==================== block 1
**Block 1: placement view**

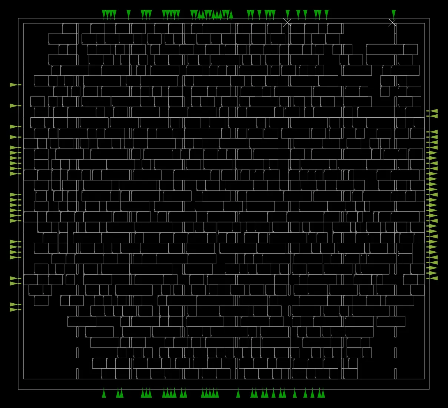

$ cat src/rtl/transpose_col_serializer.sv
// transpose_col_serializer: holds one transpose-buffer column and streams its words with row/col tags
module transpose_col_serializer #(
    parameter int DATA_W = 12,
    parameter int N      = 8
) (
    input  logic                    clk,
    input  logic                    reset,
    input  logic                    col_valid,
    output logic                    col_ready,
    input  logic [N*DATA_W-1:0]     col_data,
    output logic                    out_valid,
    input  logic                    out_ready,
    output logic [DATA_W-1:0]       out_data,
    output logic [$clog2(N)-1:0]    out_row,
    output logic [$clog2(N)-1:0]    out_col,
    output logic                    out_first,
    output logic                    out_last,
    output logic                    block_done
);
    localparam int RW = $clog2(N);

    typedef enum logic {EMPTY, HOLD} state_t;

    state_t                  state;
    logic [N-1:0][DATA_W-1:0] held;
    logic [RW-1:0]           row;
    logic [RW-1:0]           col;
    logic                    word_acc;
    logic                    last_row;
    logic                    col_acc;

    // handshakes; a new column may be taken in the same cycle the last row leaves
    always_comb begin
        out_valid = state == HOLD;
        word_acc  = out_valid & out_ready;
        last_row  = row == RW'(N - 1);
        col_ready = (state == EMPTY) | (word_acc & last_row);
        col_acc   = col_valid & col_ready;
        out_data  = held[row];
        out_row   = row;
        out_col   = col;
        out_first = out_valid & (row == '0) & (col == '0);
        out_last  = out_valid & last_row & (col == RW'(N - 1));
    end

    // column load, row/col walk and block-end pulse; row wraps to 0 naturally since N is a power of 2
    always_ff @(posedge clk) begin
        if (reset) begin
            state      <= EMPTY;
            held       <= '0;
            row        <= '0;
            col        <= '0;
            block_done <= 1'b0;
        end else begin
            block_done <= out_last & out_ready;
            if (word_acc & last_row)
                col <= col + 1'b1;
            if (col_acc) begin
                held  <= col_data;
                row   <= '0;
                state <= HOLD;
            end else if (word_acc) begin
                row   <= row + 1'b1;
                state <= last_row ? EMPTY : HOLD;
            end
        end
    end
endmodule

$ cat config.mk
export PLATFORM = sky130hd
export DESIGN_NAME = transpose_col_serializer
export DESIGN_NICKNAME = d
export VERILOG_FILES = /design/src/rtl/transpose_col_serializer.sv
export SDC_FILE = /design/constraint.sdc
export NUM_CORES = 1
export LEC_CHECK = 0
export ABC_CLOCK_PERIOD_IN_PS = 2500
export CORE_ASPECT_RATIO = 0.9
export CORE_UTILIZATION = 55
export CTS_CLUSTER_SIZE = 24
export DETAILED_ROUTE_END_ITERATION = 8
export MAX_ROUTING_LAYER = met4
export PLACE_DENSITY = 0.86
export SLEW_MARGIN = 10
export SYNTH_ARGS = -nofsm -noshare
export SYNTH_HDL_FRONTEND = slang
export SYNTH_SLANG_ARGS = --single-unit
export TNS_END_PERCENT = 10
$ cat constraint.sdc
create_clock -name clk -period 2.5 [get_ports clk]
set_clock_uncertainty 0.05 [all_clocks]
set_input_delay 0.25 -clock clk [delete_from_list [all_inputs] [get_ports clk]]
set_output_delay 0.25 -clock clk [all_outputs]
set_load 0.05 [all_outputs]
==================== block 2
`src/rtl/bt_cmd_parser_if.sv`:
```
// -----------------------------------------------------------------------------
// bt_cmd_parser_if
// Groups the byte stream coming from the Bluetooth UART receiver and the drive
// command presented to the motor-control logic.
//   rx_int     receiver busy flag; a 1->0 transition marks a completed byte
//   rx_data    received byte, valid from the cycle rx_int is first low
//   dir        0 stop, 1 forward, 2 back, 3 left, 4 right
//   speed      drive speed, 0..SPEED_MAX
//   cmd_valid  one-cycle pulse when dir/speed take a new frame
//   frame_err  one-cycle pulse on bad checksum or unknown command
//   link_ok    high from the first good frame until the link watchdog expires
// master: byte source / command consumer.  slave: the parser.
// -----------------------------------------------------------------------------
interface bt_cmd_parser_if;
   logic       rx_int;
   logic [7:0] rx_data;
   logic [2:0] dir;
   logic [7:0] speed;
   logic       cmd_valid;
   logic       frame_err;
   logic       link_ok;

   modport master (
      output rx_int, rx_data,
      input  dir, speed, cmd_valid, frame_err, link_ok
   );

   modport slave (
      input  rx_int, rx_data,
      output dir, speed, cmd_valid, frame_err, link_ok
   );
endinterface

```
`src/rtl/bt_cmd_parser.sv`:
```
// -----------------------------------------------------------------------------
// bt_cmd_parser
// Assembles 4-byte drive frames (0xA5, CMD, SPD, CHK) from the UART receiver,
// validates CHK = CMD + SPD (mod 256) and CMD in 0..4, and holds the latest
// good direction/speed.  An inter-byte timer drops stalled partial frames and
// a link watchdog stops the car when good frames stop arriving.
// Ports:
//   clk   system clock, rising edge
//   rst   asynchronous active-low reset
//   bus   bt_cmd_parser_if.slave (rx_int/rx_data in; dir, speed, cmd_valid,
//         frame_err, link_ok out)
// -----------------------------------------------------------------------------
module bt_cmd_parser #(
   parameter int BYTE_TO_CYC = 500_000,
   parameter int TIMEOUT_CYC = 50_000_000,
   parameter int SPEED_MAX   = 100
) (
   input  logic              clk,
   input  logic              rst,
   bt_cmd_parser_if.slave    bus
);

   localparam int BT_W = $clog2(BYTE_TO_CYC);
   localparam int WD_W = $clog2(TIMEOUT_CYC);
   localparam logic [BT_W-1:0] BT_LAST = BT_W'(BYTE_TO_CYC - 1);
   localparam logic [WD_W-1:0] WD_LAST = WD_W'(TIMEOUT_CYC - 1);
   localparam logic [7:0]      HDR     = 8'hA5;

   typedef enum logic [1:0] {IDLE, GET_CMD, GET_SPD, GET_CHK} state_t;

   function automatic logic [7:0] sat_speed(input logic [7:0] s);
      return (s > 8'(SPEED_MAX)) ? 8'(SPEED_MAX) : s;
   endfunction

   state_t          state_q, state_d;
   logic            rx_int_q;
   logic [BT_W-1:0] bt_q, bt_d;
   logic [WD_W-1:0] wd_q, wd_d;
   logic [2:0]      dir_q, dir_d;
   logic [7:0]      speed_q, speed_d;
   logic            cv_q, cv_d;
   logic            fe_q, fe_d;
   logic            link_q, link_d;
   logic [7:0]      cmd_q, cmd_d;
   logic [7:0]      spd_q, spd_d;
   logic            byte_stb;
   logic            commit;
   logic [7:0]      sum;

   always_comb begin
      byte_stb = rx_int_q & ~bus.rx_int;
      sum      = cmd_q + spd_q;
      commit   = 1'b0;
      state_d  = state_q;
      bt_d     = bt_q;
      dir_d    = dir_q;
      speed_d  = speed_q;
      link_d   = link_q;
      cv_d     = 1'b0;
      fe_d     = 1'b0;
      cmd_d    = cmd_q;
      spd_d    = spd_q;
      // Watchdog free-runs and sticks at its terminal count.
      wd_d     = (wd_q == WD_LAST) ? wd_q : wd_q + WD_W'(1);

      // A strobe always beats the inter-byte timeout in the same cycle.
      if (byte_stb) begin
         bt_d = '0;
         case (state_q)
            IDLE:    if (bus.rx_data == HDR) state_d = GET_CMD;
            GET_CMD: begin cmd_d = bus.rx_data; state_d = GET_SPD; end
            GET_SPD: begin spd_d = bus.rx_data; state_d = GET_CHK; end
            GET_CHK: begin
               state_d = IDLE;
               if (sum == bus.rx_data && cmd_q <= 8'd4) commit = 1'b1;
               else                                      fe_d   = 1'b1;
            end
            default: state_d = IDLE;
         endcase
      end else if (state_q != IDLE) begin
         if (bt_q == BT_LAST) begin
            state_d = IDLE;
            bt_d    = '0;
         end else begin
            bt_d = bt_q + BT_W'(1);
         end
      end

      // Commit has priority over a watchdog expiry landing on the same edge.
      if (commit) begin
         dir_d   = cmd_q[2:0];
         speed_d = (cmd_q == 8'd0) ? 8'd0 : sat_speed(spd_q);
         cv_d    = 1'b1;
         link_d  = 1'b1;
         wd_d    = '0;
      end else if (link_q && wd_q == WD_LAST) begin
         link_d  = 1'b0;
         dir_d   = 3'd0;
         speed_d = 8'd0;
      end
   end

   always_ff @(posedge clk or negedge rst) begin
      if (!rst) begin
         state_q  <= IDLE;
         rx_int_q <= 1'b1;
         bt_q     <= '0;
         wd_q     <= '0;
         dir_q    <= 3'd0;
         speed_q  <= 8'd0;
         cv_q     <= 1'b0;
         fe_q     <= 1'b0;
         link_q   <= 1'b0;
      end else begin
         state_q  <= state_d;
         rx_int_q <= bus.rx_int;
         bt_q     <= bt_d;
         wd_q     <= wd_d;
         dir_q    <= dir_d;
         speed_q  <= speed_d;
         cv_q     <= cv_d;
         fe_q     <= fe_d;
         link_q   <= link_d;
      end
   end

   // Frame field holding registers are only read after being written in the
   // current frame, so they carry no reset.
   always_ff @(posedge clk) begin
      cmd_q <= cmd_d;
      spd_q <= spd_d;
   end

   assign bus.dir       = dir_q;
   assign bus.speed     = speed_q;
   assign bus.cmd_valid = cv_q;
   assign bus.frame_err = fe_q;
   assign bus.link_ok   = link_q;

endmodule

```
`src/flat_wrapper.sv`:
```
// flat-port wrapper written by rule: the top's interface ports become plain ports
module bt_cmd_parser_flat 
#(
   parameter int BYTE_TO_CYC = 500_000,
   parameter int TIMEOUT_CYC = 50_000_000,
   parameter int SPEED_MAX   = 100
)
  (clk, rst, bus_rx_int, bus_rx_data, bus_dir, bus_speed, bus_cmd_valid, bus_frame_err, bus_link_ok);
  bt_cmd_parser_if bus_i ();
  input  logic clk;
  input  logic rst;
  input wire logic [$bits(bus_i.rx_int)-1:0] bus_rx_int;
  input wire logic [$bits(bus_i.rx_data)-1:0] bus_rx_data;
  output wire logic [$bits(bus_i.dir)-1:0] bus_dir;
  output wire logic [$bits(bus_i.speed)-1:0] bus_speed;
  output wire logic [$bits(bus_i.cmd_valid)-1:0] bus_cmd_valid;
  output wire logic [$bits(bus_i.frame_err)-1:0] bus_frame_err;
  output wire logic [$bits(bus_i.link_ok)-1:0] bus_link_ok;
  assign bus_i.rx_int = bus_rx_int;
  assign bus_i.rx_data = bus_rx_data;
  assign bus_dir = bus_i.dir;
  assign bus_speed = bus_i.speed;
  assign bus_cmd_valid = bus_i.cmd_valid;
  assign bus_frame_err = bus_i.frame_err;
  assign bus_link_ok = bus_i.link_ok;
  bt_cmd_parser #(.BYTE_TO_CYC(BYTE_TO_CYC), .TIMEOUT_CYC(TIMEOUT_CYC), .SPEED_MAX(SPEED_MAX)) u_core (.clk(clk), .rst(rst), .bus(bus_i));
endmodule
```
`config.mk`:
```
export PLATFORM = sky130hd
export DESIGN_NAME = bt_cmd_parser_flat
export DESIGN_NICKNAME = d
export VERILOG_FILES = /design/src/rtl/bt_cmd_parser_if.sv /design/src/rtl/bt_cmd_parser.sv /design/src/flat_wrapper.sv
export SDC_FILE = /design/constraint.sdc
export NUM_CORES = 1
export LEC_CHECK = 0
export ABC_AREA = 0
export CORE_MARGIN = 3
export CORE_UTILIZATION = 54
export DETAILED_ROUTE_END_ITERATION = 10
export MAX_ROUTING_LAYER = met4
export PLACE_DENSITY_LB_ADDON = 0.05
export SLEW_MARGIN = 5
export SYNTH_ARGS = -nofsm -noshare
export SYNTH_HDL_FRONTEND = slang
export SYNTH_SLANG_ARGS = --single-unit
export TNS_END_PERCENT = 20
```
`constraint.sdc`:
```
create_clock -name clk -period 2.3 [get_ports clk]
set_input_delay 0.46 -clock clk [delete_from_list [all_inputs] [get_ports clk]]
set_output_delay 0.46 -clock clk [all_outputs]
set_load 0.01 [all_outputs]
```
==================== block 3
**config.mk**
```make
export PLATFORM = sky130hd
export DESIGN_NAME = case_char_fifo
export DESIGN_NICKNAME = d
export VERILOG_FILES = /design/src/rtl/case_char_fifo.sv
export SDC_FILE = /design/constraint.sdc
export NUM_CORES = 1
export LEC_CHECK = 0
export CAP_MARGIN = 20
export CORE_MARGIN = 2
export CORE_UTILIZATION = 65
export DETAILED_ROUTE_END_ITERATION = 10
export DONT_BUFFER_PORTS = 1
export PLACE_DENSITY = 0.79
export SLEW_MARGIN = 15
export SYNTH_ARGS = -nofsm -noshare
export SYNTH_HDL_FRONTEND = slang
export SYNTH_SLANG_ARGS = --single-unit
```
**constraint.sdc**
```tcl
create_clock -name clk -period 4.55 [get_ports clk]
set_input_delay 0.6825 -clock clk [delete_from_list [all_inputs] [get_ports clk]]
set_output_delay 0.6825 -clock clk [all_outputs]
set_load 0.02 [all_outputs]
```
**src/rtl/case_char_fifo.sv**
```systemverilog
// case_char_fifo: show-ahead FIFO holding converted chars with their cap flag.
// Define CASE_CHAR_FIFO_STATS_EN to add saturating cap/small push counters.
module case_char_fifo #(
  parameter int DEPTH  = 8,
  parameter int ADDR_W = 3,
  parameter int CNT_W  = 16
) (
  input  logic              clk,
  input  logic              rst_n,
  input  logic              in_valid,
  output logic              in_ready,
  input  logic [7:0]        in_char,
  input  logic              in_cap,
  output logic              out_valid,
  input  logic              out_ready,
  output logic [7:0]        out_char,
  output logic              out_cap,
`ifdef CASE_CHAR_FIFO_STATS_EN
  output logic [ADDR_W:0]   level,
  output logic              ovf,
  output logic [CNT_W-1:0]  cap_total,
  output logic [CNT_W-1:0]  small_total
`else
  output logic [ADDR_W:0]   level,
  output logic              ovf
`endif
);

  localparam logic [ADDR_W:0] LP_FULL = (ADDR_W+1)'(DEPTH);

  logic [8:0]        r_mem [DEPTH];
  logic [ADDR_W-1:0] r_wr_ptr;
  logic [ADDR_W-1:0] r_rd_ptr;
  logic [ADDR_W:0]   r_level;
  logic              r_ovf;
  logic              w_push;
  logic              w_pop;
  logic [8:0]        w_head;

  assign in_ready  = (r_level != LP_FULL);
  assign out_valid = (r_level != '0);
  assign w_push    = in_valid & in_ready;
  assign w_pop     = out_valid & out_ready;
  assign w_head    = r_mem[r_rd_ptr];
  assign out_char  = out_valid ? w_head[7:0] : 8'h00;
  assign out_cap   = out_valid & w_head[8];
  assign level     = r_level;
  assign ovf       = r_ovf;

  // Storage is deliberately left unreset; pointers alone define contents.
  always_ff @(posedge clk) begin
    if (rst_n && w_push) begin
      r_mem[r_wr_ptr] <= {in_cap, in_char};
    end
  end

  always_ff @(posedge clk) begin
    if (!rst_n) begin
      r_wr_ptr <= '0;
      r_rd_ptr <= '0;
      r_level  <= '0;
      r_ovf    <= 1'b0;
    end else begin
      if (w_push) begin
        r_wr_ptr <= r_wr_ptr + ADDR_W'(1);
      end
      if (w_pop) begin
        r_rd_ptr <= r_rd_ptr + ADDR_W'(1);
      end
      unique case ({w_push, w_pop})
        2'b10:   r_level <= r_level + (ADDR_W+1)'(1);
        2'b01:   r_level <= r_level - (ADDR_W+1)'(1);
        default: r_level <= r_level;
      endcase
      if (in_valid && !in_ready) begin
        r_ovf <= 1'b1;
      end
    end
  end

`ifdef CASE_CHAR_FIFO_STATS_EN
  logic [CNT_W-1:0] r_cap_total;
  logic [CNT_W-1:0] r_small_total;

  assign cap_total   = r_cap_total;
  assign small_total = r_small_total;

  // Counters stick at all-ones rather than wrapping.
  always_ff @(posedge clk) begin
    if (!rst_n) begin
      r_cap_total   <= '0;
      r_small_total <= '0;
    end else if (w_push) begin
      if (in_cap && !(&r_cap_total)) begin
        r_cap_total <= r_cap_total + CNT_W'(1);
      end
      if (!in_cap && !(&r_small_total)) begin
        r_small_total <= r_small_total + CNT_W'(1);
      end
    end
  end
`endif

endmodule

```
**Block 3: PDN straps and rails**

Bar = 20 µm. Pins as bars on the die edge. Tap cells in gray.
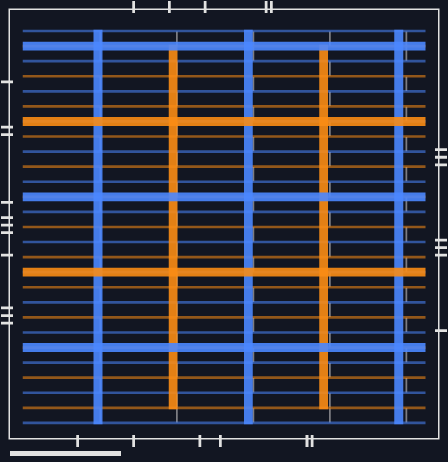
[blue] VSS
[orange] VDD
tap cells: 70
met5 straps: 5
met4 straps: 5
met1 rails: 27
signal pins: 29

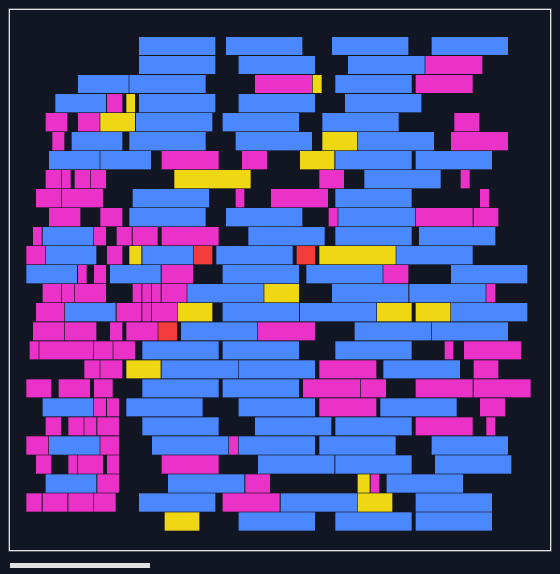
**Above:** block 3 (cells colored by class).
Bar = 20 µm.
[blue] flops | cells: 86
[yellow] clock drivers and dummy loads | cells: 16
[red] other buffers and delay cells | cells: 3
[magenta] combinational and other logic | cells: 98

==> out/results.txt, block 3 <==
Wire length per cell: 22.3 µm
Hold Slack: 0.425 ns
Crit start category: flip-flop
Outcome: complete, no violations
Final setup fails: 0
Setup crit end: level[2]
Nets: 216
Total negative slack: 0 ns
Post-Place Cell Area: 3570 µm²
R2r endpoint: level[2]
Ys flop type: edfxtp_1
Routed vias: 1693
Max cap viols: 0
Non-clock buffer share: 0.595%
CP top delay family: simple AND/OR/NAND/NOR gates
Commonest Layout Cell: edfxtp_1
Cycle use final: 71.7%
Dominant kind of cell: registers
Hold-critical path depth: 0
Synth Seq Share: 70.1%
Yosys Instances: 193
Internal power: 0.00146 W
Post-Layout Cell Count: 273
Syn Inst Count: 193
Asr flop ratio synth: 0%
Total GRT Usage: 22.9%
Post-Route WL: 6080 µm
Count leader, synth: edfxtp_1
Setup WS pre-CTS: 1.34 ns
Yosys stat area: 3490 µm²
Largest stage delay on the critical path: 0.84 ns
Share of layout cells above drive strength 1: 23.2%
Fill count: 323
Buffer count from post-CTS setup fixing: 0
Hold Vio Cnt, Final: 0
Post-Syn Area per Cell: 18.1 µm²
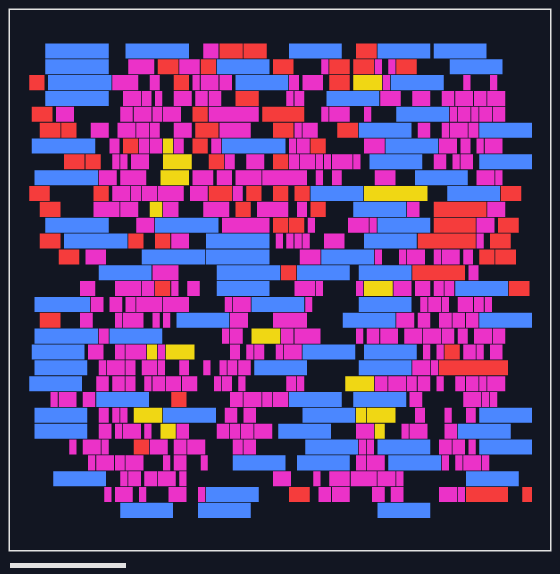
**Above:** block 2 (cells colored by class).
Bar = 20 µm.
[red] other buffers and delay cells | cells: 63
[yellow] clock drivers and dummy loads | cells: 16
[blue] flops | cells: 78
[magenta] combinational and other logic | cells: 309

==> out/results.txt, block 2 <==
Outcome: complete, but fails checks
Failing checks: setup timing
Setup WS post-layout: -0.334 ns
Top reg by flops: u_core.wd_q
Final setup fails: 40
Worst-margin pin slew: 0.558 ns
Met2 usage: 33.7%
Worst Path Max Fanout: 9
Switching power share of the total: 22.7%
CP max stage cell: fa_2
P_clk: 0.000998 W
Post-synth tally of flip-flops with integrated enable: 16
Mux cell area share after synthesis: 2.96%
Largest net degree at the start of global routing: 63
Max Slew Vio Count: 0
Fill count: 541
Yosys warns: 0
Comb pwr: 0.000113 W
Share of layout cells above drive strength 1: 17.4%
Clock slew at reported path FFs: 0.08 ns
Final Core Density: 71.4%
DRT Pass-1 Iters: 4
Yosys stat area: 4060 µm²
Fraction of area in multi-input gates: 39.7%
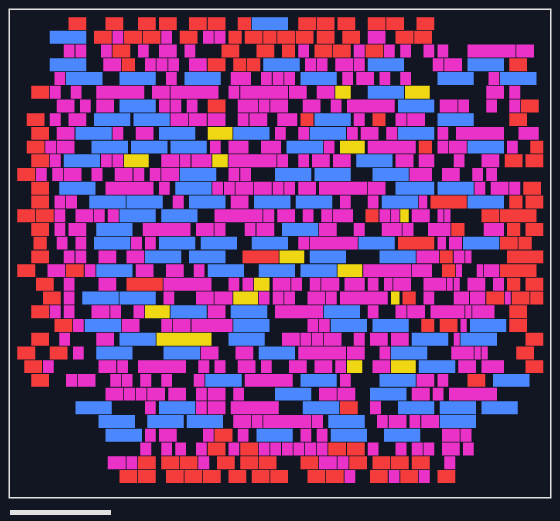
**Above:** block 1 (cells colored by class).
Bar = 20 µm.
[magenta] combinational and other logic | cells: 360
[red] other buffers and delay cells | cells: 134
[blue] flops | cells: 104
[yellow] clock drivers and dummy loads | cells: 16

## Picture notes: 'placement view' of block 1
number of tapcells: 126
Final Core Density: 72.4%
num rows: 34
Core ar.: 9660 µm²
fill count: 713

==> out/results.txt, block 1 <==
Area Growth Syn to Fin: 27.9%
Top reg by flops: held
CTS tree: built
Total GRT Usage: 25.2%
Max cap viols: 0
Crit start category: flip-flop
Mux cell area share after synthesis: 32.3%
Failing checks: DRC
Largest net degree at the start of global routing: 93
Storage element area: 2080 µm²
Switching power: 0.000962 W
Asr flop ratio synth: 0%
Final setup fails: 0
I/O pin cnt: 123
Worst-margin pin slew: 0.491 ns
Wire length per cell: 16.7 µm
Tot Pwr: 0.00360 W
Max reg flops: 96
Relative slew slack: 67.2%
Share of layout cells above drive strength 1: 9.93%
Buffer count from post-CTS setup fixing: 0
Met2 usage: 42.5%
Global-route wire length before repair: 19100 µm
Top sig layer: met4
Clock buffers: 9
Post-DR vias/cell: 5.33
Largest stage delay on the critical path: 0.66 ns
Outcome: complete, but fails checks
DRC violation count after routing: 2
Ys flop type: dfxtp_1
Syn Inst Count: 504
Nets: 716
GR Layer Usage met3: 4.36%
Combinational gate count: 356

==================== block 4
**Block 4: PDN straps and rails**

Bar = 20 µm. Pins as bars on the die edge. Tap cells in gray.
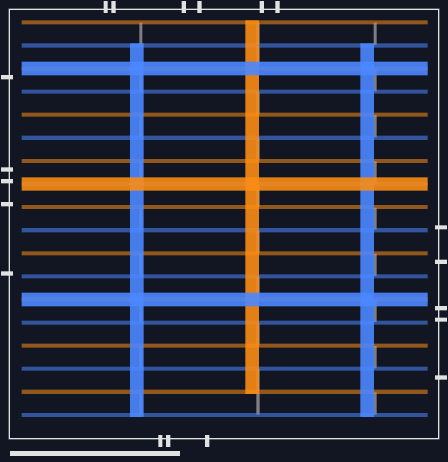

**config.mk**
```make
export PLATFORM = sky130hd
export DESIGN_NAME = phase_scheduler
export DESIGN_NICKNAME = d
export VERILOG_FILES = /design/src/rtl/phase_scheduler.sv
export SDC_FILE = /design/constraint.sdc
export NUM_CORES = 1
export LEC_CHECK = 0
export CAP_MARGIN = 20
export CORE_MARGIN = 1
export CORE_UTILIZATION = 46
export CTS_CLUSTER_DIAMETER = 40
export CTS_CLUSTER_SIZE = 24
export DETAILED_ROUTE_END_ITERATION = 7
export PLACE_DENSITY = 0.79
export SLEW_MARGIN = 15
export SYNTH_ARGS = -nofsm -noshare
export SYNTH_HDL_FRONTEND = slang
export SYNTH_SLANG_ARGS = --single-unit
```
**constraint.sdc**
```tcl
create_clock -name clk -period 1.9 [get_ports clk]
set_input_delay 0.19 -clock clk [delete_from_list [all_inputs] [get_ports clk]]
set_output_delay 0.19 -clock clk [all_outputs]
set_load 0.01 [all_outputs]
```
**src/rtl/phase_scheduler.sv**
```systemverilog
// rtl/phase_scheduler.sv - tick-driven main/side intersection phase sequencer with walk, gap-out, extension and emergency handling
module phase_scheduler #(
  parameter int TBASE = 6,
  parameter int TEXT  = 3,
  parameter int TYEL  = 2,
  parameter int TWALK = 4
) (
  input  logic       clk,
  input  logic       reset,
  input  logic       tick,
  input  logic       walk_btn,
  input  logic       side_sensor,
  input  logic       emerg,
  output logic [2:0] phase,
  output logic [1:0] main_light,
  output logic [1:0] side_light,
  output logic       walk_light,
  output logic [3:0] remaining,
  output logic       walk_pending
);

  typedef enum logic [2:0] {
    G_R  = 3'd0,
    Y_R  = 3'd1,
    R_G  = 3'd2,
    R_Y  = 3'd3,
    WALK = 3'd4
  } phase_e;

  localparam logic [3:0] LD_GREEN = 4'(2 * TBASE);
  localparam logic [3:0] LD_BASE  = 4'(TBASE);
  localparam logic [3:0] LD_EXT   = 4'(TEXT);
  localparam logic [3:0] LD_YEL   = 4'(TYEL);
  localparam logic [3:0] LD_WALK  = 4'(TWALK);
  localparam logic [3:0] GAP_LIM  = 4'(TBASE + 1);

  phase_e     phase_q, phase_d;
  logic [3:0] rem_q, rem_d;
  logic       wp_q, wp_d;
  logic       side_req_q, side_req_d;
  logic       ext_used_q, ext_used_d;
  logic       run_q;
  logic [1:0] main_q, main_d;
  logic [1:0] side_q, side_d;
  logic       walk_q, walk_d;
  logic       enter_rg, enter_walk;

  always_comb begin
    phase_d    = phase_q;
    rem_d      = rem_q;
    ext_used_d = ext_used_q;

    // run_q masks the tick that may coincide with the first edge after reset release
    if (tick && run_q) begin
      case (phase_q)
        R_Y: begin
          if (rem_q == 4'd1) begin
            phase_d = G_R;
            rem_d   = LD_GREEN;
          end else begin
            rem_d = rem_q - 4'd1;
          end
        end
        G_R: begin
          if (!emerg) begin
            if (rem_q == 4'd1 || (side_req_q && rem_q <= GAP_LIM)) begin
              phase_d = Y_R;
              rem_d   = LD_YEL;
            end else begin
              rem_d = rem_q - 4'd1;
            end
          end
        end
        Y_R: begin
          if (rem_q == 4'd1) begin
            if (wp_q) begin
              phase_d = WALK;
              rem_d   = LD_WALK;
            end else begin
              phase_d = R_G;
              rem_d   = LD_BASE;
            end
          end else begin
            rem_d = rem_q - 4'd1;
          end
        end
        WALK: begin
          if (rem_q == 4'd1) begin
            phase_d = R_G;
            rem_d   = LD_BASE;
          end else begin
            rem_d = rem_q - 4'd1;
          end
        end
        R_G: begin
          if (emerg) begin
            phase_d = R_Y;
            rem_d   = LD_YEL;
          end else if (rem_q == 4'd1) begin
            if (side_sensor && !ext_used_q) begin
              rem_d      = LD_EXT;
              ext_used_d = 1'b1;
            end else begin
              phase_d = R_Y;
              rem_d   = LD_YEL;
            end
          end else begin
            rem_d = rem_q - 4'd1;
          end
        end
        default: begin
          phase_d = R_Y;
          rem_d   = LD_YEL;
        end
      endcase
    end

    enter_rg   = (phase_d == R_G)  && (phase_q != R_G);
    enter_walk = (phase_d == WALK) && (phase_q != WALK);

    if (enter_rg) ext_used_d = 1'b0;
    wp_d       = enter_walk ? 1'b0 : (wp_q | (walk_btn && phase_q != WALK));
    side_req_d = enter_rg ? 1'b0 : (side_req_q | (side_sensor && phase_q == G_R));

    main_d = 2'd3;
    side_d = 2'd3;
    walk_d = 1'b0;
    case (phase_d)
      G_R:     begin main_d = 2'd1; side_d = 2'd3; end
      Y_R:     begin main_d = 2'd2; side_d = 2'd3; end
      R_G:     begin main_d = 2'd3; side_d = 2'd1; end
      R_Y:     begin main_d = 2'd3; side_d = 2'd2; end
      WALK:    begin main_d = 2'd3; side_d = 2'd3; walk_d = 1'b1; end
      default: begin main_d = 2'd3; side_d = 2'd3; end
    endcase
  end

  always_ff @(posedge clk or negedge reset) begin
    if (!reset) begin
      phase_q    <= R_Y;
      rem_q      <= LD_YEL;
      wp_q       <= 1'b0;
      side_req_q <= 1'b0;
      ext_used_q <= 1'b0;
      run_q      <= 1'b0;
      main_q     <= 2'd3;
      side_q     <= 2'd2;
      walk_q     <= 1'b0;
    end else begin
      phase_q    <= phase_d;
      rem_q      <= rem_d;
      wp_q       <= wp_d;
      side_req_q <= side_req_d;
      ext_used_q <= ext_used_d;
      run_q      <= 1'b1;
      main_q     <= main_d;
      side_q     <= side_d;
      walk_q     <= walk_d;
    end
  end

  assign phase        = phase_q;
  assign remaining    = rem_q;
  assign walk_pending = wp_q;
  assign main_light   = main_q;
  assign side_light   = side_q;
  assign walk_light   = walk_q;

endmodule
```
==================== block 5
File: src/rtl/window_fetch_unit.sv
// window_fetch_unit: fetches image pixels one at a time and assembles the 3x3 Sobel window.
// Define WFU_PARAM_CHECK_EN to reject images smaller than 3x3 and reads before a valid load.
module window_fetch_unit #(
  parameter int ADDR_W = 16,
  parameter int PIX_W  = 8,
  parameter int DIM_W  = 10
) (
  input  logic                 clk,
  input  logic                 n_rst,
  input  logic                 load_initial,
  input  logic                 start_i_read,
  input  logic                 start_read,
  input  logic                 start_shift,
  input  logic                 start_move,
  input  logic [ADDR_W-1:0]    cfg_base,
  input  logic [DIM_W-1:0]     cfg_width,
  input  logic [DIM_W-1:0]     cfg_height,
  output logic                 mem_ren,
  output logic [ADDR_W-1:0]    mem_addr,
  input  logic [PIX_W-1:0]     mem_rdata,
  input  logic                 mem_rvalid,
  output logic                 load_done,
  output logic                 read_data_done,
  output logic                 read_done,
  output logic                 shift_done,
  output logic                 move_done,
  output logic                 all_done,
  output logic [9*PIX_W-1:0]   win_pixels,
  output logic [3:0]           dbg_state
);

  // Handshake: requests are levels and only a rising edge seen while IDLE starts an
  // operation; every accepted operation answers with exactly one single-cycle done pulse.
  typedef enum logic [3:0] {
    S_IDLE, S_LOAD, S_ISSUE, S_WAIT, S_DONE_RD, S_WRWIN, S_SHIFT, S_MOVE,
    S_ROW_ISSUE, S_ROW_WAIT, S_ROW_NEXT
  } state_t;

  typedef enum logic {M_INIT, M_REFILL} mode_t;

  state_t              state_q, state_d;
  mode_t               mode_q, mode_d;
  logic [4:0]          req_q, req_d;
  logic [4:0]          req_now, req_rise;
  logic [ADDR_W-1:0]   base_q, base_d;
  logic [DIM_W-1:0]    width_q, width_d;
  logic [DIM_W-1:0]    height_q, height_d;
  logic [DIM_W-1:0]    row_top_q, row_top_d;
  logic [DIM_W-1:0]    col_left_q, col_left_d;
  logic [3:0]          sp_q, sp_d;
  logic [2:0]          row_cnt_q, row_cnt_d;
  logic [2:0]          row_next;
  logic [3:0]          row_slot;
  logic [PIX_W-1:0]    hold_q, hold_d;
  logic                hold_v_q, hold_v_d;
  logic [PIX_W-1:0]    win_q [9];
  logic [PIX_W-1:0]    win_d [9];
  logic                mem_ren_q, mem_ren_d;
  logic [ADDR_W-1:0]   mem_addr_q, mem_addr_d;
  logic                load_done_q, load_done_d;
  logic                read_data_done_q, read_data_done_d;
  logic                read_done_q, read_done_d;
  logic                shift_done_q, shift_done_d;
  logic                move_done_q, move_done_d;
  logic                all_done_q, all_done_d;
  logic [DIM_W:0]      col_end, row_end;
  logic                load_ok, rd_allowed;
`ifdef WFU_PARAM_CHECK_EN
  logic                cfg_valid_q, cfg_valid_d;
`endif

  // Pixel address base + row*width + col, wrapped to the address width.
  function automatic logic [ADDR_W-1:0] pix_addr(input logic [ADDR_W-1:0] b,
                                                 input logic [DIM_W-1:0]  w,
                                                 input logic [31:0]       r,
                                                 input logic [31:0]       c);
    logic [31:0] full;
    full = 32'(b) + r * 32'(w) + c;
    return full[ADDR_W-1:0];
  endfunction

  // Bit order matches the priority chain: load > move > shift > i_read > read.
  assign req_now  = {load_initial, start_move, start_shift, start_i_read, start_read};
  assign req_rise = req_now & ~req_q;
  assign col_end  = {1'b0, col_left_q} + (DIM_W+1)'(3);
  assign row_end  = {1'b0, row_top_q} + (DIM_W+1)'(3);
  assign row_next = row_cnt_q + 3'd1;
  assign row_slot = 4'(row_cnt_q[2:1]) * 4'd3 + 4'd1 + 4'(row_cnt_q[0]);

`ifdef WFU_PARAM_CHECK_EN
  assign load_ok    = (cfg_width >= DIM_W'(3)) && (cfg_height >= DIM_W'(3));
  assign rd_allowed = cfg_valid_q;
`else
  assign load_ok    = 1'b1;
  assign rd_allowed = 1'b1;
`endif

  always_comb begin
    state_d          = state_q;
    mode_d           = mode_q;
    req_d            = req_now;
    base_d           = base_q;
    width_d          = width_q;
    height_d         = height_q;
    row_top_d        = row_top_q;
    col_left_d       = col_left_q;
    sp_d             = sp_q;
    row_cnt_d        = row_cnt_q;
    hold_d           = hold_q;
    hold_v_d         = hold_v_q;
    for (int k = 0; k < 9; k++) win_d[k] = win_q[k];
    mem_ren_d        = 1'b0;
    mem_addr_d       = mem_addr_q;
    load_done_d      = 1'b0;
    read_data_done_d = 1'b0;
    read_done_d      = 1'b0;
    shift_done_d     = 1'b0;
    move_done_d      = 1'b0;
    all_done_d       = 1'b0;
`ifdef WFU_PARAM_CHECK_EN
    cfg_valid_d      = cfg_valid_q;
`endif

    case (state_q)
      S_IDLE: begin
        if (req_rise[4]) begin
          state_d = S_LOAD;
          if (load_ok) begin
            base_d      = cfg_base;
            width_d     = cfg_width;
            height_d    = cfg_height;
            row_top_d   = '0;
            col_left_d  = '0;
            sp_d        = '0;
            mode_d      = M_INIT;
            hold_v_d    = 1'b0;
            load_done_d = 1'b1;
`ifdef WFU_PARAM_CHECK_EN
            cfg_valid_d = 1'b1;
`endif
          end else begin
            all_done_d = 1'b1;
          end
        end else if (req_rise[3]) begin
          if (col_end < {1'b0, width_q}) begin
            col_left_d  = col_left_q + DIM_W'(1);
            move_done_d = 1'b1;
            state_d     = S_MOVE;
          end else if (row_end < {1'b0, height_q}) begin
            // Row wrap: preload columns 0,1 of the next row into slot columns 1,2.
            row_top_d  = row_top_q + DIM_W'(1);
            col_left_d = '0;
            row_cnt_d  = '0;
            mem_ren_d  = 1'b1;
            mem_addr_d = pix_addr(base_q, width_q, 32'(row_top_q) + 32'd1, 32'd0);
            state_d    = S_ROW_ISSUE;
          end else begin
            all_done_d = 1'b1;
            state_d    = S_MOVE;
          end
        end else if (req_rise[2]) begin
          for (int r = 0; r < 3; r++) begin
            win_d[r*3]   = win_q[r*3+1];
            win_d[r*3+1] = win_q[r*3+2];
          end
          sp_d         = 4'd2;
          mode_d       = M_REFILL;
          shift_done_d = 1'b1;
          state_d      = S_SHIFT;
        end else if (req_rise[1] && rd_allowed) begin
          mem_ren_d  = 1'b1;
          mem_addr_d = pix_addr(base_q, width_q,
                                32'(row_top_q) + 32'(sp_q / 4'd3),
                                32'(col_left_q) + 32'(sp_q % 4'd3));
          state_d    = S_ISSUE;
        end else if (req_rise[0] && hold_v_q) begin
          win_d[sp_q] = hold_q;
          hold_v_d    = 1'b0;
          read_done_d = 1'b1;
          state_d     = S_WRWIN;
          if (mode_q == M_INIT) begin
            if (sp_q == 4'd8) begin
              mode_d = M_REFILL;
              sp_d   = 4'd2;
            end else begin
              sp_d = sp_q + 4'd1;
            end
          end else begin
            sp_d = (sp_q >= 4'd8) ? 4'd2 : sp_q + 4'd3;
          end
        end
      end
      S_ISSUE: state_d = S_WAIT;
      S_WAIT: begin
        if (mem_rvalid) begin
          hold_d           = mem_rdata;
          hold_v_d         = 1'b1;
          read_data_done_d = 1'b1;
          state_d          = S_DONE_RD;
        end
      end
      S_ROW_ISSUE: state_d = S_ROW_WAIT;
      S_ROW_WAIT: begin
        if (mem_rvalid) begin
          win_d[row_slot] = mem_rdata;
          state_d         = S_ROW_NEXT;
        end
      end
      S_ROW_NEXT: begin
        if (row_cnt_q == 3'd5) begin
          move_done_d = 1'b1;
          state_d     = S_MOVE;
        end else begin
          row_cnt_d  = row_next;
          mem_ren_d  = 1'b1;
          mem_addr_d = pix_addr(base_q, width_q,
                                32'(row_top_q) + 32'(row_next[2:1]),
                                32'(col_left_q) + 32'(row_next[0]));
          state_d    = S_ROW_ISSUE;
        end
      end
      default: state_d = S_IDLE;
    endcase
  end

  always_ff @(posedge clk or negedge n_rst) begin
    if (!n_rst) begin
      state_q          <= S_IDLE;
      mode_q           <= M_INIT;
      req_q            <= '0;
      base_q           <= '0;
      width_q          <= '0;
      height_q         <= '0;
      row_top_q        <= '0;
      col_left_q       <= '0;
      sp_q             <= '0;
      row_cnt_q        <= '0;
      hold_q           <= '0;
      hold_v_q         <= 1'b0;
      for (int k = 0; k < 9; k++) win_q[k] <= '0;
      mem_ren_q        <= 1'b0;
      mem_addr_q       <= '0;
      load_done_q      <= 1'b0;
      read_data_done_q <= 1'b0;
      read_done_q      <= 1'b0;
      shift_done_q     <= 1'b0;
      move_done_q      <= 1'b0;
      all_done_q       <= 1'b0;
`ifdef WFU_PARAM_CHECK_EN
      cfg_valid_q      <= 1'b0;
`endif
    end else begin
      state_q          <= state_d;
      mode_q           <= mode_d;
      req_q            <= req_d;
      base_q           <= base_d;
      width_q          <= width_d;
      height_q         <= height_d;
      row_top_q        <= row_top_d;
      col_left_q       <= col_left_d;
      sp_q             <= sp_d;
      row_cnt_q        <= row_cnt_d;
      hold_q           <= hold_d;
      hold_v_q         <= hold_v_d;
      for (int k = 0; k < 9; k++) win_q[k] <= win_d[k];
      mem_ren_q        <= mem_ren_d;
      mem_addr_q       <= mem_addr_d;
      load_done_q      <= load_done_d;
      read_data_done_q <= read_data_done_d;
      read_done_q      <= read_done_d;
      shift_done_q     <= shift_done_d;
      move_done_q      <= move_done_d;
      all_done_q       <= all_done_d;
`ifdef WFU_PARAM_CHECK_EN
      cfg_valid_q      <= cfg_valid_d;
`endif
    end
  end

  always_comb begin
    win_pixels = '0;
    for (int k = 0; k < 9; k++) win_pixels[k*PIX_W +: PIX_W] = win_q[k];
  end

  assign mem_ren        = mem_ren_q;
  assign mem_addr       = mem_addr_q;
  assign load_done      = load_done_q;
  assign read_data_done = read_data_done_q;
  assign read_done      = read_done_q;
  assign shift_done     = shift_done_q;
  assign move_done      = move_done_q;
  assign all_done       = all_done_q;
  assign dbg_state      = state_q;

endmodule

File: config.mk
export PLATFORM = sky130hd
export DESIGN_NAME = window_fetch_unit
export DESIGN_NICKNAME = d
export VERILOG_FILES = /design/src/rtl/window_fetch_unit.sv
export SDC_FILE = /design/constraint.sdc
export NUM_CORES = 1
export LEC_CHECK = 0
export ABC_AREA = 1
export CAP_MARGIN = 20
export CORE_AREA = 8 8 209 211
export CTS_CLUSTER_SIZE = 40
export DETAILED_ROUTE_END_ITERATION = 10
export DIE_AREA = 0 0 217 219
export GPL_ROUTABILITY_DRIVEN = 0
export MAX_ROUTING_LAYER = met4
export PLACE_DENSITY = 0.78
export SLEW_MARGIN = 5
export SYNTH_ARGS = -nofsm -noshare
export SYNTH_HDL_FRONTEND = slang
export SYNTH_SLANG_ARGS = --single-unit
File: constraint.sdc
create_clock -name clk -period 10.7 [get_ports clk]
set_input_delay 1.07 -clock clk [delete_from_list [all_inputs] [get_ports clk]]
set_output_delay 1.07 -clock clk [all_outputs]
set_load 0.02 [all_outputs]
==================== block 6
**config.mk**
```make
export PLATFORM = sky130hd
export DESIGN_NAME = screen_arbiter
export DESIGN_NICKNAME = d
export VERILOG_FILES = /design/src/rtl/screen_arbiter.sv
export SDC_FILE = /design/constraint.sdc
export NUM_CORES = 1
export LEC_CHECK = 0
export CORE_UTILIZATION = 40
export CTS_CLUSTER_SIZE = 16
export DETAILED_ROUTE_END_ITERATION = 8
export PLACE_DENSITY = 0.82
export SETUP_SLACK_MARGIN = 0.2
export SLEW_MARGIN = 20
export SYNTH_ARGS = -nofsm -noshare
export SYNTH_HDL_FRONTEND = slang
export SYNTH_SLANG_ARGS = --single-unit
```
**constraint.sdc**
```tcl
create_clock -name clk -period 2.5 [get_ports clk]
set_input_delay 0.375 -clock clk [delete_from_list [all_inputs] [get_ports clk]]
set_output_delay 0.375 -clock clk [all_outputs]
set_load 0.01 [all_outputs]
```
**src/rtl/screen_arbiter.sv**
```systemverilog
// Arbitrates the single-port screen BRAM between CPU word accesses and
// 32-word scanline prefetches into the line buffer; fetches take priority.
module screen_arbiter #(
    parameter int ADDR_W     = 13,
    parameter int LINE_WORDS = 32
) (
    input  logic              clk,
    input  logic              reset_n,
    input  logic              cpu_req,
    input  logic              cpu_we,
    input  logic [ADDR_W-1:0] cpu_addr,
    input  logic [15:0]       cpu_wdata,
    output logic              cpu_ack,
    output logic [15:0]       cpu_rdata,
    input  logic              line_req,
    input  logic [7:0]        line_num,
    output logic              line_busy,
    output logic              line_done,
    output logic              overrun,
    input  logic              ovr_clr,
    output logic [ADDR_W-1:0] mem_addr,
    output logic              mem_we,
    output logic [15:0]       mem_wdata,
    input  logic [15:0]       mem_rdata,
    output logic              lb_we,
    output logic [4:0]        lb_addr,
    output logic [15:0]       lb_wdata
);

    localparam int WORD_W = $clog2(LINE_WORDS);
    localparam logic [WORD_W-1:0] LAST_WORD = WORD_W'(LINE_WORDS - 1);

    typedef enum logic [2:0] {
        IDLE,
        CPU_WR,
        CPU_RD,
        CPU_RDW,
        CPU_ACK,
        FETCH,
        DRAIN
    } state_t;

    state_t              state_reg;
    logic                pend_reg;
    logic [7:0]          pend_line_reg;
    logic [7:0]          fetch_line_reg;
    logic [WORD_W-1:0]   word_reg;
    logic                ovr_reg;
    logic                cpu_ack_reg;
    logic [15:0]         cpu_rdata_reg;
    logic [ADDR_W-1:0]   mem_addr_reg;
    logic                mem_we_reg;
    logic [15:0]         mem_wdata_reg;
    logic                lb_we_reg;
    logic [WORD_W-1:0]   lb_addr_reg;
    logic                line_done_reg;

    logic                start_fetch;
    logic [7:0]          start_line;
    logic [WORD_W-1:0]   word_inc;

    // A line_req arriving in the very IDLE cycle is fetched directly, so the
    // CPU request seen in that same cycle loses.
    always_comb begin
        start_fetch = (state_reg == IDLE) && (pend_reg || line_req);
        start_line  = line_req ? line_num : pend_line_reg;
        word_inc    = word_reg + WORD_W'(1);
    end

    always_ff @(posedge clk or negedge reset_n) begin
        if (!reset_n) begin
            state_reg      <= IDLE;
            pend_reg       <= 1'b0;
            pend_line_reg  <= '0;
            fetch_line_reg <= '0;
            word_reg       <= '0;
            ovr_reg        <= 1'b0;
            cpu_ack_reg    <= 1'b0;
            cpu_rdata_reg  <= '0;
            mem_addr_reg   <= '0;
            mem_we_reg     <= 1'b0;
            mem_wdata_reg  <= '0;
            lb_we_reg      <= 1'b0;
            lb_addr_reg    <= '0;
            line_done_reg  <= 1'b0;
        end else begin
            cpu_ack_reg   <= 1'b0;
            mem_we_reg    <= 1'b0;
            lb_we_reg     <= 1'b0;
            line_done_reg <= 1'b0;

            if (line_req) begin
                pend_line_reg <= line_num;
            end

            if (start_fetch) begin
                pend_reg <= 1'b0;
            end else if (line_req) begin
                pend_reg <= 1'b1;
            end

            // A request that lands on a not-yet-started fetch discards it.
            if (line_req && pend_reg) begin
                ovr_reg <= 1'b1;
            end else if (ovr_clr) begin
                ovr_reg <= 1'b0;
            end

            case (state_reg)
                IDLE: begin
                    if (start_fetch) begin
                        state_reg      <= FETCH;
                        fetch_line_reg <= start_line;
                        word_reg       <= '0;
                        mem_addr_reg   <= ADDR_W'({start_line, {WORD_W{1'b0}}});
                        mem_wdata_reg  <= '0;
                    end else if (cpu_req) begin
                        mem_addr_reg <= cpu_addr;
                        if (cpu_we) begin
                            state_reg     <= CPU_WR;
                            mem_we_reg    <= 1'b1;
                            mem_wdata_reg <= cpu_wdata;
                            cpu_ack_reg   <= 1'b1;
                        end else begin
                            state_reg     <= CPU_RD;
                            mem_wdata_reg <= '0;
                        end
                    end
                end
                CPU_WR: begin
                    state_reg     <= IDLE;
                    mem_addr_reg  <= '0;
                    mem_wdata_reg <= '0;
                end
                CPU_RD: begin
                    state_reg    <= CPU_RDW;
                    mem_addr_reg <= '0;
                end
                CPU_RDW: begin
                    state_reg     <= CPU_ACK;
                    cpu_rdata_reg <= mem_rdata;
                    cpu_ack_reg   <= 1'b1;
                end
                CPU_ACK: begin
                    state_reg <= IDLE;
                end
                FETCH: begin
                    // Line-buffer writes trail the address by the BRAM latency.
                    lb_we_reg   <= 1'b1;
                    lb_addr_reg <= word_reg;
                    if (word_reg == LAST_WORD) begin
                        state_reg     <= DRAIN;
                        line_done_reg <= 1'b1;
                        mem_addr_reg  <= '0;
                    end else begin
                        word_reg     <= word_inc;
                        mem_addr_reg <= ADDR_W'({fetch_line_reg, word_inc});
                    end
                end
                DRAIN: begin
                    state_reg <= IDLE;
                end
                default: begin
                    state_reg <= IDLE;
                end
            endcase
        end
    end

    assign cpu_ack   = cpu_ack_reg;
    assign cpu_rdata = cpu_rdata_reg;
    assign line_busy = pend_reg || (state_reg == FETCH) || (state_reg == DRAIN);
    assign line_done = line_done_reg;
    assign overrun   = ovr_reg;
    assign mem_addr  = mem_addr_reg;
    assign mem_we    = mem_we_reg;
    assign mem_wdata = mem_wdata_reg;
    assign lb_we     = lb_we_reg;
    assign lb_addr   = 5'(lb_addr_reg);
    assign lb_wdata  = lb_we_reg ? mem_rdata : 16'h0000;

endmodule

```
**Block 5: cells colored by class**

Bar = 50 µm.
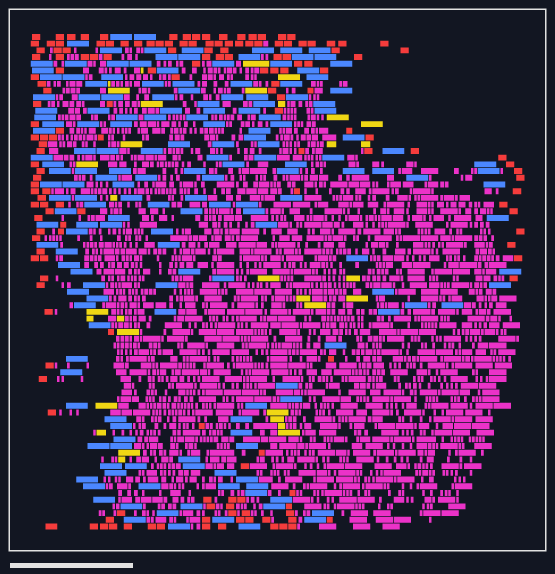
[magenta] combinational and other logic | cells: 2528
[yellow] clock drivers and dummy loads | cells: 32
[blue] flops | cells: 177
[red] other buffers and delay cells | cells: 165

==> out/results.txt, block 5 <==
Outcome: complete, no violations
#FFs+latches synth: 177
Clock buffers: 19
Min-delay src: mem_addr[3]
Share of layout cells above drive strength 1: 4.58%
Combinational gate count: 1921
Max reg flops: 72
Comb. cell area: 14800 µm²
Largest net degree at the start of global routing: 106
Total negative slack: 0 ns
R2r endpoint: mem_addr[14]
Setup WS post-layout: 1.85 ns
Final setup fails: 0
Yosys warns: 0
Non-CTS buffers: 165
Post-Syn Area per Cell: 7.86 µm²
Iteration-0 DRC Markers: 2791
Clock latency (worst-skew pair): 0.48 ns
Asr flop ratio synth: 100%
DRC violation count after routing: 0
Met1 WL: 27000 µm
Non-clock buffer share: 6.62%
Fmax: 113 MHz
CP Depth: 36
Dominant comb cell: adder cells
Commonest Layout Cell: inv_1
Met1 usage: 38.2%
Crit start category: flip-flop
WP data arrival: 9.24 ns
CP top delay family: adder cells
Setup crit end: mem_addr[14]
GR Layer Usage met3: 8.67%
Routed vias: 20200
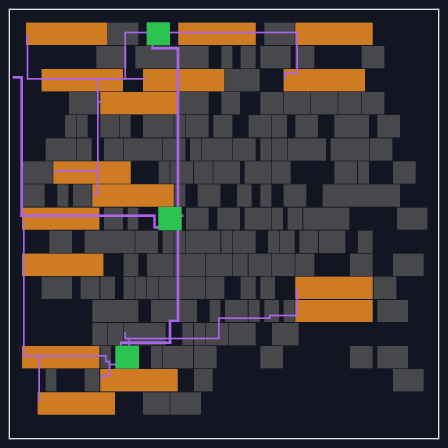
**Above:** block 4 (routed clock nets over the placement).
[orange] flip-flops | count: 16
[green] clock drivers | count: 3
[purple] clock wires | length: 223 µm
flops lie: spread over the die

Notes on 'PDN straps and rails' of block 4 above:
[blue] VSS
[orange] VDD
met1 rails: 18
rows: 17
tap cells: 28
signal pins: 19

==> out/results.txt, block 4 <==
Yosys xor share: 0.812%
CP Cell Sequence: inv_2, ha_4, or3b_4, or3_4, o32a_1, o211ai_2, a31oi_1
Core ar.: 2210 µm²
R2r endpoint: side_light[0]
Met1 WL: 1170 µm
Global-route wire length before repair: 4880 µm
Layout clock area frac: 2.46%
Max Root-Sink Buffers: 2
Syn_nets: 127
WP data arrival: 2.14 ns
Post-synth tally of flip-flops with integrated enable: 0
Worst EP required: 2.08 ns
DR WL met3: 170 µm
Outcome: complete, but fails checks
Post-DR vias/cell: 5.99
Largest net degree at the start of global routing: 17
FFs & Latches: 16
CP max stage cell: dfstp_2
Worst-margin pin slew: 0.535 ns
Clock latency (worst-skew pair): 0.30 ns
Mux cell area share after synthesis: 1.04%
FP Core Util: 48.8%
Failing checks: setup timing
Worst Hold Class: input pin to async pin
CTS H-Tree Depth: 1
Met1 usage: 33.7%
Total gr overflow: 0
Non-CTS buffers: 39
Non-clock buffer share: 22.9%
# hold bufs at CTS: 0
Syn Inst Count: 119
Setup crit end: side_light[0]
Fraction of area in multi-input gates: 42.6%
Yosys aoi share: 25.4%
I/O pin cnt: 19
Max reg flops: 4
Final setup fails: 5
Setup WS post-layout: -0.0563 ns
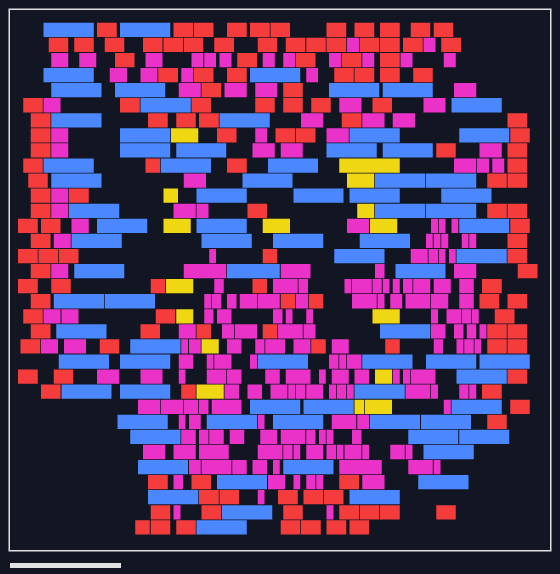
**Above:** block 6 (cells colored by class).
Bar = 20 µm.
[blue] flops | cells: 80
[yellow] clock drivers and dummy loads | cells: 16
[magenta] combinational and other logic | cells: 205
[red] other buffers and delay cells | cells: 141

==> out/results.txt, block 6 <==
Outcome: complete, no violations
DR WL met3: 495 µm
Clock skew: 0.0124 ns
I/O Buffers: 130
Fmax: 470 MHz
R2R depth: 7
Combinational gate count: 194
FP Core Util: 41.6%
Crit start category: flip-flop
Worst-margin pin slew: 0.633 ns
Final Wtd Congestion: 0.786
Yosys stat area: 3640 µm²
Die ar.: 9490 µm²
Mux cell area share after synthesis: 9.24%
FFs & Latches: 80
Clock sinks: 80
Die W: 97.4 µm
CP Depth: 7
Clk root buf: clkbuf_8
Inverters: 11
Fraction of area in multi-input gates: 28.0%
Tool warning count: 26

==================== block 7
**Block 7: cells colored by class**

Bar = 20 µm.
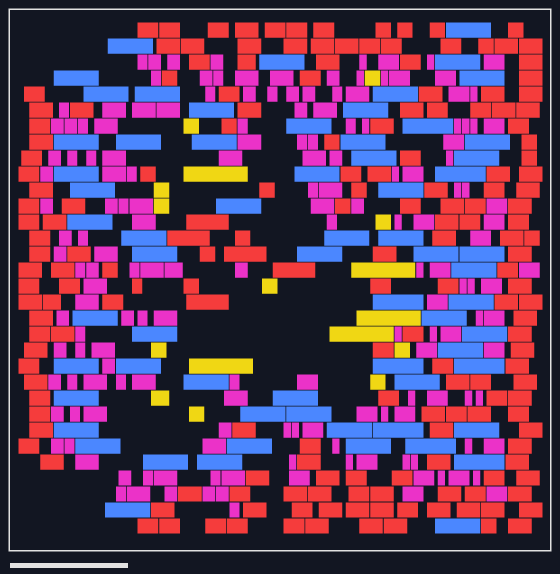

File: src/rtl/decoder_state_reg.sv
// Fetch->decode pipeline register: captures PC and instruction word each cycle,
// with stall (hold) and flush (bubble) control, and exposes pre-sliced RV32 fields.
module decoder_state_reg #(
   parameter int          XLEN      = 32,
   parameter logic [31:0] RESET_PC  = 32'h0000_0000,
   parameter logic [31:0] NOP_INSTR = 32'h0000_0013
) (
   input  logic            i_clk,
   input  logic            i_reset,
   input  logic [XLEN-1:0] i_pc,
   input  logic [XLEN-1:0] i_instruction,
   input  logic            i_stall,
   input  logic            i_flush,
   output logic [XLEN-1:0] o_pc,
   output logic [XLEN-1:0] o_instruction,
   output logic            o_valid,
   output logic [6:0]      o_opcode,
   output logic [4:0]      o_rd,
   output logic [2:0]      o_funct3,
   output logic [4:0]      o_rs1,
   output logic [4:0]      o_rs2,
   output logic [6:0]      o_funct7
);

   logic [XLEN-1:0] pc_q, pc_d;
   logic [XLEN-1:0] instr_q, instr_d;
   logic            valid_q, valid_d;

   // The load is the final else so an unknown stall/flush falls through to loading.
   always_comb begin
      pc_d    = pc_q;
      instr_d = instr_q;
      valid_d = valid_q;
      if (i_flush) begin
         pc_d    = i_pc;
         instr_d = XLEN'(NOP_INSTR);
         valid_d = 1'b0;
      end else if (i_stall) begin
         pc_d    = pc_q;
         instr_d = instr_q;
         valid_d = valid_q;
      end else begin
         pc_d    = i_pc;
         instr_d = i_instruction;
         valid_d = 1'b1;
      end
   end

   always_ff @(posedge i_clk) begin
      if (i_reset) begin
         pc_q    <= XLEN'(RESET_PC);
         instr_q <= XLEN'(NOP_INSTR);
         valid_q <= 1'b0;
      end else begin
         pc_q    <= pc_d;
         instr_q <= instr_d;
         valid_q <= valid_d;
      end
   end

   assign o_pc          = pc_q;
   assign o_instruction = instr_q;
   assign o_valid       = valid_q;

   // Fields are slices of the registered word, never of the input.
   assign o_opcode = instr_q[6:0];
   assign o_rd     = instr_q[11:7];
   assign o_funct3 = instr_q[14:12];
   assign o_rs1    = instr_q[19:15];
   assign o_rs2    = instr_q[24:20];
   assign o_funct7 = instr_q[31:25];

endmodule

File: config.mk
export PLATFORM = sky130hd
export DESIGN_NAME = decoder_state_reg
export DESIGN_NICKNAME = d
export VERILOG_FILES = /design/src/rtl/decoder_state_reg.sv
export SDC_FILE = /design/constraint.sdc
export NUM_CORES = 1
export LEC_CHECK = 0
export CAP_MARGIN = 40
export CORE_MARGIN = 1
export CORE_UTILIZATION = 36
export CTS_BUF_LIST = sky130_fd_sc_hd__clkbuf_4
export DETAILED_ROUTE_END_ITERATION = 7
export PLACE_DENSITY = 0.79
export SYNTH_ARGS = -nofsm -noshare
export SYNTH_HDL_FRONTEND = slang
export SYNTH_SLANG_ARGS = --single-unit
export TNS_END_PERCENT = 10
File: constraint.sdc
create_clock -name i_clk -period 1 [get_ports i_clk]
set_clock_uncertainty 0.15 [all_clocks]
set_input_delay 0.15 -clock i_clk [delete_from_list [all_inputs] [get_ports i_clk]]
set_output_delay 0.15 -clock i_clk [all_outputs]
set_load 0.02 [all_outputs]
==================== block 8
File: config.mk
export PLATFORM = sky130hd
export DESIGN_NAME = asrm_cpu
export DESIGN_NICKNAME = d
export VERILOG_FILES = /design/src/rtl/asrm_cpu.sv
export SDC_FILE = /design/constraint.sdc
export NUM_CORES = 1
export LEC_CHECK = 0
export CAP_MARGIN = 10
export CORE_UTILIZATION = 55
export DETAILED_ROUTE_END_ITERATION = 10
export PLACE_DENSITY = 0.72
export SLEW_MARGIN = 20
export SYNTH_ARGS = -nofsm -noshare
export SYNTH_HDL_FRONTEND = slang
export SYNTH_SLANG_ARGS = --single-unit
File: constraint.sdc
create_clock -name clk -period 14 [get_ports clk]
set_input_delay 2.8 -clock clk [delete_from_list [all_inputs] [get_ports clk]]
set_output_delay 2.8 -clock clk [all_outputs]
set_load 0.1 [all_outputs]
File: src/rtl/asrm_cpu.sv
// ---------------------------------------------------------------------------
// asrm_cpu - minimal accumulator CPU with a single shared memory port.
//
// Instructions are 8 bits: opcode = instr[7:4], operand register n = instr[3:0].
// There are 16 registers of WORDSIZE bits:
//   R0 = WR (accumulator), R1 = SR (bit0 = compare flag), R2 = SP, R3 = PC.
// The memory port is shared between instruction fetch and data access. The
// memory is expected to have synchronous read: data_in carries the word
// addressed by addr one cycle after addr was presented.
//
// Optional feature macro: ASRM_STACK_EN
//   defined   : push / pop / call / ret use an upward-growing stack at SP
//               (SP points to the next free slot).
//   undefined : opcodes 0x09-0x0C are no-ops and SP is a plain register.
//
// Ports:
//   clk       in   rising-edge clock
//   reset     in   asynchronous, active-high; clears all state
//   quit      out  high once a quit instruction has executed, until reset
//   data_in   in   memory read data (WORDSIZE)
//   addr      out  memory address (WORDSIZE)
//   data_out  out  memory write data (WORDSIZE)
//   write_en  out  memory write strobe, one cycle per store
//
// FSM states:
//   state    | meaning
//   ---------+---------------------------------------------------------
//   FETCH    | addr holds PC; memory is returning the instruction
//   EXEC     | decode data_in[7:0] and execute; set up any memory access
//   MEM_RD   | data address presented; memory is returning the word
//   MEM_WB   | store: write_en high; load/pop/ret: capture data_in
//   HALT     | quit executed; bus idle until reset
// ---------------------------------------------------------------------------
module asrm_cpu #(
  parameter int WORDSIZE = 16
) (
  input  logic                clk,
  input  logic                reset,
  output logic                quit,
  input  logic [WORDSIZE-1:0] data_in,
  output logic [WORDSIZE-1:0] addr,
  output logic [WORDSIZE-1:0] data_out,
  output logic                write_en
);

  localparam int R_WR = 0;
  localparam int R_SR = 1;
  localparam int R_SP = 2;
  localparam int R_PC = 3;

  localparam logic [WORDSIZE-1:0] ONE = WORDSIZE'(1);

  typedef enum logic [2:0] {
    S_FETCH,
    S_EXEC,
    S_MEM_RD,
    S_MEM_WB,
    S_HALT
  } state_t;

  // What MEM_WB does with the returned word (nothing for a store cycle).
  typedef enum logic [1:0] {
    WB_NONE,
    WB_WR,
    WB_PC
  } wb_t;

  state_t              state_q, state_d;
  wb_t                 wb_q, wb_d;
  logic [WORDSIZE-1:0] regs_q [16];
  logic [WORDSIZE-1:0] regs_d [16];
  logic [WORDSIZE-1:0] addr_q, addr_d;
  logic [WORDSIZE-1:0] dout_q, dout_d;
  logic                we_q, we_d;
  logic                quit_q, quit_d;

  logic [7:0]          instr;
  logic [3:0]          opcode;
  logic [3:0]          n;
  logic [WORDSIZE-1:0] wr;
  logic [WORDSIZE-1:0] rn;
  logic [WORDSIZE-1:0] pc_inc;

  assign instr  = data_in[7:0];
  assign opcode = instr[7:4];
  assign n      = instr[3:0];
  assign wr     = regs_q[R_WR];
  assign rn     = regs_q[n];
  assign pc_inc = regs_q[R_PC] + ONE;

  always_comb begin
    state_d = state_q;
    wb_d    = wb_q;
    regs_d  = regs_q;
    addr_d  = addr_q;
    dout_d  = dout_q;
    we_d    = 1'b0;
    quit_d  = quit_q;

    case (state_q)
      S_FETCH: begin
        state_d = S_EXEC;
      end

      S_EXEC: begin
        state_d       = S_FETCH;
        regs_d[R_PC]  = pc_inc;
        case (opcode)
          4'h1: regs_d[R_WR] = {{(WORDSIZE-4){1'b0}}, n};
          4'h2: regs_d[R_WR] = rn;
          // Written after the PC increment so that cpy R3 acts as a jump.
          4'h3: regs_d[n] = wr;
          4'h4: regs_d[R_WR] = wr + rn;
          4'h5: regs_d[R_WR] = wr - rn;
          4'h6: regs_d[R_WR] = wr & rn;
          4'h7: regs_d[R_WR] = wr | rn;
          4'h8: regs_d[R_WR] = wr ^ rn;
          4'h9: regs_d[R_WR] = ~rn;
          4'hA: regs_d[R_WR] = wr << rn;
          4'hB: regs_d[R_WR] = wr >> rn;
          4'hC: regs_d[R_SR][0] = (wr == rn);
          4'hD: regs_d[R_SR][0] = (wr < rn);
          4'hE: begin
            addr_d  = rn;
            dout_d  = wr;
            we_d    = 1'b1;
            wb_d    = WB_NONE;
            state_d = S_MEM_WB;
          end
          4'hF: begin
            addr_d  = rn;
            wb_d    = WB_WR;
            state_d = S_MEM_RD;
          end
          default: begin
            case (n)
              4'h8: begin
                if (regs_q[R_SR][0]) begin
                  regs_d[R_PC] = wr;
                end
              end
              4'hD: regs_d[R_SR][0] = ~regs_q[R_SR][0];
              4'hF: begin
                quit_d  = 1'b1;
                state_d = S_HALT;
              end
`ifdef ASRM_STACK_EN
              4'h9: begin
                regs_d[R_SP] = regs_q[R_SP] - ONE;
                addr_d       = regs_q[R_SP] - ONE;
                wb_d         = WB_WR;
                state_d      = S_MEM_RD;
              end
              4'hA: begin
                addr_d       = regs_q[R_SP];
                dout_d       = wr;
                we_d         = 1'b1;
                regs_d[R_SP] = regs_q[R_SP] + ONE;
                wb_d         = WB_NONE;
                state_d      = S_MEM_WB;
              end
              4'hB: begin
                addr_d       = regs_q[R_SP];
                dout_d       = pc_inc;
                we_d         = 1'b1;
                regs_d[R_SP] = regs_q[R_SP] + ONE;
                regs_d[R_PC] = wr;
                wb_d         = WB_NONE;
                state_d      = S_MEM_WB;
              end
              4'hC: begin
                regs_d[R_SP] = regs_q[R_SP] - ONE;
                addr_d       = regs_q[R_SP] - ONE;
                wb_d         = WB_PC;
                state_d      = S_MEM_RD;
              end
`endif
              default: ;
            endcase
          end
        endcase
        // The next fetch address is registered here so that addr already
        // equals PC during the FETCH cycle.
        if (state_d == S_FETCH) begin
          addr_d = regs_d[R_PC];
        end
      end

      S_MEM_RD: begin
        state_d = S_MEM_WB;
      end

      S_MEM_WB: begin
        state_d = S_FETCH;
        addr_d  = regs_q[R_PC];
        case (wb_q)
          WB_WR: regs_d[R_WR] = data_in;
          WB_PC: begin
            regs_d[R_PC] = data_in;
            addr_d       = data_in;
          end
          default: ;
        endcase
      end

      S_HALT: ;

      default: state_d = S_FETCH;
    endcase
  end

  always_ff @(posedge clk or posedge reset) begin
    if (reset) begin
      state_q <= S_FETCH;
      wb_q    <= WB_NONE;
      addr_q  <= '0;
      dout_q  <= '0;
      we_q    <= 1'b0;
      quit_q  <= 1'b0;
      for (int i = 0; i < 16; i++) begin
        regs_q[i] <= '0;
      end
    end else begin
      state_q <= state_d;
      wb_q    <= wb_d;
      addr_q  <= addr_d;
      dout_q  <= dout_d;
      we_q    <= we_d;
      quit_q  <= quit_d;
      regs_q  <= regs_d;
    end
  end

  assign addr     = addr_q;
  assign data_out = dout_q;
  assign write_en = we_q;
  assign quit     = quit_q;

endmodule

**Block 7: PDN straps and rails**

Bar = 20 µm. Pins as bars on the die edge. Tap cells in gray.
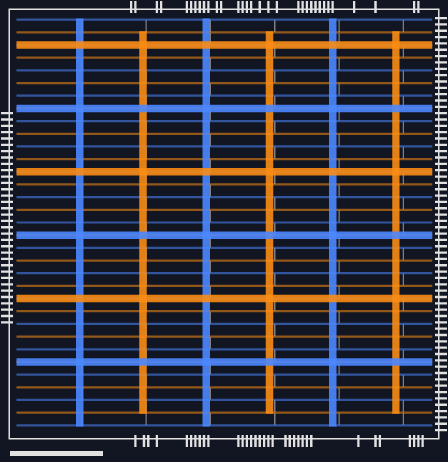
[blue] VSS
[orange] VDD
signal pins: 165
met5 straps: 6
met4 straps: 6
met1 rails: 33

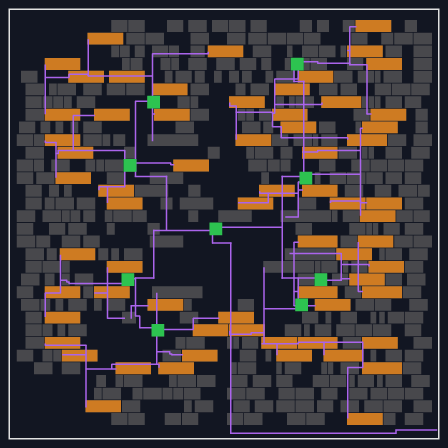
**Above:** block 7 (routed clock nets over the placement).
[purple] clock wires | length: 856 µm
[orange] flip-flops | count: 65
[green] clock drivers | count: 9
flops lie: spread over the die
routed clock nets: 10

About 'cells colored by class' of block 7:
[magenta] combinational and other logic | cells: 165
[red] other buffers and delay cells | cells: 181
[blue] flops | cells: 65
[yellow] clock drivers and dummy loads | cells: 16

==> out/results.txt, block 7 <==
Ys flop type: dfxtp_1
Setup WS pre-CTS: -0.507 ns
Tmin final: 1.21 ns
Setup WS post-layout: -0.212 ns
R2r endpoint: o_instruction[31]
Failing checks: setup timing
Hold Vio Cnt, Final: 0
Setup Crit Path Kind: flip-flop to output port
Wire length per cell: 14.5 µm
Outcome: complete, but fails checks
CTS tree: built
Post-Place Cell Area: 4440 µm²
Max cap viols: 0
FFs & Latches: 65
Leak Pwr: 2.06 nW
Combinational gate count: 164
Total gr overflow: 0
Fill count: 637
Synth Cell Area: 2910 µm²
Dominant comb cell: simple AND/OR/NAND/NOR gates
Clock power share: 40.0%
Final setup fails: 97
Post-synth area hogs: dfxtp_1, nand4bb_1, mux2i_1, buf_4, nand2b_1
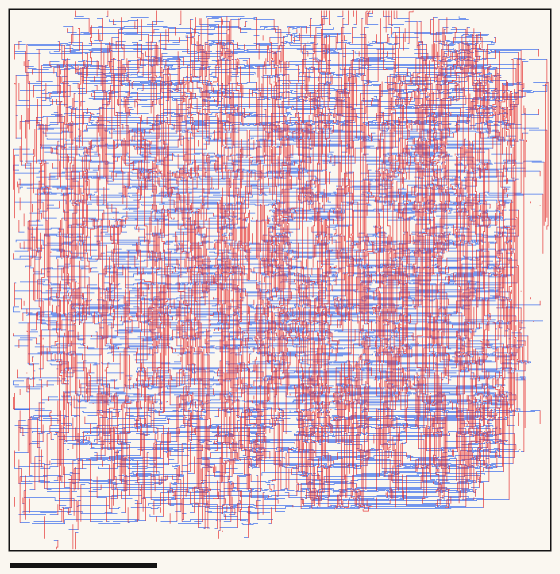
**Above:** block 8 (wiring by layer).
Bar = 50 µm. Two of the layers only.
[red] metal 2 | wire length: 27.7 mm
[blue] metal 1 | wire length: 24.9 mm

==> out/results.txt, block 8 <==
Comb power frac: 47.1%
Fraction of area in multi-input gates: 49.7%
Share of layout cells above drive strength 1: 20.3%
Clock sinks: 294
Outcome: complete, no violations
R2R depth: 16
GR Layer Usage met3: 8.10%
CTS tree: built
#FFs+latches synth: 294
Post-Place Cell Area: 19100 µm²
Most common logic cells in the final layout: dfrtp_1, nand2_1, mux2_2
DRC violation count after routing: 0
Clock slew at reported path FFs: 0.06 ns
Comb. cell area: 10000 µm²
Synth Cell Area: 18200 µm²
Routed vias: 15500
Syn_nets: 1888
Iteration-0 DRC Markers: 1744
P_seq: 0.00109 W
Tot Pwr: 0.00373 W
Clock buffers: 44
Met2 usage: 56.4%
Cycle use final: 54.7%
Post-synth top area cell: dfrtp_1
Yosys xor share: 0.866%

==================== block 9
**Block 9: PDN straps and rails**

Bar = 50 µm. Pins as bars on the die edge. Tap cells in gray.
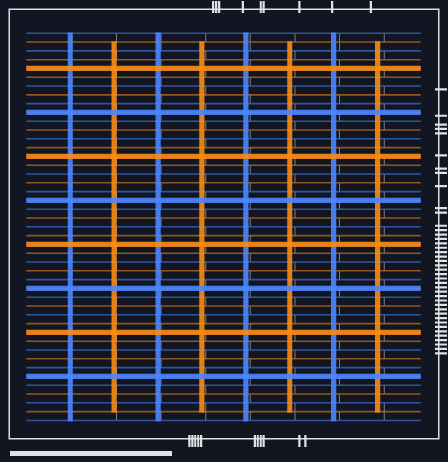

--- config.mk ---
export PLATFORM = sky130hd
export DESIGN_NAME = round_ctrl
export DESIGN_NICKNAME = d
export VERILOG_FILES = /design/src/rtl/game_pkg.sv /design/src/rtl/round_timer.sv /design/src/rtl/round_ctrl.sv
export SDC_FILE = /design/constraint.sdc
export NUM_CORES = 1
export LEC_CHECK = 0
export ABC_AREA = 0
export CORE_MARGIN = 5
export CORE_UTILIZATION = 30
export CTS_CLUSTER_SIZE = 30
export DETAILED_ROUTE_END_ITERATION = 10
export PLACE_DENSITY = 0.5
export SETUP_SLACK_MARGIN = 0.15
export SLEW_MARGIN = 20
export SYNTH_ARGS = -nofsm -noshare
export SYNTH_HDL_FRONTEND = slang
export SYNTH_HIERARCHICAL = 1
export SYNTH_SLANG_ARGS = --single-unit
--- constraint.sdc ---
create_clock -name clk -period 6.3 [get_ports clk]
set_input_delay 1.89 -clock clk [delete_from_list [all_inputs] [get_ports clk]]
set_output_delay 1.89 -clock clk [all_outputs]
set_load 0.05 [all_outputs]
--- src/rtl/game_pkg.sv ---
// Shared definitions for the target game: widths and round FSM encoding.
package game_pkg;

    localparam int COORD_W = 5;
    localparam int SCORE_W = 8;
    localparam int TIMER_W = 24;

    typedef enum logic [2:0] {
        ST_IDLE,
        ST_LOAD,
        ST_PLAY,
        ST_RESOLVE,
        ST_OVER
    } state_t;

endpackage

--- src/rtl/round_timer.sv ---
// Round countdown: load with a score-dependent reload value, decrement,
// and flag zero.
module round_timer
    import game_pkg::*;
#(
    parameter logic [TIMER_W-1:0] TIMEOUT_CYCLES = 24'd12_000_000,
    parameter logic [TIMER_W-1:0] TIMEOUT_STEP   = 24'd250_000,
    parameter logic [TIMER_W-1:0] MIN_TIMEOUT    = 24'd2_000_000
) (
    input  logic               clk,
    input  logic               reset_n,
    input  logic               i_load,
    input  logic               i_dec,
    input  logic [SCORE_W-1:0] i_score,
    output logic [TIMER_W-1:0] o_time_left,
    output logic               o_zero
);

    logic [TIMER_W-1:0] r_time;
    logic [31:0]        w_prod;
    logic [31:0]        w_base;
    logic [31:0]        w_min;
    logic [31:0]        w_diff;
    logic               w_under;
    logic               w_clamp;
    logic [TIMER_W-1:0] w_reload;

    // Upper diff bits feed the clamp compare, so truncation is safe.
    assign w_prod   = {24'd0, i_score} * {8'd0, TIMEOUT_STEP};
    assign w_base   = {8'd0, TIMEOUT_CYCLES};
    assign w_min    = {8'd0, MIN_TIMEOUT};
    assign w_under  = w_prod > w_base;
    assign w_diff   = w_base - w_prod;
    assign w_clamp  = w_under || (w_diff < w_min);
    assign w_reload = w_clamp ? MIN_TIMEOUT
                              : w_diff[TIMER_W-1:0];

    always_ff @(posedge clk or negedge reset_n) begin
        if (!reset_n) begin
            r_time <= '0;
        end else if (i_load) begin
            r_time <= w_reload;
        end else if (i_dec) begin
            r_time <= r_time - 1'b1;
        end
    end

    assign o_time_left = r_time;
    assign o_zero      = (r_time == '0);

endmodule

--- src/rtl/round_ctrl.sv ---
// Round controller: shot/timeout resolution, score, lives and game over.
module round_ctrl
    import game_pkg::*;
#(
    parameter logic [TIMER_W-1:0] TIMEOUT_CYCLES = 24'd12_000_000,
    parameter logic [TIMER_W-1:0] TIMEOUT_STEP   = 24'd250_000,
    parameter logic [TIMER_W-1:0] MIN_TIMEOUT    = 24'd2_000_000,
    parameter logic [1:0]         LIVES          = 2'd3
) (
    input  logic               clk,
    input  logic               reset_n,
    input  logic               start,
    input  logic               fire,
    input  logic [COORD_W-1:0] cursor_x,
    input  logic [COORD_W-1:0] cursor_y,
    input  logic [COORD_W-1:0] target_x,
    input  logic [COORD_W-1:0] target_y,
    output logic               result_valid,
    output logic               hit,
    output logic [SCORE_W-1:0] score,
    output logic [1:0]         lives,
    output logic [TIMER_W-1:0] time_left,
    output logic               game_over
);

    state_t             r_state;
    state_t             w_state_nxt;
    logic               r_fire_q;
    logic               r_hit;
    logic [SCORE_W-1:0] r_score;
    logic [1:0]         r_lives;

    logic               w_hit_nxt;
    logic [SCORE_W-1:0] w_score_nxt;
    logic [1:0]         w_lives_nxt;
    logic               w_load;
    logic               w_dec;
    logic               w_shot;
    logic               w_on_tgt;
    logic               w_zero;

    assign w_shot   = fire && !r_fire_q;
    assign w_on_tgt = (cursor_x == target_x)
                   && (cursor_y == target_y);

    always_comb begin
        w_state_nxt = r_state;
        w_hit_nxt   = r_hit;
        w_score_nxt = r_score;
        w_lives_nxt = r_lives;
        w_load      = 1'b0;
        w_dec       = 1'b0;
        unique case (r_state)
            ST_IDLE, ST_OVER: begin
                if (start) begin
                    w_state_nxt = ST_LOAD;
                    w_score_nxt = '0;
                    w_lives_nxt = LIVES;
                    w_hit_nxt   = 1'b0;
                end
            end
            ST_LOAD: begin
                w_load      = 1'b1;
                w_state_nxt = ST_PLAY;
            end
            ST_PLAY: begin
                if (w_shot) begin
                    w_hit_nxt   = w_on_tgt;
                    w_state_nxt = ST_RESOLVE;
                end else if (w_zero) begin
                    w_hit_nxt   = 1'b0;
                    w_state_nxt = ST_RESOLVE;
                end else begin
                    w_dec = 1'b1;
                end
            end
            ST_RESOLVE: begin
                if (r_hit) begin
                    if (r_score != '1) begin
                        w_score_nxt = r_score + 1'b1;
                    end
                    w_load      = 1'b1;
                    w_state_nxt = ST_PLAY;
                end else if (r_lives == 2'd1) begin
                    w_lives_nxt = 2'd0;
                    w_state_nxt = ST_OVER;
                end else begin
                    w_lives_nxt = r_lives - 1'b1;
                    w_load      = 1'b1;
                    w_state_nxt = ST_PLAY;
                end
            end
            default: begin
                w_state_nxt = ST_IDLE;
            end
        endcase
    end

    always_ff @(posedge clk or negedge reset_n) begin
        if (!reset_n) begin
            r_state  <= ST_IDLE;
            r_fire_q <= 1'b0;
            r_hit    <= 1'b0;
            r_score  <= '0;
            r_lives  <= '0;
        end else begin
            r_state  <= w_state_nxt;
            r_fire_q <= fire;
            r_hit    <= w_hit_nxt;
            r_score  <= w_score_nxt;
            r_lives  <= w_lives_nxt;
        end
    end

    // Reload uses the post-resolve score so a hit shortens the next round.
    round_timer #(
        .TIMEOUT_CYCLES (TIMEOUT_CYCLES),
        .TIMEOUT_STEP   (TIMEOUT_STEP),
        .MIN_TIMEOUT    (MIN_TIMEOUT)
    ) u_timer (
        .clk         (clk),
        .reset_n     (reset_n),
        .i_load      (w_load),
        .i_dec       (w_dec),
        .i_score     (w_score_nxt),
        .o_time_left (time_left),
        .o_zero      (w_zero)
    );

    assign result_valid = (r_state == ST_LOAD)
                       || (r_state == ST_RESOLVE);
    assign game_over    = (r_state == ST_OVER);
    assign hit          = r_hit;
    assign score        = r_score;
    assign lives        = r_lives;

endmodule

==================== block 10
## config.mk

```make
export PLATFORM = sky130hd
export DESIGN_NAME = egg_timer_ctrl
export DESIGN_NICKNAME = d
export VERILOG_FILES = /design/src/rtl/egg_timer_ctrl.sv
export SDC_FILE = /design/constraint.sdc
export NUM_CORES = 1
export LEC_CHECK = 0
export CORE_ASPECT_RATIO = 1.25
export CORE_UTILIZATION = 27
export CTS_BUF_LIST = sky130_fd_sc_hd__clkbuf_2
export CTS_CLUSTER_DIAMETER = 80
export CTS_CLUSTER_SIZE = 16
export DETAILED_ROUTE_END_ITERATION = 10
export PLACE_DENSITY_LB_ADDON = 0.2
export SLEW_MARGIN = 40
export SYNTH_ARGS = -nofsm -noshare
export SYNTH_HDL_FRONTEND = slang
export SYNTH_SLANG_ARGS = --single-unit
export TNS_END_PERCENT = 100
```

## constraint.sdc

```tcl
create_clock -name clk -period 4.1 [get_ports clk]
set_input_delay 1.23 -clock clk [delete_from_list [all_inputs] [get_ports clk]]
set_output_delay 1.23 -clock clk [all_outputs]
set_load 0.01 [all_outputs]
```

## src/rtl/egg_timer_ctrl.sv

```systemverilog
// Egg timer countdown sequencer: programmable MM:SS in BCD, 1 Hz countdown,
// alarm with a flashing display once 00:00 is reached.
//
// state   | meaning
// --------+-----------------------------------------------------------
// S_IDLE  | time programmable with inc_min/inc_sec, waiting for start
// S_RUN   | counting down one second every TICKS_PER_SEC cycles
// S_PAUSE | time and tick count frozen, start resumes
// S_DONE  | 00:00 reached, alarm high, display flashes
module egg_timer_ctrl #(
  parameter int TICKS_PER_SEC = 50000000
) (
  input  logic       clk,
  input  logic       rst_n,
  input  logic       start,
  input  logic       pause,
  input  logic       clear,
  input  logic       inc_min,
  input  logic       inc_sec,
  output logic [3:0] min_tens,
  output logic [3:0] min_ones,
  output logic [3:0] sec_tens,
  output logic [3:0] sec_ones,
  output logic [3:0] blank,
  output logic       alarm,
  output logic [1:0] state
);

  localparam int TW = $clog2(TICKS_PER_SEC);
  localparam logic [TW-1:0] TICK_LAST  = TW'(TICKS_PER_SEC - 1);
  localparam logic [TW-1:0] FLASH_LAST = TW'(TICKS_PER_SEC / 2 - 1);

  typedef enum logic [1:0] {
    S_IDLE  = 2'd0,
    S_RUN   = 2'd1,
    S_PAUSE = 2'd2,
    S_DONE  = 2'd3
  } state_t;

  state_t        state_q, state_d;
  logic [15:0]   time_q, time_d;
  logic [15:0]   set_q, set_d;
  logic [15:0]   time_dec;
  logic [TW-1:0] tick_q, tick_d;
  logic [TW-1:0] flash_q, flash_d;
  logic          phase_q, phase_d;
  logic [3:0]    blank_q, blank_d;
  logic          alarm_q, alarm_d;

  function automatic logic [15:0] dec_time(input logic [15:0] t);
    logic [3:0] mt, mo, st, so;
    {mt, mo, st, so} = t;
    if (t == 16'h0000) begin
      return 16'h0000;
    end
    if (so != 4'd0) begin
      so = so - 4'd1;
    end else begin
      so = 4'd9;
      if (st != 4'd0) begin
        st = st - 4'd1;
      end else begin
        st = 4'd5;
        if (mo != 4'd0) begin
          mo = mo - 4'd1;
        end else begin
          mo = 4'd9;
          mt = mt - 4'd1;
        end
      end
    end
    return {mt, mo, st, so};
  endfunction

  function automatic logic [15:0] inc_minutes(input logic [15:0] t);
    logic [3:0] mt, mo;
    {mt, mo} = t[15:8];
    if (mo == 4'd9) begin
      mo = 4'd0;
      mt = (mt == 4'd9) ? 4'd0 : mt + 4'd1;
    end else begin
      mo = mo + 4'd1;
    end
    return {mt, mo, t[7:0]};
  endfunction

  // Seconds wrap 59 -> 00 without touching the minutes.
  function automatic logic [15:0] inc_seconds(input logic [15:0] t);
    logic [3:0] st, so;
    {st, so} = t[7:0];
    if (so == 4'd9) begin
      so = 4'd0;
      st = (st == 4'd5) ? 4'd0 : st + 4'd1;
    end else begin
      so = so + 4'd1;
    end
    return {t[15:8], st, so};
  endfunction

  assign time_dec = dec_time(time_q);

  // tick_q and flash_q are down-counters: cycles left before the terminal count.
  always_comb begin
    state_d = state_q;
    time_d  = time_q;
    set_d   = set_q;
    tick_d  = tick_q;
    flash_d = flash_q;
    phase_d = phase_q;
    alarm_d = alarm_q;
    blank_d = 4'b0000;
    case (state_q)
      S_IDLE: begin
        alarm_d = 1'b0;
        if (clear) begin
          time_d = 16'h0000;
        end else if (start) begin
          if (time_q != 16'h0000) begin
            set_d   = time_q;
            tick_d  = TICK_LAST;
            state_d = S_RUN;
          end
        end else if (inc_min) begin
          time_d = inc_minutes(time_q);
        end else if (inc_sec) begin
          time_d = inc_seconds(time_q);
        end
      end
      S_RUN: begin
        if (clear) begin
          time_d  = 16'h0000;
          tick_d  = TICK_LAST;
          state_d = S_IDLE;
        end else if (pause) begin
          state_d = S_PAUSE;
        end else if (tick_q == '0) begin
          tick_d = TICK_LAST;
          time_d = time_dec;
          if (time_dec == 16'h0000) begin
            state_d = S_DONE;
            alarm_d = 1'b1;
            flash_d = FLASH_LAST;
            phase_d = 1'b1;
          end
        end else begin
          tick_d = tick_q - TW'(1);
        end
      end
      S_PAUSE: begin
        if (clear) begin
          time_d  = 16'h0000;
          tick_d  = TICK_LAST;
          state_d = S_IDLE;
        end else if (start) begin
          state_d = S_RUN;
        end
      end
      S_DONE: begin
        // phase_q leads blank_q by one cycle so the display goes dark one edge after entry.
        blank_d = {4{phase_q}};
        if (flash_q == '0) begin
          flash_d = FLASH_LAST;
          phase_d = ~phase_q;
        end else begin
          flash_d = flash_q - TW'(1);
        end
        if (clear) begin
          time_d  = 16'h0000;
          tick_d  = TICK_LAST;
          alarm_d = 1'b0;
          blank_d = 4'b0000;
          state_d = S_IDLE;
        end else if (start) begin
          time_d  = set_q;
          tick_d  = TICK_LAST;
          alarm_d = 1'b0;
          blank_d = 4'b0000;
          state_d = S_RUN;
        end
      end
      default: begin
        state_d = S_IDLE;
      end
    endcase
  end

  always_ff @(posedge clk) begin
    if (!rst_n) begin
      state_q <= S_IDLE;
      time_q  <= 16'h0000;
      set_q   <= 16'h0000;
      tick_q  <= TICK_LAST;
      flash_q <= FLASH_LAST;
      phase_q <= 1'b1;
      blank_q <= 4'b0000;
      alarm_q <= 1'b0;
    end else begin
      state_q <= state_d;
      time_q  <= time_d;
      set_q   <= set_d;
      tick_q  <= tick_d;
      flash_q <= flash_d;
      phase_q <= phase_d;
      blank_q <= blank_d;
      alarm_q <= alarm_d;
    end
  end

  assign min_tens = time_q[15:12];
  assign min_ones = time_q[11:8];
  assign sec_tens = time_q[7:4];
  assign sec_ones = time_q[3:0];
  assign blank    = blank_q;
  assign alarm    = alarm_q;
  assign state    = state_q;

endmodule

```

==================== block 11
$ cat config.mk
export PLATFORM = sky130hd
export DESIGN_NAME = fetch_sequencer
export DESIGN_NICKNAME = d
export VERILOG_FILES = /design/src/rtl/fetch_sequencer.sv
export SDC_FILE = /design/constraint.sdc
export NUM_CORES = 1
export LEC_CHECK = 0
export CAP_MARGIN = 20
export CORE_MARGIN = 1.5
export CORE_UTILIZATION = 35
export CTS_CLUSTER_DIAMETER = 30
export DETAILED_ROUTE_END_ITERATION = 16
export HOLD_SLACK_MARGIN = 0.05
export PLACE_DENSITY = 0.8
export SKIP_CTS_REPAIR_TIMING = 1
export SLEW_MARGIN = 20
export SYNTH_ARGS = -nofsm -noshare
export SYNTH_HDL_FRONTEND = slang
export SYNTH_SLANG_ARGS = --single-unit
$ cat constraint.sdc
create_clock -name clk -period 1.5 [get_ports clk]
set_input_delay 0.15 -clock clk [delete_from_list [all_inputs] [get_ports clk]]
set_output_delay 0.15 -clock clk [all_outputs]
set_load 0.03 [all_outputs]
$ cat src/rtl/fetch_sequencer.sv
// fetch_sequencer: registered instruction fetch with stall, redirect, halt.
// Define FETCH_PERF_EN to add saturating fetch/stall counter outputs.
module fetch_sequencer #(
    parameter logic [9:0]  RESET_PC   = 10'd0,
    parameter logic [31:0] HALT_INSTR = 32'h0000_0073
) (
    input  logic        clk,
    input  logic        reset_n,
    output logic [9:0]  pc_o,
    input  logic [31:0] instr_i,
    output logic [31:0] instr_o,
    output logic [9:0]  instr_pc_o,
    output logic        instr_valid_o,
    input  logic        instr_ready_i,
    input  logic        redirect_i,
    input  logic [9:0]  redirect_pc_i,
    output logic        halt_o
`ifdef FETCH_PERF_EN
    ,
    output logic [15:0] fetch_cnt_o,
    output logic [15:0] stall_cnt_o
`endif
);

    typedef enum logic {
        FETCH = 1'b0,
        HALT  = 1'b1
    } state_t;

    state_t      state_q;
    state_t      state_d;
    logic [9:0]  pc_q;
    logic [9:0]  pc_d;
    logic [9:0]  ipc_q;
    logic [9:0]  ipc_d;
    logic [31:0] instr_q;
    logic [31:0] instr_d;
    logic        valid_q;
    logic        valid_d;

    logic slot_free;
    logic load;
    logic stall;
    logic is_halt;

    assign slot_free = !valid_q || instr_ready_i;
    assign is_halt   = (instr_i == HALT_INSTR);
    assign load      = !redirect_i && (state_q == FETCH) && slot_free;
    assign stall     = !redirect_i && valid_q && !instr_ready_i;

    always_comb begin
        state_d = state_q;
        pc_d    = pc_q;
        ipc_d   = ipc_q;
        instr_d = instr_q;
        valid_d = valid_q;
        unique case (1'b1)
            redirect_i: begin
                // The word on instr_i belongs to the squashed path.
                pc_d    = redirect_pc_i;
                valid_d = 1'b0;
                state_d = FETCH;
            end
            load: begin
                instr_d = instr_i;
                ipc_d   = pc_q;
                valid_d = 1'b1;
                if (is_halt) begin
                    state_d = HALT;
                end else begin
                    pc_d = pc_q + 10'd1;
                end
            end
            default: begin
                if (state_q == HALT && valid_q && instr_ready_i) begin
                    valid_d = 1'b0;
                end
            end
        endcase
    end

    always_ff @(posedge clk) begin
        if (!reset_n) begin
            state_q <= FETCH;
            pc_q    <= RESET_PC;
            ipc_q   <= 10'd0;
            instr_q <= 32'd0;
            valid_q <= 1'b0;
        end else begin
            state_q <= state_d;
            pc_q    <= pc_d;
            ipc_q   <= ipc_d;
            instr_q <= instr_d;
            valid_q <= valid_d;
        end
    end

    assign pc_o          = pc_q;
    assign instr_o       = instr_q;
    assign instr_pc_o    = ipc_q;
    assign instr_valid_o = valid_q;
    assign halt_o        = (state_q == HALT);

`ifdef FETCH_PERF_EN
    logic [15:0] fetch_cnt_q;
    logic [15:0] stall_cnt_q;

    always_ff @(posedge clk) begin
        if (!reset_n) begin
            fetch_cnt_q <= 16'd0;
            stall_cnt_q <= 16'd0;
        end else begin
            if (load && fetch_cnt_q != 16'hFFFF) begin
                fetch_cnt_q <= fetch_cnt_q + 16'd1;
            end
            if (stall && stall_cnt_q != 16'hFFFF) begin
                stall_cnt_q <= stall_cnt_q + 16'd1;
            end
        end
    end

    assign fetch_cnt_o = fetch_cnt_q;
    assign stall_cnt_o = stall_cnt_q;
`endif

endmodule

==================== block 12
<file path="src/rtl/johnson_decoder.sv">
// Decodes an N-bit Johnson code to a binary index, tracks step direction against the
// previous legal sample and keeps a saturating count of out-of-sequence and illegal codes.
module johnson_decoder #(
  parameter int unsigned N         = 4,
  parameter int unsigned ERR_CNT_W = 8,
  localparam int unsigned IW       = $clog2(2 * N)
) (
  input  logic                 clk,
  input  logic                 rst,
  input  logic [N-1:0]         code_in,
  input  logic                 code_valid,
  input  logic                 clr_err,
  output logic [IW-1:0]        idx_out,
  output logic                 idx_valid,
  output logic                 dir_up,
  output logic                 dir_dn,
  output logic                 step_err,
  output logic                 illegal,
  output logic                 locked,
  output logic [ERR_CNT_W-1:0] err_cnt
);

  typedef enum logic [0:0] {StUnlocked, StLocked} state_e;

  state_e               state_q, state_d;
  logic [IW-1:0]        idx_q, idx_d;
  logic                 idx_valid_q, idx_valid_d;
  logic                 dir_up_q, dir_up_d;
  logic                 dir_dn_q, dir_dn_d;
  logic                 step_err_q, step_err_d;
  logic                 illegal_q, illegal_d;
  logic [ERR_CNT_W-1:0] err_q, err_d;
  logic                 err_inc;

  logic                 dec_legal;
  logic [IW-1:0]        dec_idx;
  logic [IW-1:0]        idx_plus, idx_minus;

  // Johnson pattern for index k: 1..N fill ones from the MSB, N+1..2N-1 fill zeros from the MSB.
  function automatic logic [N-1:0] johnson_code(input int unsigned k);
    logic [N-1:0] c;
    for (int unsigned i = 0; i < N; i++) begin
      if (k <= N) c[i] = (i + k >= N);
      else        c[i] = (i + k < 2 * N);
    end
    return c;
  endfunction

  always_comb begin
    dec_legal = 1'b0;
    dec_idx   = '0;
    for (int unsigned k = 0; k < 2 * N; k++) begin
      if (code_in == johnson_code(k)) begin
        dec_legal = 1'b1;
        dec_idx   = IW'(k);
      end
    end
  end

  assign idx_plus  = (idx_q == IW'(2 * N - 1)) ? '0 : idx_q + 1'b1;
  assign idx_minus = (idx_q == '0) ? IW'(2 * N - 1) : idx_q - 1'b1;

  always_ff @(posedge clk or negedge rst) begin
    if (!rst) begin
      state_q     <= StUnlocked;
      idx_q       <= '0;
      idx_valid_q <= 1'b0;
      dir_up_q    <= 1'b0;
      dir_dn_q    <= 1'b0;
      step_err_q  <= 1'b0;
      illegal_q   <= 1'b0;
      err_q       <= '0;
    end else begin
      state_q     <= state_d;
      idx_q       <= idx_d;
      idx_valid_q <= idx_valid_d;
      dir_up_q    <= dir_up_d;
      dir_dn_q    <= dir_dn_d;
      step_err_q  <= step_err_d;
      illegal_q   <= illegal_d;
      err_q       <= err_d;
    end
  end

  always_comb begin
    state_d = state_q;
    if (code_valid) state_d = dec_legal ? StLocked : StUnlocked;
  end

  always_comb begin
    idx_d       = idx_q;
    idx_valid_d = 1'b0;
    dir_up_d    = 1'b0;
    dir_dn_d    = 1'b0;
    step_err_d  = 1'b0;
    illegal_d   = 1'b0;
    err_inc     = 1'b0;
    if (code_valid) begin
      if (!dec_legal) begin
        illegal_d = 1'b1;
        err_inc   = 1'b1;
      end else begin
        idx_d       = dec_idx;
        idx_valid_d = 1'b1;
        // The first legal sample after losing lock only anchors; it is never a step.
        if (state_q == StLocked && dec_idx != idx_q) begin
          if (dec_idx == idx_plus) begin
            dir_up_d = 1'b1;
          end else if (dec_idx == idx_minus) begin
            dir_dn_d = 1'b1;
          end else begin
            step_err_d = 1'b1;
            err_inc    = 1'b1;
          end
        end
      end
    end
    err_d = err_q;
    if (clr_err) err_d = '0;
    else if (err_inc && err_q != '1) err_d = err_q + 1'b1;
  end

  assign idx_out   = idx_q;
  assign idx_valid = idx_valid_q;
  assign dir_up    = dir_up_q;
  assign dir_dn    = dir_dn_q;
  assign step_err  = step_err_q;
  assign illegal   = illegal_q;
  assign locked    = (state_q == StLocked);
  assign err_cnt   = err_q;

endmodule
</file>
<file path="config.mk">
export PLATFORM = sky130hd
export DESIGN_NAME = johnson_decoder
export DESIGN_NICKNAME = d
export VERILOG_FILES = /design/src/rtl/johnson_decoder.sv
export SDC_FILE = /design/constraint.sdc
export NUM_CORES = 1
export LEC_CHECK = 0
export ABC_AREA = 1
export CAP_MARGIN = 20
export CORE_MARGIN = 4
export CORE_UTILIZATION = 45
export CTS_CLUSTER_SIZE = 30
export DETAILED_ROUTE_END_ITERATION = 12
export PLACE_DENSITY = 0.81
export SYNTH_ARGS = -nofsm -noshare
export SYNTH_HDL_FRONTEND = slang
export SYNTH_SLANG_ARGS = --single-unit
</file>
<file path="constraint.sdc">
create_clock -name clk -period 1.7 [get_ports clk]
set_clock_uncertainty 0.05 [all_clocks]
set_input_delay 0.255 -clock clk [delete_from_list [all_inputs] [get_ports clk]]
set_output_delay 0.255 -clock clk [all_outputs]
set_load 0.05 [all_outputs]
</file>
==================== block 13
<file path="config.mk">
export PLATFORM = sky130hd
export DESIGN_NAME = key_entry
export DESIGN_NICKNAME = d
export VERILOG_FILES = /design/src/rtl/key_entry.sv
export SDC_FILE = /design/constraint.sdc
export NUM_CORES = 1
export LEC_CHECK = 0
export ABC_AREA = 1
export CAP_MARGIN = 20
export CORE_MARGIN = 4
export CORE_UTILIZATION = 56
export CTS_BUF_LIST = sky130_fd_sc_hd__clkbuf_8
export DETAILED_ROUTE_END_ITERATION = 16
export GPL_TIMING_DRIVEN = 0
export PLACE_DENSITY_LB_ADDON = 0.3
export SYNTH_ARGS = -nofsm -noshare
export SYNTH_HDL_FRONTEND = slang
export SYNTH_SLANG_ARGS = --single-unit
</file>
<file path="constraint.sdc">
create_clock -name clk -period 2.3 [get_ports clk]
set_input_delay 0.345 -clock clk [delete_from_list [all_inputs] [get_ports clk]]
set_output_delay 0.345 -clock clk [all_outputs]
set_load 0.05 [all_outputs]
</file>
<file path="src/rtl/key_entry.sv">
// Keypad key-code consumer: assembles digit keys into a BCD entry buffer with
// backspace/clear/enter editing. Optional idle timeout: define KEY_ENTRY_TIMEOUT_EN.
module key_entry #(
   parameter int unsigned DIGITS      = 4,
   parameter int unsigned TIMEOUT_CYC = 250_000_000
) (
   input  logic                  clk,
   input  logic                  rst_n,
   input  logic                  key_vld,
   input  logic [3:0]            key_out,
   output logic [4*DIGITS-1:0]   entry_bcd,
   output logic [2:0]            entry_cnt,
   output logic [4*DIGITS-1:0]   entry_val,
   output logic                  entry_done,
   output logic                  err,
   output logic                  timeout
);

   localparam int unsigned W       = 4 * DIGITS;
   localparam logic [2:0]  CNT_MAX = 3'(DIGITS);

   if (DIGITS < 1 || DIGITS > 7 || TIMEOUT_CYC < 1) begin : g_bad_param
      $error("key_entry: DIGITS must be 1..7 and TIMEOUT_CYC at least 1");
   end

   typedef enum logic [1:0] {EMPTY, ENTRY, FULL} state_t;

   state_t        state_q, state_d;
   logic [W-1:0]  bcd_d, val_d;
   logic [2:0]    cnt_d;
   logic          done_d, err_d;
   logic [W+3:0]  shl;
   logic          idle_hit;

   // Shift-in built one nibble wide so the slice stays legal when DIGITS=1.
   assign shl = {entry_bcd, key_out};

`ifdef KEY_ENTRY_TIMEOUT_EN
   localparam logic [27:0] IDLE_LAST = 28'(TIMEOUT_CYC - 1);
   logic [27:0] idle_q;
   logic        timeout_q;

   assign idle_hit = (state_q != EMPTY) && !key_vld && (idle_q == IDLE_LAST);

   always_ff @(posedge clk or negedge rst_n) begin
      if (!rst_n) begin
         idle_q    <= '0;
         timeout_q <= 1'b0;
      end else begin
         timeout_q <= idle_hit;
         if (key_vld || state_q == EMPTY || idle_hit)
            idle_q <= '0;
         else
            idle_q <= idle_q + 28'd1;
      end
   end

   assign timeout = timeout_q;
`else
   assign idle_hit = 1'b0;
   assign timeout  = 1'b0;
`endif

   always_comb begin
      state_d = state_q;
      bcd_d   = entry_bcd;
      cnt_d   = entry_cnt;
      val_d   = entry_val;
      done_d  = 1'b0;
      err_d   = 1'b0;
      if (key_vld) begin
         if (key_out <= 4'h9) begin
            if (state_q == FULL) begin
               err_d = 1'b1;
            end else begin
               bcd_d   = shl[W-1:0];
               cnt_d   = entry_cnt + 3'd1;
               state_d = (cnt_d == CNT_MAX) ? FULL : ENTRY;
            end
         end else begin
            case (key_out)
               4'hA: begin
                  if (state_q != EMPTY) begin
                     bcd_d   = entry_bcd >> 4;
                     cnt_d   = entry_cnt - 3'd1;
                     state_d = (cnt_d == 3'd0) ? EMPTY : ENTRY;
                  end
               end
               4'hB: begin
                  bcd_d   = '0;
                  cnt_d   = '0;
                  state_d = EMPTY;
               end
               4'hC: begin
                  if (state_q == EMPTY) begin
                     err_d = 1'b1;
                  end else begin
                     val_d   = entry_bcd;
                     done_d  = 1'b1;
                     bcd_d   = '0;
                     cnt_d   = '0;
                     state_d = EMPTY;
                  end
               end
               default: ;
            endcase
         end
      end else if (idle_hit) begin
         bcd_d   = '0;
         cnt_d   = '0;
         state_d = EMPTY;
      end
   end

   always_ff @(posedge clk or negedge rst_n) begin
      if (!rst_n) begin
         state_q    <= EMPTY;
         entry_bcd  <= '0;
         entry_cnt  <= '0;
         entry_val  <= '0;
         entry_done <= 1'b0;
         err        <= 1'b0;
      end else begin
         state_q    <= state_d;
         entry_bcd  <= bcd_d;
         entry_cnt  <= cnt_d;
         entry_val  <= val_d;
         entry_done <= done_d;
         err        <= err_d;
      end
   end

endmodule
</file>
**Block 9: routed clock nets over the placement**

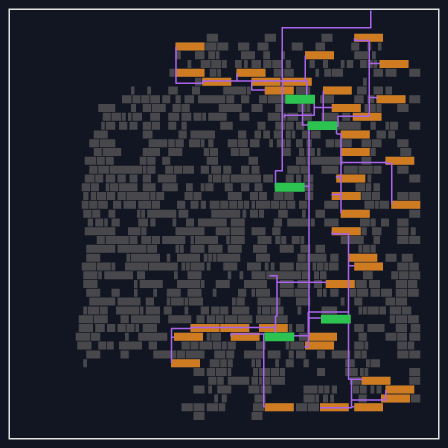
[green] clock drivers | count: 5
[orange] flip-flops | count: 39
[purple] clock wires | length: 638 µm
routed clock nets: 6

About 'PDN straps and rails' of block 9:
[blue] VSS
[orange] VDD
signal pins: 61
met5 straps: 8
tap cells: 184
met1 rails: 45

==> out/results.txt, block 9 <==
Crit path buffers/inverters: 9
Max Slew Vio Count: 0
DRT Pass-1 Iters: 4
CTS tree: built
Relative slew slack: 39.2%
Post-Place Cell Area: 6210 µm²
CTS H-Tree Depth: 2
Failing checks: setup timing
Asr flop ratio synth: 100%
R2R setup slack: 0.50 ns
Initial antenna violation count: 0
Setup WS pre-CTS: -0.832 ns
Largest net degree at the start of global routing: 40
Non-clock buffer share: 23.0%
Final Core Density: 47.6%
CP max stage cell: fa_1
Combinational gate count: 391
Most common logic cells in the final layout: buf_4, clkdlybuf4s50_1, ha_1
Clock power share: 10.4%
GRT Max-Usage Layer: met2
Critical Path End Type: flip-flop
Outcome: complete, but fails checks
Total GRT Usage: 14.6%
Area Growth Syn to Fin: 54.6%
Tot Pwr: 0.00288 W
Post-synth top area share: 21.7%
Final setup fails: 16
Ys flop type: dfrtp_1
Setup crit end: u_timer/o_time_left[4]
Tmin final: 6.46 ns
Die W: 132 µm
Worst-margin pin slew: 0.911 ns
Leak Pwr: 3.17 nW
Sequential Power Share: 15.4%
Synth Cell Area: 4490 µm²
CP Depth: 24
Nets: 774
Fraction of area in multi-input gates: 54.1%
Setup WS post-layout: -0.157 ns
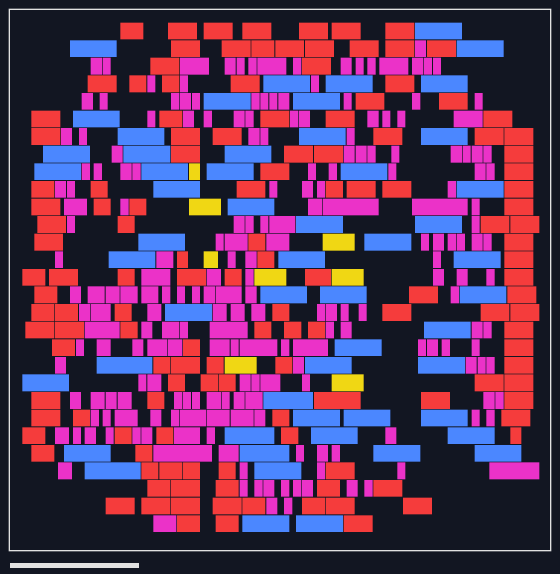
**Above:** block 11 (cells colored by class).
Bar = 20 µm.
[red] other buffers and delay cells | cells: 136
[yellow] clock drivers and dummy loads | cells: 8
[blue] flops | cells: 54
[magenta] combinational and other logic | cells: 213

==> out/results.txt, block 11 <==
Setup WS pre-CTS: -0.717 ns
Mux cell area share after synthesis: 1.82%
Met1 WL: 3050 µm
WP data arrival: 1.73 ns
Layout clock area frac: 2.37%
Tmin final: 1.51 ns
Dominant comb cell: simple AND/OR/NAND/NOR gates
DRC violation count after routing: 0
DRT Pass-1 Iters: 4
Share of layout cells above drive strength 1: 17.8%
Met2 usage: 33.4%
CP Cell Sequence: ha_4, and4_4, nand4_1, nor3_2, a21oi_1, o31ai_1
Final setup fails: 1
Failing checks: setup timing
Post-Syn Area per Cell: 7.98 µm²
Max cap viols: 0
Worst EP required: 1.72 ns
Crit path buffers/inverters: 0
Post-route cell area: 3960 µm²
R2r endpoint: pc_o[8]
Leak Pwr: 2.45 nW
Setup WS post-layout: -0.0123 ns
Outcome: complete, but fails checks
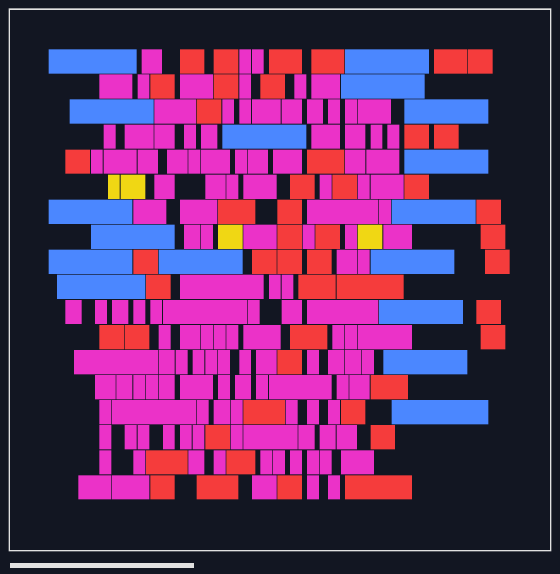
**Above:** block 12 (cells colored by class).
Bar = 20 µm.
[blue] flops | cells: 17
[yellow] clock drivers and dummy loads | cells: 4
[red] other buffers and delay cells | cells: 48
[magenta] combinational and other logic | cells: 136

==> out/results.txt, block 12 <==
Outcome: complete, but fails checks
Failing checks: setup timing
Setup WS post-layout: -0.230 ns
Met2 wire length: 1730 µm
Total gr overflow: 0
Leak Pwr: 0.971 nW
Final Core Density: 73.3%
RSZ-0062 raised after global routing: true
Inverters: 22
Yosys aoi share: 5.21%
Internal power: 0.000823 W
DRC violation count after routing: 0
Final setup fails: 11
DR WL met3: 150 µm
# hold bufs at CTS: 0
Critical Path End Type: flip-flop
Most common logic cells in the final layout: nand2_1, buf_4, inv_1
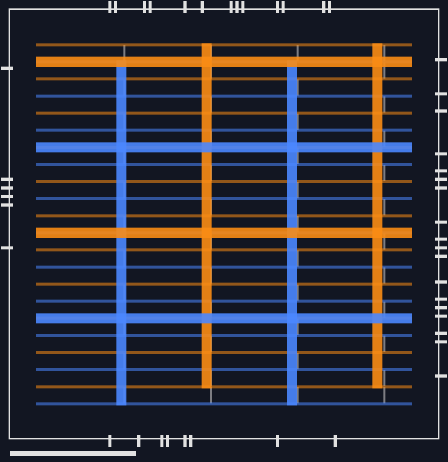
**Above:** block 13 (PDN straps and rails).
Bar = 20 µm. Pins as bars on the die edge. Tap cells in gray.
[orange] VDD
[blue] VSS
met5 straps: 4
tap cells: 46
met1 rails: 22
signal pins: 45

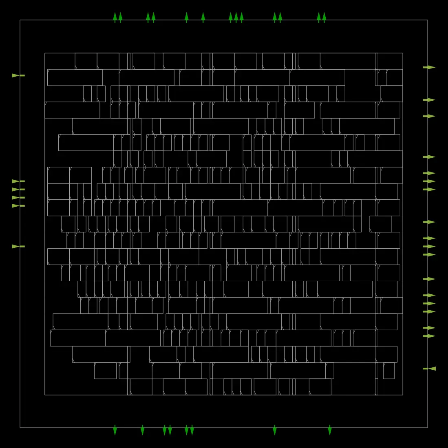
**Above:** block 13 (placement view).
Core ar.: 3420 µm²
Post-Layout Cell Count: 374
FFs & Latches: 39

==> out/results.txt, block 13 <==
Setup Crit Path Kind: flip-flop to output port
DRT Pass-1 Iters: 4
Crit start category: flip-flop
R2r endpoint: entry_val[15]
Post-synth tally of flip-flops with integrated enable: 0
Flop share of the area: 37.7%
Count leader, synth: nand2_1
Setup WS post-layout: 0.358 ns
Top sig layer: met4
Routed vias: 1899
Yosys Instances: 277
Antenna fix cells: 0
Total GRT Usage: 22.5%
Fill count: 270
R2R depth: 6
Clk root buf: clkbuf_8
DRC violation count after routing: 0
Comb pwr: 0.00110 W
CTS H-Tree Depth: 2
Non-clock buffer share: 19.4%
Synth Seq Share: 48.3%
Outcome: complete, no violations
P_seq: 0.000947 W
Main power group: combinational logic
CTS Buf Count: 5
Tool warning count: 29
Post-synthesis cell type count: 21
Wire length per cell: 12.3 µm
Clock latency (worst-skew pair): 0.28 ns
Clock skew: 0.00408 ns
Comb power frac: 44.5%
Worst r2r src: state_q[0]
Post-DRT Antenna Nets: 0
WP data arrival: 1.60 ns
Post-synth area hogs: dfrtp_1, nand2_1, nand4_1, nor2_1, inv_1
Met2 wire length: 2200 µm
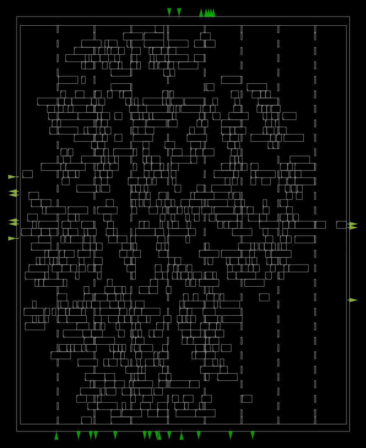
**Above:** block 10 (placement view).
Post-Layout Cell Count: 878
flop share of the area: 31.1%

==> out/results.txt, block 10 <==
Storage element area: 1780 µm²
Commonest Layout Cell: dfxtp_1
Pwr dens: 317 nW/µm²
Dominant comb cell: simple AND/OR/NAND/NOR gates
Die Y: 156 µm
Inverters: 19
GR Layer Usage met3: 2.13%
Outcome: complete, no violations
Max Slew Vio Count: 0
Nets: 666
I/O pin cnt: 30
Global-route wire length before repair: 23500 µm
Post-synthesis cell type count: 74
Adder Area Share: 3.68%
Antenna fix cells: 1
Comb power frac: 25.4%
Post-Route WL: 14200 µm
Yosys warns: 0
Switching power: 0.000664 W
P_seq: 0.000927 W
WP data arrival: 4.21 ns
Wire length per cell: 16.2 µm
Fraction of area in multi-input gates: 53.5%
Die W: 125 µm

==================== block 14
`src/rtl/pc_sequencer_pkg.sv`:
```
`default_nettype none
// ============================================================================
//  Module   : pc_sequencer_pkg
//  Brief    : Shared types and constants for the program-counter sequencer:
//             FSM state encoding, opcode values, HALT encoding, bus widths.
//  Revision : 1.0 - initial release
// ============================================================================
package pc_sequencer_pkg;

   localparam int DATA_W_DEF   = 8;
   localparam int OFFSET_W_DEF = 6;

   // PAUSE is only reachable when single-step support is compiled in.
   typedef enum logic [2:0] {
      ST_IDLE   = 3'd0,
      ST_FETCH  = 3'd1,
      ST_DECODE = 3'd2,
      ST_EXEC   = 3'd3,
      ST_HALT   = 3'd4,
      ST_PAUSE  = 3'd5
   } state_t;

   localparam logic [1:0] OP_ALU  = 2'b00;
   localparam logic [1:0] OP_LOAD = 2'b01;
   localparam logic [1:0] OP_BRZ  = 2'b10;
   localparam logic [1:0] OP_J    = 2'b11;

   localparam logic [7:0] HALT_INSN = 8'hFF;

   // ALU and LOAD are the only opcodes that write the register file.
   function automatic logic op_writes(input logic [1:0] op);
      return (op == OP_ALU) || (op == OP_LOAD);
   endfunction

endpackage
`default_nettype wire

```
`src/rtl/pc_sequencer_sign_extender.sv`:
```
`default_nettype none
// ============================================================================
//  Module   : sign_extender
//  Brief    : Combinational sign extension of an IN_W-bit immediate to OUT_W
//             bits by replicating its top bit.
//  Revision : 1.0 - initial release
// ============================================================================
module sign_extender #(
   parameter int IN_W  = 6,
   parameter int OUT_W = 8
) (
   input  logic [IN_W-1:0]  in_val,
   output logic [OUT_W-1:0] out_val
);

   assign out_val = {{(OUT_W-IN_W){in_val[IN_W-1]}}, in_val};

endmodule
`default_nettype wire

```
`src/rtl/pc_sequencer.sv`:
```
`default_nettype none
// ============================================================================
//  Module   : pc_sequencer
//  Brief    : Multi-cycle FETCH/DECODE/EXEC controller owning the program
//             counter. Feeds the external jump adder and loads its result on
//             taken branches; strobes register-file writes for ALU/LOAD.
//             Optional macro PC_SEQUENCER_SINGLE_STEP_EN adds a Step input and
//             a PAUSE state so each Step rising edge runs one instruction.
//  Revision : 1.0 - initial release
// ============================================================================
module pc_sequencer
   import pc_sequencer_pkg::*;
#(
   parameter int               DATA_W   = DATA_W_DEF,
   parameter int               OFFSET_W = OFFSET_W_DEF,
   parameter logic [DATA_W-1:0] RESET_PC = '0
) (
   input  logic              Clock,
   input  logic              Clear,
   input  logic              Run,
   input  logic [DATA_W-1:0] Instruction,
   input  logic              Mem_Ready,
   input  logic              Zero,
   input  logic [DATA_W-1:0] Jump_Address,
`ifdef PC_SEQUENCER_SINGLE_STEP_EN
   input  logic              Step,
`endif
   output logic [DATA_W-1:0] PC,
   output logic [DATA_W-1:0] PC_Added,
   output logic [DATA_W-1:0] Sign_Extended_Instruction,
   output logic              Fetch_Req,
   output logic              Reg_Write,
   output logic              Halted
);

   state_t            state_q, state_d;
   logic [DATA_W-1:0] pc_q, pc_d;
   logic [DATA_W-1:0] ir_q, ir_d;
   logic [DATA_W-1:0] pc_added_q, pc_added_d;
   logic [DATA_W-1:0] sext_q, sext_d;
   logic              fetch_req_q, fetch_req_d;
   logic              reg_write_q, reg_write_d;
   logic              halted_q, halted_d;
`ifdef PC_SEQUENCER_SINGLE_STEP_EN
   logic              step_q, step_d;
`endif

   logic [DATA_W-1:0] w_sext;
   logic [1:0]        w_op;
   logic              w_is_halt;
   logic              w_taken;

   sign_extender #(
      .IN_W  (OFFSET_W),
      .OUT_W (DATA_W)
   ) u_sign_extender (
      .in_val  (ir_q[OFFSET_W-1:0]),
      .out_val (w_sext)
   );

   assign w_op      = ir_q[DATA_W-1 -: 2];
   assign w_is_halt = (ir_q == DATA_W'(HALT_INSN));
   assign w_taken   = (w_op == OP_J) || ((w_op == OP_BRZ) && Zero);

   // Next-state and registered-output computation; everything holds by default.
   always_comb begin
      state_d     = state_q;
      pc_d        = pc_q;
      ir_d        = ir_q;
      pc_added_d  = pc_added_q;
      sext_d      = sext_q;
      reg_write_d = 1'b0;
`ifdef PC_SEQUENCER_SINGLE_STEP_EN
      step_d      = Step;
`endif
      case (state_q)
         ST_IDLE: begin
            if (Run) state_d = ST_FETCH;
         end
         ST_FETCH: begin
            if (Mem_Ready) begin
               ir_d    = Instruction;
               state_d = ST_DECODE;
            end
         end
         ST_DECODE: begin
            if (w_is_halt) begin
               state_d = ST_HALT;
            end else begin
               pc_added_d  = pc_q + DATA_W'(1);
               sext_d      = w_sext;
               // Strobe is registered so it is high exactly during EXEC.
               reg_write_d = op_writes(w_op);
               state_d     = ST_EXEC;
            end
         end
         ST_EXEC: begin
            pc_d = w_taken ? Jump_Address : pc_added_q;
`ifdef PC_SEQUENCER_SINGLE_STEP_EN
            state_d = Run ? ST_PAUSE : ST_IDLE;
`else
            state_d = Run ? ST_FETCH : ST_IDLE;
`endif
         end
         ST_HALT: begin
            state_d = ST_HALT;
         end
`ifdef PC_SEQUENCER_SINGLE_STEP_EN
         ST_PAUSE: begin
            if (Step && !step_q) state_d = ST_FETCH;
         end
`endif
         default: begin
            state_d = ST_IDLE;
         end
      endcase
      fetch_req_d = (state_d == ST_FETCH);
      halted_d    = (state_d == ST_HALT);
   end

   // State and datapath registers; Clear discards any in-flight instruction.
   always_ff @(posedge Clock or posedge Clear) begin
      if (Clear) begin
         state_q     <= ST_IDLE;
         pc_q        <= RESET_PC;
         ir_q        <= '0;
         pc_added_q  <= '0;
         sext_q      <= '0;
         fetch_req_q <= 1'b0;
         reg_write_q <= 1'b0;
         halted_q    <= 1'b0;
`ifdef PC_SEQUENCER_SINGLE_STEP_EN
         step_q      <= 1'b0;
`endif
      end else begin
         state_q     <= state_d;
         pc_q        <= pc_d;
         ir_q        <= ir_d;
         pc_added_q  <= pc_added_d;
         sext_q      <= sext_d;
         fetch_req_q <= fetch_req_d;
         reg_write_q <= reg_write_d;
         halted_q    <= halted_d;
`ifdef PC_SEQUENCER_SINGLE_STEP_EN
         step_q      <= step_d;
`endif
      end
   end

   assign PC                        = pc_q;
   assign PC_Added                  = pc_added_q;
   assign Sign_Extended_Instruction = sext_q;
   assign Fetch_Req                 = fetch_req_q;
   assign Reg_Write                 = reg_write_q;
   assign Halted                    = halted_q;

endmodule
`default_nettype wire

```
`config.mk`:
```
export PLATFORM = sky130hd
export DESIGN_NAME = pc_sequencer
export DESIGN_NICKNAME = d
export VERILOG_FILES = /design/src/rtl/pc_sequencer_pkg.sv /design/src/rtl/pc_sequencer_sign_extender.sv /design/src/rtl/pc_sequencer.sv
export SDC_FILE = /design/constraint.sdc
export NUM_CORES = 1
export LEC_CHECK = 0
export CORE_ASPECT_RATIO = 1.75
export CORE_MARGIN = 5
export CORE_UTILIZATION = 40
export DETAILED_ROUTE_END_ITERATION = 8
export PLACE_DENSITY_LB_ADDON = 0.2
export SYNTH_ARGS = -nofsm -noshare
export SYNTH_HDL_FRONTEND = slang
export SYNTH_SLANG_ARGS = --single-unit
```
`constraint.sdc`:
```
create_clock -name Clock -period 2.1 [get_ports Clock]
set_input_delay 0.315 -clock Clock [delete_from_list [all_inputs] [get_ports Clock]]
set_output_delay 0.315 -clock Clock [all_outputs]
set_load 0.005 [all_outputs]
```
==================== block 15
==> src/rtl/lsu_ctrl.sv <==
`default_nettype none
// lsu_ctrl: single-outstanding load/store controller in front of a 2**ADDR_W byte data memory.
// Splits word-crossing accesses into two memory cycles and aligns/extends load data.
module lsu_ctrl #(
  parameter int ADDR_W           = 11,
  parameter bit ALLOW_MISALIGNED = 1'b1
) (
  input  logic              i_clk,
  input  logic              i_reset,
  input  logic              i_req_valid,
  output logic              o_req_ready,
  input  logic              i_req_we,
  input  logic [1:0]        i_req_size,
  input  logic              i_req_unsigned,
  input  logic [31:0]       i_req_addr,
  input  logic [31:0]       i_req_wdata,
  output logic              o_rsp_valid,
  input  logic              i_rsp_ready,
  output logic [31:0]       o_rsp_rdata,
  output logic              o_rsp_err,
  output logic [ADDR_W-1:0] o_dmem_addr,
  output logic [31:0]       o_dmem_wdata,
  output logic [3:0]        o_dmem_wren,
  input  logic [31:0]       i_dmem_q
);
  localparam int WA_W = ADDR_W - 2;

  typedef enum logic [1:0] {
    IDLE = 2'd0,
    ACC0 = 2'd1,
    ACC1 = 2'd2,
    RESP = 2'd3
  } state_t;

  state_t state;

  // Accept-time decode of the incoming request
  logic [1:0]      off;
  logic [3:0]      size_mask;
  logic [7:0]      mask8;
  logic [63:0]     wdata64;
  logic [ADDR_W:0] end_byte;
  logic            size_err;
  logic            range_err;
  logic            align_err;
  logic            acc_err;

  always_comb begin
    off = i_req_addr[1:0];
    case (i_req_size)
      2'b00:   size_mask = 4'b0001;
      2'b01:   size_mask = 4'b0011;
      default: size_mask = 4'b1111;
    endcase
    mask8    = {4'b0000, size_mask} << off;
    wdata64  = {32'h0, i_req_wdata} << {off, 3'b000};
    end_byte = {1'b0, i_req_addr[ADDR_W-1:0]}
             + {{(ADDR_W-1){1'b0}}, i_req_size[1], |i_req_size};
    size_err  = (i_req_size == 2'b11);
    range_err = (i_req_addr[31:ADDR_W] != '0) || (end_byte > {1'b0, {ADDR_W{1'b1}}});
    align_err = !ALLOW_MISALIGNED
              && ((i_req_size == 2'b01 && off[0]) || (i_req_size == 2'b10 && off != 2'b00));
    acc_err   = size_err || range_err || align_err;
  end

  // Latched request
  logic            req_we;
  logic [1:0]      req_size;
  logic            req_uns;
  logic [1:0]      req_off;
  logic            err_q;
  logic [WA_W-1:0] word_next;
  logic [31:0]     wdata_hi;
  logic [3:0]      mask_hi;
  logic [31:0]     lo_q;
  logic [31:0]     hi_q;
  logic [3:0]      wren_q;

  logic [31:0] shifted;
  logic [31:0] load_val;

  always_comb begin
    shifted = 32'({hi_q, lo_q} >> {req_off, 3'b000});
    case (req_size)
      2'b00:   load_val = req_uns ? {24'h0, shifted[7:0]} : {{24{shifted[7]}}, shifted[7:0]};
      2'b01:   load_val = req_uns ? {16'h0, shifted[15:0]} : {{16{shifted[15]}}, shifted[15:0]};
      default: load_val = shifted;
    endcase
  end

  // A reset arriving mid-access must not write memory on the reset edge itself
  assign o_dmem_wren = i_reset ? 4'b0000 : wren_q;

  always_ff @(posedge i_clk) begin
    if (i_reset) begin
      state        <= IDLE;
      o_req_ready  <= 1'b1;
      o_rsp_valid  <= 1'b0;
      o_rsp_err    <= 1'b0;
      o_rsp_rdata  <= '0;
      o_dmem_addr  <= '0;
      o_dmem_wdata <= '0;
      wren_q       <= '0;
      req_we       <= 1'b0;
      req_size     <= '0;
      req_uns      <= 1'b0;
      req_off      <= '0;
      err_q        <= 1'b0;
      word_next    <= '0;
      wdata_hi     <= '0;
      mask_hi      <= '0;
      lo_q         <= '0;
      hi_q         <= '0;
    end else begin
      case (state)
        IDLE: begin
          if (i_req_valid && o_req_ready) begin
            o_req_ready  <= 1'b0;
            req_we       <= i_req_we;
            req_size     <= i_req_size;
            req_uns      <= i_req_unsigned;
            req_off      <= off;
            err_q        <= acc_err;
            word_next    <= i_req_addr[ADDR_W-1:2] + WA_W'(1);
            wdata_hi     <= wdata64[63:32];
            mask_hi      <= mask8[7:4];
            o_dmem_addr  <= {i_req_addr[ADDR_W-1:2], 2'b00};
            o_dmem_wdata <= wdata64[31:0];
            if (acc_err) begin
              state  <= RESP;
              wren_q <= 4'b0000;
            end else begin
              state  <= ACC0;
              wren_q <= i_req_we ? mask8[3:0] : 4'b0000;
            end
          end
        end
        ACC0: begin
          lo_q <= i_dmem_q;
          if (mask_hi != 4'b0000) begin
            state        <= ACC1;
            o_dmem_addr  <= {word_next, 2'b00};
            o_dmem_wdata <= wdata_hi;
            wren_q       <= req_we ? mask_hi : 4'b0000;
          end else begin
            state  <= RESP;
            wren_q <= 4'b0000;
          end
        end
        ACC1: begin
          hi_q   <= i_dmem_q;
          wren_q <= 4'b0000;
          state  <= RESP;
        end
        RESP: begin
          // First RESP cycle formats the result; valid is then held until consumed
          if (!o_rsp_valid) begin
            o_rsp_valid <= 1'b1;
            o_rsp_err   <= err_q;
            o_rsp_rdata <= (err_q || req_we) ? 32'h0 : load_val;
          end else if (i_rsp_ready) begin
            o_rsp_valid <= 1'b0;
            o_rsp_err   <= 1'b0;
            o_rsp_rdata <= '0;
            o_req_ready <= 1'b1;
            state       <= IDLE;
          end
        end
      endcase
    end
  end
endmodule
`default_nettype wire
==> config.mk <==
export PLATFORM = sky130hd
export DESIGN_NAME = lsu_ctrl
export DESIGN_NICKNAME = d
export VERILOG_FILES = /design/src/rtl/lsu_ctrl.sv
export SDC_FILE = /design/constraint.sdc
export NUM_CORES = 1
export LEC_CHECK = 0
export CORE_MARGIN = 4
export CORE_UTILIZATION = 46
export CTS_CLUSTER_DIAMETER = 50
export DETAILED_ROUTE_END_ITERATION = 7
export PLACE_DENSITY = 0.86
export SLEW_MARGIN = 0
export SYNTH_ARGS = -nofsm -noshare
export SYNTH_HDL_FRONTEND = slang
export SYNTH_SLANG_ARGS = --single-unit
==> constraint.sdc <==
create_clock -name i_clk -period 1.9 [get_ports i_clk]
set_input_delay 0.475 -clock i_clk [delete_from_list [all_inputs] [get_ports i_clk]]
set_output_delay 0.475 -clock i_clk [all_outputs]
set_load 0.005 [all_outputs]
==================== block 16
===== src/rtl/ccacc_pkg.sv =====
// Shared state type and width helpers for the counter-chain result accumulator.
package ccacc_pkg;

  typedef enum logic [1:0] {
    StIdle  = 2'd0,
    StAccum = 2'd1,
    StDone  = 2'd2
  } ccacc_state_e;

  // Width of one compressed sum coming out of a LENGTH-deep counter chain.
  function automatic int unsigned in_w(input int unsigned length);
    return 2 * length + 3;
  endfunction

  function automatic int unsigned acc_w(input int unsigned length, input int unsigned nacc);
    return in_w(length) + $clog2(nacc);
  endfunction

  function automatic int unsigned cnt_w(input int unsigned nacc);
    return $clog2(nacc + 1);
  endfunction

endpackage


===== src/rtl/ccacc_add.sv =====
// Zero-extending accumulator adder; CCACC_SATURATE_EN selects clamp-to-all-ones on carry-out,
// otherwise the sum wraps and ovf_o is tied low.
module ccacc_add #(
  parameter int unsigned IN_W  = 13,
  parameter int unsigned ACC_W = 16
) (
  input  logic [ACC_W-1:0] acc_i,
  input  logic [IN_W-1:0]  data_i,
  output logic [ACC_W-1:0] sum_o,
  output logic             ovf_o
);

`ifdef CCACC_SATURATE_EN
  logic [ACC_W:0] wide_sum;

  always_comb begin
    wide_sum = {1'b0, acc_i} + (ACC_W + 1)'(data_i);
    ovf_o    = wide_sum[ACC_W];
    sum_o    = ovf_o ? {ACC_W{1'b1}} : wide_sum[ACC_W-1:0];
  end
`else
  always_comb begin
    sum_o = acc_i + ACC_W'(data_i);
    ovf_o = 1'b0;
  end
`endif

endmodule


===== src/rtl/counter_chain_accumulator.sv =====
// Groups NACC compressed sums (or fewer, on flush) into one wide total with valid/ready on both
// sides. Optional saturation is controlled by CCACC_SATURATE_EN.
module counter_chain_accumulator
  import ccacc_pkg::*;
#(
  parameter int unsigned LENGTH = 5,
  parameter int unsigned NACC   = 8,
  parameter int unsigned ACC_W  = acc_w(LENGTH, NACC)
) (
  input  logic                     clk,
  input  logic                     rst_n,
  input  logic [in_w(LENGTH)-1:0]  in_data,
  input  logic                     in_valid,
  output logic                     in_ready,
  input  logic                     flush,
  output logic [ACC_W-1:0]         out_sum,
  output logic [cnt_w(NACC)-1:0]   out_count,
  output logic                     out_valid,
  input  logic                     out_ready,
  output logic                     out_ovf
);

  localparam int unsigned IN_W  = in_w(LENGTH);
  localparam int unsigned CNT_W = cnt_w(NACC);

  ccacc_state_e     state_q, state_d;
  logic [ACC_W-1:0] acc_q, acc_d;
  logic [CNT_W-1:0] cnt_q, cnt_d;
  logic             ovf_q, ovf_d;
  logic [ACC_W-1:0] out_sum_q, out_sum_d;
  logic [CNT_W-1:0] out_count_q, out_count_d;

  logic [ACC_W-1:0] add_sum;
  logic             add_ovf;
  logic             accept;
  logic [CNT_W-1:0] cnt_inc;
  logic             last_beat;

  ccacc_add #(
    .IN_W  (IN_W),
    .ACC_W (ACC_W)
  ) u_add (
    .acc_i  (acc_q),
    .data_i (in_data),
    .sum_o  (add_sum),
    .ovf_o  (add_ovf)
  );

  assign in_ready  = rst_n && (state_q != StDone);
  assign out_valid = (state_q == StDone);
  assign out_sum   = out_sum_q;
  assign out_count = out_count_q;
  assign out_ovf   = ovf_q;

  always_comb begin
    accept      = in_valid && in_ready;
    cnt_inc     = cnt_q + CNT_W'(1);
    last_beat   = (cnt_inc == CNT_W'(NACC));
    state_d     = state_q;
    acc_d       = acc_q;
    cnt_d       = cnt_q;
    ovf_d       = ovf_q;
    out_sum_d   = out_sum_q;
    out_count_d = out_count_q;

    unique case (state_q)
      StIdle, StAccum: begin
        if (accept) begin
          acc_d = add_sum;
          cnt_d = cnt_inc;
          ovf_d = ovf_q | add_ovf;
        end
        // A bare flush closes only a group that already holds beats.
        if ((accept && (flush || last_beat)) || (state_q == StAccum && flush)) begin
          state_d     = StDone;
          out_sum_d   = acc_d;
          out_count_d = cnt_d;
        end else if (accept) begin
          state_d = StAccum;
        end
      end
      StDone: begin
        if (out_ready) begin
          state_d = StIdle;
          acc_d   = '0;
          cnt_d   = '0;
          ovf_d   = 1'b0;
        end
      end
      default: state_d = StIdle;
    endcase
  end

  always_ff @(posedge clk) begin
    if (!rst_n) begin
      state_q     <= StIdle;
      acc_q       <= '0;
      cnt_q       <= '0;
      ovf_q       <= 1'b0;
      out_sum_q   <= '0;
      out_count_q <= '0;
    end else begin
      state_q     <= state_d;
      acc_q       <= acc_d;
      cnt_q       <= cnt_d;
      ovf_q       <= ovf_d;
      out_sum_q   <= out_sum_d;
      out_count_q <= out_count_d;
    end
  end

endmodule


===== config.mk =====
export PLATFORM = sky130hd
export DESIGN_NAME = counter_chain_accumulator
export DESIGN_NICKNAME = d
export VERILOG_FILES = /design/src/rtl/ccacc_pkg.sv /design/src/rtl/ccacc_add.sv /design/src/rtl/counter_chain_accumulator.sv
export SDC_FILE = /design/constraint.sdc
export NUM_CORES = 1
export LEC_CHECK = 0
export ABC_AREA = 1
export CORE_ASPECT_RATIO = 2
export CORE_UTILIZATION = 55
export CTS_CLUSTER_DIAMETER = 50
export DETAILED_ROUTE_END_ITERATION = 6
export HOLD_SLACK_MARGIN = 0.1
export PLACE_DENSITY = 0.8
export SYNTH_ARGS = -nofsm -noshare
export SYNTH_HDL_FRONTEND = slang
export SYNTH_SLANG_ARGS = --single-unit

===== constraint.sdc =====
create_clock -name clk -period 2.4 [get_ports clk]
set_input_delay 0.72 -clock clk [delete_from_list [all_inputs] [get_ports clk]]
set_output_delay 0.72 -clock clk [all_outputs]
set_load 0.005 [all_outputs]

**Block 15: wiring by layer**

Bar = 50 µm. Two of the layers only.
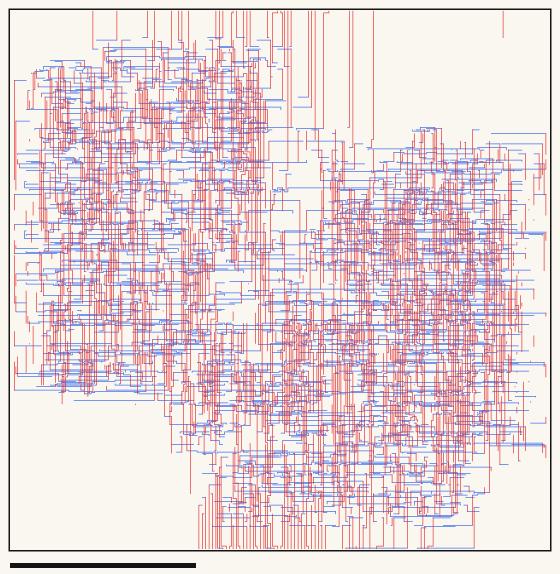
[red] metal 2 | wire length: 13200 µm
[blue] metal 1 | wire length: 10700 µm

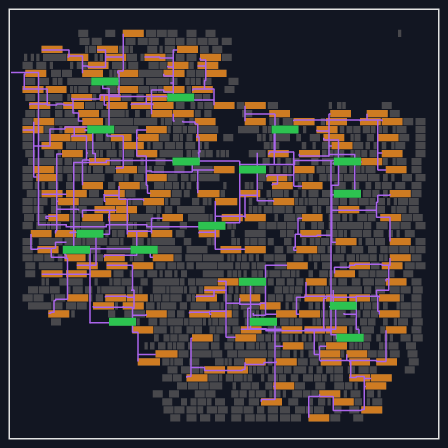
**Above:** block 15 (routed clock nets over the placement).
[green] clock drivers | count: 17
[purple] clock wires | length: 2130 µm
[orange] flip-flops | count: 181
flops lie: spread over the die

==> out/results.txt, block 15 <==
Storage element area: 3630 µm²
Worst EP required: 1.42 ns
Top sig layer: met4
Layout clock area frac: 5.12%
Tot Pwr: 0.0155 W
Die ar.: 21100 µm²
CP Cell Sequence: clkdlybuf4s50_1
Commonest Layout Cell: dfxtp_1
Post-Layout Cell Count: 1357
Met2 usage: 41.1%
DRC violation count after routing: 0
Yosys warns: 0
Total negative slack: 0 ns
Total GRT Usage: 24.7%
FFs & Latches: 181
Min-delay src: i_reset
Max Slew Vio Count: 0
Asr flop ratio synth: 0%
Fmax: 538 MHz
Outcome: complete, no violations
Clock sinks: 181
CTS Buf Count: 17
Worst Path Max Fanout: 2
Non-CTS buffers: 271
Non-clock buffer share: 22.4%
Inverters: 8
P_clk: 0.00364 W
Flop share of the area: 30.4%
Met1 usage: 29.9%
Internal power: 0.00986 W
R2r endpoint: o_dmem_wdata[3]
Post-DR vias/cell: 5.96
Met2 wire length: 13200 µm
Initial antenna violation count: 1
Main power group: combinational logic
CTS H-Tree Depth: 4
# hold bufs at CTS: 0
Clock slew at reported path FFs: 0.08 ns
Global-route wire length before repair: 42600 µm
Switching power: 0.00562 W
Combinational gate count: 635
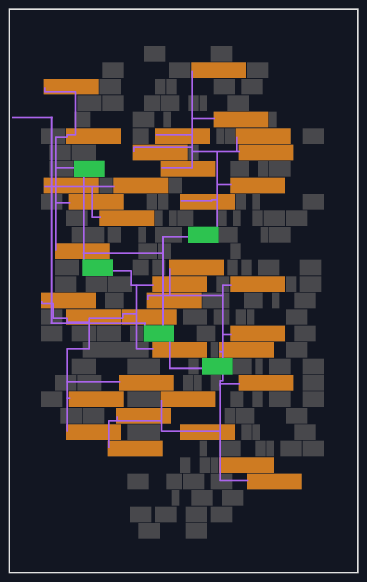
**Above:** block 14 (routed clock nets over the placement).
[orange] flip-flops | count: 36
[green] clock drivers | count: 5
[purple] clock wires | length: 423 µm
routed clock nets: 6

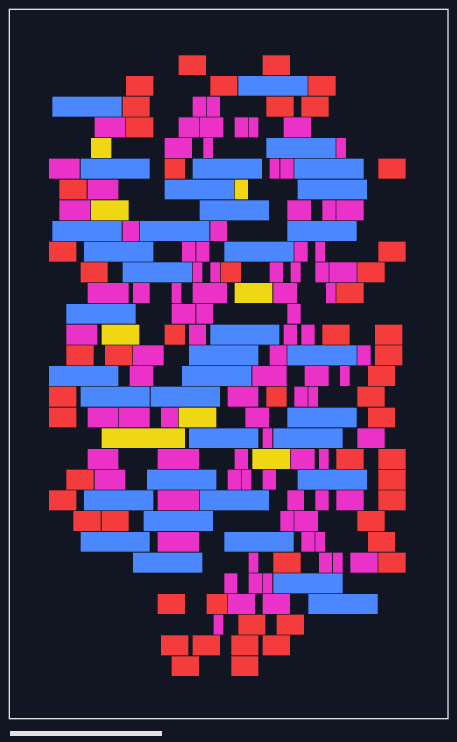
**Above:** block 14 (cells colored by class).
Bar = 20 µm.
[blue] flops | cells: 36
[red] other buffers and delay cells | cells: 52
[yellow] clock drivers and dummy loads | cells: 8
[magenta] combinational and other logic | cells: 88

==> out/results.txt, block 14 <==
CP Depth: 1
Final Wtd Congestion: 0.703
Comb pwr: 0.00123 W
Critical Path End Type: output port
Setup WS pre-CTS: 0.330 ns
DRC violation count after routing: 0
Number of tapcells: 48
Worst Path Max Fanout: 7
Post-Synth Simple-Gate Area: 11.2%
#FFs+latches synth: 36
Inverters: 1
Max cap viols: 0
Tot Pwr: 0.00310 W
Critical Path Source: PC[0]
Clock power share: 19.1%
Pwr dens: 1400 nW/µm²
Post-Layout Cell Count: 232
Routed vias: 1144
Total negative slack: 0 ns
FFs & Latches: 36
Non-clock buffer share: 23.0%
Die Y: 92.9 µm
Switching power share of the total: 31.2%
Dominant kind of cell: registers
Clk root buf: clkbuf_8
Yosys warns: 0
Number of global-route vias before repair: 1204
Leak Pwr: 0.974 nW
Final Core Density: 57.7%
Syn Inst Count: 130
Flop share of the area: 40.7%
Placed Cells: 224
Dominant comb cell: multiplexers
Hold Slack: 0.431 ns
Outcome: complete, no violations
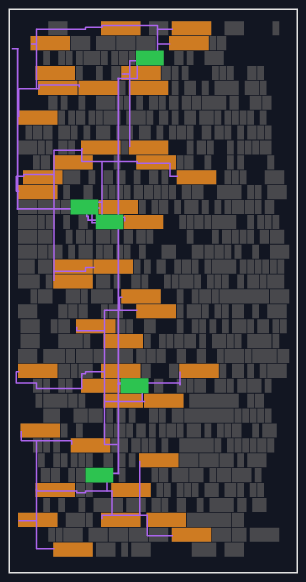
**Above:** block 16 (routed clock nets over the placement).
[purple] clock wires | length: 488 µm
[green] clock drivers | count: 5
[orange] flip-flops | count: 42
routed clock nets: 6

==> out/results.txt, block 16 <==
Outcome: complete, no violations
Final setup fails: 0
Die W: 52.3 µm
Storage element area: 841 µm²
DRT Pass-1 Iters: 4
Yosys Instances: 449
FP Core Util: 57.2%
Max cap viols: 0
Nets: 542
Met2 wire length: 3910 µm
CP Depth: 4
Clock skew: 0.00383 ns
Post-synth tally of flip-flops with integrated enable: 0
CP max stage cell: clkdlybuf4s50_1
Non-CTS buffers: 68

==================== block 17
**Block 17: PDN straps and rails**

Bar = 100 µm. Pins as bars on the die edge. Tap cells in gray.
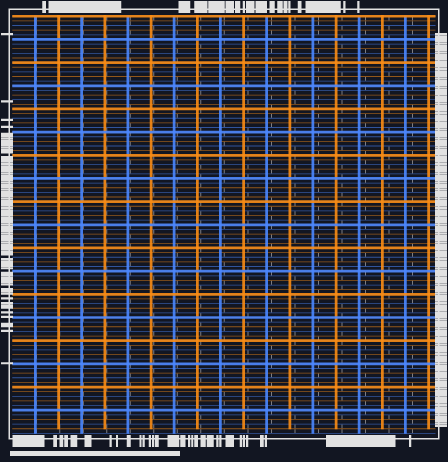

===== src/rtl/axi_xdma_st_data_check_s_axis.sv =====
// AXI-Stream checker for the XDMA data generator: verifies counter sequences and TLAST
// framing, throttles TREADY with a rotating pattern, and exports saturating status counters.
module axi_xdma_st_data_check_s_axis #(
  parameter int C_S_AXIS_TDATA_WIDTH  = 128,
  parameter int NUMBER_OF_INPUT_WORDS = 64
) (
  input  logic                              S_AXIS_ACLK,
  input  logic                              S_AXIS_ARESET,
  input  logic                              S_AXIS_TVALID,
  input  logic [C_S_AXIS_TDATA_WIDTH-1:0]   S_AXIS_TDATA,
  input  logic [C_S_AXIS_TDATA_WIDTH/8-1:0] S_AXIS_TSTRB,
  input  logic                              S_AXIS_TLAST,
  output logic                              S_AXIS_TREADY,
  input  logic [31:0]                       config_reg0,
  input  logic [31:0]                       config_reg1,
  input  logic [31:0]                       config_reg2,
  output logic [31:0]                       status_beat_count,
  output logic [31:0]                       status_pkt_count,
  output logic [31:0]                       status_data_err_count,
  output logic [31:0]                       status_frame_err_count,
  output logic [C_S_AXIS_TDATA_WIDTH-1:0]   status_first_err_data,
  output logic                              status_err_flag
);

  localparam int W     = C_S_AXIS_TDATA_WIDTH;
  localparam int N     = NUMBER_OF_INPUT_WORDS;
  localparam int IDX_W = (N > 1) ? $clog2(N) : 1;
  localparam logic [IDX_W-1:0] LAST_IDX = IDX_W'((N > 0) ? N - 1 : 0);

  localparam logic [1:0] MODE_UP   = 2'b00;
  localparam logic [1:0] MODE_DOWN = 2'b01;
  localparam logic [1:0] MODE_RAND = 2'b11;

  typedef enum logic [1:0] {ST_DISABLED, ST_SYNC, ST_CHECK} state_t;

  function automatic logic [31:0] sat_inc(input logic [31:0] v);
    return (v == 32'hFFFF_FFFF) ? v : v + 32'd1;
  endfunction

  function automatic logic [W-1:0] next_val(input logic [W-1:0] x, input logic [1:0] m,
                                            input logic [W-1:0] s);
    case (m)
      MODE_UP:   return x + s;
      MODE_DOWN: return x - s;
      default:   return x;
    endcase
  endfunction

  logic [1:0]   mode;
  logic         enable, clr;
  logic [7:0]   pattern;
  logic [W-1:0] step_w;
  logic         acc, data_err, frame_err, last_pos;
  logic         cfg_unused;

  state_t       state_q, state_d;
  logic [7:0]   thr_q, thr_d;
  logic         tready_q, tready_d;
  logic [1:0]   mode_q;
  logic [W-1:0] exp_q, exp_d;
  logic [IDX_W-1:0] idx_q, idx_d;
  logic [31:0]  beat_q, beat_d, pkt_q, pkt_d, derr_q, derr_d, ferr_q, ferr_d;
  logic [W-1:0] first_q, first_d;
  logic         flag_q, flag_d;

  assign mode       = config_reg0[1:0];
  assign enable     = config_reg0[4];
  assign clr        = config_reg0[5];
  assign pattern    = config_reg0[15:8];
  assign step_w     = W'({config_reg2, config_reg1});
  assign cfg_unused = ^{config_reg0[31:16], config_reg0[7:6], config_reg0[3:2]};
  assign acc        = S_AXIS_TVALID & tready_q;
  assign last_pos   = (idx_q == LAST_IDX);

  always_comb begin
    state_d   = state_q;
    thr_d     = {thr_q[0], thr_q[7:1]};
    exp_d     = exp_q;
    idx_d     = idx_q;
    data_err  = 1'b0;
    frame_err = 1'b0;
    tready_d  = enable & ~thr_q[0] & (state_q != ST_DISABLED);
    if (!enable) begin
      state_d = ST_DISABLED;
      idx_d   = '0;
    end else begin
      unique case (state_q)
        ST_DISABLED: begin
          state_d = ST_SYNC;
          thr_d   = pattern;
        end
        ST_SYNC: begin
          if (acc) begin
            exp_d   = next_val(S_AXIS_TDATA, mode, step_w);
            state_d = ST_CHECK;
          end
        end
        ST_CHECK: begin
          // A mode switch invalidates exp, so this cycle's beat is not compared.
          if (mode != mode_q) begin
            state_d = ST_SYNC;
            thr_d   = pattern;
          end else if (acc) begin
            data_err = (S_AXIS_TSTRB != '1) ||
                       ((mode != MODE_RAND) && (S_AXIS_TDATA != exp_q));
            exp_d    = next_val(S_AXIS_TDATA, mode, step_w);
          end
        end
        default: state_d = ST_DISABLED;
      endcase
      if (acc && (state_q != ST_DISABLED) && (N != 0)) begin
        frame_err = S_AXIS_TLAST ? !last_pos : last_pos;
        idx_d     = (S_AXIS_TLAST || last_pos) ? '0 : idx_q + IDX_W'(1);
      end
    end

    beat_d  = acc ? sat_inc(beat_q) : beat_q;
    pkt_d   = (acc && S_AXIS_TLAST) ? sat_inc(pkt_q) : pkt_q;
    derr_d  = data_err ? sat_inc(derr_q) : derr_q;
    ferr_d  = frame_err ? sat_inc(ferr_q) : ferr_q;
    first_d = (data_err && (derr_q == 32'd0)) ? S_AXIS_TDATA : first_q;
    flag_d  = flag_q | data_err | frame_err;
    if (clr) begin
      beat_d  = '0;
      pkt_d   = '0;
      derr_d  = '0;
      ferr_d  = '0;
      first_d = '0;
      flag_d  = 1'b0;
    end
  end

  always_ff @(posedge S_AXIS_ACLK) begin
    if (S_AXIS_ARESET) begin
      state_q  <= ST_DISABLED;
      thr_q    <= '0;
      tready_q <= 1'b0;
      mode_q   <= '0;
      exp_q    <= '0;
      idx_q    <= '0;
      beat_q   <= '0;
      pkt_q    <= '0;
      derr_q   <= '0;
      ferr_q   <= '0;
      first_q  <= '0;
      flag_q   <= 1'b0;
    end else begin
      state_q  <= state_d;
      thr_q    <= thr_d;
      tready_q <= tready_d;
      mode_q   <= mode;
      exp_q    <= exp_d;
      idx_q    <= idx_d;
      beat_q   <= beat_d;
      pkt_q    <= pkt_d;
      derr_q   <= derr_d;
      ferr_q   <= ferr_d;
      first_q  <= first_d;
      flag_q   <= flag_d;
    end
  end

  assign S_AXIS_TREADY          = tready_q;
  assign status_beat_count      = beat_q;
  assign status_pkt_count       = pkt_q;
  assign status_data_err_count  = derr_q;
  assign status_frame_err_count = ferr_q;
  assign status_first_err_data  = first_q;
  assign status_err_flag        = flag_q;

endmodule

===== config.mk =====
export PLATFORM = sky130hd
export DESIGN_NAME = axi_xdma_st_data_check_s_axis
export DESIGN_NICKNAME = d
export VERILOG_FILES = /design/src/rtl/axi_xdma_st_data_check_s_axis.sv
export SDC_FILE = /design/constraint.sdc
export NUM_CORES = 1
export LEC_CHECK = 0
export CAP_MARGIN = 20
export CORE_UTILIZATION = 45
export CTS_CLUSTER_SIZE = 24
export DETAILED_ROUTE_END_ITERATION = 6
export GPL_TIMING_DRIVEN = 0
export PLACE_DENSITY = 0.7
export SLEW_MARGIN = 30
export SYNTH_ARGS = -nofsm -noshare
export SYNTH_HDL_FRONTEND = slang
export SYNTH_SLANG_ARGS = --single-unit

===== constraint.sdc =====
create_clock -name S_AXIS_ACLK -period 7.5 [get_ports S_AXIS_ACLK]
set_input_delay 1.125 -clock S_AXIS_ACLK [delete_from_list [all_inputs] [get_ports S_AXIS_ACLK]]
set_output_delay 1.125 -clock S_AXIS_ACLK [all_outputs]
set_load 0.02 [all_outputs]

==================== block 18
==> config.mk <==
export PLATFORM = sky130hd
export DESIGN_NAME = commit_exception_unit
export DESIGN_NICKNAME = d
export VERILOG_FILES = /design/src/rtl/commit_exception_unit_pkg.sv /design/src/rtl/commit_exception_unit_int_sync.sv /design/src/rtl/commit_exception_unit.sv
export SDC_FILE = /design/constraint.sdc
export NUM_CORES = 1
export LEC_CHECK = 0
export ABC_AREA = 1
export CORE_ASPECT_RATIO = 1.75
export CORE_MARGIN = 5
export CORE_UTILIZATION = 30
export CTS_BUF_LIST = sky130_fd_sc_hd__clkbuf_4
export DETAILED_ROUTE_END_ITERATION = 6
export DONT_BUFFER_PORTS = 1
export GPL_ROUTABILITY_DRIVEN = 0
export MAX_ROUTING_LAYER = met4
export SLEW_MARGIN = 25
export SYNTH_ARGS = -nofsm -noshare
export SYNTH_HDL_FRONTEND = slang
export SYNTH_SLANG_ARGS = --single-unit
==> constraint.sdc <==
create_clock -name clk -period 2.1 [get_ports clk]
set_input_delay 0.315 -clock clk [delete_from_list [all_inputs] [get_ports clk]]
set_output_delay 0.315 -clock clk [all_outputs]
set_load 0.02 [all_outputs]
==> src/rtl/commit_exception_unit_pkg.sv <==
// Shared types and constants for the commit exception unit.
// Synchroniser depth is selected by EXT_INT_SYNC_EN (see commit_exception_unit_int_sync).
package commit_exception_unit_pkg;

  localparam logic [31:0] EXC_VECTOR_DEFAULT = 32'hBFC0_0380;

  localparam logic [4:0] CODE_INT  = 5'd0;
  localparam logic [4:0] CODE_ADEL = 5'd4;
  localparam logic [4:0] CODE_ADES = 5'd5;
  localparam logic [4:0] CODE_SYS  = 5'd8;
  localparam logic [4:0] CODE_BP   = 5'd9;
  localparam logic [4:0] CODE_RI   = 5'd10;
  localparam logic [4:0] CODE_OV   = 5'd12;

  typedef struct packed {
    logic adel_if;
    logic ri;
    logic ov;
    logic syscall;
    logic break_;
    logic adel_mem;
    logic ades_mem;
  } exc_flags_t;

  typedef struct packed {
    logic [7:0] im;
    logic       erl;
    logic       exl;
    logic       ie;
  } cp0_status_t;

  typedef struct packed {
    logic [1:0] ip_sw;
  } cp0_cause_t;

  typedef struct packed {
    logic        valid;
    logic [4:0]  code;
    logic [31:0] pc;
    logic        in_delay_slot;
    logic [31:0] badvaddr;
  } exception_t;

  typedef enum logic [1:0] {
    ST_IDLE       = 2'd0,
    ST_EXC_REDIR  = 2'd1,
    ST_ERET_REDIR = 2'd2
  } redir_state_t;

  // Priority within one slot, highest first.
  function automatic logic [4:0] exc_code(input logic irq, input exc_flags_t f);
    if (irq)             return CODE_INT;
    else if (f.adel_if)  return CODE_ADEL;
    else if (f.ri)       return CODE_RI;
    else if (f.ov)       return CODE_OV;
    else if (f.syscall)  return CODE_SYS;
    else if (f.break_)   return CODE_BP;
    else if (f.adel_mem) return CODE_ADEL;
    else if (f.ades_mem) return CODE_ADES;
    else                 return CODE_INT;
  endfunction

endpackage

==> src/rtl/commit_exception_unit_int_sync.sv <==
// Per-bit capture of the asynchronous hardware interrupt lines.
// EXT_INT_SYNC_EN selects a two-flop synchroniser; otherwise a single capture flop.
module commit_exception_unit_int_sync #(
  parameter int WIDTH = 6
) (
  input  logic             clk,
  input  logic             reset,
  input  logic [WIDTH-1:0] i_async,
  output logic [WIDTH-1:0] o_sync
);

`ifdef EXT_INT_SYNC_EN
  logic [WIDTH-1:0] r_meta;
  logic [WIDTH-1:0] r_sync;

  always_ff @(posedge clk or posedge reset) begin
    if (reset) begin
      r_meta <= '0;
      r_sync <= '0;
    end else begin
      r_meta <= i_async;
      r_sync <= r_meta;
    end
  end
`else
  logic [WIDTH-1:0] r_sync;

  always_ff @(posedge clk or posedge reset) begin
    if (reset) r_sync <= '0;
    else       r_sync <= i_async;
  end
`endif

  assign o_sync = r_sync;

endmodule

==> src/rtl/commit_exception_unit.sv <==
// Commit-stage exception/interrupt arbitration, cp0 exception record and fetch redirect.
// Interrupt synchroniser depth selected by EXT_INT_SYNC_EN.
//
// state         | meaning
// ST_IDLE       | commit flowing; exception/ERET decided combinationally
// ST_EXC_REDIR  | holding redirect to EXC_VECTOR until fetch accepts
// ST_ERET_REDIR | holding redirect to captured EPC until fetch accepts
module commit_exception_unit
  import commit_exception_unit_pkg::*;
#(
  parameter logic [31:0] EXC_VECTOR = EXC_VECTOR_DEFAULT,
  parameter int          N_EXT_INT  = 6
) (
  input  logic                 clk,
  input  logic                 reset,
  input  logic [1:0]           i_slot_valid,
  input  logic [1:0][31:0]     i_slot_pc,
  input  logic [1:0]           i_slot_in_delay_slot,
  input  exc_flags_t [1:0]     i_slot_exc,
  input  logic [1:0][31:0]     i_slot_mem_addr,
  input  logic [1:0]           i_slot_eret,
  input  logic [N_EXT_INT-1:0] i_ext_int,
  input  logic                 i_timer_interrupt,
  input  cp0_status_t          i_cp0_status,
  input  cp0_cause_t           i_cp0_cause,
  input  logic [31:0]          i_cp0_epc,
  output exception_t           o_exception,
  output logic                 o_is_eret,
  output logic [N_EXT_INT-1:0] o_cause_ip_hw,
  output logic [1:0]           o_commit_kill,
  output logic                 o_stall_commit,
  output logic                 o_redirect_valid,
  output logic [31:0]          o_redirect_pc,
  input  logic                 i_redirect_ready
);

  redir_state_t r_state;
  redir_state_t w_state_next;
  logic         r_eret_first;
  logic [31:0]  r_epc_hold;

  logic [N_EXT_INT-1:0] w_ip_sync;
  logic [5:0]           w_ip_hw;
  logic [7:0]           w_ip;
  logic                 w_int_pending;
  logic [1:0]           w_irq_slot;
  logic [1:0]           w_has_exc;
  logic [1:0][4:0]      w_code;
  logic [1:0][31:0]     w_badv;

  logic       w_take_exc;
  logic       w_take_eret;
  logic       w_sel;
  logic [1:0] w_kill_idle;
  exception_t w_exc_rec;

  commit_exception_unit_int_sync #(.WIDTH(N_EXT_INT)) u_int_sync (
    .clk     (clk),
    .reset   (reset),
    .i_async (i_ext_int),
    .o_sync  (w_ip_sync)
  );

  assign o_cause_ip_hw = w_ip_sync;
  assign w_ip_hw       = 6'(w_ip_sync);
  assign w_ip          = {w_ip_hw[5] | i_timer_interrupt, w_ip_hw[4:0], i_cp0_cause.ip_sw};
  assign w_int_pending = (|(w_ip & i_cp0_status.im)) & i_cp0_status.ie
                         & ~i_cp0_status.exl & ~i_cp0_status.erl;

  // Interrupt attaches to the oldest valid slot only.
  assign w_irq_slot = {w_int_pending & i_slot_valid[1],
                       w_int_pending & i_slot_valid[0] & ~i_slot_valid[1]};

  always_comb begin
    for (int s = 0; s < 2; s++) begin
      w_code[s]    = exc_code(w_irq_slot[s], i_slot_exc[s]);
      w_has_exc[s] = i_slot_valid[s] & (w_irq_slot[s] | (|i_slot_exc[s]));
      if (w_irq_slot[s])
        w_badv[s] = '0;
      else if (i_slot_exc[s].adel_if)
        w_badv[s] = i_slot_pc[s];
      else if (w_code[s] == CODE_ADEL || w_code[s] == CODE_ADES)
        w_badv[s] = i_slot_mem_addr[s];
      else
        w_badv[s] = '0;
    end
  end

  // Age-ordered walk: the first exception or ERET found decides the bundle.
  always_comb begin
    w_take_exc  = 1'b0;
    w_take_eret = 1'b0;
    w_sel       = 1'b0;
    w_kill_idle = 2'b00;
    if (w_has_exc[1]) begin
      w_take_exc  = 1'b1;
      w_sel       = 1'b1;
      w_kill_idle = 2'b11;
    end else if (i_slot_valid[1] && i_slot_eret[1]) begin
      w_take_eret = 1'b1;
      w_kill_idle = 2'b01;
    end else if (w_has_exc[0]) begin
      w_take_exc  = 1'b1;
      w_kill_idle = 2'b01;
    end else if (i_slot_valid[0] && i_slot_eret[0]) begin
      w_take_eret = 1'b1;
    end
  end

  always_comb begin
    w_exc_rec               = '0;
    w_exc_rec.valid         = 1'b1;
    w_exc_rec.code          = w_code[w_sel];
    w_exc_rec.pc            = i_slot_pc[w_sel];
    w_exc_rec.in_delay_slot = i_slot_in_delay_slot[w_sel];
    w_exc_rec.badvaddr      = w_badv[w_sel];
  end

  always_ff @(posedge clk or posedge reset) begin
    if (reset) begin
      r_state      <= ST_IDLE;
      r_eret_first <= 1'b0;
      r_epc_hold   <= '0;
    end else begin
      r_state      <= w_state_next;
      r_eret_first <= (r_state == ST_IDLE) && (w_state_next == ST_ERET_REDIR);
      if (r_eret_first) r_epc_hold <= i_cp0_epc;
    end
  end

  always_comb begin
    w_state_next     = r_state;
    o_exception      = '0;
    o_is_eret        = 1'b0;
    o_commit_kill    = 2'b00;
    o_stall_commit   = 1'b0;
    o_redirect_valid = 1'b0;
    o_redirect_pc    = '0;
    case (r_state)
      ST_IDLE: begin
        o_commit_kill = w_kill_idle;
        if (w_take_exc) begin
          o_exception  = w_exc_rec;
          w_state_next = ST_EXC_REDIR;
        end else if (w_take_eret) begin
          o_is_eret    = 1'b1;
          w_state_next = ST_ERET_REDIR;
        end
      end
      ST_EXC_REDIR: begin
        o_commit_kill    = 2'b11;
        o_stall_commit   = 1'b1;
        o_redirect_valid = 1'b1;
        o_redirect_pc    = EXC_VECTOR;
        if (i_redirect_ready) w_state_next = ST_IDLE;
      end
      ST_ERET_REDIR: begin
        o_commit_kill    = 2'b11;
        o_stall_commit   = 1'b1;
        o_redirect_valid = 1'b1;
        // First cycle sees the post-ERET cp0 EPC; later cycles replay the held copy.
        o_redirect_pc    = r_eret_first ? i_cp0_epc : r_epc_hold;
        if (i_redirect_ready) w_state_next = ST_IDLE;
      end
      default: w_state_next = ST_IDLE;
    endcase
  end

endmodule

==================== block 19
## src/rtl/multi_cycle_controller.sv

```systemverilog
// ---------------------------------------------------------------------------
// multi_cycle_controller
//
// Main control FSM for a multi-cycle RV32I-subset datapath. Each instruction
// starts in FETCH, is classified in DECODE and then walks a short,
// opcode-specific state sequence back to FETCH. Unsupported opcodes and
// function codes trap to ILLEGAL.
//
// Parameters
//   HALT_ON_ILLEGAL : 1 = ILLEGAL is sticky until reset,
//                     0 = ILLEGAL lasts one cycle, then FETCH
//   ALUCTL_W        : width of ALUControl (>= 3); bits above [2:0] are 0
//
// Ports
//   clk, rst         : clock (rising edge) and synchronous active-high reset
//   op/func3/func7   : instruction fields from the instruction register
//   Zero, ALU_sine   : ALU flags, used only for the branch decision
//   PCWrite, AdrSrc, MemWrite, IRWrite, RegWrite, ResultSrc, ALUSrcA,
//   ALUSrcB, ALUControl, ImmSrc : datapath controls
//   Illegal          : high while in ILLEGAL
//   state_o          : current state index (debug)
//
// All outputs are combinational from the state register (plus op/func and
// the ALU flags where noted). While rst is high every write enable and
// Illegal is held low so a reset can never commit a half-finished access.
// ---------------------------------------------------------------------------
module multi_cycle_controller #(
  parameter bit HALT_ON_ILLEGAL = 1'b1,
  parameter int ALUCTL_W        = 3
) (
  input  logic                clk,
  input  logic                rst,
  input  logic [6:0]          op,
  input  logic [2:0]          func3,
  input  logic [6:0]          func7,
  input  logic                Zero,
  input  logic                ALU_sine,
  output logic                PCWrite,
  output logic                AdrSrc,
  output logic                MemWrite,
  output logic                IRWrite,
  output logic                RegWrite,
  output logic [1:0]          ResultSrc,
  output logic [1:0]          ALUSrcA,
  output logic [1:0]          ALUSrcB,
  output logic [ALUCTL_W-1:0] ALUControl,
  output logic [2:0]          ImmSrc,
  output logic                Illegal,
  output logic [3:0]          state_o
);

  // -------------------------------------------------------------------------
  // Encodings
  // -------------------------------------------------------------------------
  typedef enum logic [3:0] {
    S_FETCH    = 4'd0,
    S_DECODE   = 4'd1,
    S_MEMADR   = 4'd2,
    S_MEMREAD  = 4'd3,
    S_MEMWB    = 4'd4,
    S_MEMWRITE = 4'd5,
    S_EXECR    = 4'd6,
    S_EXECI    = 4'd7,
    S_ALUWB    = 4'd8,
    S_JAL      = 4'd9,
    S_JALR     = 4'd10,
    S_JALRLINK = 4'd11,
    S_BRANCH   = 4'd12,
    S_LUI      = 4'd13,
    S_ILLEGAL  = 4'd14
  } state_e;

  localparam logic [6:0] OP_LOAD   = 7'b0000011;
  localparam logic [6:0] OP_STORE  = 7'b0100011;
  localparam logic [6:0] OP_RTYPE  = 7'b0110011;
  localparam logic [6:0] OP_ITYPE  = 7'b0010011;
  localparam logic [6:0] OP_JAL    = 7'b1101111;
  localparam logic [6:0] OP_JALR   = 7'b1100111;
  localparam logic [6:0] OP_BRANCH = 7'b1100011;
  localparam logic [6:0] OP_LUI    = 7'b0110111;

  localparam logic [6:0] F7_BASE = 7'b0000000;
  localparam logic [6:0] F7_ALT  = 7'b0100000;

  localparam logic [2:0] ALU_ADD = 3'b000;
  localparam logic [2:0] ALU_SUB = 3'b001;
  localparam logic [2:0] ALU_AND = 3'b010;
  localparam logic [2:0] ALU_OR  = 3'b011;
  localparam logic [2:0] ALU_SLT = 3'b100;
  localparam logic [2:0] ALU_XOR = 3'b101;

  localparam logic [2:0] IMM_I = 3'b000;
  localparam logic [2:0] IMM_S = 3'b001;
  localparam logic [2:0] IMM_B = 3'b010;
  localparam logic [2:0] IMM_U = 3'b011;
  localparam logic [2:0] IMM_J = 3'b100;

  localparam logic [1:0] RES_ALUOUT = 2'b00;
  localparam logic [1:0] RES_DATA   = 2'b01;
  localparam logic [1:0] RES_ALURES = 2'b10;
  localparam logic [1:0] RES_IMM    = 2'b11;

  localparam logic [1:0] SRCA_PC    = 2'b00;
  localparam logic [1:0] SRCA_OLDPC = 2'b01;
  localparam logic [1:0] SRCA_RD1   = 2'b10;

  localparam logic [1:0] SRCB_RD2   = 2'b00;
  localparam logic [1:0] SRCB_IMM   = 2'b01;
  localparam logic [1:0] SRCB_FOUR  = 2'b10;

  // -------------------------------------------------------------------------
  // State register
  // -------------------------------------------------------------------------
  state_e state_q;
  state_e state_d;

  always_ff @(posedge clk) begin
    if (rst) begin
      state_q <= S_FETCH;
    end else begin
      state_q <= state_d;
    end
  end

  // -------------------------------------------------------------------------
  // Function-code decode, shared by DECODE (legality) and the execute
  // states (ALU operation / branch condition).
  // -------------------------------------------------------------------------
  logic       r_legal;
  logic [2:0] r_alu;
  logic       i_legal;
  logic [2:0] i_alu;
  logic       br_legal;
  logic       br_taken;

  always_comb begin
    r_legal = 1'b1;
    r_alu   = ALU_ADD;
    case ({func7, func3})
      {F7_BASE, 3'b000}: r_alu = ALU_ADD;
      {F7_ALT,  3'b000}: r_alu = ALU_SUB;
      {F7_BASE, 3'b111}: r_alu = ALU_AND;
      {F7_BASE, 3'b110}: r_alu = ALU_OR;
      {F7_BASE, 3'b010}: r_alu = ALU_SLT;
      default:           r_legal = 1'b0;
    endcase
  end

  always_comb begin
    i_legal = 1'b1;
    i_alu   = ALU_ADD;
    case (func3)
      3'b000:  i_alu = ALU_ADD;
      3'b100:  i_alu = ALU_XOR;
      3'b110:  i_alu = ALU_OR;
      3'b010:  i_alu = ALU_SLT;
      default: i_legal = 1'b0;
    endcase
  end

  // The datapath computes RD1 - RD2 in BRANCH, so the decision only needs
  // the zero and sign flags of that subtraction.
  always_comb begin
    br_legal = 1'b1;
    br_taken = 1'b0;
    case (func3)
      3'b000:  br_taken = Zero;        // beq
      3'b001:  br_taken = ~Zero;       // bne
      3'b100:  br_taken = ALU_sine;    // blt
      3'b101:  br_taken = ~ALU_sine;   // bge
      default: br_legal = 1'b0;
    endcase
  end

  // -------------------------------------------------------------------------
  // Next-state logic
  // -------------------------------------------------------------------------
  always_comb begin
    state_d = state_q;
    case (state_q)
      S_FETCH:  state_d = S_DECODE;
      S_DECODE: begin
        case (op)
          OP_LOAD, OP_STORE: state_d = S_MEMADR;
          OP_RTYPE:          state_d = r_legal  ? S_EXECR  : S_ILLEGAL;
          OP_ITYPE:          state_d = i_legal  ? S_EXECI  : S_ILLEGAL;
          OP_JAL:            state_d = S_JAL;
          OP_JALR:           state_d = S_JALR;
          OP_BRANCH:         state_d = br_legal ? S_BRANCH : S_ILLEGAL;
          OP_LUI:            state_d = S_LUI;
          default:           state_d = S_ILLEGAL;
        endcase
      end
      S_MEMADR:   state_d = (op == OP_STORE) ? S_MEMWRITE : S_MEMREAD;
      S_MEMREAD:  state_d = S_MEMWB;
      S_MEMWB:    state_d = S_FETCH;
      S_MEMWRITE: state_d = S_FETCH;
      S_EXECR:    state_d = S_ALUWB;
      S_EXECI:    state_d = S_ALUWB;
      S_ALUWB:    state_d = S_FETCH;
      // JAL redirects the PC first, then ALUWB writes back OldPC+4.
      S_JAL:      state_d = S_ALUWB;
      // JALR needs an extra cycle because the ALU is busy with the target
      // when the link value would otherwise be formed.
      S_JALR:     state_d = S_JALRLINK;
      S_JALRLINK: state_d = S_ALUWB;
      S_BRANCH:   state_d = S_FETCH;
      S_LUI:      state_d = S_FETCH;
      S_ILLEGAL:  state_d = HALT_ON_ILLEGAL ? S_ILLEGAL : S_FETCH;
      default:    state_d = S_FETCH;
    endcase
  end

  // -------------------------------------------------------------------------
  // Output decode. Everything defaults to 0, which is add / I-imm / PC.
  // -------------------------------------------------------------------------
  logic       pc_write;
  logic       adr_src;
  logic       mem_write;
  logic       ir_write;
  logic       reg_write;
  logic [1:0] result_src;
  logic [1:0] alu_src_a;
  logic [1:0] alu_src_b;
  logic [2:0] alu_ctl;
  logic [2:0] imm_src;
  logic       illegal;

  always_comb begin
    pc_write   = 1'b0;
    adr_src    = 1'b0;
    mem_write  = 1'b0;
    ir_write   = 1'b0;
    reg_write  = 1'b0;
    result_src = RES_ALUOUT;
    alu_src_a  = SRCA_PC;
    alu_src_b  = SRCB_RD2;
    alu_ctl    = ALU_ADD;
    imm_src    = IMM_I;
    illegal    = 1'b0;
    case (state_q)
      S_FETCH: begin
        // PC+4 goes straight from the ALU result into the PC.
        ir_write   = 1'b1;
        pc_write   = 1'b1;
        alu_src_b  = SRCB_FOUR;
        result_src = RES_ALURES;
      end
      S_DECODE: begin
        // Speculatively form OldPC+imm as a branch/jump target.
        alu_src_a = SRCA_OLDPC;
        alu_src_b = SRCB_IMM;
        imm_src   = (op == OP_JAL) ? IMM_J : IMM_B;
      end
      S_MEMADR: begin
        alu_src_a = SRCA_RD1;
        alu_src_b = SRCB_IMM;
        imm_src   = (op == OP_STORE) ? IMM_S : IMM_I;
      end
      S_MEMREAD: begin
        adr_src = 1'b1;
      end
      S_MEMWB: begin
        result_src = RES_DATA;
        reg_write  = 1'b1;
      end
      S_MEMWRITE: begin
        adr_src   = 1'b1;
        mem_write = 1'b1;
      end
      S_EXECR: begin
        alu_src_a = SRCA_RD1;
        alu_src_b = SRCB_RD2;
        alu_ctl   = r_alu;
      end
      S_EXECI: begin
        alu_src_a = SRCA_RD1;
        alu_src_b = SRCB_IMM;
        imm_src   = IMM_I;
        alu_ctl   = i_alu;
      end
      S_ALUWB: begin
        result_src = RES_ALUOUT;
        reg_write  = 1'b1;
      end
      S_JAL: begin
        // ALUOut still holds the DECODE target; meanwhile form OldPC+4.
        alu_src_a  = SRCA_OLDPC;
        alu_src_b  = SRCB_FOUR;
        result_src = RES_ALUOUT;
        pc_write   = 1'b1;
      end
      S_JALR: begin
        alu_src_a  = SRCA_RD1;
        alu_src_b  = SRCB_IMM;
        result_src = RES_ALURES;
        pc_write   = 1'b1;
      end
      S_JALRLINK: begin
        alu_src_a = SRCA_OLDPC;
        alu_src_b = SRCB_FOUR;
      end
      S_BRANCH: begin
        // ALUOut holds the DECODE target; the compare happens this cycle.
        alu_src_a  = SRCA_RD1;
        alu_src_b  = SRCB_RD2;
        alu_ctl    = ALU_SUB;
        result_src = RES_ALUOUT;
        pc_write   = br_taken;
      end
      S_LUI: begin
        imm_src    = IMM_U;
        result_src = RES_IMM;
        reg_write  = 1'b1;
      end
      S_ILLEGAL: begin
        illegal = 1'b1;
      end
      default: begin
        illegal = 1'b0;
      end
    endcase
  end

  // -------------------------------------------------------------------------
  // Port drive. Write enables and Illegal are suppressed during reset.
  // -------------------------------------------------------------------------
  assign PCWrite   = pc_write  & ~rst;
  assign IRWrite   = ir_write  & ~rst;
  assign MemWrite  = mem_write & ~rst;
  assign RegWrite  = reg_write & ~rst;
  assign Illegal   = illegal   & ~rst;
  assign AdrSrc    = adr_src;
  assign ResultSrc = result_src;
  assign ALUSrcA   = alu_src_a;
  assign ALUSrcB   = alu_src_b;
  assign ImmSrc    = imm_src;
  assign state_o   = state_q;

  // ALUControl is zero-extended to whatever width the datapath wants.
  assign ALUControl[2:0] = alu_ctl;

  genvar gi;
  generate
    for (gi = 3; gi < ALUCTL_W; gi++) begin : g_aluctl_pad
      assign ALUControl[gi] = 1'b0;
    end
  endgenerate

endmodule

```

## config.mk

```make
export PLATFORM = sky130hd
export DESIGN_NAME = multi_cycle_controller
export DESIGN_NICKNAME = d
export VERILOG_FILES = /design/src/rtl/multi_cycle_controller.sv
export SDC_FILE = /design/constraint.sdc
export NUM_CORES = 1
export LEC_CHECK = 0
export ABC_AREA = 1
export CORE_MARGIN = 2
export CORE_UTILIZATION = 41
export CTS_CLUSTER_SIZE = 25
export DETAILED_ROUTE_END_ITERATION = 6
export GPL_ROUTABILITY_DRIVEN = 0
export PLACE_DENSITY = 0.86
export REMOVE_ABC_BUFFERS = 1
export SYNTH_ARGS = -nofsm -noshare
export SYNTH_HDL_FRONTEND = slang
export SYNTH_SLANG_ARGS = --single-unit
export TNS_END_PERCENT = 10
```

## constraint.sdc

```tcl
create_clock -name clk -period 3.3 [get_ports clk]
set_clock_uncertainty 0.15 [all_clocks]
set_input_delay 0.66 -clock clk [delete_from_list [all_inputs] [get_ports clk]]
set_output_delay 0.66 -clock clk [all_outputs]
set_load 0.05 [all_outputs]
```

==================== block 20
## config.mk

```make
export PLATFORM = sky130hd
export DESIGN_NAME = dmem_arbiter
export DESIGN_NICKNAME = d
export VERILOG_FILES = /design/src/rtl/dmem_arbiter.sv
export SDC_FILE = /design/constraint.sdc
export NUM_CORES = 1
export LEC_CHECK = 0
export CAP_MARGIN = 25
export CELL_PAD_IN_SITES_DETAIL_PLACEMENT = 0
export CELL_PAD_IN_SITES_GLOBAL_PLACEMENT = 2
export CORE_AREA = 2 2 154 156
export DETAILED_ROUTE_END_ITERATION = 10
export DIE_AREA = 0 0 156 158
export PLACE_DENSITY = 0.87
export SLEW_MARGIN = 25
export SYNTH_ARGS = -nofsm -noshare
export SYNTH_HDL_FRONTEND = slang
export SYNTH_SLANG_ARGS = --single-unit
```

## constraint.sdc

```tcl
create_clock -name clock -period 1.85 [get_ports clock]
set_input_delay 0.37 -clock clock [delete_from_list [all_inputs] [get_ports clock]]
set_output_delay 0.37 -clock clock [all_outputs]
set_load 0.01 [all_outputs]
```

## src/rtl/dmem_arbiter.sv

```systemverilog
// Two-port arbiter for the core's single data-memory port: round-robin grant, locked bursts, read-data return.
// Define DMEMARB_FIXED_PRIO_EN to make port 0 always win contention in IDLE.
module dmem_arbiter #(
    parameter int MAX_BURST = 8
) (
    input  logic        clock,
    input  logic        reset,
    input  logic        req0,
    input  logic        req1,
    input  logic        lock0,
    input  logic        lock1,
    input  logic [31:0] addr0,
    input  logic [31:0] addr1,
    input  logic [31:0] wdata0,
    input  logic [31:0] wdata1,
    input  logic        we0,
    input  logic        we1,
    input  logic [2:0]  op0,
    input  logic [2:0]  op1,
    output logic        gnt0,
    output logic        gnt1,
    output logic        rvalid0,
    output logic        rvalid1,
    output logic [31:0] rdata0,
    output logic [31:0] rdata1,
    output logic [31:0] memaddr,
    output logic [31:0] memdatain,
    output logic [2:0]  memop,
    output logic        memwe,
    input  logic [31:0] memdataout
);

    localparam int CW = $clog2(MAX_BURST) + 1;
    // A beat taken while cnt equals this value is the last one the owner gets.
    localparam logic [CW-1:0] CNT_LAST = CW'(MAX_BURST - 1);

    typedef enum logic [1:0] {IDLE, OWN0, OWN1} state_t;

    state_t          state_reg, state_next;
    logic            last_reg, last_next;
    logic [CW-1:0]   cnt_reg, cnt_next;
    logic [1:0]      rd_pend_reg, rd_pend_next;

    logic [1:0]      req_vec, lock_vec, we_vec, gnt_raw, gnt_vec, rvalid_vec;
    logic [31:0]     rdata_arr [2];
    logic            win, own;

    assign req_vec  = {req1, req0};
    assign lock_vec = {lock1, lock0};
    assign we_vec   = {we1, we0};

    always_comb begin
        state_next = state_reg;
        last_next  = last_reg;
        cnt_next   = cnt_reg;
        gnt_raw    = 2'b00;
        win        = 1'b0;
        own        = 1'b0;
        case (state_reg)
            IDLE: begin
                if (req_vec == 2'b11) begin
`ifdef DMEMARB_FIXED_PRIO_EN
                    win = 1'b0;
`else
                    win = ~last_reg;
`endif
                end else begin
                    win = req_vec[1];
                end
                if (|req_vec) begin
                    gnt_raw[win] = 1'b1;
                    last_next    = win;
                    if (lock_vec[win]) begin
                        state_next = win ? OWN1 : OWN0;
                        cnt_next   = CW'(1);
                    end
                end
            end
            OWN0, OWN1: begin
                own = (state_reg == OWN1);
                if (req_vec[own]) begin
                    gnt_raw[own] = 1'b1;
                    if (lock_vec[own] && (cnt_reg < CNT_LAST)) begin
                        cnt_next = cnt_reg + CW'(1);
                    end else begin
                        state_next = IDLE;
                        cnt_next   = '0;
                    end
                end else begin
                    state_next = IDLE;
                    cnt_next   = '0;
                end
            end
            default: begin
                state_next = IDLE;
                cnt_next   = '0;
            end
        endcase
    end

    // Grants are suppressed while reset is held so nothing reaches the RAM.
    assign gnt_vec = reset ? gnt_raw : 2'b00;
    assign gnt0    = gnt_vec[0];
    assign gnt1    = gnt_vec[1];

    always_comb begin
        memaddr   = '0;
        memdatain = '0;
        memop     = '0;
        memwe     = 1'b0;
        if (gnt_vec[0]) begin
            memaddr   = addr0;
            memdatain = wdata0;
            memop     = op0;
            memwe     = we0;
        end else if (gnt_vec[1]) begin
            memaddr   = addr1;
            memdatain = wdata1;
            memop     = op1;
            memwe     = we1;
        end
    end

    // Read return: the RAM answers one cycle after issue; gating with reset
    // drops a read whose response would land inside a reset cycle.
    genvar gi;
    generate
        for (gi = 0; gi < 2; gi++) begin : g_ret
            assign rd_pend_next[gi] = gnt_vec[gi] & ~we_vec[gi];
            assign rvalid_vec[gi]   = rd_pend_reg[gi] & reset;
            assign rdata_arr[gi]    = rvalid_vec[gi] ? memdataout : 32'd0;
        end
    endgenerate

    assign rvalid0 = rvalid_vec[0];
    assign rvalid1 = rvalid_vec[1];
    assign rdata0  = rdata_arr[0];
    assign rdata1  = rdata_arr[1];

    always_ff @(posedge clock) begin
        if (!reset) begin
            state_reg   <= IDLE;
            last_reg    <= 1'b1;
            cnt_reg     <= '0;
            rd_pend_reg <= 2'b00;
        end else begin
            state_reg   <= state_next;
            last_reg    <= last_next;
            cnt_reg     <= cnt_next;
            rd_pend_reg <= rd_pend_next;
        end
    end

endmodule

```

**Block 19: placement view**

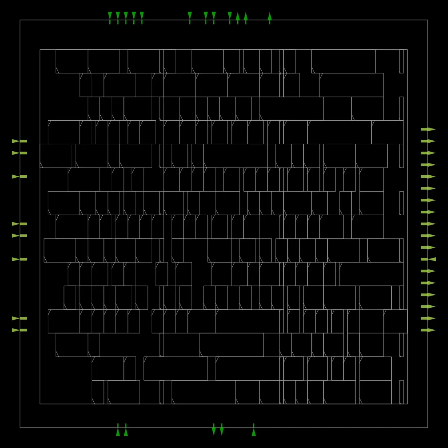
flop share of the area: 6.23%
Final Core Density: 74.5%
fill count: 160

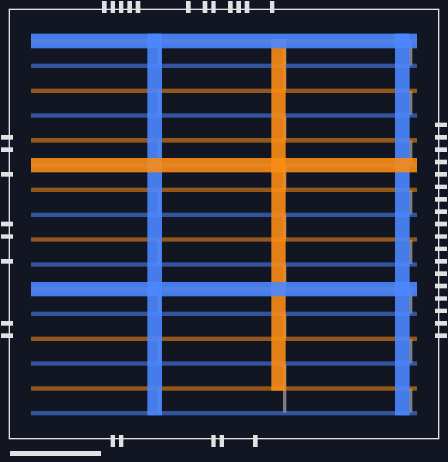
**Above:** block 19 (PDN straps and rails).
Bar = 10 µm. Pins as bars on the die edge. Tap cells in gray.
[blue] VSS
[orange] VDD
met4 straps: 3
tap cells: 25

==> out/results.txt, block 19 <==
Clock sinks: 4
Post-Route WL: 2380 µm
Top cells by count: nand2_1, nor2_1, inv_1, nand3_1, inv_2
Clock slew at reported path FFs: 0.04 ns
FP Core Util: 43.8%
Switching power: 0.000654 W
Core ar.: 1730 µm²
Post-DRT Antenna Nets: 0
Relative slew slack: 66.3%
Worst ir drop on vdd: 0.561 mV
Cycle use final: 90.6%
Max reg flops: 4
Inverters: 31
Critical Path Source: func3[2]
Combinational gate count: 122
Setup WS pre-CTS: 0.335 ns
RSZ-0062 raised after global routing: false
Nets: 225
Yosys stat area: 756 µm²
Crit path buffers/inverters: 3
Outcome: complete, no violations
Hold Slack: 0.566 ns
Storage element area: 80.1 µm²
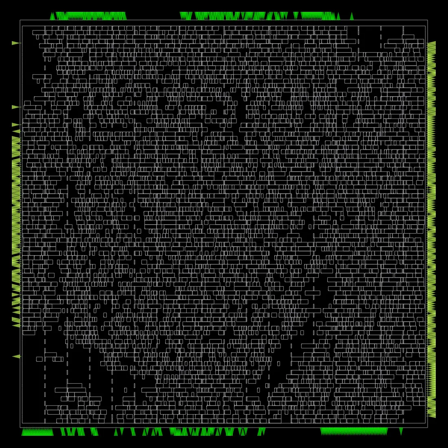
**Above:** block 17 (placement view).
flop share of the area: 22.8%
Post-Layout Cell Count: 4989
num rows: 90

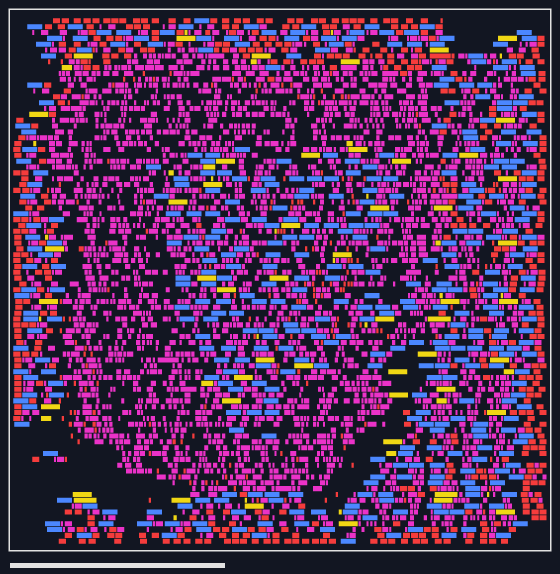
**Above:** block 17 (cells colored by class).
Bar = 100 µm.
[magenta] combinational and other logic | cells: 3034
[yellow] clock drivers and dummy loads | cells: 79
[blue] flops | cells: 404
[red] other buffers and delay cells | cells: 689

About 'PDN straps and rails' of block 17:
[orange] VDD
[blue] VSS
met4 straps: 18
signal pins: 502
rows: 90
tap cells: 782
met1 rails: 91

==> out/results.txt, block 17 <==
Hold Slack: 0.424 ns
Setup crit end: exp_q[109]
Total GRT Usage: 34.5%
Adder Area Share: 6.16%
Placed Cells: 4918
Clk root buf: clkbuf_16
Max Slew Vio Count: 0
Outcome: complete, no violations
Clock buffers: 63
FFs & Latches: 404
Number of global-route vias before repair: 27400
Tot Pwr: 0.00597 W
Clock latency (worst-skew pair): 0.61 ns
Routed vias: 29800
I/O pin cnt: 502
Setup WS post-layout: 0.246 ns
Comb pwr: 0.00154 W
#FFs+latches synth: 404
Comb power frac: 25.7%
Post-DRT Antenna Nets: 0
Core ar.: 60800 µm²
Critical Path End Type: flip-flop
Cycle use final: 96.7%
Die W: 251 µm
GRT Max-Usage Layer: met2
Setup WS pre-CTS: -2.48 ns
GR Layer Usage met3: 6.99%
Yosys xor share: 13.2%
Iteration-0 DRC Markers: 3065
WP data arrival: 7.73 ns
Worst ir drop on vdd: 0.156 mV
CTS tree: built
Leak Pwr: 12.5 nW
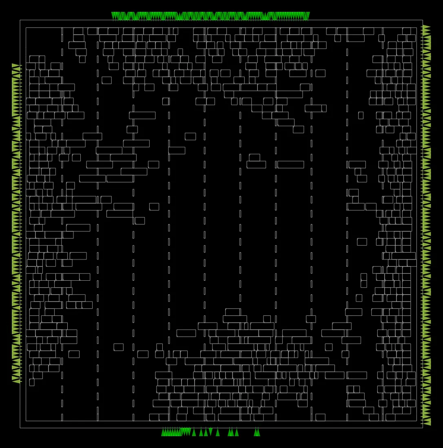
**Above:** block 20 (placement view).
Final Core Density: 30.2%
Core ar.: 23100 µm²
flop share of the area: 2.71%
FFs & Latches: 9
Post-Layout Cell Count: 938

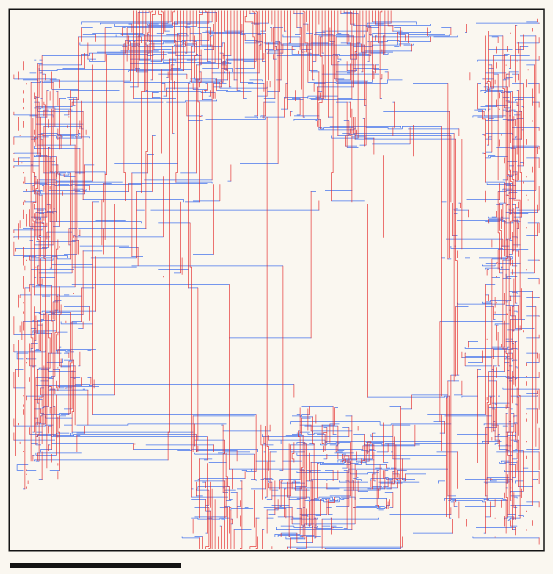
**Above:** block 20 (wiring by layer).
Bar = 50 µm. Two of the layers only.
[blue] metal 1 | wire length: 6410 µm
[red] metal 2 | wire length: 9030 µm

==> out/results.txt, block 20 <==
GR Layer Usage met3: 3.64%
Internal power: 0.00301 W
Combinational gate count: 253
Switching power share of the total: 39.4%
Post-synth top area share: 36.2%
Failing checks: setup timing
CP Cell Sequence: inv_2, ha_4, mux2i_4, buf_6, o32a_4, buf_12, buf_16, a31o_4, buf_6
Storage element area: 189 µm²
Share of layout cells above drive strength 1: 34.9%
Syn Inst Count: 311
Largest stage delay on the critical path: 0.41 ns
Final setup fails: 71
Comb pwr: 0.00432 W
Post-synth top area cell: and3_1
Post-route cell area: 6970 µm²
Main power group: combinational logic
Relative slew slack: 78.9%
Cycle use final: 139%
CTS Buf Count: 3
Synth Seq Share: 7.90%
Dominant kind of cell: non-clock buffers
Worst Path Max Fanout: 6
Wire length per cell: 18.4 µm
CTS H-Tree Depth: 1
Clock power share: 7.9%
Outcome: complete, but fails checks
Top sig layer: met4
DR WL met3: 1630 µm
Worst Hold Class: flip-flop to flip-flop
Tool warning count: 32
R2R setup slack: -0.20 ns
Setup crit end: memdatain[9]
Initial antenna violation count: 0
Total negative slack: -46.16 ns
Iteration-0 DRC Markers: 200
Clk root buf: clkbuf_16
R2R depth: 9
Syn_nets: 490
Num rows: 56
Setup WS post-layout: -0.727 ns
Nets: 828
Pwr dens: 712 nW/µm²
Max Slew Vio Count: 0
Fill count: 2479
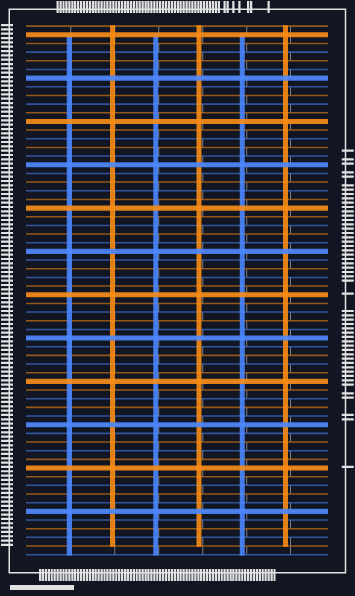
**Above:** block 18 (PDN straps and rails).
Bar = 20 µm. Pins as bars on the die edge. Tap cells in gray.
[orange] VDD
[blue] VSS
met5 straps: 12
tap cells: 189

==> out/results.txt, block 18 <==
Clk root buf: clkbuf_4
Num rows: 61
Setup WS post-layout: -0.559 ns
Final setup fails: 73
Failing checks: setup timing
Hold Vio Cnt, Final: 0
Outcome: complete, but fails checks
Max Slew Vio Count: 0
Post-Synth Simple-Gate Area: 37.3%
DRC violation count after routing: 0
Post-synth top area cell: dfrtp_1
Tmin final: 2.66 ns
Largest net degree at the start of global routing: 48
R2r endpoint: r_eret_first
Final Core Density: 46.9%
Most common logic cells in the final layout: buf_4, inv_1, nand2_1
Worst ir drop on vdd: 0.446 mV
Met2 wire length: 12000 µm
Wire length per cell: 18.8 µm
Post-synth tally of flip-flops with integrated enable: 0
Synth Seq Share: 21.6%
Hold Crit Endpoint: r_epc_hold[27]
Critical Path End Type: output port
Post-synthesis cell type count: 34
Post-Route WL: 22100 µm
Comb power frac: 72.6%
Hpwl dp: 15500 µm

==================== block 21
**Block 21: cells colored by class**

Bar = 20 µm.
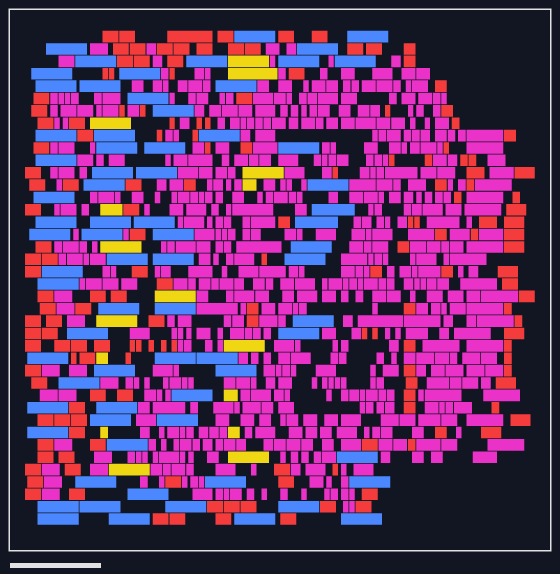

--- config.mk ---
export PLATFORM = sky130hd
export DESIGN_NAME = serial_pp_accumulator
export DESIGN_NICKNAME = d
export VERILOG_FILES = /design/src/rtl/serial_pp_accumulator.sv
export SDC_FILE = /design/constraint.sdc
export NUM_CORES = 1
export LEC_CHECK = 0
export CAP_MARGIN = 20
export CORE_MARGIN = 3
export CORE_UTILIZATION = 50
export DETAILED_ROUTE_END_ITERATION = 12
export GPL_TIMING_DRIVEN = 0
export PLACE_DENSITY = 0.76
export SKIP_CTS_REPAIR_TIMING = 1
export SLEW_MARGIN = 20
export SYNTH_ARGS = -nofsm -noshare
export SYNTH_HDL_FRONTEND = slang
export SYNTH_SLANG_ARGS = --single-unit
--- constraint.sdc ---
create_clock -name clk -period 5.3 [get_ports clk]
set_clock_uncertainty 0.2 [all_clocks]
set_input_delay 1.06 -clock clk [delete_from_list [all_inputs] [get_ports clk]]
set_output_delay 1.06 -clock clk [all_outputs]
set_load 0.1 [all_outputs]
--- src/rtl/serial_pp_accumulator.sv ---
// Sequential radix-2 signed multiplier: issues one multiplier bit per cycle to a partial-product
// generator and shift-accumulates its result. Optional macro: SERIAL_PP_EARLY_TERM_EN.
module serial_pp_accumulator #(
    parameter int W      = 16,
    parameter int PP_LAT = 0
) (
    input  logic           clk,
    input  logic           rst,
    input  logic           in_valid,
    output logic           in_ready,
    input  logic [W-1:0]   x,
    input  logic [W-1:0]   y,
    output logic           pp_bit,
    output logic [W-1:0]   pp_y,
    input  logic [W:0]     pp_in,
    output logic           out_valid,
    input  logic           out_ready,
    output logic [2*W-1:0] product,
    output logic           busy
);
    localparam int IW = $clog2(W);
    localparam logic [IW-1:0] LAST = IW'(W - 1);

    // Handshakes: a transfer happens on a rising edge where valid && ready; the producer holds
    // its data stable while valid is high and ready is low.
    typedef enum logic [1:0] {IDLE, RUN, DRAIN, DONE} state_t;

    state_t           state_q, state_d;
    logic [W-1:0]     x_q, x_d;
    logic [W-1:0]     pp_y_q, pp_y_d;
    logic [IW-1:0]    idx_q, idx_d;
    logic [IW-1:0]    idx_dly_q, idx_dly_d;
    logic             add_en_q, add_en_d;
    logic [2*W-1:0]   acc_q, acc_d;
    logic             pp_bit_q, pp_bit_d;
    logic             out_valid_q, out_valid_d;
    logic             busy_q, busy_d;
    logic             early_run;
    logic             acc_en;
    logic [IW-1:0]    acc_idx;

    // Weight a partial product by 2^i; the top bit of a signed multiplier carries negative weight.
    function automatic logic [2*W-1:0] weigh(input logic [W:0] pp, input logic [IW-1:0] i);
        logic [2*W-1:0] ext;
        ext = {{(W-1){pp[W]}}, pp};
        ext = ext << i;
        return (i == LAST) ? ((2*W)'(0) - ext) : ext;
    endfunction

`ifdef SERIAL_PP_EARLY_TERM_EN
    assign early_run = (state_q == RUN) && (x_q == '0);
`else
    assign early_run = 1'b0;
`endif

    // x_q is shifted right each issued bit, so x_q[0] is always the bit for the current index.
    assign acc_en  = (PP_LAT == 0) ? ((state_q == RUN) && !early_run) : add_en_q;
    assign acc_idx = (PP_LAT == 0) ? idx_q : idx_dly_q;

    always_comb begin
        state_d     = state_q;
        x_d         = x_q;
        pp_y_d      = pp_y_q;
        idx_d       = idx_q;
        idx_dly_d   = idx_q;
        add_en_d    = 1'b0;
        acc_d       = acc_q;
        pp_bit_d    = 1'b0;
        out_valid_d = out_valid_q;
        if (acc_en) begin
            acc_d = acc_q + weigh(pp_in, acc_idx);
        end
        case (state_q)
            IDLE: begin
                if (in_valid && in_ready) begin
                    x_d      = x;
                    pp_y_d   = y;
                    acc_d    = '0;
                    idx_d    = '0;
                    pp_bit_d = x[0];
                    state_d  = RUN;
                end
            end
            RUN: begin
                if (early_run) begin
                    idx_d       = '0;
                    state_d     = DONE;
                    out_valid_d = 1'b1;
                end else begin
                    add_en_d = 1'b1;
                    x_d      = x_q >> 1;
                    if (idx_q == LAST) begin
                        idx_d       = '0;
                        state_d     = (PP_LAT == 1) ? DRAIN : DONE;
                        out_valid_d = (PP_LAT == 0);
                    end else begin
                        idx_d    = idx_q + 1'b1;
                        pp_bit_d = x_q[1];
                    end
                end
            end
            DRAIN: begin
                state_d     = DONE;
                out_valid_d = 1'b1;
            end
            DONE: begin
                if (out_ready) begin
                    state_d     = IDLE;
                    out_valid_d = 1'b0;
                end
            end
            default: state_d = IDLE;
        endcase
        busy_d = (state_d != IDLE);
    end

    always_ff @(posedge clk or posedge rst) begin
        if (rst) begin
            state_q     <= IDLE;
            x_q         <= '0;
            pp_y_q      <= '0;
            idx_q       <= '0;
            idx_dly_q   <= '0;
            add_en_q    <= 1'b0;
            acc_q       <= '0;
            pp_bit_q    <= 1'b0;
            out_valid_q <= 1'b0;
            busy_q      <= 1'b0;
        end else begin
            state_q     <= state_d;
            x_q         <= x_d;
            pp_y_q      <= pp_y_d;
            idx_q       <= idx_d;
            idx_dly_q   <= idx_dly_d;
            add_en_q    <= add_en_d;
            acc_q       <= acc_d;
            pp_bit_q    <= pp_bit_d;
            out_valid_q <= out_valid_d;
            busy_q      <= busy_d;
        end
    end

    assign in_ready  = (state_q == IDLE) && !rst;
    assign pp_bit    = pp_bit_q;
    assign pp_y      = pp_y_q;
    assign out_valid = out_valid_q;
    assign product   = acc_q;
    assign busy      = busy_q;
endmodule

==================== block 22
**src/rtl/div_stream_ctrl.sv**
```systemverilog
// Streaming front-end for a fixed-latency, non-stallable divider: registers operands,
// tracks in-flight ops and buffers quotients in a FIFO sized so it can never overflow.
// Optional divide-by-zero flagging is enabled by defining DIV_STREAM_DBZ_EN.
module div_stream_ctrl #(
    parameter int DATA_LEN    = 32,
    parameter int DIV_LATENCY = 11,
    parameter int FIFO_DEPTH  = 16
) (
    input  logic                          clk,
    input  logic                          reset,
    input  logic                          in_valid,
    output logic                          in_ready,
    input  logic [DATA_LEN-1:0]           in_a,
    input  logic [DATA_LEN-1:0]           in_b,
    output logic [DATA_LEN-1:0]           div_a,
    output logic [DATA_LEN-1:0]           div_b,
    input  logic [DATA_LEN-1:0]           div_result,
    output logic                          out_valid,
    input  logic                          out_ready,
    output logic [DATA_LEN-1:0]           out_result,
    output logic                          out_dbz,
    output logic [$clog2(FIFO_DEPTH):0]   occupancy
);
    localparam int AW = $clog2(FIFO_DEPTH);
    localparam logic [AW:0] DEPTH_C = (AW+1)'(FIFO_DEPTH);

    logic                accept;
    logic                push;
    logic                pop;
    logic [AW:0]         occ_q;
    logic [AW:0]         fifo_cnt;
    logic [AW-1:0]       wr_ptr;
    logic [AW-1:0]       rd_ptr;
    logic [DATA_LEN-1:0] div_a_q;
    logic [DATA_LEN-1:0] div_b_q;
    logic [DIV_LATENCY:0] vld_pipe;
    logic [DATA_LEN-1:0] push_data;
    logic [DATA_LEN-1:0] mem [FIFO_DEPTH];

    // Occupancy counts in-flight ops too, so a slot is reserved for every accept.
    assign in_ready  = !reset && (occ_q < DEPTH_C);
    assign out_valid = !reset && (fifo_cnt != '0);
    assign accept    = in_valid && in_ready;
    assign pop       = out_valid && out_ready;
    assign push      = vld_pipe[DIV_LATENCY];

    assign div_a      = reset ? '0 : div_a_q;
    assign div_b      = reset ? '0 : div_b_q;
    assign occupancy  = reset ? '0 : occ_q;
    assign out_result = out_valid ? mem[rd_ptr] : '0;

    always_ff @(posedge clk) begin
        if (reset) begin
            div_a_q  <= '0;
            div_b_q  <= '0;
            vld_pipe <= '0;
            occ_q    <= '0;
            fifo_cnt <= '0;
            wr_ptr   <= '0;
            rd_ptr   <= '0;
        end else begin
            if (accept) begin
                div_a_q <= in_a;
                div_b_q <= in_b;
            end
            vld_pipe <= {vld_pipe[DIV_LATENCY-1:0], accept};
            occ_q    <= occ_q + (AW+1)'(accept) - (AW+1)'(pop);
            fifo_cnt <= fifo_cnt + (AW+1)'(push) - (AW+1)'(pop);
            if (push) wr_ptr <= wr_ptr + AW'(1);
            if (pop)  rd_ptr <= rd_ptr + AW'(1);
        end
    end

    always_ff @(posedge clk) begin
        if (push) mem[wr_ptr] <= push_data;
    end

`ifdef DIV_STREAM_DBZ_EN
    logic [DIV_LATENCY:0]  dbz_pipe;
    logic [FIFO_DEPTH-1:0] dbz_mem;

    always_ff @(posedge clk) begin
        if (reset) dbz_pipe <= '0;
        else       dbz_pipe <= {dbz_pipe[DIV_LATENCY-1:0], accept && (in_b == '0)};
        if (push) dbz_mem[wr_ptr] <= dbz_pipe[DIV_LATENCY];
    end

    // Divider output is meaningless for b == 0; substitute a fixed marker.
    assign push_data = dbz_pipe[DIV_LATENCY] ? '1 : div_result;
    assign out_dbz   = out_valid && dbz_mem[rd_ptr];
`else
    assign push_data = div_result;
    assign out_dbz   = 1'b0;
`endif

endmodule
```
**config.mk**
```make
export PLATFORM = sky130hd
export DESIGN_NAME = div_stream_ctrl
export DESIGN_NICKNAME = d
export VERILOG_FILES = /design/src/rtl/div_stream_ctrl.sv
export SDC_FILE = /design/constraint.sdc
export NUM_CORES = 1
export LEC_CHECK = 0
export CAP_MARGIN = 0
export CORE_UTILIZATION = 39
export DETAILED_ROUTE_END_ITERATION = 12
export PLACE_DENSITY = 0.71
export SLEW_MARGIN = 20
export SYNTH_ARGS = -nofsm -noshare
export SYNTH_HDL_FRONTEND = slang
export SYNTH_SLANG_ARGS = --single-unit
```
**constraint.sdc**
```tcl
create_clock -name clk -period 2.7 [get_ports clk]
set_input_delay 0.405 -clock clk [delete_from_list [all_inputs] [get_ports clk]]
set_output_delay 0.405 -clock clk [all_outputs]
set_load 0.01 [all_outputs]
```
==================== block 23
### src/rtl/jk_counter_n.sv
// Modulo-MODULUS up/down/load counter whose state bits are JK flip-flop cells.
// tc flags the edge that will wrap; wrap pulses in the cycle after a wrap.
module jk_counter_n #(
  parameter int WIDTH   = 4,
  parameter int MODULUS = 16
) (
  input  logic             clk,
  input  logic             rst_n,
  input  logic             en,
  input  logic             clr,
  input  logic [1:0]       mode,
  input  logic [WIDTH-1:0] d,
  output logic [WIDTH-1:0] q,
  output logic             tc,
  output logic             wrap
);

  typedef enum logic [1:0] {
    MODE_HOLD = 2'b00,
    MODE_DOWN = 2'b01,
    MODE_UP   = 2'b10,
    MODE_LOAD = 2'b11
  } mode_e;

  localparam logic [WIDTH-1:0] MAX_Q = WIDTH'(MODULUS - 1);
  localparam logic [WIDTH:0]   MOD_X = (WIDTH + 1)'(MODULUS);

  // Characteristic equation of a JK flip-flop: Q+ = J.~Q + ~K.Q
  function automatic logic jk_cell(input logic j, input logic k, input logic qb);
    return (j & ~qb) | (~k & qb);
  endfunction

  logic [WIDTH-1:0] cnt_q, cnt_d, target, j_vec, k_vec;
  logic             wrap_q, wrap_d;

  always_comb begin
    target = cnt_q;
    wrap_d = 1'b0;
    if (clr) begin
      target = '0;
    end else if (en) begin
      case (mode_e'(mode))
        MODE_UP: begin
          if (cnt_q == MAX_Q) begin
            target = '0;
            wrap_d = 1'b1;
          end else begin
            target = cnt_q + WIDTH'(1);
          end
        end
        MODE_DOWN: begin
          if (cnt_q == '0) begin
            target = MAX_Q;
            wrap_d = 1'b1;
          end else begin
            target = cnt_q - WIDTH'(1);
          end
        end
        MODE_LOAD: target = ({1'b0, d} < MOD_X) ? d : '0;
        default:   target = cnt_q;
      endcase
    end
  end

  // Per-bit J sets a bit that must rise, K clears a bit that must fall.
  always_comb begin
    j_vec = ~cnt_q & target;
    k_vec = cnt_q & ~target;
    cnt_d = '0;
    for (int i = 0; i < WIDTH; i++) begin
      cnt_d[i] = jk_cell(j_vec[i], k_vec[i], cnt_q[i]);
    end
  end

  always_ff @(posedge clk or negedge rst_n) begin
    if (!rst_n) begin
      cnt_q  <= '0;
      wrap_q <= 1'b0;
    end else begin
      cnt_q  <= cnt_d;
      wrap_q <= wrap_d;
    end
  end

  assign q    = cnt_q;
  assign wrap = wrap_q;
  assign tc   = rst_n & ~clr & en &
                (((mode == MODE_UP) && (cnt_q == MAX_Q)) ||
                 ((mode == MODE_DOWN) && (cnt_q == '0)));

endmodule

### config.mk
export PLATFORM = sky130hd
export DESIGN_NAME = jk_counter_n
export DESIGN_NICKNAME = d
export VERILOG_FILES = /design/src/rtl/jk_counter_n.sv
export SDC_FILE = /design/constraint.sdc
export NUM_CORES = 1
export LEC_CHECK = 0
export CELL_PAD_IN_SITES_DETAIL_PLACEMENT = 2
export CELL_PAD_IN_SITES_GLOBAL_PLACEMENT = 2
export CORE_MARGIN = 2
export CORE_UTILIZATION = 22
export DETAILED_ROUTE_END_ITERATION = 10
export PLACE_DENSITY = 0.79
export SLEW_MARGIN = 10
export SYNTH_ARGS = -nofsm -noshare
export SYNTH_HDL_FRONTEND = slang
export SYNTH_SLANG_ARGS = --single-unit
### constraint.sdc
create_clock -name clk -period 1.5 [get_ports clk]
set_input_delay 0.15 -clock clk [delete_from_list [all_inputs] [get_ports clk]]
set_output_delay 0.15 -clock clk [all_outputs]
set_load 0.05 [all_outputs]
==================== block 24
<file path="src/rtl/msg_stream_ctrl.sv">
// rtl/msg_stream_ctrl.sv - ROM message sequencer with valid/ready byte output, looping and abort
//
// Purpose:
//   Plays one of two stored messages out of a synchronous character ROM one
//   byte at a time. The message selection and the inter-byte gap are latched
//   when playback starts. rom_addr is walked alongside char_idx. Each byte is
//   presented on out_data/out_valid until the consumer takes it.
//
// Ports:
//   clk        in   1  clock, all logic on posedge
//   rst_n      in   1  synchronous reset, active HIGH (despite the name)
//   start      in   1  begin playback when idle (level sampled)
//   abort      in   1  return to idle, drop out_valid, no done pulse
//   msg_sel    in   2  00/11 -> message 0, 01/10 -> message 1
//   loop       in   1  replay from byte 0 after the last byte
//   div        in   8  idle gap cycles between bytes
//   rom_addr   out  8  registered ROM read address
//   rom_data   in   8  ROM data, valid one cycle after rom_addr
//   out_data   out  8  current byte
//   out_valid  out  1  out_data valid
//   out_ready  in   1  consumer accepts the byte
//   busy       out  1  not idle
//   done       out  1  one-cycle pulse after the final byte of a non-looping pass
//   char_idx   out  7  index of the byte being fetched or presented

module msg_stream_ctrl #(
    parameter logic [7:0] MSG0_BASE = 8'd0,
    parameter logic [6:0] MSG0_LEN  = 7'd126,
    parameter logic [7:0] MSG1_BASE = 8'd128,
    parameter logic [6:0] MSG1_LEN  = 7'd77
) (
    input  logic       clk,
    input  logic       rst_n,
    input  logic       start,
    input  logic       abort,
    input  logic [1:0] msg_sel,
    input  logic       loop,
    input  logic [7:0] div,
    output logic [7:0] rom_addr,
    input  logic [7:0] rom_data,
    output logic [7:0] out_data,
    output logic       out_valid,
    input  logic       out_ready,
    output logic       busy,
    output logic       done,
    output logic [6:0] char_idx
);

    typedef enum logic [2:0] {
        S_IDLE,
        S_FETCH,
        S_CAPTURE,
        S_PRESENT,
        S_GAP
    } state_t;

    state_t     state_q, state_d;
    logic [7:0] addr_q,  addr_d;
    logic [7:0] data_q,  data_d;
    logic       valid_q, valid_d;
    logic       done_q,  done_d;
    logic [6:0] idx_q,   idx_d;
    logic [7:0] gap_q,   gap_d;
    logic [7:0] base_q,  base_d;
    logic [6:0] len_q,   len_d;
    logic [7:0] div_q,   div_d;

    logic sel_msg1;
    logic xfer;
    logic last_byte;

    // 01 and 10 select message 1; 00 and 11 select message 0.
    assign sel_msg1  = msg_sel[0] ^ msg_sel[1];
    assign xfer      = valid_q && out_ready;
    assign last_byte = (idx_q == (len_q - 7'd1));

    always_ff @(posedge clk) begin
        if (rst_n) begin
            state_q <= S_IDLE;
            addr_q  <= 8'd0;
            data_q  <= 8'h00;
            valid_q <= 1'b0;
            done_q  <= 1'b0;
            idx_q   <= 7'd0;
            gap_q   <= 8'd0;
            base_q  <= 8'd0;
            len_q   <= 7'd0;
            div_q   <= 8'd0;
        end else begin
            state_q <= state_d;
            addr_q  <= addr_d;
            data_q  <= data_d;
            valid_q <= valid_d;
            done_q  <= done_d;
            idx_q   <= idx_d;
            gap_q   <= gap_d;
            base_q  <= base_d;
            len_q   <= len_d;
            div_q   <= div_d;
        end
    end

    always_comb begin
        state_d = state_q;
        addr_d  = addr_q;
        data_d  = data_q;
        valid_d = valid_q;
        done_d  = 1'b0;
        idx_d   = idx_q;
        gap_d   = gap_q;
        base_d  = base_q;
        len_d   = len_q;
        div_d   = div_q;

        case (state_q)
            S_IDLE: begin
                // abort beats start, so nothing is latched when both are high
                if (start && !abort) begin
                    base_d  = sel_msg1 ? MSG1_BASE : MSG0_BASE;
                    len_d   = sel_msg1 ? MSG1_LEN  : MSG0_LEN;
                    addr_d  = sel_msg1 ? MSG1_BASE : MSG0_BASE;
                    div_d   = div;
                    idx_d   = 7'd0;
                    state_d = S_FETCH;
                end
            end

            // rom_addr is already stable; the ROM registers it on this edge
            S_FETCH: begin
                state_d = S_CAPTURE;
            end

            S_CAPTURE: begin
                data_d  = rom_data;
                valid_d = 1'b1;
                state_d = S_PRESENT;
            end

            S_PRESENT: begin
                if (xfer) begin
                    valid_d = 1'b0;
                    if (last_byte && !loop) begin
                        done_d  = 1'b1;
                        state_d = S_IDLE;
                    end else begin
                        if (last_byte) begin
                            idx_d  = 7'd0;
                            addr_d = base_q;
                        end else begin
                            idx_d  = idx_q + 7'd1;
                            addr_d = addr_q + 8'd1;   // wraps mod 256 by width
                        end
                        // the loop wrap uses the same gap as any other byte
                        if (div_q == 8'd0) begin
                            state_d = S_FETCH;
                        end else begin
                            gap_d   = div_q;
                            state_d = S_GAP;
                        end
                    end
                end
            end

            // gap_q is loaded with div and counts down, one GAP cycle per count
            S_GAP: begin
                if (gap_q <= 8'd1) begin
                    gap_d   = 8'd0;
                    state_d = S_FETCH;
                end else begin
                    gap_d = gap_q - 8'd1;
                end
            end

            default: begin
                state_d = S_IDLE;
            end
        endcase

        // A transfer on the same edge still advances idx/addr. The byte was
        // taken, but the pass ends without a done pulse.
        if (abort) begin
            state_d = S_IDLE;
            valid_d = 1'b0;
            done_d  = 1'b0;
            data_d  = data_q;
        end
    end

    assign rom_addr  = addr_q;
    assign out_data  = data_q;
    assign out_valid = valid_q;
    assign done      = done_q;
    assign char_idx  = idx_q;
    assign busy      = (state_q != S_IDLE);

endmodule

</file>
<file path="config.mk">
export PLATFORM = sky130hd
export DESIGN_NAME = msg_stream_ctrl
export DESIGN_NICKNAME = d
export VERILOG_FILES = /design/src/rtl/msg_stream_ctrl.sv
export SDC_FILE = /design/constraint.sdc
export NUM_CORES = 1
export LEC_CHECK = 0
export ABC_AREA = 1
export ABC_CLOCK_PERIOD_IN_PS = 2300
export CORE_ASPECT_RATIO = 0.7
export CORE_MARGIN = 1.5
export CORE_UTILIZATION = 40
export CTS_CLUSTER_SIZE = 20
export DETAILED_ROUTE_END_ITERATION = 16
export RECOVER_POWER = 25
export SYNTH_ARGS = -nofsm -noshare
export SYNTH_HDL_FRONTEND = slang
export SYNTH_SLANG_ARGS = --single-unit
</file>
<file path="constraint.sdc">
create_clock -name clk -period 2.3 [get_ports clk]
set_input_delay 0.46 -clock clk [delete_from_list [all_inputs] [get_ports clk]]
set_output_delay 0.46 -clock clk [all_outputs]
set_load 0.02 [all_outputs]
</file>
==================== block 25
## config.mk

```make
export PLATFORM = sky130hd
export DESIGN_NAME = alu_pipe
export DESIGN_NICKNAME = d
export VERILOG_FILES = /design/src/rtl/alu_pkg.sv /design/src/rtl/alu_core.sv /design/src/rtl/alu_pipe.sv
export SDC_FILE = /design/constraint.sdc
export NUM_CORES = 1
export LEC_CHECK = 0
export ABC_AREA = 1
export CAP_MARGIN = 20
export CORE_MARGIN = 2
export CORE_UTILIZATION = 25
export CTS_CLUSTER_DIAMETER = 30
export DETAILED_ROUTE_END_ITERATION = 8
export PLACE_DENSITY = 0.46
export SETUP_SLACK_MARGIN = 0.02
export SLEW_MARGIN = 0
export SYNTH_ARGS = -nofsm -noshare
export SYNTH_HDL_FRONTEND = slang
export SYNTH_SLANG_ARGS = --single-unit
```

## constraint.sdc

```tcl
create_clock -name i_clk -period 6.2 [get_ports i_clk]
set_input_delay 0.93 -clock i_clk [delete_from_list [all_inputs] [get_ports i_clk]]
set_output_delay 0.93 -clock i_clk [all_outputs]
set_load 0.01 [all_outputs]
```

## src/rtl/alu_pkg.sv

```systemverilog
// Opcode encodings and result-flag bundle shared by the ALU pipeline and its core.
package alu_pkg;

    localparam logic [5:0] OP_ADD  = 6'b100000;
    localparam logic [5:0] OP_SUBU = 6'b100010;
    localparam logic [5:0] OP_AND  = 6'b100100;
    localparam logic [5:0] OP_OR   = 6'b100101;
    localparam logic [5:0] OP_XOR  = 6'b100110;
    localparam logic [5:0] OP_SRA  = 6'b100111;
    localparam logic [5:0] OP_SRL  = 6'b101000;
    localparam logic [5:0] OP_NOR  = 6'b101001;
    localparam logic [5:0] OP_SLL  = 6'b000000;
    localparam logic [5:0] OP_SLT  = 6'b101010;
    localparam logic [5:0] OP_SLTU = 6'b101011;

    typedef struct packed {
        logic zero;
        logic negative;
        logic carry;
        logic overflow;
    } alu_flags_t;

    localparam int FLAGS_W = $bits(alu_flags_t);

endpackage

```

## src/rtl/alu_core.sv

```systemverilog
// Purely combinational ALU: operands + opcode in, result, flags and error out.
module alu_core
    import alu_pkg::*;
#(
    parameter int DATA_SIZE = 8,
    parameter int SHAMT_W   = $clog2(DATA_SIZE)
) (
    input  logic [DATA_SIZE-1:0] a,
    input  logic [DATA_SIZE-1:0] b,
    input  logic [5:0]           opcode,
    output logic [DATA_SIZE-1:0] result,
    output alu_flags_t           flags,
    output logic                 err
);

    localparam int MSB = DATA_SIZE - 1;

    logic [DATA_SIZE:0]   sum;
    logic [DATA_SIZE:0]   diff;
    logic [SHAMT_W-1:0]   shamt;

    always_comb begin
        sum            = {1'b0, a} + {1'b0, b};
        diff           = {1'b0, a} - {1'b0, b};
        shamt          = a[SHAMT_W-1:0];
        result         = '0;
        err            = 1'b0;
        flags.carry    = 1'b0;
        flags.overflow = 1'b0;
        case (opcode)
            OP_ADD: begin
                result         = sum[MSB:0];
                flags.carry    = sum[DATA_SIZE];
                flags.overflow = (a[MSB] == b[MSB]) && (sum[MSB] != a[MSB]);
            end
            OP_SUBU: begin
                // Extended-width MSB of the difference is the unsigned borrow.
                result         = diff[MSB:0];
                flags.carry    = diff[DATA_SIZE];
                flags.overflow = (a[MSB] != b[MSB]) && (diff[MSB] != a[MSB]);
            end
            OP_AND:  result = a & b;
            OP_OR:   result = a | b;
            OP_XOR:  result = a ^ b;
            OP_NOR:  result = ~(a | b);
            OP_SRA:  result = $signed(b) >>> shamt;
            OP_SRL:  result = b >> shamt;
            OP_SLL:  result = b << shamt;
            OP_SLT:  result = {{(DATA_SIZE-1){1'b0}}, ($signed(a) < $signed(b))};
            OP_SLTU: result = {{(DATA_SIZE-1){1'b0}}, (a < b)};
            default: begin
                result = '1;
                err    = 1'b1;
            end
        endcase
        flags.zero     = (result == '0);
        flags.negative = result[MSB];
    end

endmodule

```

## src/rtl/alu_pipe.sv

```systemverilog
// Two-stage valid/ready ALU pipeline: stage 1 holds operands, stage 2 holds result and flags.
module alu_pipe
    import alu_pkg::*;
#(
    parameter int DATA_SIZE = 8,
    parameter int SHAMT_W   = $clog2(DATA_SIZE)
) (
    input  logic                 i_clk,
    input  logic                 i_rst_n,
    input  logic                 i_valid,
    output logic                 o_ready,
    input  logic [DATA_SIZE-1:0] i_A,
    input  logic [DATA_SIZE-1:0] i_B,
    input  logic [5:0]           i_opcode,
    output logic                 o_valid,
    input  logic                 i_ready,
    output logic [DATA_SIZE-1:0] o_output,
    output logic                 o_zero,
    output logic                 o_negative,
    output logic                 o_carry,
    output logic                 o_overflow,
    output logic                 o_err
);

    logic                 s1_valid;
    logic [DATA_SIZE-1:0] s1_a;
    logic [DATA_SIZE-1:0] s1_b;
    logic [5:0]           s1_op;

    logic                 s2_valid;
    logic [DATA_SIZE-1:0] s2_result;
    logic [FLAGS_W-1:0]   s2_flags;
    logic                 s2_err;

    logic [DATA_SIZE-1:0] core_result;
    alu_flags_t           core_flags;
    logic                 core_err;

    logic s1_adv;
    logic s2_adv;
    logic accept;

    alu_core #(
        .DATA_SIZE (DATA_SIZE),
        .SHAMT_W   (SHAMT_W)
    ) u_core (
        .a      (s1_a),
        .b      (s1_b),
        .opcode (s1_op),
        .result (core_result),
        .flags  (core_flags),
        .err    (core_err)
    );

    assign s2_adv  = !s2_valid || i_ready;
    assign s1_adv  = !s1_valid || s2_adv;
    // Gate with reset so the block never advertises readiness while held in reset.
    assign o_ready = i_rst_n && s1_adv;
    assign accept  = i_valid && o_ready;

    always_ff @(posedge i_clk or negedge i_rst_n) begin
        if (!i_rst_n) begin
            s1_valid <= 1'b0;
            s1_a     <= '0;
            s1_b     <= '0;
            s1_op    <= '0;
        end else if (s1_adv) begin
            s1_valid <= i_valid;
            if (i_valid) begin
                s1_a  <= i_A;
                s1_b  <= i_B;
                s1_op <= i_opcode;
            end
        end
    end

    always_ff @(posedge i_clk or negedge i_rst_n) begin
        if (!i_rst_n) begin
            s2_valid  <= 1'b0;
            s2_result <= '0;
            s2_flags  <= '0;
            s2_err    <= 1'b0;
        end else if (s2_adv) begin
            s2_valid <= s1_valid;
            if (s1_valid) begin
                s2_result <= core_result;
                s2_flags  <= core_flags;
                s2_err    <= core_err;
            end
        end
    end

    assign o_valid  = s2_valid;
    assign o_output = s2_result;
    assign {o_zero, o_negative, o_carry, o_overflow} = s2_flags;
    assign o_err    = s2_err;

endmodule

```


==> notes/layouts.md <==
Pictures saved along the way, in no particular order.

PDN straps and rails.
picture 1
Bar = 20 µm. Pins as bars on the die edge. Tap cells in gray.
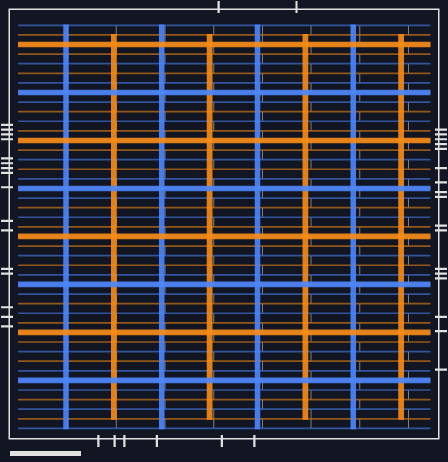
picture 2
Bar = 50 µm. Pins as bars on the die edge. Tap cells in gray.
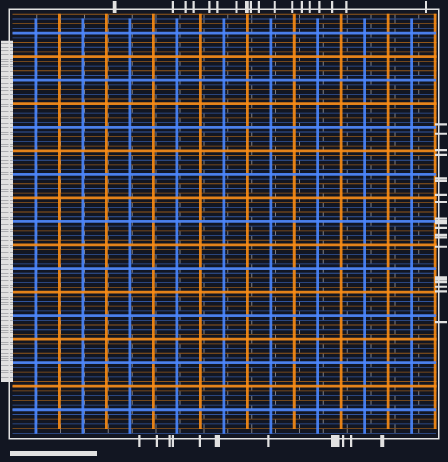
picture 3
Bar = 10 µm. Pins as bars on the die edge. Tap cells in gray.
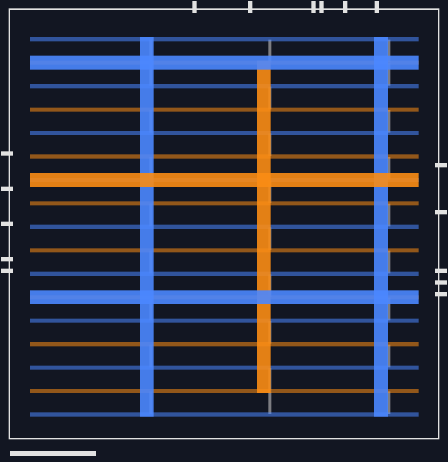
picture 4
Bar = 20 µm. Pins as bars on the die edge. Tap cells in gray.
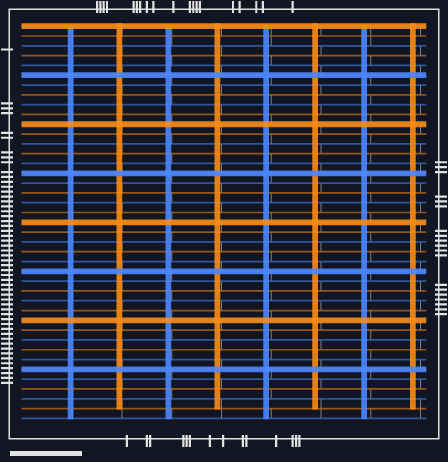
picture 5
Bar = 20 µm. Pins as bars on the die edge. Tap cells in gray.
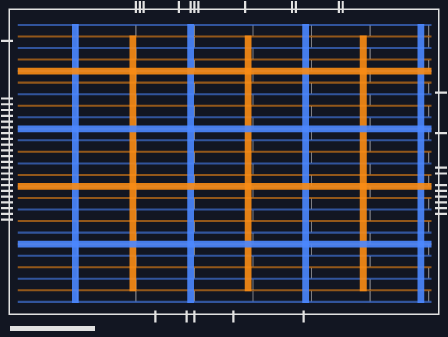
The one with the largest die is picture 2.
- block 23 = picture 3
- block 21 = picture 4
- block 25 = picture 1
- block 22 = picture 2
- block 24 = picture 5

**Block 22: wiring by layer**

Bar = 50 µm. Two of the layers only.
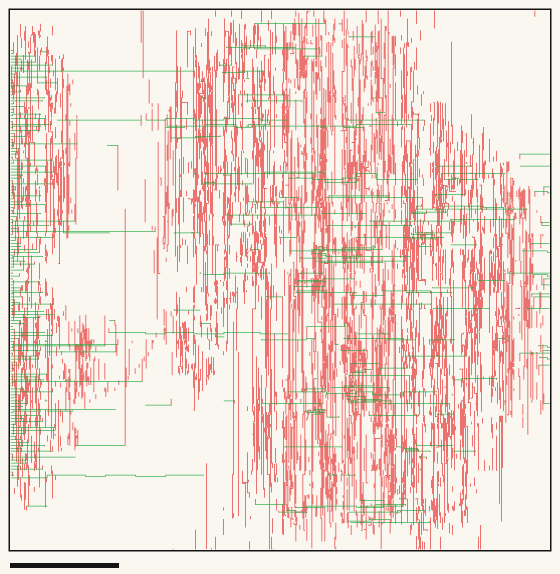
[green] metal 3 | wire length: 4620 µm
[red] metal 2 | wire length: 28.5 mm

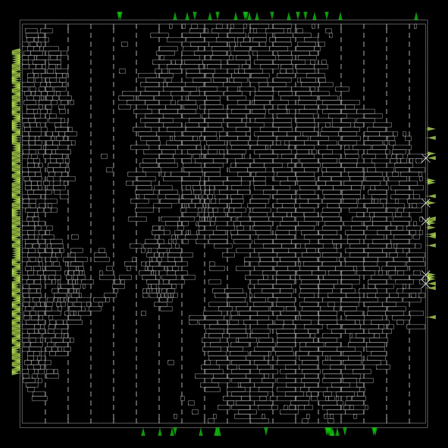
**Above:** block 22 (placement view).
flop share of the area: 57.2%
FFs & Latches: 610
Core ar.: 59200 µm²
num rows: 89
number of tapcells: 773

==> out/results.txt, block 22 <==
Synth Seq Share: 73.9%
Top sig layer: met5
Hold Vio Cnt, Final: 0
Post-Route WL: 55600 µm
Yosys stat area: 23500 µm²
Tool warning count: 32
Hold Slack: 0.255 ns
Post-synth area hogs: edfxtp_1, mux4_2, dfxtp_1, mux2_2, nor2b_1
Total gr overflow: 0
CP Cell Sequence: buf_12, buf_12, buf_16, buf_6, mux4_2, mux2_2, a221o_1, buf_2
Synth Cell Area: 23500 µm²
DRC violation count after routing: 10
Final setup fails: 32
Met1 WL: 21000 µm
R2r endpoint: occ_q[4]
Total GRT Usage: 18.5%
Outcome: complete, but fails checks
Max Slew Vio Count: 0
Yosys Instances: 1160
Failing checks: DRC, setup timing
Hold Crit Endpoint: fifo_cnt[0]
Setup WS post-layout: -0.342 ns
Setup Crit Path Kind: flip-flop to output port
# hold bufs at CTS: 0
Final Core Density: 51.2%
Die Y: 247 µm
Critical Path End Type: output port
DRT Pass-1 Iters: 9
Worst-margin pin slew: 0.808 ns
Met1 usage: 22.1%
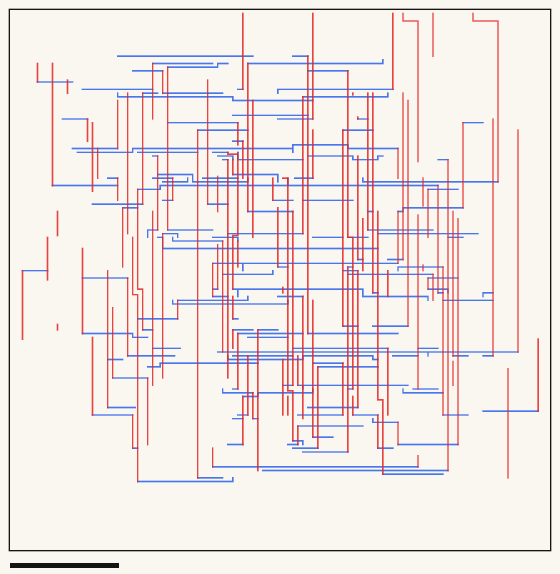
**Above:** block 23 (wiring by layer).
Bar = 10 µm. Two of the layers only.
[red] metal 2 | wire length: 979 µm
[blue] metal 1 | wire length: 721 µm

==> out/results.txt, block 23 <==
Outcome: complete, but fails checks
Failing checks: setup timing
Post-synth top area share: 27.3%
Non-CTS buffers: 31
Setup Crit Path Kind: flip-flop to output port
Non-clock buffer share: 35.1%
Synth Cell Area: 458 µm²
Setup WS post-layout: -0.336 ns
Relative slew slack: 82.5%
Tmin final: 1.84 ns
Cycle use final: 122%
Hold Vio Cnt, Final: 0
Asr flop ratio synth: 100%
Yosys Instances: 50
Worst Hold Class: input pin to async pin
Hpwl dp: 1540 µm
Clock skew: 0.00193 ns
DRC violation count after routing: 0
Max Root-Sink Buffers: 2
Placed Cells: 106
CTS Buf Count: 3
Adder Area Share: 16.4%
Final setup fails: 1
Worst Path Max Fanout: 2
#FFs+latches synth: 5
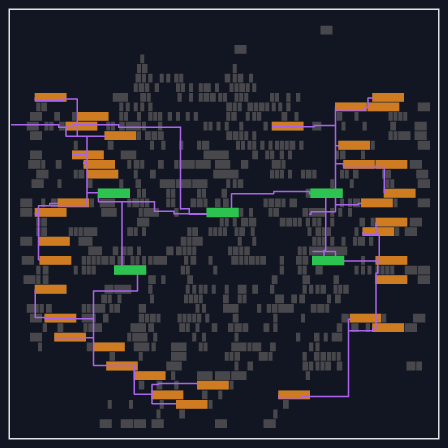
**Above:** block 25 (routed clock nets over the placement).
[orange] flip-flops | count: 36
[purple] clock wires | length: 645 µm
[green] clock drivers | count: 5
flops lie: spread over the die
routed clock nets: 6

==> out/results.txt, block 25 <==
Outcome: complete, no violations
Fill count: 1534
Worst r2r src: s1_a[1]
Non-clock buffer share: 9.85%
Wire length per cell: 14.8 µm
Fmax: 322 MHz
Clock latency (worst-skew pair): 0.28 ns
Final Wtd Congestion: 0.866
Total gr overflow: 0
Clk root buf: clkbuf_16
Max Root-Sink Buffers: 2
Synth Cell Area: 3440 µm²
Yosys stat area: 3440 µm²
Post-DRT Antenna Nets: 0
Worst EP required: 5.27 ns
CTS H-Tree Depth: 2
WP data arrival: 2.17 ns
Hold Crit Endpoint: s2_flags[3]
Worst Path Max Fanout: 3
Clock skew: 0.00260 ns
Crit path buffers/inverters: 4
Total GRT Usage: 16.1%
Largest net degree at the start of global routing: 45
Hold-critical path depth: 2
Comb. cell area: 2230 µm²
Count leader, synth: nand2_1
Mux cell area share after synthesis: 0%
CP Depth: 6
Layout clock area frac: 4.38%
Clock slew at reported path FFs: 0.05 ns
Fraction of area in multi-input gates: 53.6%
Post-DR vias/cell: 4.59
Relative slew slack: 56.7%
R2R depth: 13
Adder Area Share: 9.89%
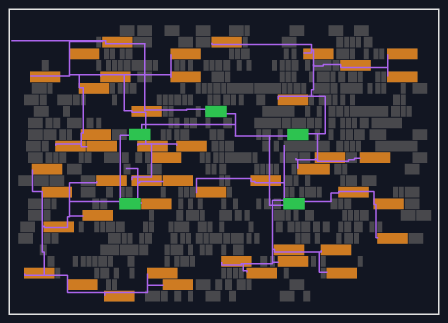
**Above:** block 24 (routed clock nets over the placement).
[orange] flip-flops | count: 47
[purple] clock wires | length: 650 µm
[green] clock drivers | count: 5
routed clock nets: 6
flops lie: spread over the die

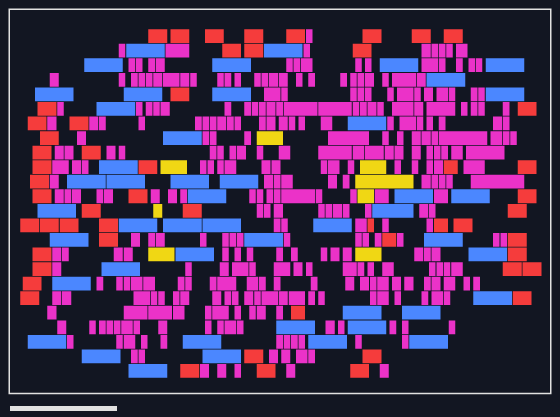
**Above:** block 24 (cells colored by class).
Bar = 20 µm.
[yellow] clock drivers and dummy loads | cells: 8
[red] other buffers and delay cells | cells: 54
[blue] flops | cells: 47
[magenta] combinational and other logic | cells: 344

==> out/results.txt, block 24 <==
Cts repair resizes: 0
Hpwl dp: 4710 µm
Total gr overflow: 0
Nets: 482
Hold Crit Endpoint: out_data[2]
Number of tapcells: 91
Total negative slack: 0 ns
Clock latency (worst-skew pair): 0.30 ns
Adder Area Share: 2.80%
R2R setup slack: 0.17 ns
Post-synth top area share: 35.1%
Outcome: complete, no violations
Worst EP required: 2.55 ns
Die W: 101 µm
CTS H-Tree Depth: 2
Worst-margin pin slew: 0.855 ns
Post-Route WL: 6620 µm
Met1 usage: 27.5%
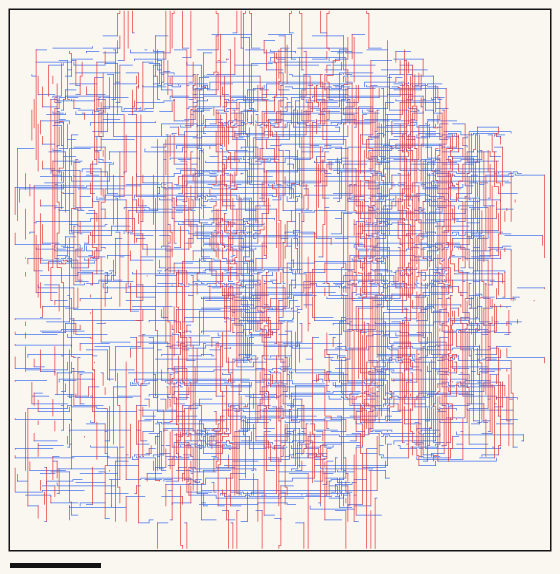
**Above:** block 21 (wiring by layer).
Bar = 20 µm. Two of the layers only.
[red] metal 2 | wire length: 9570 µm
[blue] metal 1 | wire length: 8180 µm

## Picture notes: 'cells colored by class' of block 21
[blue] flops | cells: 72
[magenta] combinational and other logic | cells: 613
[red] other buffers and delay cells | cells: 165
[yellow] clock drivers and dummy loads | cells: 16

==> out/results.txt, block 21 <==
Yosys warns: 0
Met1 WL: 8180 µm
CP max stage cell: mux4_2
DRC violation count after routing: 0
Total negative slack: 0 ns
Tool warning count: 33
CTS H-Tree Depth: 3
Syn Inst Count: 728
Non-clock buffer share: 16.7%
Post-synth top area cell: dfrtp_1
Area Growth Syn to Fin: 31.4%
CTS tree: built
Hold-critical path depth: 2
Met1 usage: 34.7%
Clock latency (worst-skew pair): 0.34 ns
Wire length per cell: 19.3 µm
Total gr overflow: 0
Worst Hold Class: flip-flop to flip-flop
Yosys aoi share: 21.4%
Crit path buffers/inverters: 1
Post-Syn Area per Cell: 8.73 µm²
Asr flop ratio synth: 100%
Met2 usage: 45.4%
Layout clock area frac: 3.67%
Clock sinks: 72
Fill count: 1003
Outcome: complete, no violations
Die ar.: 14100 µm²

==================== block 26
**Block 26: placement view**

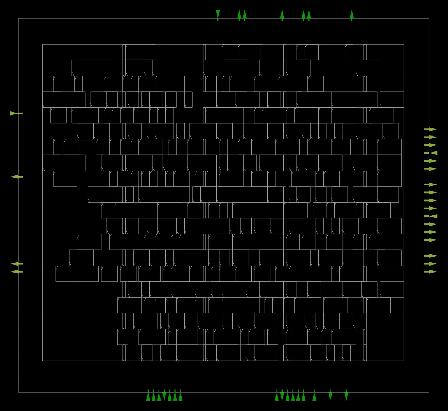

===== src/rtl/mips_mc_ctrl_if.sv =====
// Control bundle between the multi-cycle MIPS controller (master) and the datapath (slave).
// MC_CTRL_PERF_EN adds the cycle_cnt/instr_cnt performance counters.
interface mips_mc_ctrl_if;
    logic [5:0] opcode;
    logic [5:0] funct;
    logic       zero;
    logic       mem_ready;
    logic       mem_req;
    logic       mem_we;
    logic       mem_addr_sel;
    logic       ir_we;
    logic       pc_we;
    logic [2:0] pc_src;
    logic       alu_src_a;
    logic [1:0] alu_src_b;
    logic [2:0] alu_control;
    logic       sign_imm;
    logic       reg_write;
    logic [2:0] reg_dst;
    logic [2:0] reg_data_src;
    logic       illegal;
    logic       err_timeout;
    logic [3:0] state;
`ifdef MC_CTRL_PERF_EN
    logic [31:0] cycle_cnt;
    logic [31:0] instr_cnt;
`endif

    modport master (
        input  opcode, funct, zero, mem_ready,
        output mem_req, mem_we, mem_addr_sel, ir_we, pc_we, pc_src,
        output alu_src_a, alu_src_b, alu_control, sign_imm,
        output reg_write, reg_dst, reg_data_src, illegal, err_timeout, state
`ifdef MC_CTRL_PERF_EN
        , output cycle_cnt, instr_cnt
`endif
    );

    modport slave (
        output opcode, funct, zero, mem_ready,
        input  mem_req, mem_we, mem_addr_sel, ir_we, pc_we, pc_src,
        input  alu_src_a, alu_src_b, alu_control, sign_imm,
        input  reg_write, reg_dst, reg_data_src, illegal, err_timeout, state
`ifdef MC_CTRL_PERF_EN
        , input cycle_cnt, instr_cnt
`endif
    );
endinterface


===== src/rtl/mips_mc_ctrl.sv =====
// Multi-cycle MIPS main controller: FETCH/DECODE/EXEC/MEM/WB sequencing with memory stall.
// Define MC_CTRL_PERF_EN to add the cycle and instruction counters.
module mips_mc_ctrl #(
    parameter int unsigned FETCH_TIMEOUT = 16
) (
    input  logic           clk,
    input  logic           reset,
    mips_mc_ctrl_if.master bus
);
    localparam int unsigned WAIT_W = $clog2(FETCH_TIMEOUT + 1);

    localparam logic [3:0] S_FETCH    = 4'd0;
    localparam logic [3:0] S_DECODE   = 4'd1;
    localparam logic [3:0] S_EXEC_R   = 4'd2;
    localparam logic [3:0] S_WB_R     = 4'd3;
    localparam logic [3:0] S_EXEC_I   = 4'd4;
    localparam logic [3:0] S_WB_I     = 4'd5;
    localparam logic [3:0] S_MEM_ADDR = 4'd6;
    localparam logic [3:0] S_MEM_RD   = 4'd7;
    localparam logic [3:0] S_MEM_WB   = 4'd8;
    localparam logic [3:0] S_MEM_WR   = 4'd9;
    localparam logic [3:0] S_BRANCH   = 4'd10;
    localparam logic [3:0] S_JUMP     = 4'd11;
    localparam logic [3:0] S_JAL      = 4'd12;
    localparam logic [3:0] S_JR       = 4'd13;

    logic [3:0]        state_q, state_d;
    logic [WAIT_W-1:0] wait_q, wait_d;
    logic              illegal_q, illegal_d;
    logic              err_q, err_d;
    logic              waiting;
`ifdef MC_CTRL_PERF_EN
    logic [31:0]       cycle_cnt_q, cycle_cnt_d;
    logic [31:0]       instr_cnt_q, instr_cnt_d;
`endif

    // Next state, sticky flags and memory wait counter
    always_comb begin
        state_d   = state_q;
        illegal_d = illegal_q;
        err_d     = err_q;
        wait_d    = wait_q;
        waiting   = 1'b0;
        case (state_q)
            S_FETCH: begin
                waiting = !bus.mem_ready;
                if (bus.mem_ready) state_d = S_DECODE;
            end
            S_DECODE: begin
                case (bus.opcode)
                    6'h00: begin
                        case (bus.funct)
                            6'h21, 6'h23: state_d = S_EXEC_R;
                            6'h08:        state_d = S_JR;
                            default: begin
                                illegal_d = 1'b1;
                                state_d   = S_FETCH;
                            end
                        endcase
                    end
                    6'h0d, 6'h0f: state_d = S_EXEC_I;
                    6'h23, 6'h2b: state_d = S_MEM_ADDR;
                    6'h04:        state_d = S_BRANCH;
                    6'h02:        state_d = S_JUMP;
                    6'h03:        state_d = S_JAL;
                    default: begin
                        illegal_d = 1'b1;
                        state_d   = S_FETCH;
                    end
                endcase
            end
            S_EXEC_R:   state_d = S_WB_R;
            S_EXEC_I:   state_d = S_WB_I;
            S_MEM_ADDR: state_d = (bus.opcode == 6'h23) ? S_MEM_RD : S_MEM_WR;
            S_MEM_RD: begin
                waiting = !bus.mem_ready;
                if (bus.mem_ready) state_d = S_MEM_WB;
            end
            S_MEM_WR: begin
                waiting = !bus.mem_ready;
                if (bus.mem_ready) state_d = S_FETCH;
            end
            default: state_d = S_FETCH;
        endcase

        if (state_d != state_q) begin
            wait_d = '0;
        end else if (waiting && (wait_q != WAIT_W'(FETCH_TIMEOUT))) begin
            wait_d = wait_q + WAIT_W'(1);
        end
        if (wait_d == WAIT_W'(FETCH_TIMEOUT)) err_d = 1'b1;
    end

`ifdef MC_CTRL_PERF_EN
    always_comb begin
        cycle_cnt_d = cycle_cnt_q + 32'd1;
        instr_cnt_d = instr_cnt_q;
        if ((state_q != S_FETCH) && (state_d == S_FETCH)) instr_cnt_d = instr_cnt_q + 32'd1;
    end
`endif

    always_ff @(posedge clk) begin
        if (reset) begin
            state_q   <= S_FETCH;
            wait_q    <= '0;
            illegal_q <= 1'b0;
            err_q     <= 1'b0;
`ifdef MC_CTRL_PERF_EN
            cycle_cnt_q <= '0;
            instr_cnt_q <= '0;
`endif
        end else begin
            state_q   <= state_d;
            wait_q    <= wait_d;
            illegal_q <= illegal_d;
            err_q     <= err_d;
`ifdef MC_CTRL_PERF_EN
            cycle_cnt_q <= cycle_cnt_d;
            instr_cnt_q <= instr_cnt_d;
`endif
        end
    end

    // Moore datapath controls; fetch handshake qualifies ir_we/pc_we, reset blanks everything
    always_comb begin
        bus.mem_req      = 1'b0;
        bus.mem_we       = 1'b0;
        bus.mem_addr_sel = 1'b0;
        bus.ir_we        = 1'b0;
        bus.pc_we        = 1'b0;
        bus.pc_src       = 3'd0;
        bus.alu_src_a    = 1'b0;
        bus.alu_src_b    = 2'd0;
        bus.alu_control  = 3'd0;
        bus.sign_imm     = 1'b0;
        bus.reg_write    = 1'b0;
        bus.reg_dst      = 3'd0;
        bus.reg_data_src = 3'd0;
        case (state_q)
            S_FETCH: begin
                bus.mem_req   = 1'b1;
                bus.alu_src_b = 2'd1;
                bus.ir_we     = bus.mem_ready;
                bus.pc_we     = bus.mem_ready;
            end
            S_DECODE: begin
                bus.alu_src_b = 2'd3;
                bus.sign_imm  = 1'b1;
            end
            S_EXEC_R: begin
                bus.alu_src_a   = 1'b1;
                bus.alu_control = (bus.funct == 6'h23) ? 3'd1 : 3'd0;
            end
            S_WB_R: begin
                bus.reg_write = 1'b1;
                bus.reg_dst   = 3'd1;
            end
            S_EXEC_I: begin
                bus.alu_src_a   = 1'b1;
                bus.alu_src_b   = 2'd2;
                bus.alu_control = (bus.opcode == 6'h0f) ? 3'd3 : 3'd2;
            end
            S_WB_I: bus.reg_write = 1'b1;
            S_MEM_ADDR: begin
                bus.alu_src_a = 1'b1;
                bus.alu_src_b = 2'd2;
                bus.sign_imm  = 1'b1;
            end
            S_MEM_RD: begin
                bus.mem_req      = 1'b1;
                bus.mem_addr_sel = 1'b1;
            end
            S_MEM_WB: begin
                bus.reg_write    = 1'b1;
                bus.reg_data_src = 3'd1;
            end
            S_MEM_WR: begin
                bus.mem_req      = 1'b1;
                bus.mem_we       = 1'b1;
                bus.mem_addr_sel = 1'b1;
            end
            S_BRANCH: begin
                bus.alu_src_a   = 1'b1;
                bus.alu_control = 3'd1;
                bus.pc_we       = bus.zero;
                bus.pc_src      = 3'd1;
            end
            S_JUMP: begin
                bus.pc_we  = 1'b1;
                bus.pc_src = 3'd2;
            end
            S_JAL: begin
                bus.pc_we        = 1'b1;
                bus.pc_src       = 3'd2;
                bus.reg_write    = 1'b1;
                bus.reg_dst      = 3'd2;
                bus.reg_data_src = 3'd2;
            end
            S_JR: begin
                bus.pc_we  = 1'b1;
                bus.pc_src = 3'd3;
            end
            default: ;
        endcase
        if (reset) begin
            bus.mem_req      = 1'b0;
            bus.mem_we       = 1'b0;
            bus.mem_addr_sel = 1'b0;
            bus.ir_we        = 1'b0;
            bus.pc_we        = 1'b0;
            bus.pc_src       = 3'd0;
            bus.alu_src_a    = 1'b0;
            bus.alu_src_b    = 2'd0;
            bus.alu_control  = 3'd0;
            bus.sign_imm     = 1'b0;
            bus.reg_write    = 1'b0;
            bus.reg_dst      = 3'd0;
            bus.reg_data_src = 3'd0;
        end
    end

    assign bus.state       = state_q;
    assign bus.illegal     = illegal_q;
    assign bus.err_timeout = err_q;
`ifdef MC_CTRL_PERF_EN
    assign bus.cycle_cnt   = cycle_cnt_q;
    assign bus.instr_cnt   = instr_cnt_q;
`endif
endmodule

===== src/flat_wrapper.sv =====
// flat-port wrapper written by rule: the top's interface ports become plain ports
module mips_mc_ctrl_flat 
#(
    parameter int unsigned FETCH_TIMEOUT = 16
)
  (clk, reset, bus_opcode, bus_funct, bus_zero, bus_mem_ready, bus_mem_req, bus_mem_we, bus_mem_addr_sel, bus_ir_we, bus_pc_we, bus_pc_src, bus_alu_src_a, bus_alu_src_b, bus_alu_control, bus_sign_imm, bus_reg_write, bus_reg_dst, bus_reg_data_src, bus_illegal, bus_err_timeout, bus_state);
  mips_mc_ctrl_if bus_i ();
  input  logic clk;
  input  logic reset;
  input wire logic [$bits(bus_i.opcode)-1:0] bus_opcode;
  input wire logic [$bits(bus_i.funct)-1:0] bus_funct;
  input wire logic [$bits(bus_i.zero)-1:0] bus_zero;
  input wire logic [$bits(bus_i.mem_ready)-1:0] bus_mem_ready;
  output wire logic [$bits(bus_i.mem_req)-1:0] bus_mem_req;
  output wire logic [$bits(bus_i.mem_we)-1:0] bus_mem_we;
  output wire logic [$bits(bus_i.mem_addr_sel)-1:0] bus_mem_addr_sel;
  output wire logic [$bits(bus_i.ir_we)-1:0] bus_ir_we;
  output wire logic [$bits(bus_i.pc_we)-1:0] bus_pc_we;
  output wire logic [$bits(bus_i.pc_src)-1:0] bus_pc_src;
  output wire logic [$bits(bus_i.alu_src_a)-1:0] bus_alu_src_a;
  output wire logic [$bits(bus_i.alu_src_b)-1:0] bus_alu_src_b;
  output wire logic [$bits(bus_i.alu_control)-1:0] bus_alu_control;
  output wire logic [$bits(bus_i.sign_imm)-1:0] bus_sign_imm;
  output wire logic [$bits(bus_i.reg_write)-1:0] bus_reg_write;
  output wire logic [$bits(bus_i.reg_dst)-1:0] bus_reg_dst;
  output wire logic [$bits(bus_i.reg_data_src)-1:0] bus_reg_data_src;
  output wire logic [$bits(bus_i.illegal)-1:0] bus_illegal;
  output wire logic [$bits(bus_i.err_timeout)-1:0] bus_err_timeout;
  output wire logic [$bits(bus_i.state)-1:0] bus_state;
  assign bus_i.opcode = bus_opcode;
  assign bus_i.funct = bus_funct;
  assign bus_i.zero = bus_zero;
  assign bus_i.mem_ready = bus_mem_ready;
  assign bus_mem_req = bus_i.mem_req;
  assign bus_mem_we = bus_i.mem_we;
  assign bus_mem_addr_sel = bus_i.mem_addr_sel;
  assign bus_ir_we = bus_i.ir_we;
  assign bus_pc_we = bus_i.pc_we;
  assign bus_pc_src = bus_i.pc_src;
  assign bus_alu_src_a = bus_i.alu_src_a;
  assign bus_alu_src_b = bus_i.alu_src_b;
  assign bus_alu_control = bus_i.alu_control;
  assign bus_sign_imm = bus_i.sign_imm;
  assign bus_reg_write = bus_i.reg_write;
  assign bus_reg_dst = bus_i.reg_dst;
  assign bus_reg_data_src = bus_i.reg_data_src;
  assign bus_illegal = bus_i.illegal;
  assign bus_err_timeout = bus_i.err_timeout;
  assign bus_state = bus_i.state;
  mips_mc_ctrl #(.FETCH_TIMEOUT(FETCH_TIMEOUT)) u_core (.clk(clk), .reset(reset), .bus(bus_i));
endmodule

===== config.mk =====
export PLATFORM = sky130hd
export DESIGN_NAME = mips_mc_ctrl_flat
export DESIGN_NICKNAME = d
export VERILOG_FILES = /design/src/rtl/mips_mc_ctrl_if.sv /design/src/rtl/mips_mc_ctrl.sv /design/src/flat_wrapper.sv
export SDC_FILE = /design/constraint.sdc
export NUM_CORES = 1
export LEC_CHECK = 0
export ABC_AREA = 1
export CORE_ASPECT_RATIO = 0.9
export CORE_MARGIN = 4
export CORE_UTILIZATION = 30
export DETAILED_ROUTE_END_ITERATION = 8
export PLACE_DENSITY_LB_ADDON = 0.25
export SETUP_SLACK_MARGIN = 0.3
export SYNTH_ARGS = -nofsm -noshare
export SYNTH_HDL_FRONTEND = slang
export SYNTH_SLANG_ARGS = --single-unit
export TNS_END_PERCENT = 50

===== constraint.sdc =====
create_clock -name clk -period 1.4 [get_ports clk]
set_input_delay 0.35 -clock clk [delete_from_list [all_inputs] [get_ports clk]]
set_output_delay 0.35 -clock clk [all_outputs]
set_load 0.02 [all_outputs]

==================== block 27
<file path="config.mk">
export PLATFORM = sky130hd
export DESIGN_NAME = btn_ctrl_flat
export DESIGN_NICKNAME = d
export VERILOG_FILES = /design/src/rtl/btn_ctrl_pkg.sv /design/src/rtl/btn_ctrl_if.sv /design/src/rtl/btn_filter.sv /design/src/rtl/btn_ctrl.sv /design/src/flat_wrapper.sv
export SDC_FILE = /design/constraint.sdc
export NUM_CORES = 1
export LEC_CHECK = 0
export CAP_MARGIN = 0
export CORE_ASPECT_RATIO = 0.9
export CORE_MARGIN = 2
export CORE_UTILIZATION = 50
export CTS_CLUSTER_DIAMETER = 200
export CTS_CLUSTER_SIZE = 40
export DETAILED_ROUTE_END_ITERATION = 7
export PLACE_DENSITY = 0.76
export SYNTH_ARGS = -nofsm -noshare
export SYNTH_HDL_FRONTEND = slang
export SYNTH_HIERARCHICAL = 1
export SYNTH_SLANG_ARGS = --single-unit
</file>
<file path="constraint.sdc">
create_clock -name sys_clk -period 2.5 [get_ports sys_clk]
set_input_delay 0.375 -clock sys_clk [delete_from_list [all_inputs] [get_ports sys_clk]]
set_output_delay 0.375 -clock sys_clk [all_outputs]
set_load 0.005 [all_outputs]
</file>
<file path="src/rtl/btn_ctrl_pkg.sv">
// Shared definitions for the button controller and the character block.
package btn_ctrl_pkg;

  typedef enum logic [1:0] {
    ST_IDLE    = 2'd0,
    ST_CHARGE  = 2'd1,
    ST_RELEASE = 2'd2
  } jump_state_e;

  localparam int CHARGE_MAX_DEF = 63;

endpackage

</file>
<file path="src/rtl/btn_ctrl_if.sv">
// Button controller bundle: raw buttons and game tick in, debounced levels, strobes,
// jump charge and debug hold counters out.
interface btn_ctrl_if #(
  parameter int CNT_WIDTH    = 20,
  parameter int CHARGE_WIDTH = 8
) ();

  logic                    tick;
  logic                    left_btn;
  logic                    right_btn;
  logic                    jump_btn;
  logic                    left_lvl;
  logic                    right_lvl;
  logic                    jump_lvl;
  logic                    left_pulse;
  logic                    right_pulse;
  logic                    jump_pulse;
  logic                    jump_release;
  logic [CHARGE_WIDTH-1:0] jump_charge;
  logic [CNT_WIDTH-1:0]    left_cnt;
  logic [CNT_WIDTH-1:0]    right_cnt;
  logic [CNT_WIDTH-1:0]    jump_cnt;

  modport master (
    input  tick, left_btn, right_btn, jump_btn,
    output left_lvl, right_lvl, jump_lvl,
    output left_pulse, right_pulse, jump_pulse,
    output jump_release, jump_charge,
    output left_cnt, right_cnt, jump_cnt
  );

  modport slave (
    output tick, left_btn, right_btn, jump_btn,
    input  left_lvl, right_lvl, jump_lvl,
    input  left_pulse, right_pulse, jump_pulse,
    input  jump_release, jump_charge,
    input  left_cnt, right_cnt, jump_cnt
  );

endinterface

</file>
<file path="src/rtl/btn_filter.sv">
// One button channel: 2-flop synchronizer followed by a stable-count debounce filter.
// After reset the channel must see a debounced release before it can report a press.
module btn_filter #(
  parameter int DB_CYCLES = 1000000
) (
  input  logic sys_clk,
  input  logic sys_rst_n,
  input  logic btn,
  output logic lvl
);

  localparam int CW = (DB_CYCLES > 1) ? $clog2(DB_CYCLES) : 1;
  localparam logic [CW-1:0] DB_LAST = CW'(DB_CYCLES - 1);

  logic          sync1_r;
  logic          sync2_r;
  logic [CW-1:0] cnt_r;
  logic          armed_r;
  logic          stable_r;

  // Synchronize, arm on a debounced low, then debounce level changes
  always_ff @(posedge sys_clk or negedge sys_rst_n) begin
    if (!sys_rst_n) begin
      sync1_r  <= 1'b0;
      sync2_r  <= 1'b0;
      cnt_r    <= {CW{1'b0}};
      armed_r  <= 1'b0;
      stable_r <= 1'b0;
    end else begin
      sync1_r <= btn;
      sync2_r <= sync1_r;
      if (!armed_r) begin
        if (sync2_r) begin
          cnt_r <= {CW{1'b0}};
        end else if (cnt_r == DB_LAST) begin
          cnt_r   <= {CW{1'b0}};
          armed_r <= 1'b1;
        end else begin
          cnt_r <= cnt_r + CW'(1'b1);
        end
      end else if (sync2_r != stable_r) begin
        if (cnt_r == DB_LAST) begin
          cnt_r    <= {CW{1'b0}};
          stable_r <= ~stable_r;
        end else begin
          cnt_r <= cnt_r + CW'(1'b1);
        end
      end else begin
        cnt_r <= {CW{1'b0}};
      end
    end
  end

  assign lvl = stable_r;

endmodule

</file>
<file path="src/rtl/btn_ctrl.sv">
// Button controller: three debounced channels, jump-charge FSM and optional hold counters.
// Define BTN_DEBUG_CNT_EN to build the left/right/jump debug hold counters.
module btn_ctrl
  import btn_ctrl_pkg::*;
#(
  parameter int DB_CYCLES    = 1000000,
  parameter int CNT_WIDTH    = 20,
  parameter int CHARGE_WIDTH = 8,
  parameter int CHARGE_MAX   = CHARGE_MAX_DEF
) (
  input logic        sys_clk,
  input logic        sys_rst_n,
  btn_ctrl_if.master bus
);

  localparam logic [CHARGE_WIDTH-1:0] CHARGE_SAT = CHARGE_WIDTH'(CHARGE_MAX);

  logic [2:0]              raw_s;
  logic [2:0]              lvl_s;
  logic [2:0]              lvl_d_r;
  logic [2:0]              pulse_r;
  logic                    jump_rise_s;
  jump_state_e             state_r;
  logic                    release_r;
  logic [CHARGE_WIDTH-1:0] charge_r;

  // Channel order: [0] left, [1] right, [2] jump
  assign raw_s = {bus.jump_btn, bus.right_btn, bus.left_btn};

  for (genvar i = 0; i < 3; i++) begin : g_chan
    btn_filter #(.DB_CYCLES(DB_CYCLES)) u_filter (
      .sys_clk   (sys_clk),
      .sys_rst_n (sys_rst_n),
      .btn       (raw_s[i]),
      .lvl       (lvl_s[i])
    );
  end

  assign jump_rise_s = lvl_s[2] & ~lvl_d_r[2];

  // Rising-edge strobes, one cycle after each level goes high
  always_ff @(posedge sys_clk or negedge sys_rst_n) begin
    if (!sys_rst_n) begin
      lvl_d_r <= 3'b000;
      pulse_r <= 3'b000;
    end else begin
      lvl_d_r <= lvl_s;
      pulse_r <= lvl_s & ~lvl_d_r;
    end
  end

  // Jump FSM; charge clears on the same edge that raises jump_pulse
  always_ff @(posedge sys_clk or negedge sys_rst_n) begin
    if (!sys_rst_n) begin
      state_r   <= ST_IDLE;
      release_r <= 1'b0;
      charge_r  <= {CHARGE_WIDTH{1'b0}};
    end else begin
      case (state_r)
        ST_IDLE: begin
          release_r <= 1'b0;
          if (jump_rise_s) begin
            state_r  <= ST_CHARGE;
            charge_r <= {CHARGE_WIDTH{1'b0}};
          end
        end
        ST_CHARGE: begin
          if (!lvl_s[2]) begin
            state_r   <= ST_RELEASE;
            release_r <= 1'b1;
          end else if (bus.tick && (charge_r < CHARGE_SAT)) begin
            charge_r <= charge_r + CHARGE_WIDTH'(1'b1);
          end
        end
        ST_RELEASE: begin
          state_r   <= ST_IDLE;
          release_r <= 1'b0;
        end
        default: begin
          state_r   <= ST_IDLE;
          release_r <= 1'b0;
        end
      endcase
    end
  end

  assign bus.left_lvl     = lvl_s[0];
  assign bus.right_lvl    = lvl_s[1];
  assign bus.jump_lvl     = lvl_s[2];
  assign bus.left_pulse   = pulse_r[0];
  assign bus.right_pulse  = pulse_r[1];
  assign bus.jump_pulse   = pulse_r[2];
  assign bus.jump_release = release_r;
  assign bus.jump_charge  = charge_r;

`ifdef BTN_DEBUG_CNT_EN
  logic [CNT_WIDTH-1:0] cnt_r [3];

  // Hold counters advance on each tick while the level is high, wrapping freely
  always_ff @(posedge sys_clk or negedge sys_rst_n) begin
    if (!sys_rst_n) begin
      for (int i = 0; i < 3; i++) begin
        cnt_r[i] <= {CNT_WIDTH{1'b0}};
      end
    end else begin
      for (int i = 0; i < 3; i++) begin
        if (bus.tick && lvl_s[i]) begin
          cnt_r[i] <= cnt_r[i] + CNT_WIDTH'(1'b1);
        end
      end
    end
  end

  assign bus.left_cnt  = cnt_r[0];
  assign bus.right_cnt = cnt_r[1];
  assign bus.jump_cnt  = cnt_r[2];
`else
  assign bus.left_cnt  = {CNT_WIDTH{1'b0}};
  assign bus.right_cnt = {CNT_WIDTH{1'b0}};
  assign bus.jump_cnt  = {CNT_WIDTH{1'b0}};
`endif

endmodule
</file>
<file path="src/flat_wrapper.sv">
// flat-port wrapper written by rule: the top's interface ports become plain ports
module btn_ctrl_flat import btn_ctrl_pkg::*;
#(
  parameter int DB_CYCLES    = 1000000,
  parameter int CNT_WIDTH    = 20,
  parameter int CHARGE_WIDTH = 8,
  parameter int CHARGE_MAX   = CHARGE_MAX_DEF
)
  (sys_clk, sys_rst_n, bus_tick, bus_left_btn, bus_right_btn, bus_jump_btn, bus_left_lvl, bus_right_lvl, bus_jump_lvl, bus_left_pulse, bus_right_pulse, bus_jump_pulse, bus_jump_release, bus_jump_charge, bus_left_cnt, bus_right_cnt, bus_jump_cnt);
  btn_ctrl_if #(.CNT_WIDTH(CNT_WIDTH), .CHARGE_WIDTH(CHARGE_WIDTH)) bus_i ();
  input logic sys_clk;
  input logic sys_rst_n;
  input wire logic [$bits(bus_i.tick)-1:0] bus_tick;
  input wire logic [$bits(bus_i.left_btn)-1:0] bus_left_btn;
  input wire logic [$bits(bus_i.right_btn)-1:0] bus_right_btn;
  input wire logic [$bits(bus_i.jump_btn)-1:0] bus_jump_btn;
  output wire logic [$bits(bus_i.left_lvl)-1:0] bus_left_lvl;
  output wire logic [$bits(bus_i.right_lvl)-1:0] bus_right_lvl;
  output wire logic [$bits(bus_i.jump_lvl)-1:0] bus_jump_lvl;
  output wire logic [$bits(bus_i.left_pulse)-1:0] bus_left_pulse;
  output wire logic [$bits(bus_i.right_pulse)-1:0] bus_right_pulse;
  output wire logic [$bits(bus_i.jump_pulse)-1:0] bus_jump_pulse;
  output wire logic [$bits(bus_i.jump_release)-1:0] bus_jump_release;
  output wire logic [$bits(bus_i.jump_charge)-1:0] bus_jump_charge;
  output wire logic [$bits(bus_i.left_cnt)-1:0] bus_left_cnt;
  output wire logic [$bits(bus_i.right_cnt)-1:0] bus_right_cnt;
  output wire logic [$bits(bus_i.jump_cnt)-1:0] bus_jump_cnt;
  assign bus_i.tick = bus_tick;
  assign bus_i.left_btn = bus_left_btn;
  assign bus_i.right_btn = bus_right_btn;
  assign bus_i.jump_btn = bus_jump_btn;
  assign bus_left_lvl = bus_i.left_lvl;
  assign bus_right_lvl = bus_i.right_lvl;
  assign bus_jump_lvl = bus_i.jump_lvl;
  assign bus_left_pulse = bus_i.left_pulse;
  assign bus_right_pulse = bus_i.right_pulse;
  assign bus_jump_pulse = bus_i.jump_pulse;
  assign bus_jump_release = bus_i.jump_release;
  assign bus_jump_charge = bus_i.jump_charge;
  assign bus_left_cnt = bus_i.left_cnt;
  assign bus_right_cnt = bus_i.right_cnt;
  assign bus_jump_cnt = bus_i.jump_cnt;
  btn_ctrl #(.DB_CYCLES(DB_CYCLES), .CNT_WIDTH(CNT_WIDTH), .CHARGE_WIDTH(CHARGE_WIDTH), .CHARGE_MAX(CHARGE_MAX)) u_core (.sys_clk(sys_clk), .sys_rst_n(sys_rst_n), .bus(bus_i));
endmodule
</file>
**Block 27: routed clock nets over the placement**

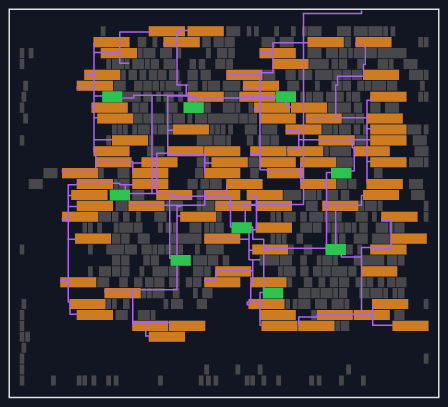
[green] clock drivers | count: 9
[purple] clock wires | length: 1010 µm
[orange] flip-flops | count: 89
flops lie: spread over the die

==> out/results.txt, block 27 <==
Outcome: complete, no violations
CP max stage cell: or3_2
Most common logic cells in the final layout: dfrtp_1, conb_1, nor2_1
Setup Crit Path Kind: flip-flop to flip-flop
Yosys stat area: 4740 µm²
Post-Syn Area per Cell: 10.2 µm²
Cts repair resizes: 0
Clock buffers: 12
Largest net degree at the start of global routing: 53
Post-synth tally of flip-flops with integrated enable: 0
R2R setup slack: 0.47 ns
CTS Buf Count: 9
Combinational gate count: 353
Comb. cell area: 2180 µm²
CTS H-Tree Depth: 3
Fraction of area in multi-input gates: 43.6%
Max Slew Vio Count: 0
Worst ir drop on vdd: 0.223 mV
Inverters: 12
Yosys Instances: 467
Post-DR vias/cell: 5.18
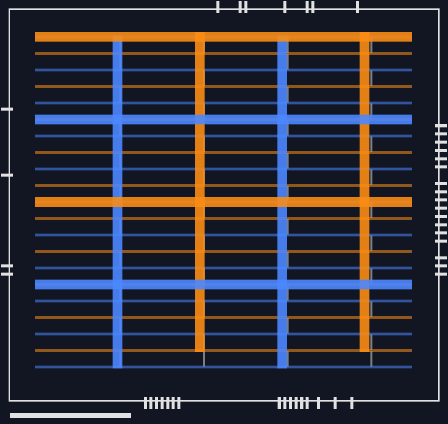
**Above:** block 26 (PDN straps and rails).
Bar = 20 µm. Pins as bars on the die edge. Tap cells in gray.
[blue] VSS
[orange] VDD
tap cells: 44
met1 rails: 21

Notes on 'placement view' of block 26 above:
flop share of the area: 10.4%
FFs & Latches: 11

==> out/results.txt, block 26 <==
Outcome: complete, but fails checks
Failing checks: setup timing
Total gr overflow: 0
Tmin final: 1.77 ns
R2R depth: 10
Initial antenna violation count: 0
Most used cell, CP: inv_2
Fmax: 564 MHz
Post-DR vias/cell: 4.69
Worst r2r src: u_core.bus.state[3]
Setup WS pre-CTS: -0.961 ns
Sequential Power Share: 31.3%
Buffer count from post-CTS setup fixing: 6
Synth Cell Area: 1060 µm²
Final Core Density: 66.9%
Setup WS post-layout: -0.372 ns
Crit start category: flip-flop
Die W: 70.5 µm
Mux cell area share after synthesis: 0%
Post-Syn Area per Cell: 5.87 µm²
Area Growth Syn to Fin: 114%
P_clk: 0.000318 W
Largest stage delay on the critical path: 0.39 ns
Syn Inst Count: 180
GRT Max-Usage Layer: met2
Final setup fails: 25
Total GRT Usage: 17.2%
Post-synth tally of flip-flops with integrated enable: 0
Worst Path Max Fanout: 4
Core ar.: 3380 µm²
Global-route wire length before repair: 6340 µm
Min-delay src: u_core.bus.err_timeout
Yosys xor share: 1.66%
Cts repair resizes: 152
Dominant comb cell: simple AND/OR/NAND/NOR gates
Switching power share of the total: 32.2%


==> gallery <==
PDN straps and rails.
shot_01.png
Bar = 20 µm. Pins as bars on the die edge. Tap cells in gray.
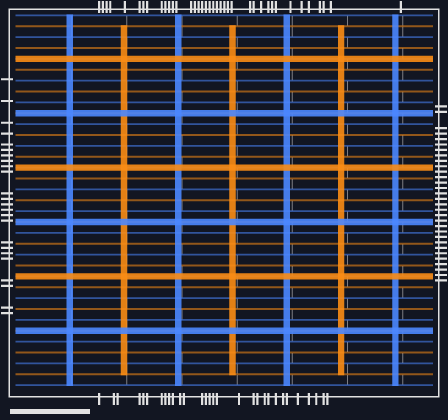
shot_02.png
Bar = 20 µm. Pins as bars on the die edge. Tap cells in gray.
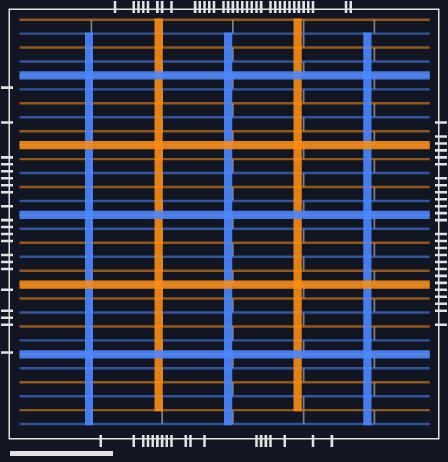
shot_03.png
Bar = 20 µm. Pins as bars on the die edge. Tap cells in gray.
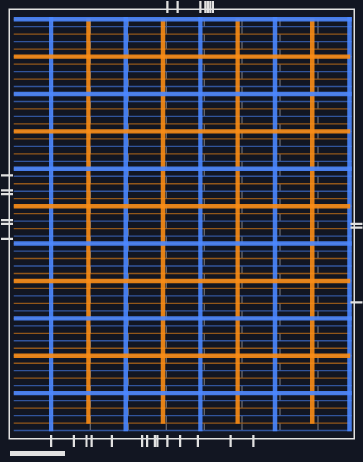
shot_04.png
Bar = 50 µm. Pins as bars on the die edge. Tap cells in gray.
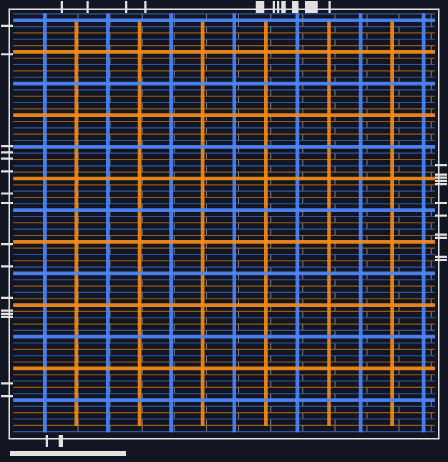
shot_05.png
Bar = 20 µm. Pins as bars on the die edge. Tap cells in gray.
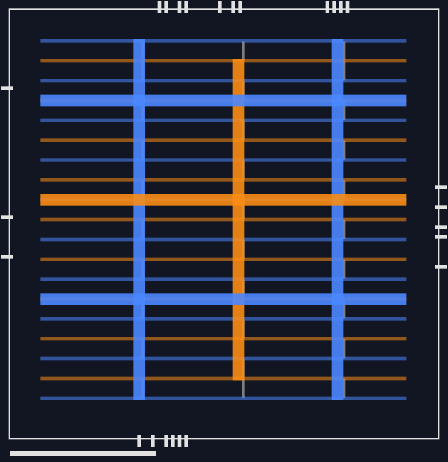
shot_06.png
Bar = 20 µm. Pins as bars on the die edge. Tap cells in gray.
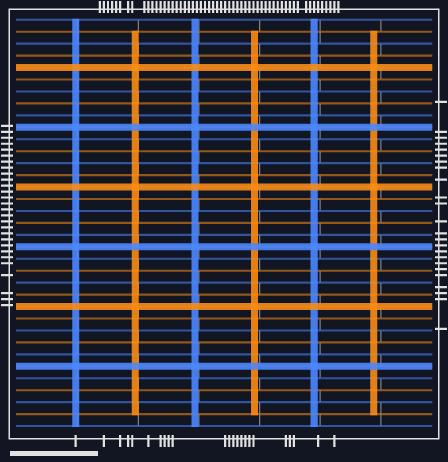
For block 11, see shot_02.png.
For block 1, see shot_01.png.
For block 12, see shot_05.png.
For block 6, see shot_06.png.
For block 10, see shot_03.png.
For block 8, see shot_04.png.
- largest die: shot_04.png


==> layout pictures side by side <==
Cells colored by class.
image #1
Bar = 20 µm.
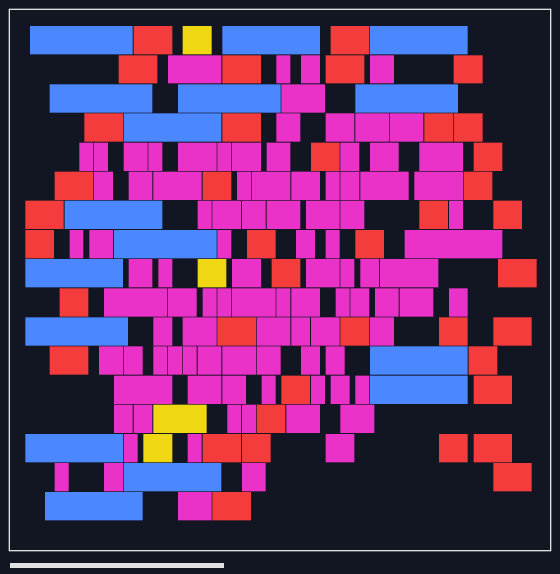
image #2
Bar = 20 µm.
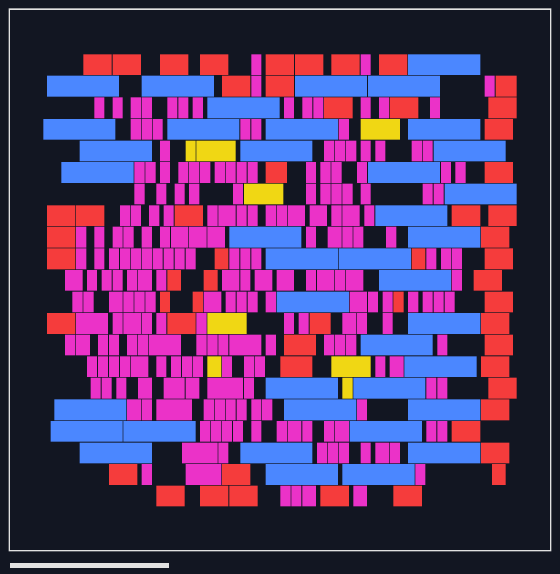
image #3
Bar = 20 µm.
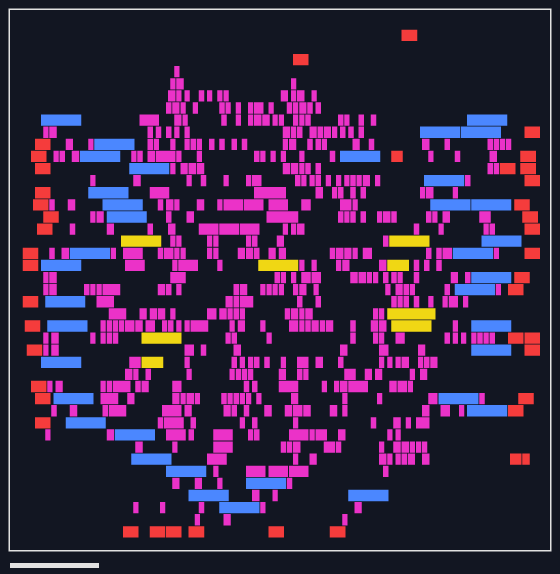
image #4
Bar = 20 µm.
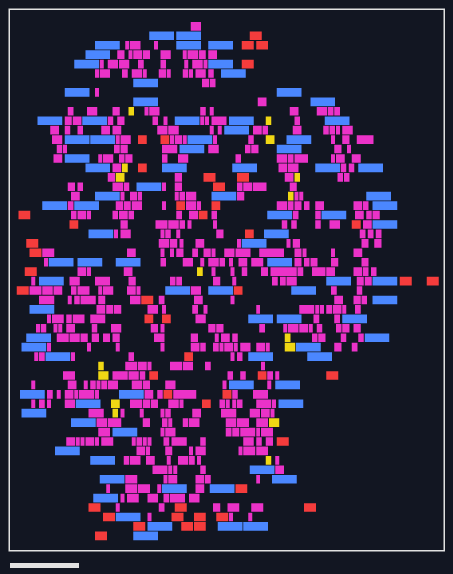
image #5
Bar = 10 µm.
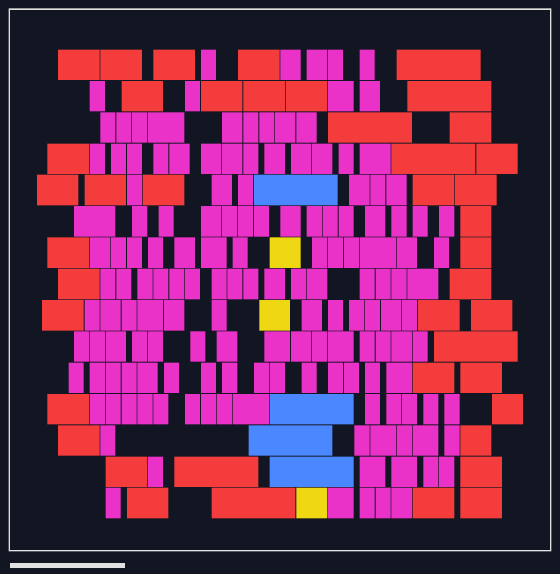
image #6
Bar = 20 µm.
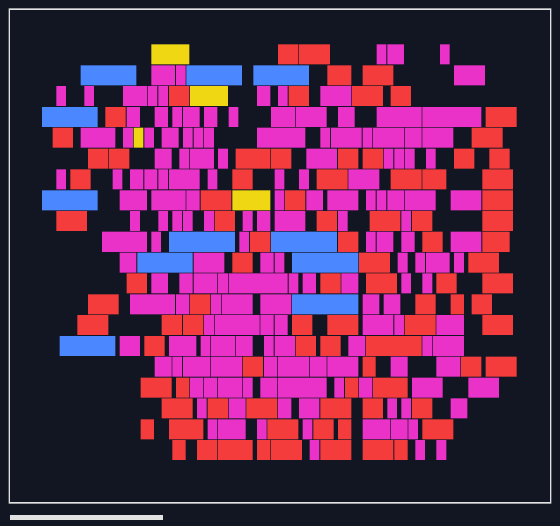
image #1: block 4
image #3: block 25
image #4: block 10
image #2: block 13
image #6: block 26
image #5: block 19
The one with the largest die is image #4.
The one with the smallest die is image #5.

Key to image #1:
[red] other buffers and delay cells | cells: 39
[blue] flops | cells: 16
[magenta] combinational and other logic | cells: 98
[yellow] clock drivers and dummy loads | cells: 4

Power and IR drop assume default switching activity.
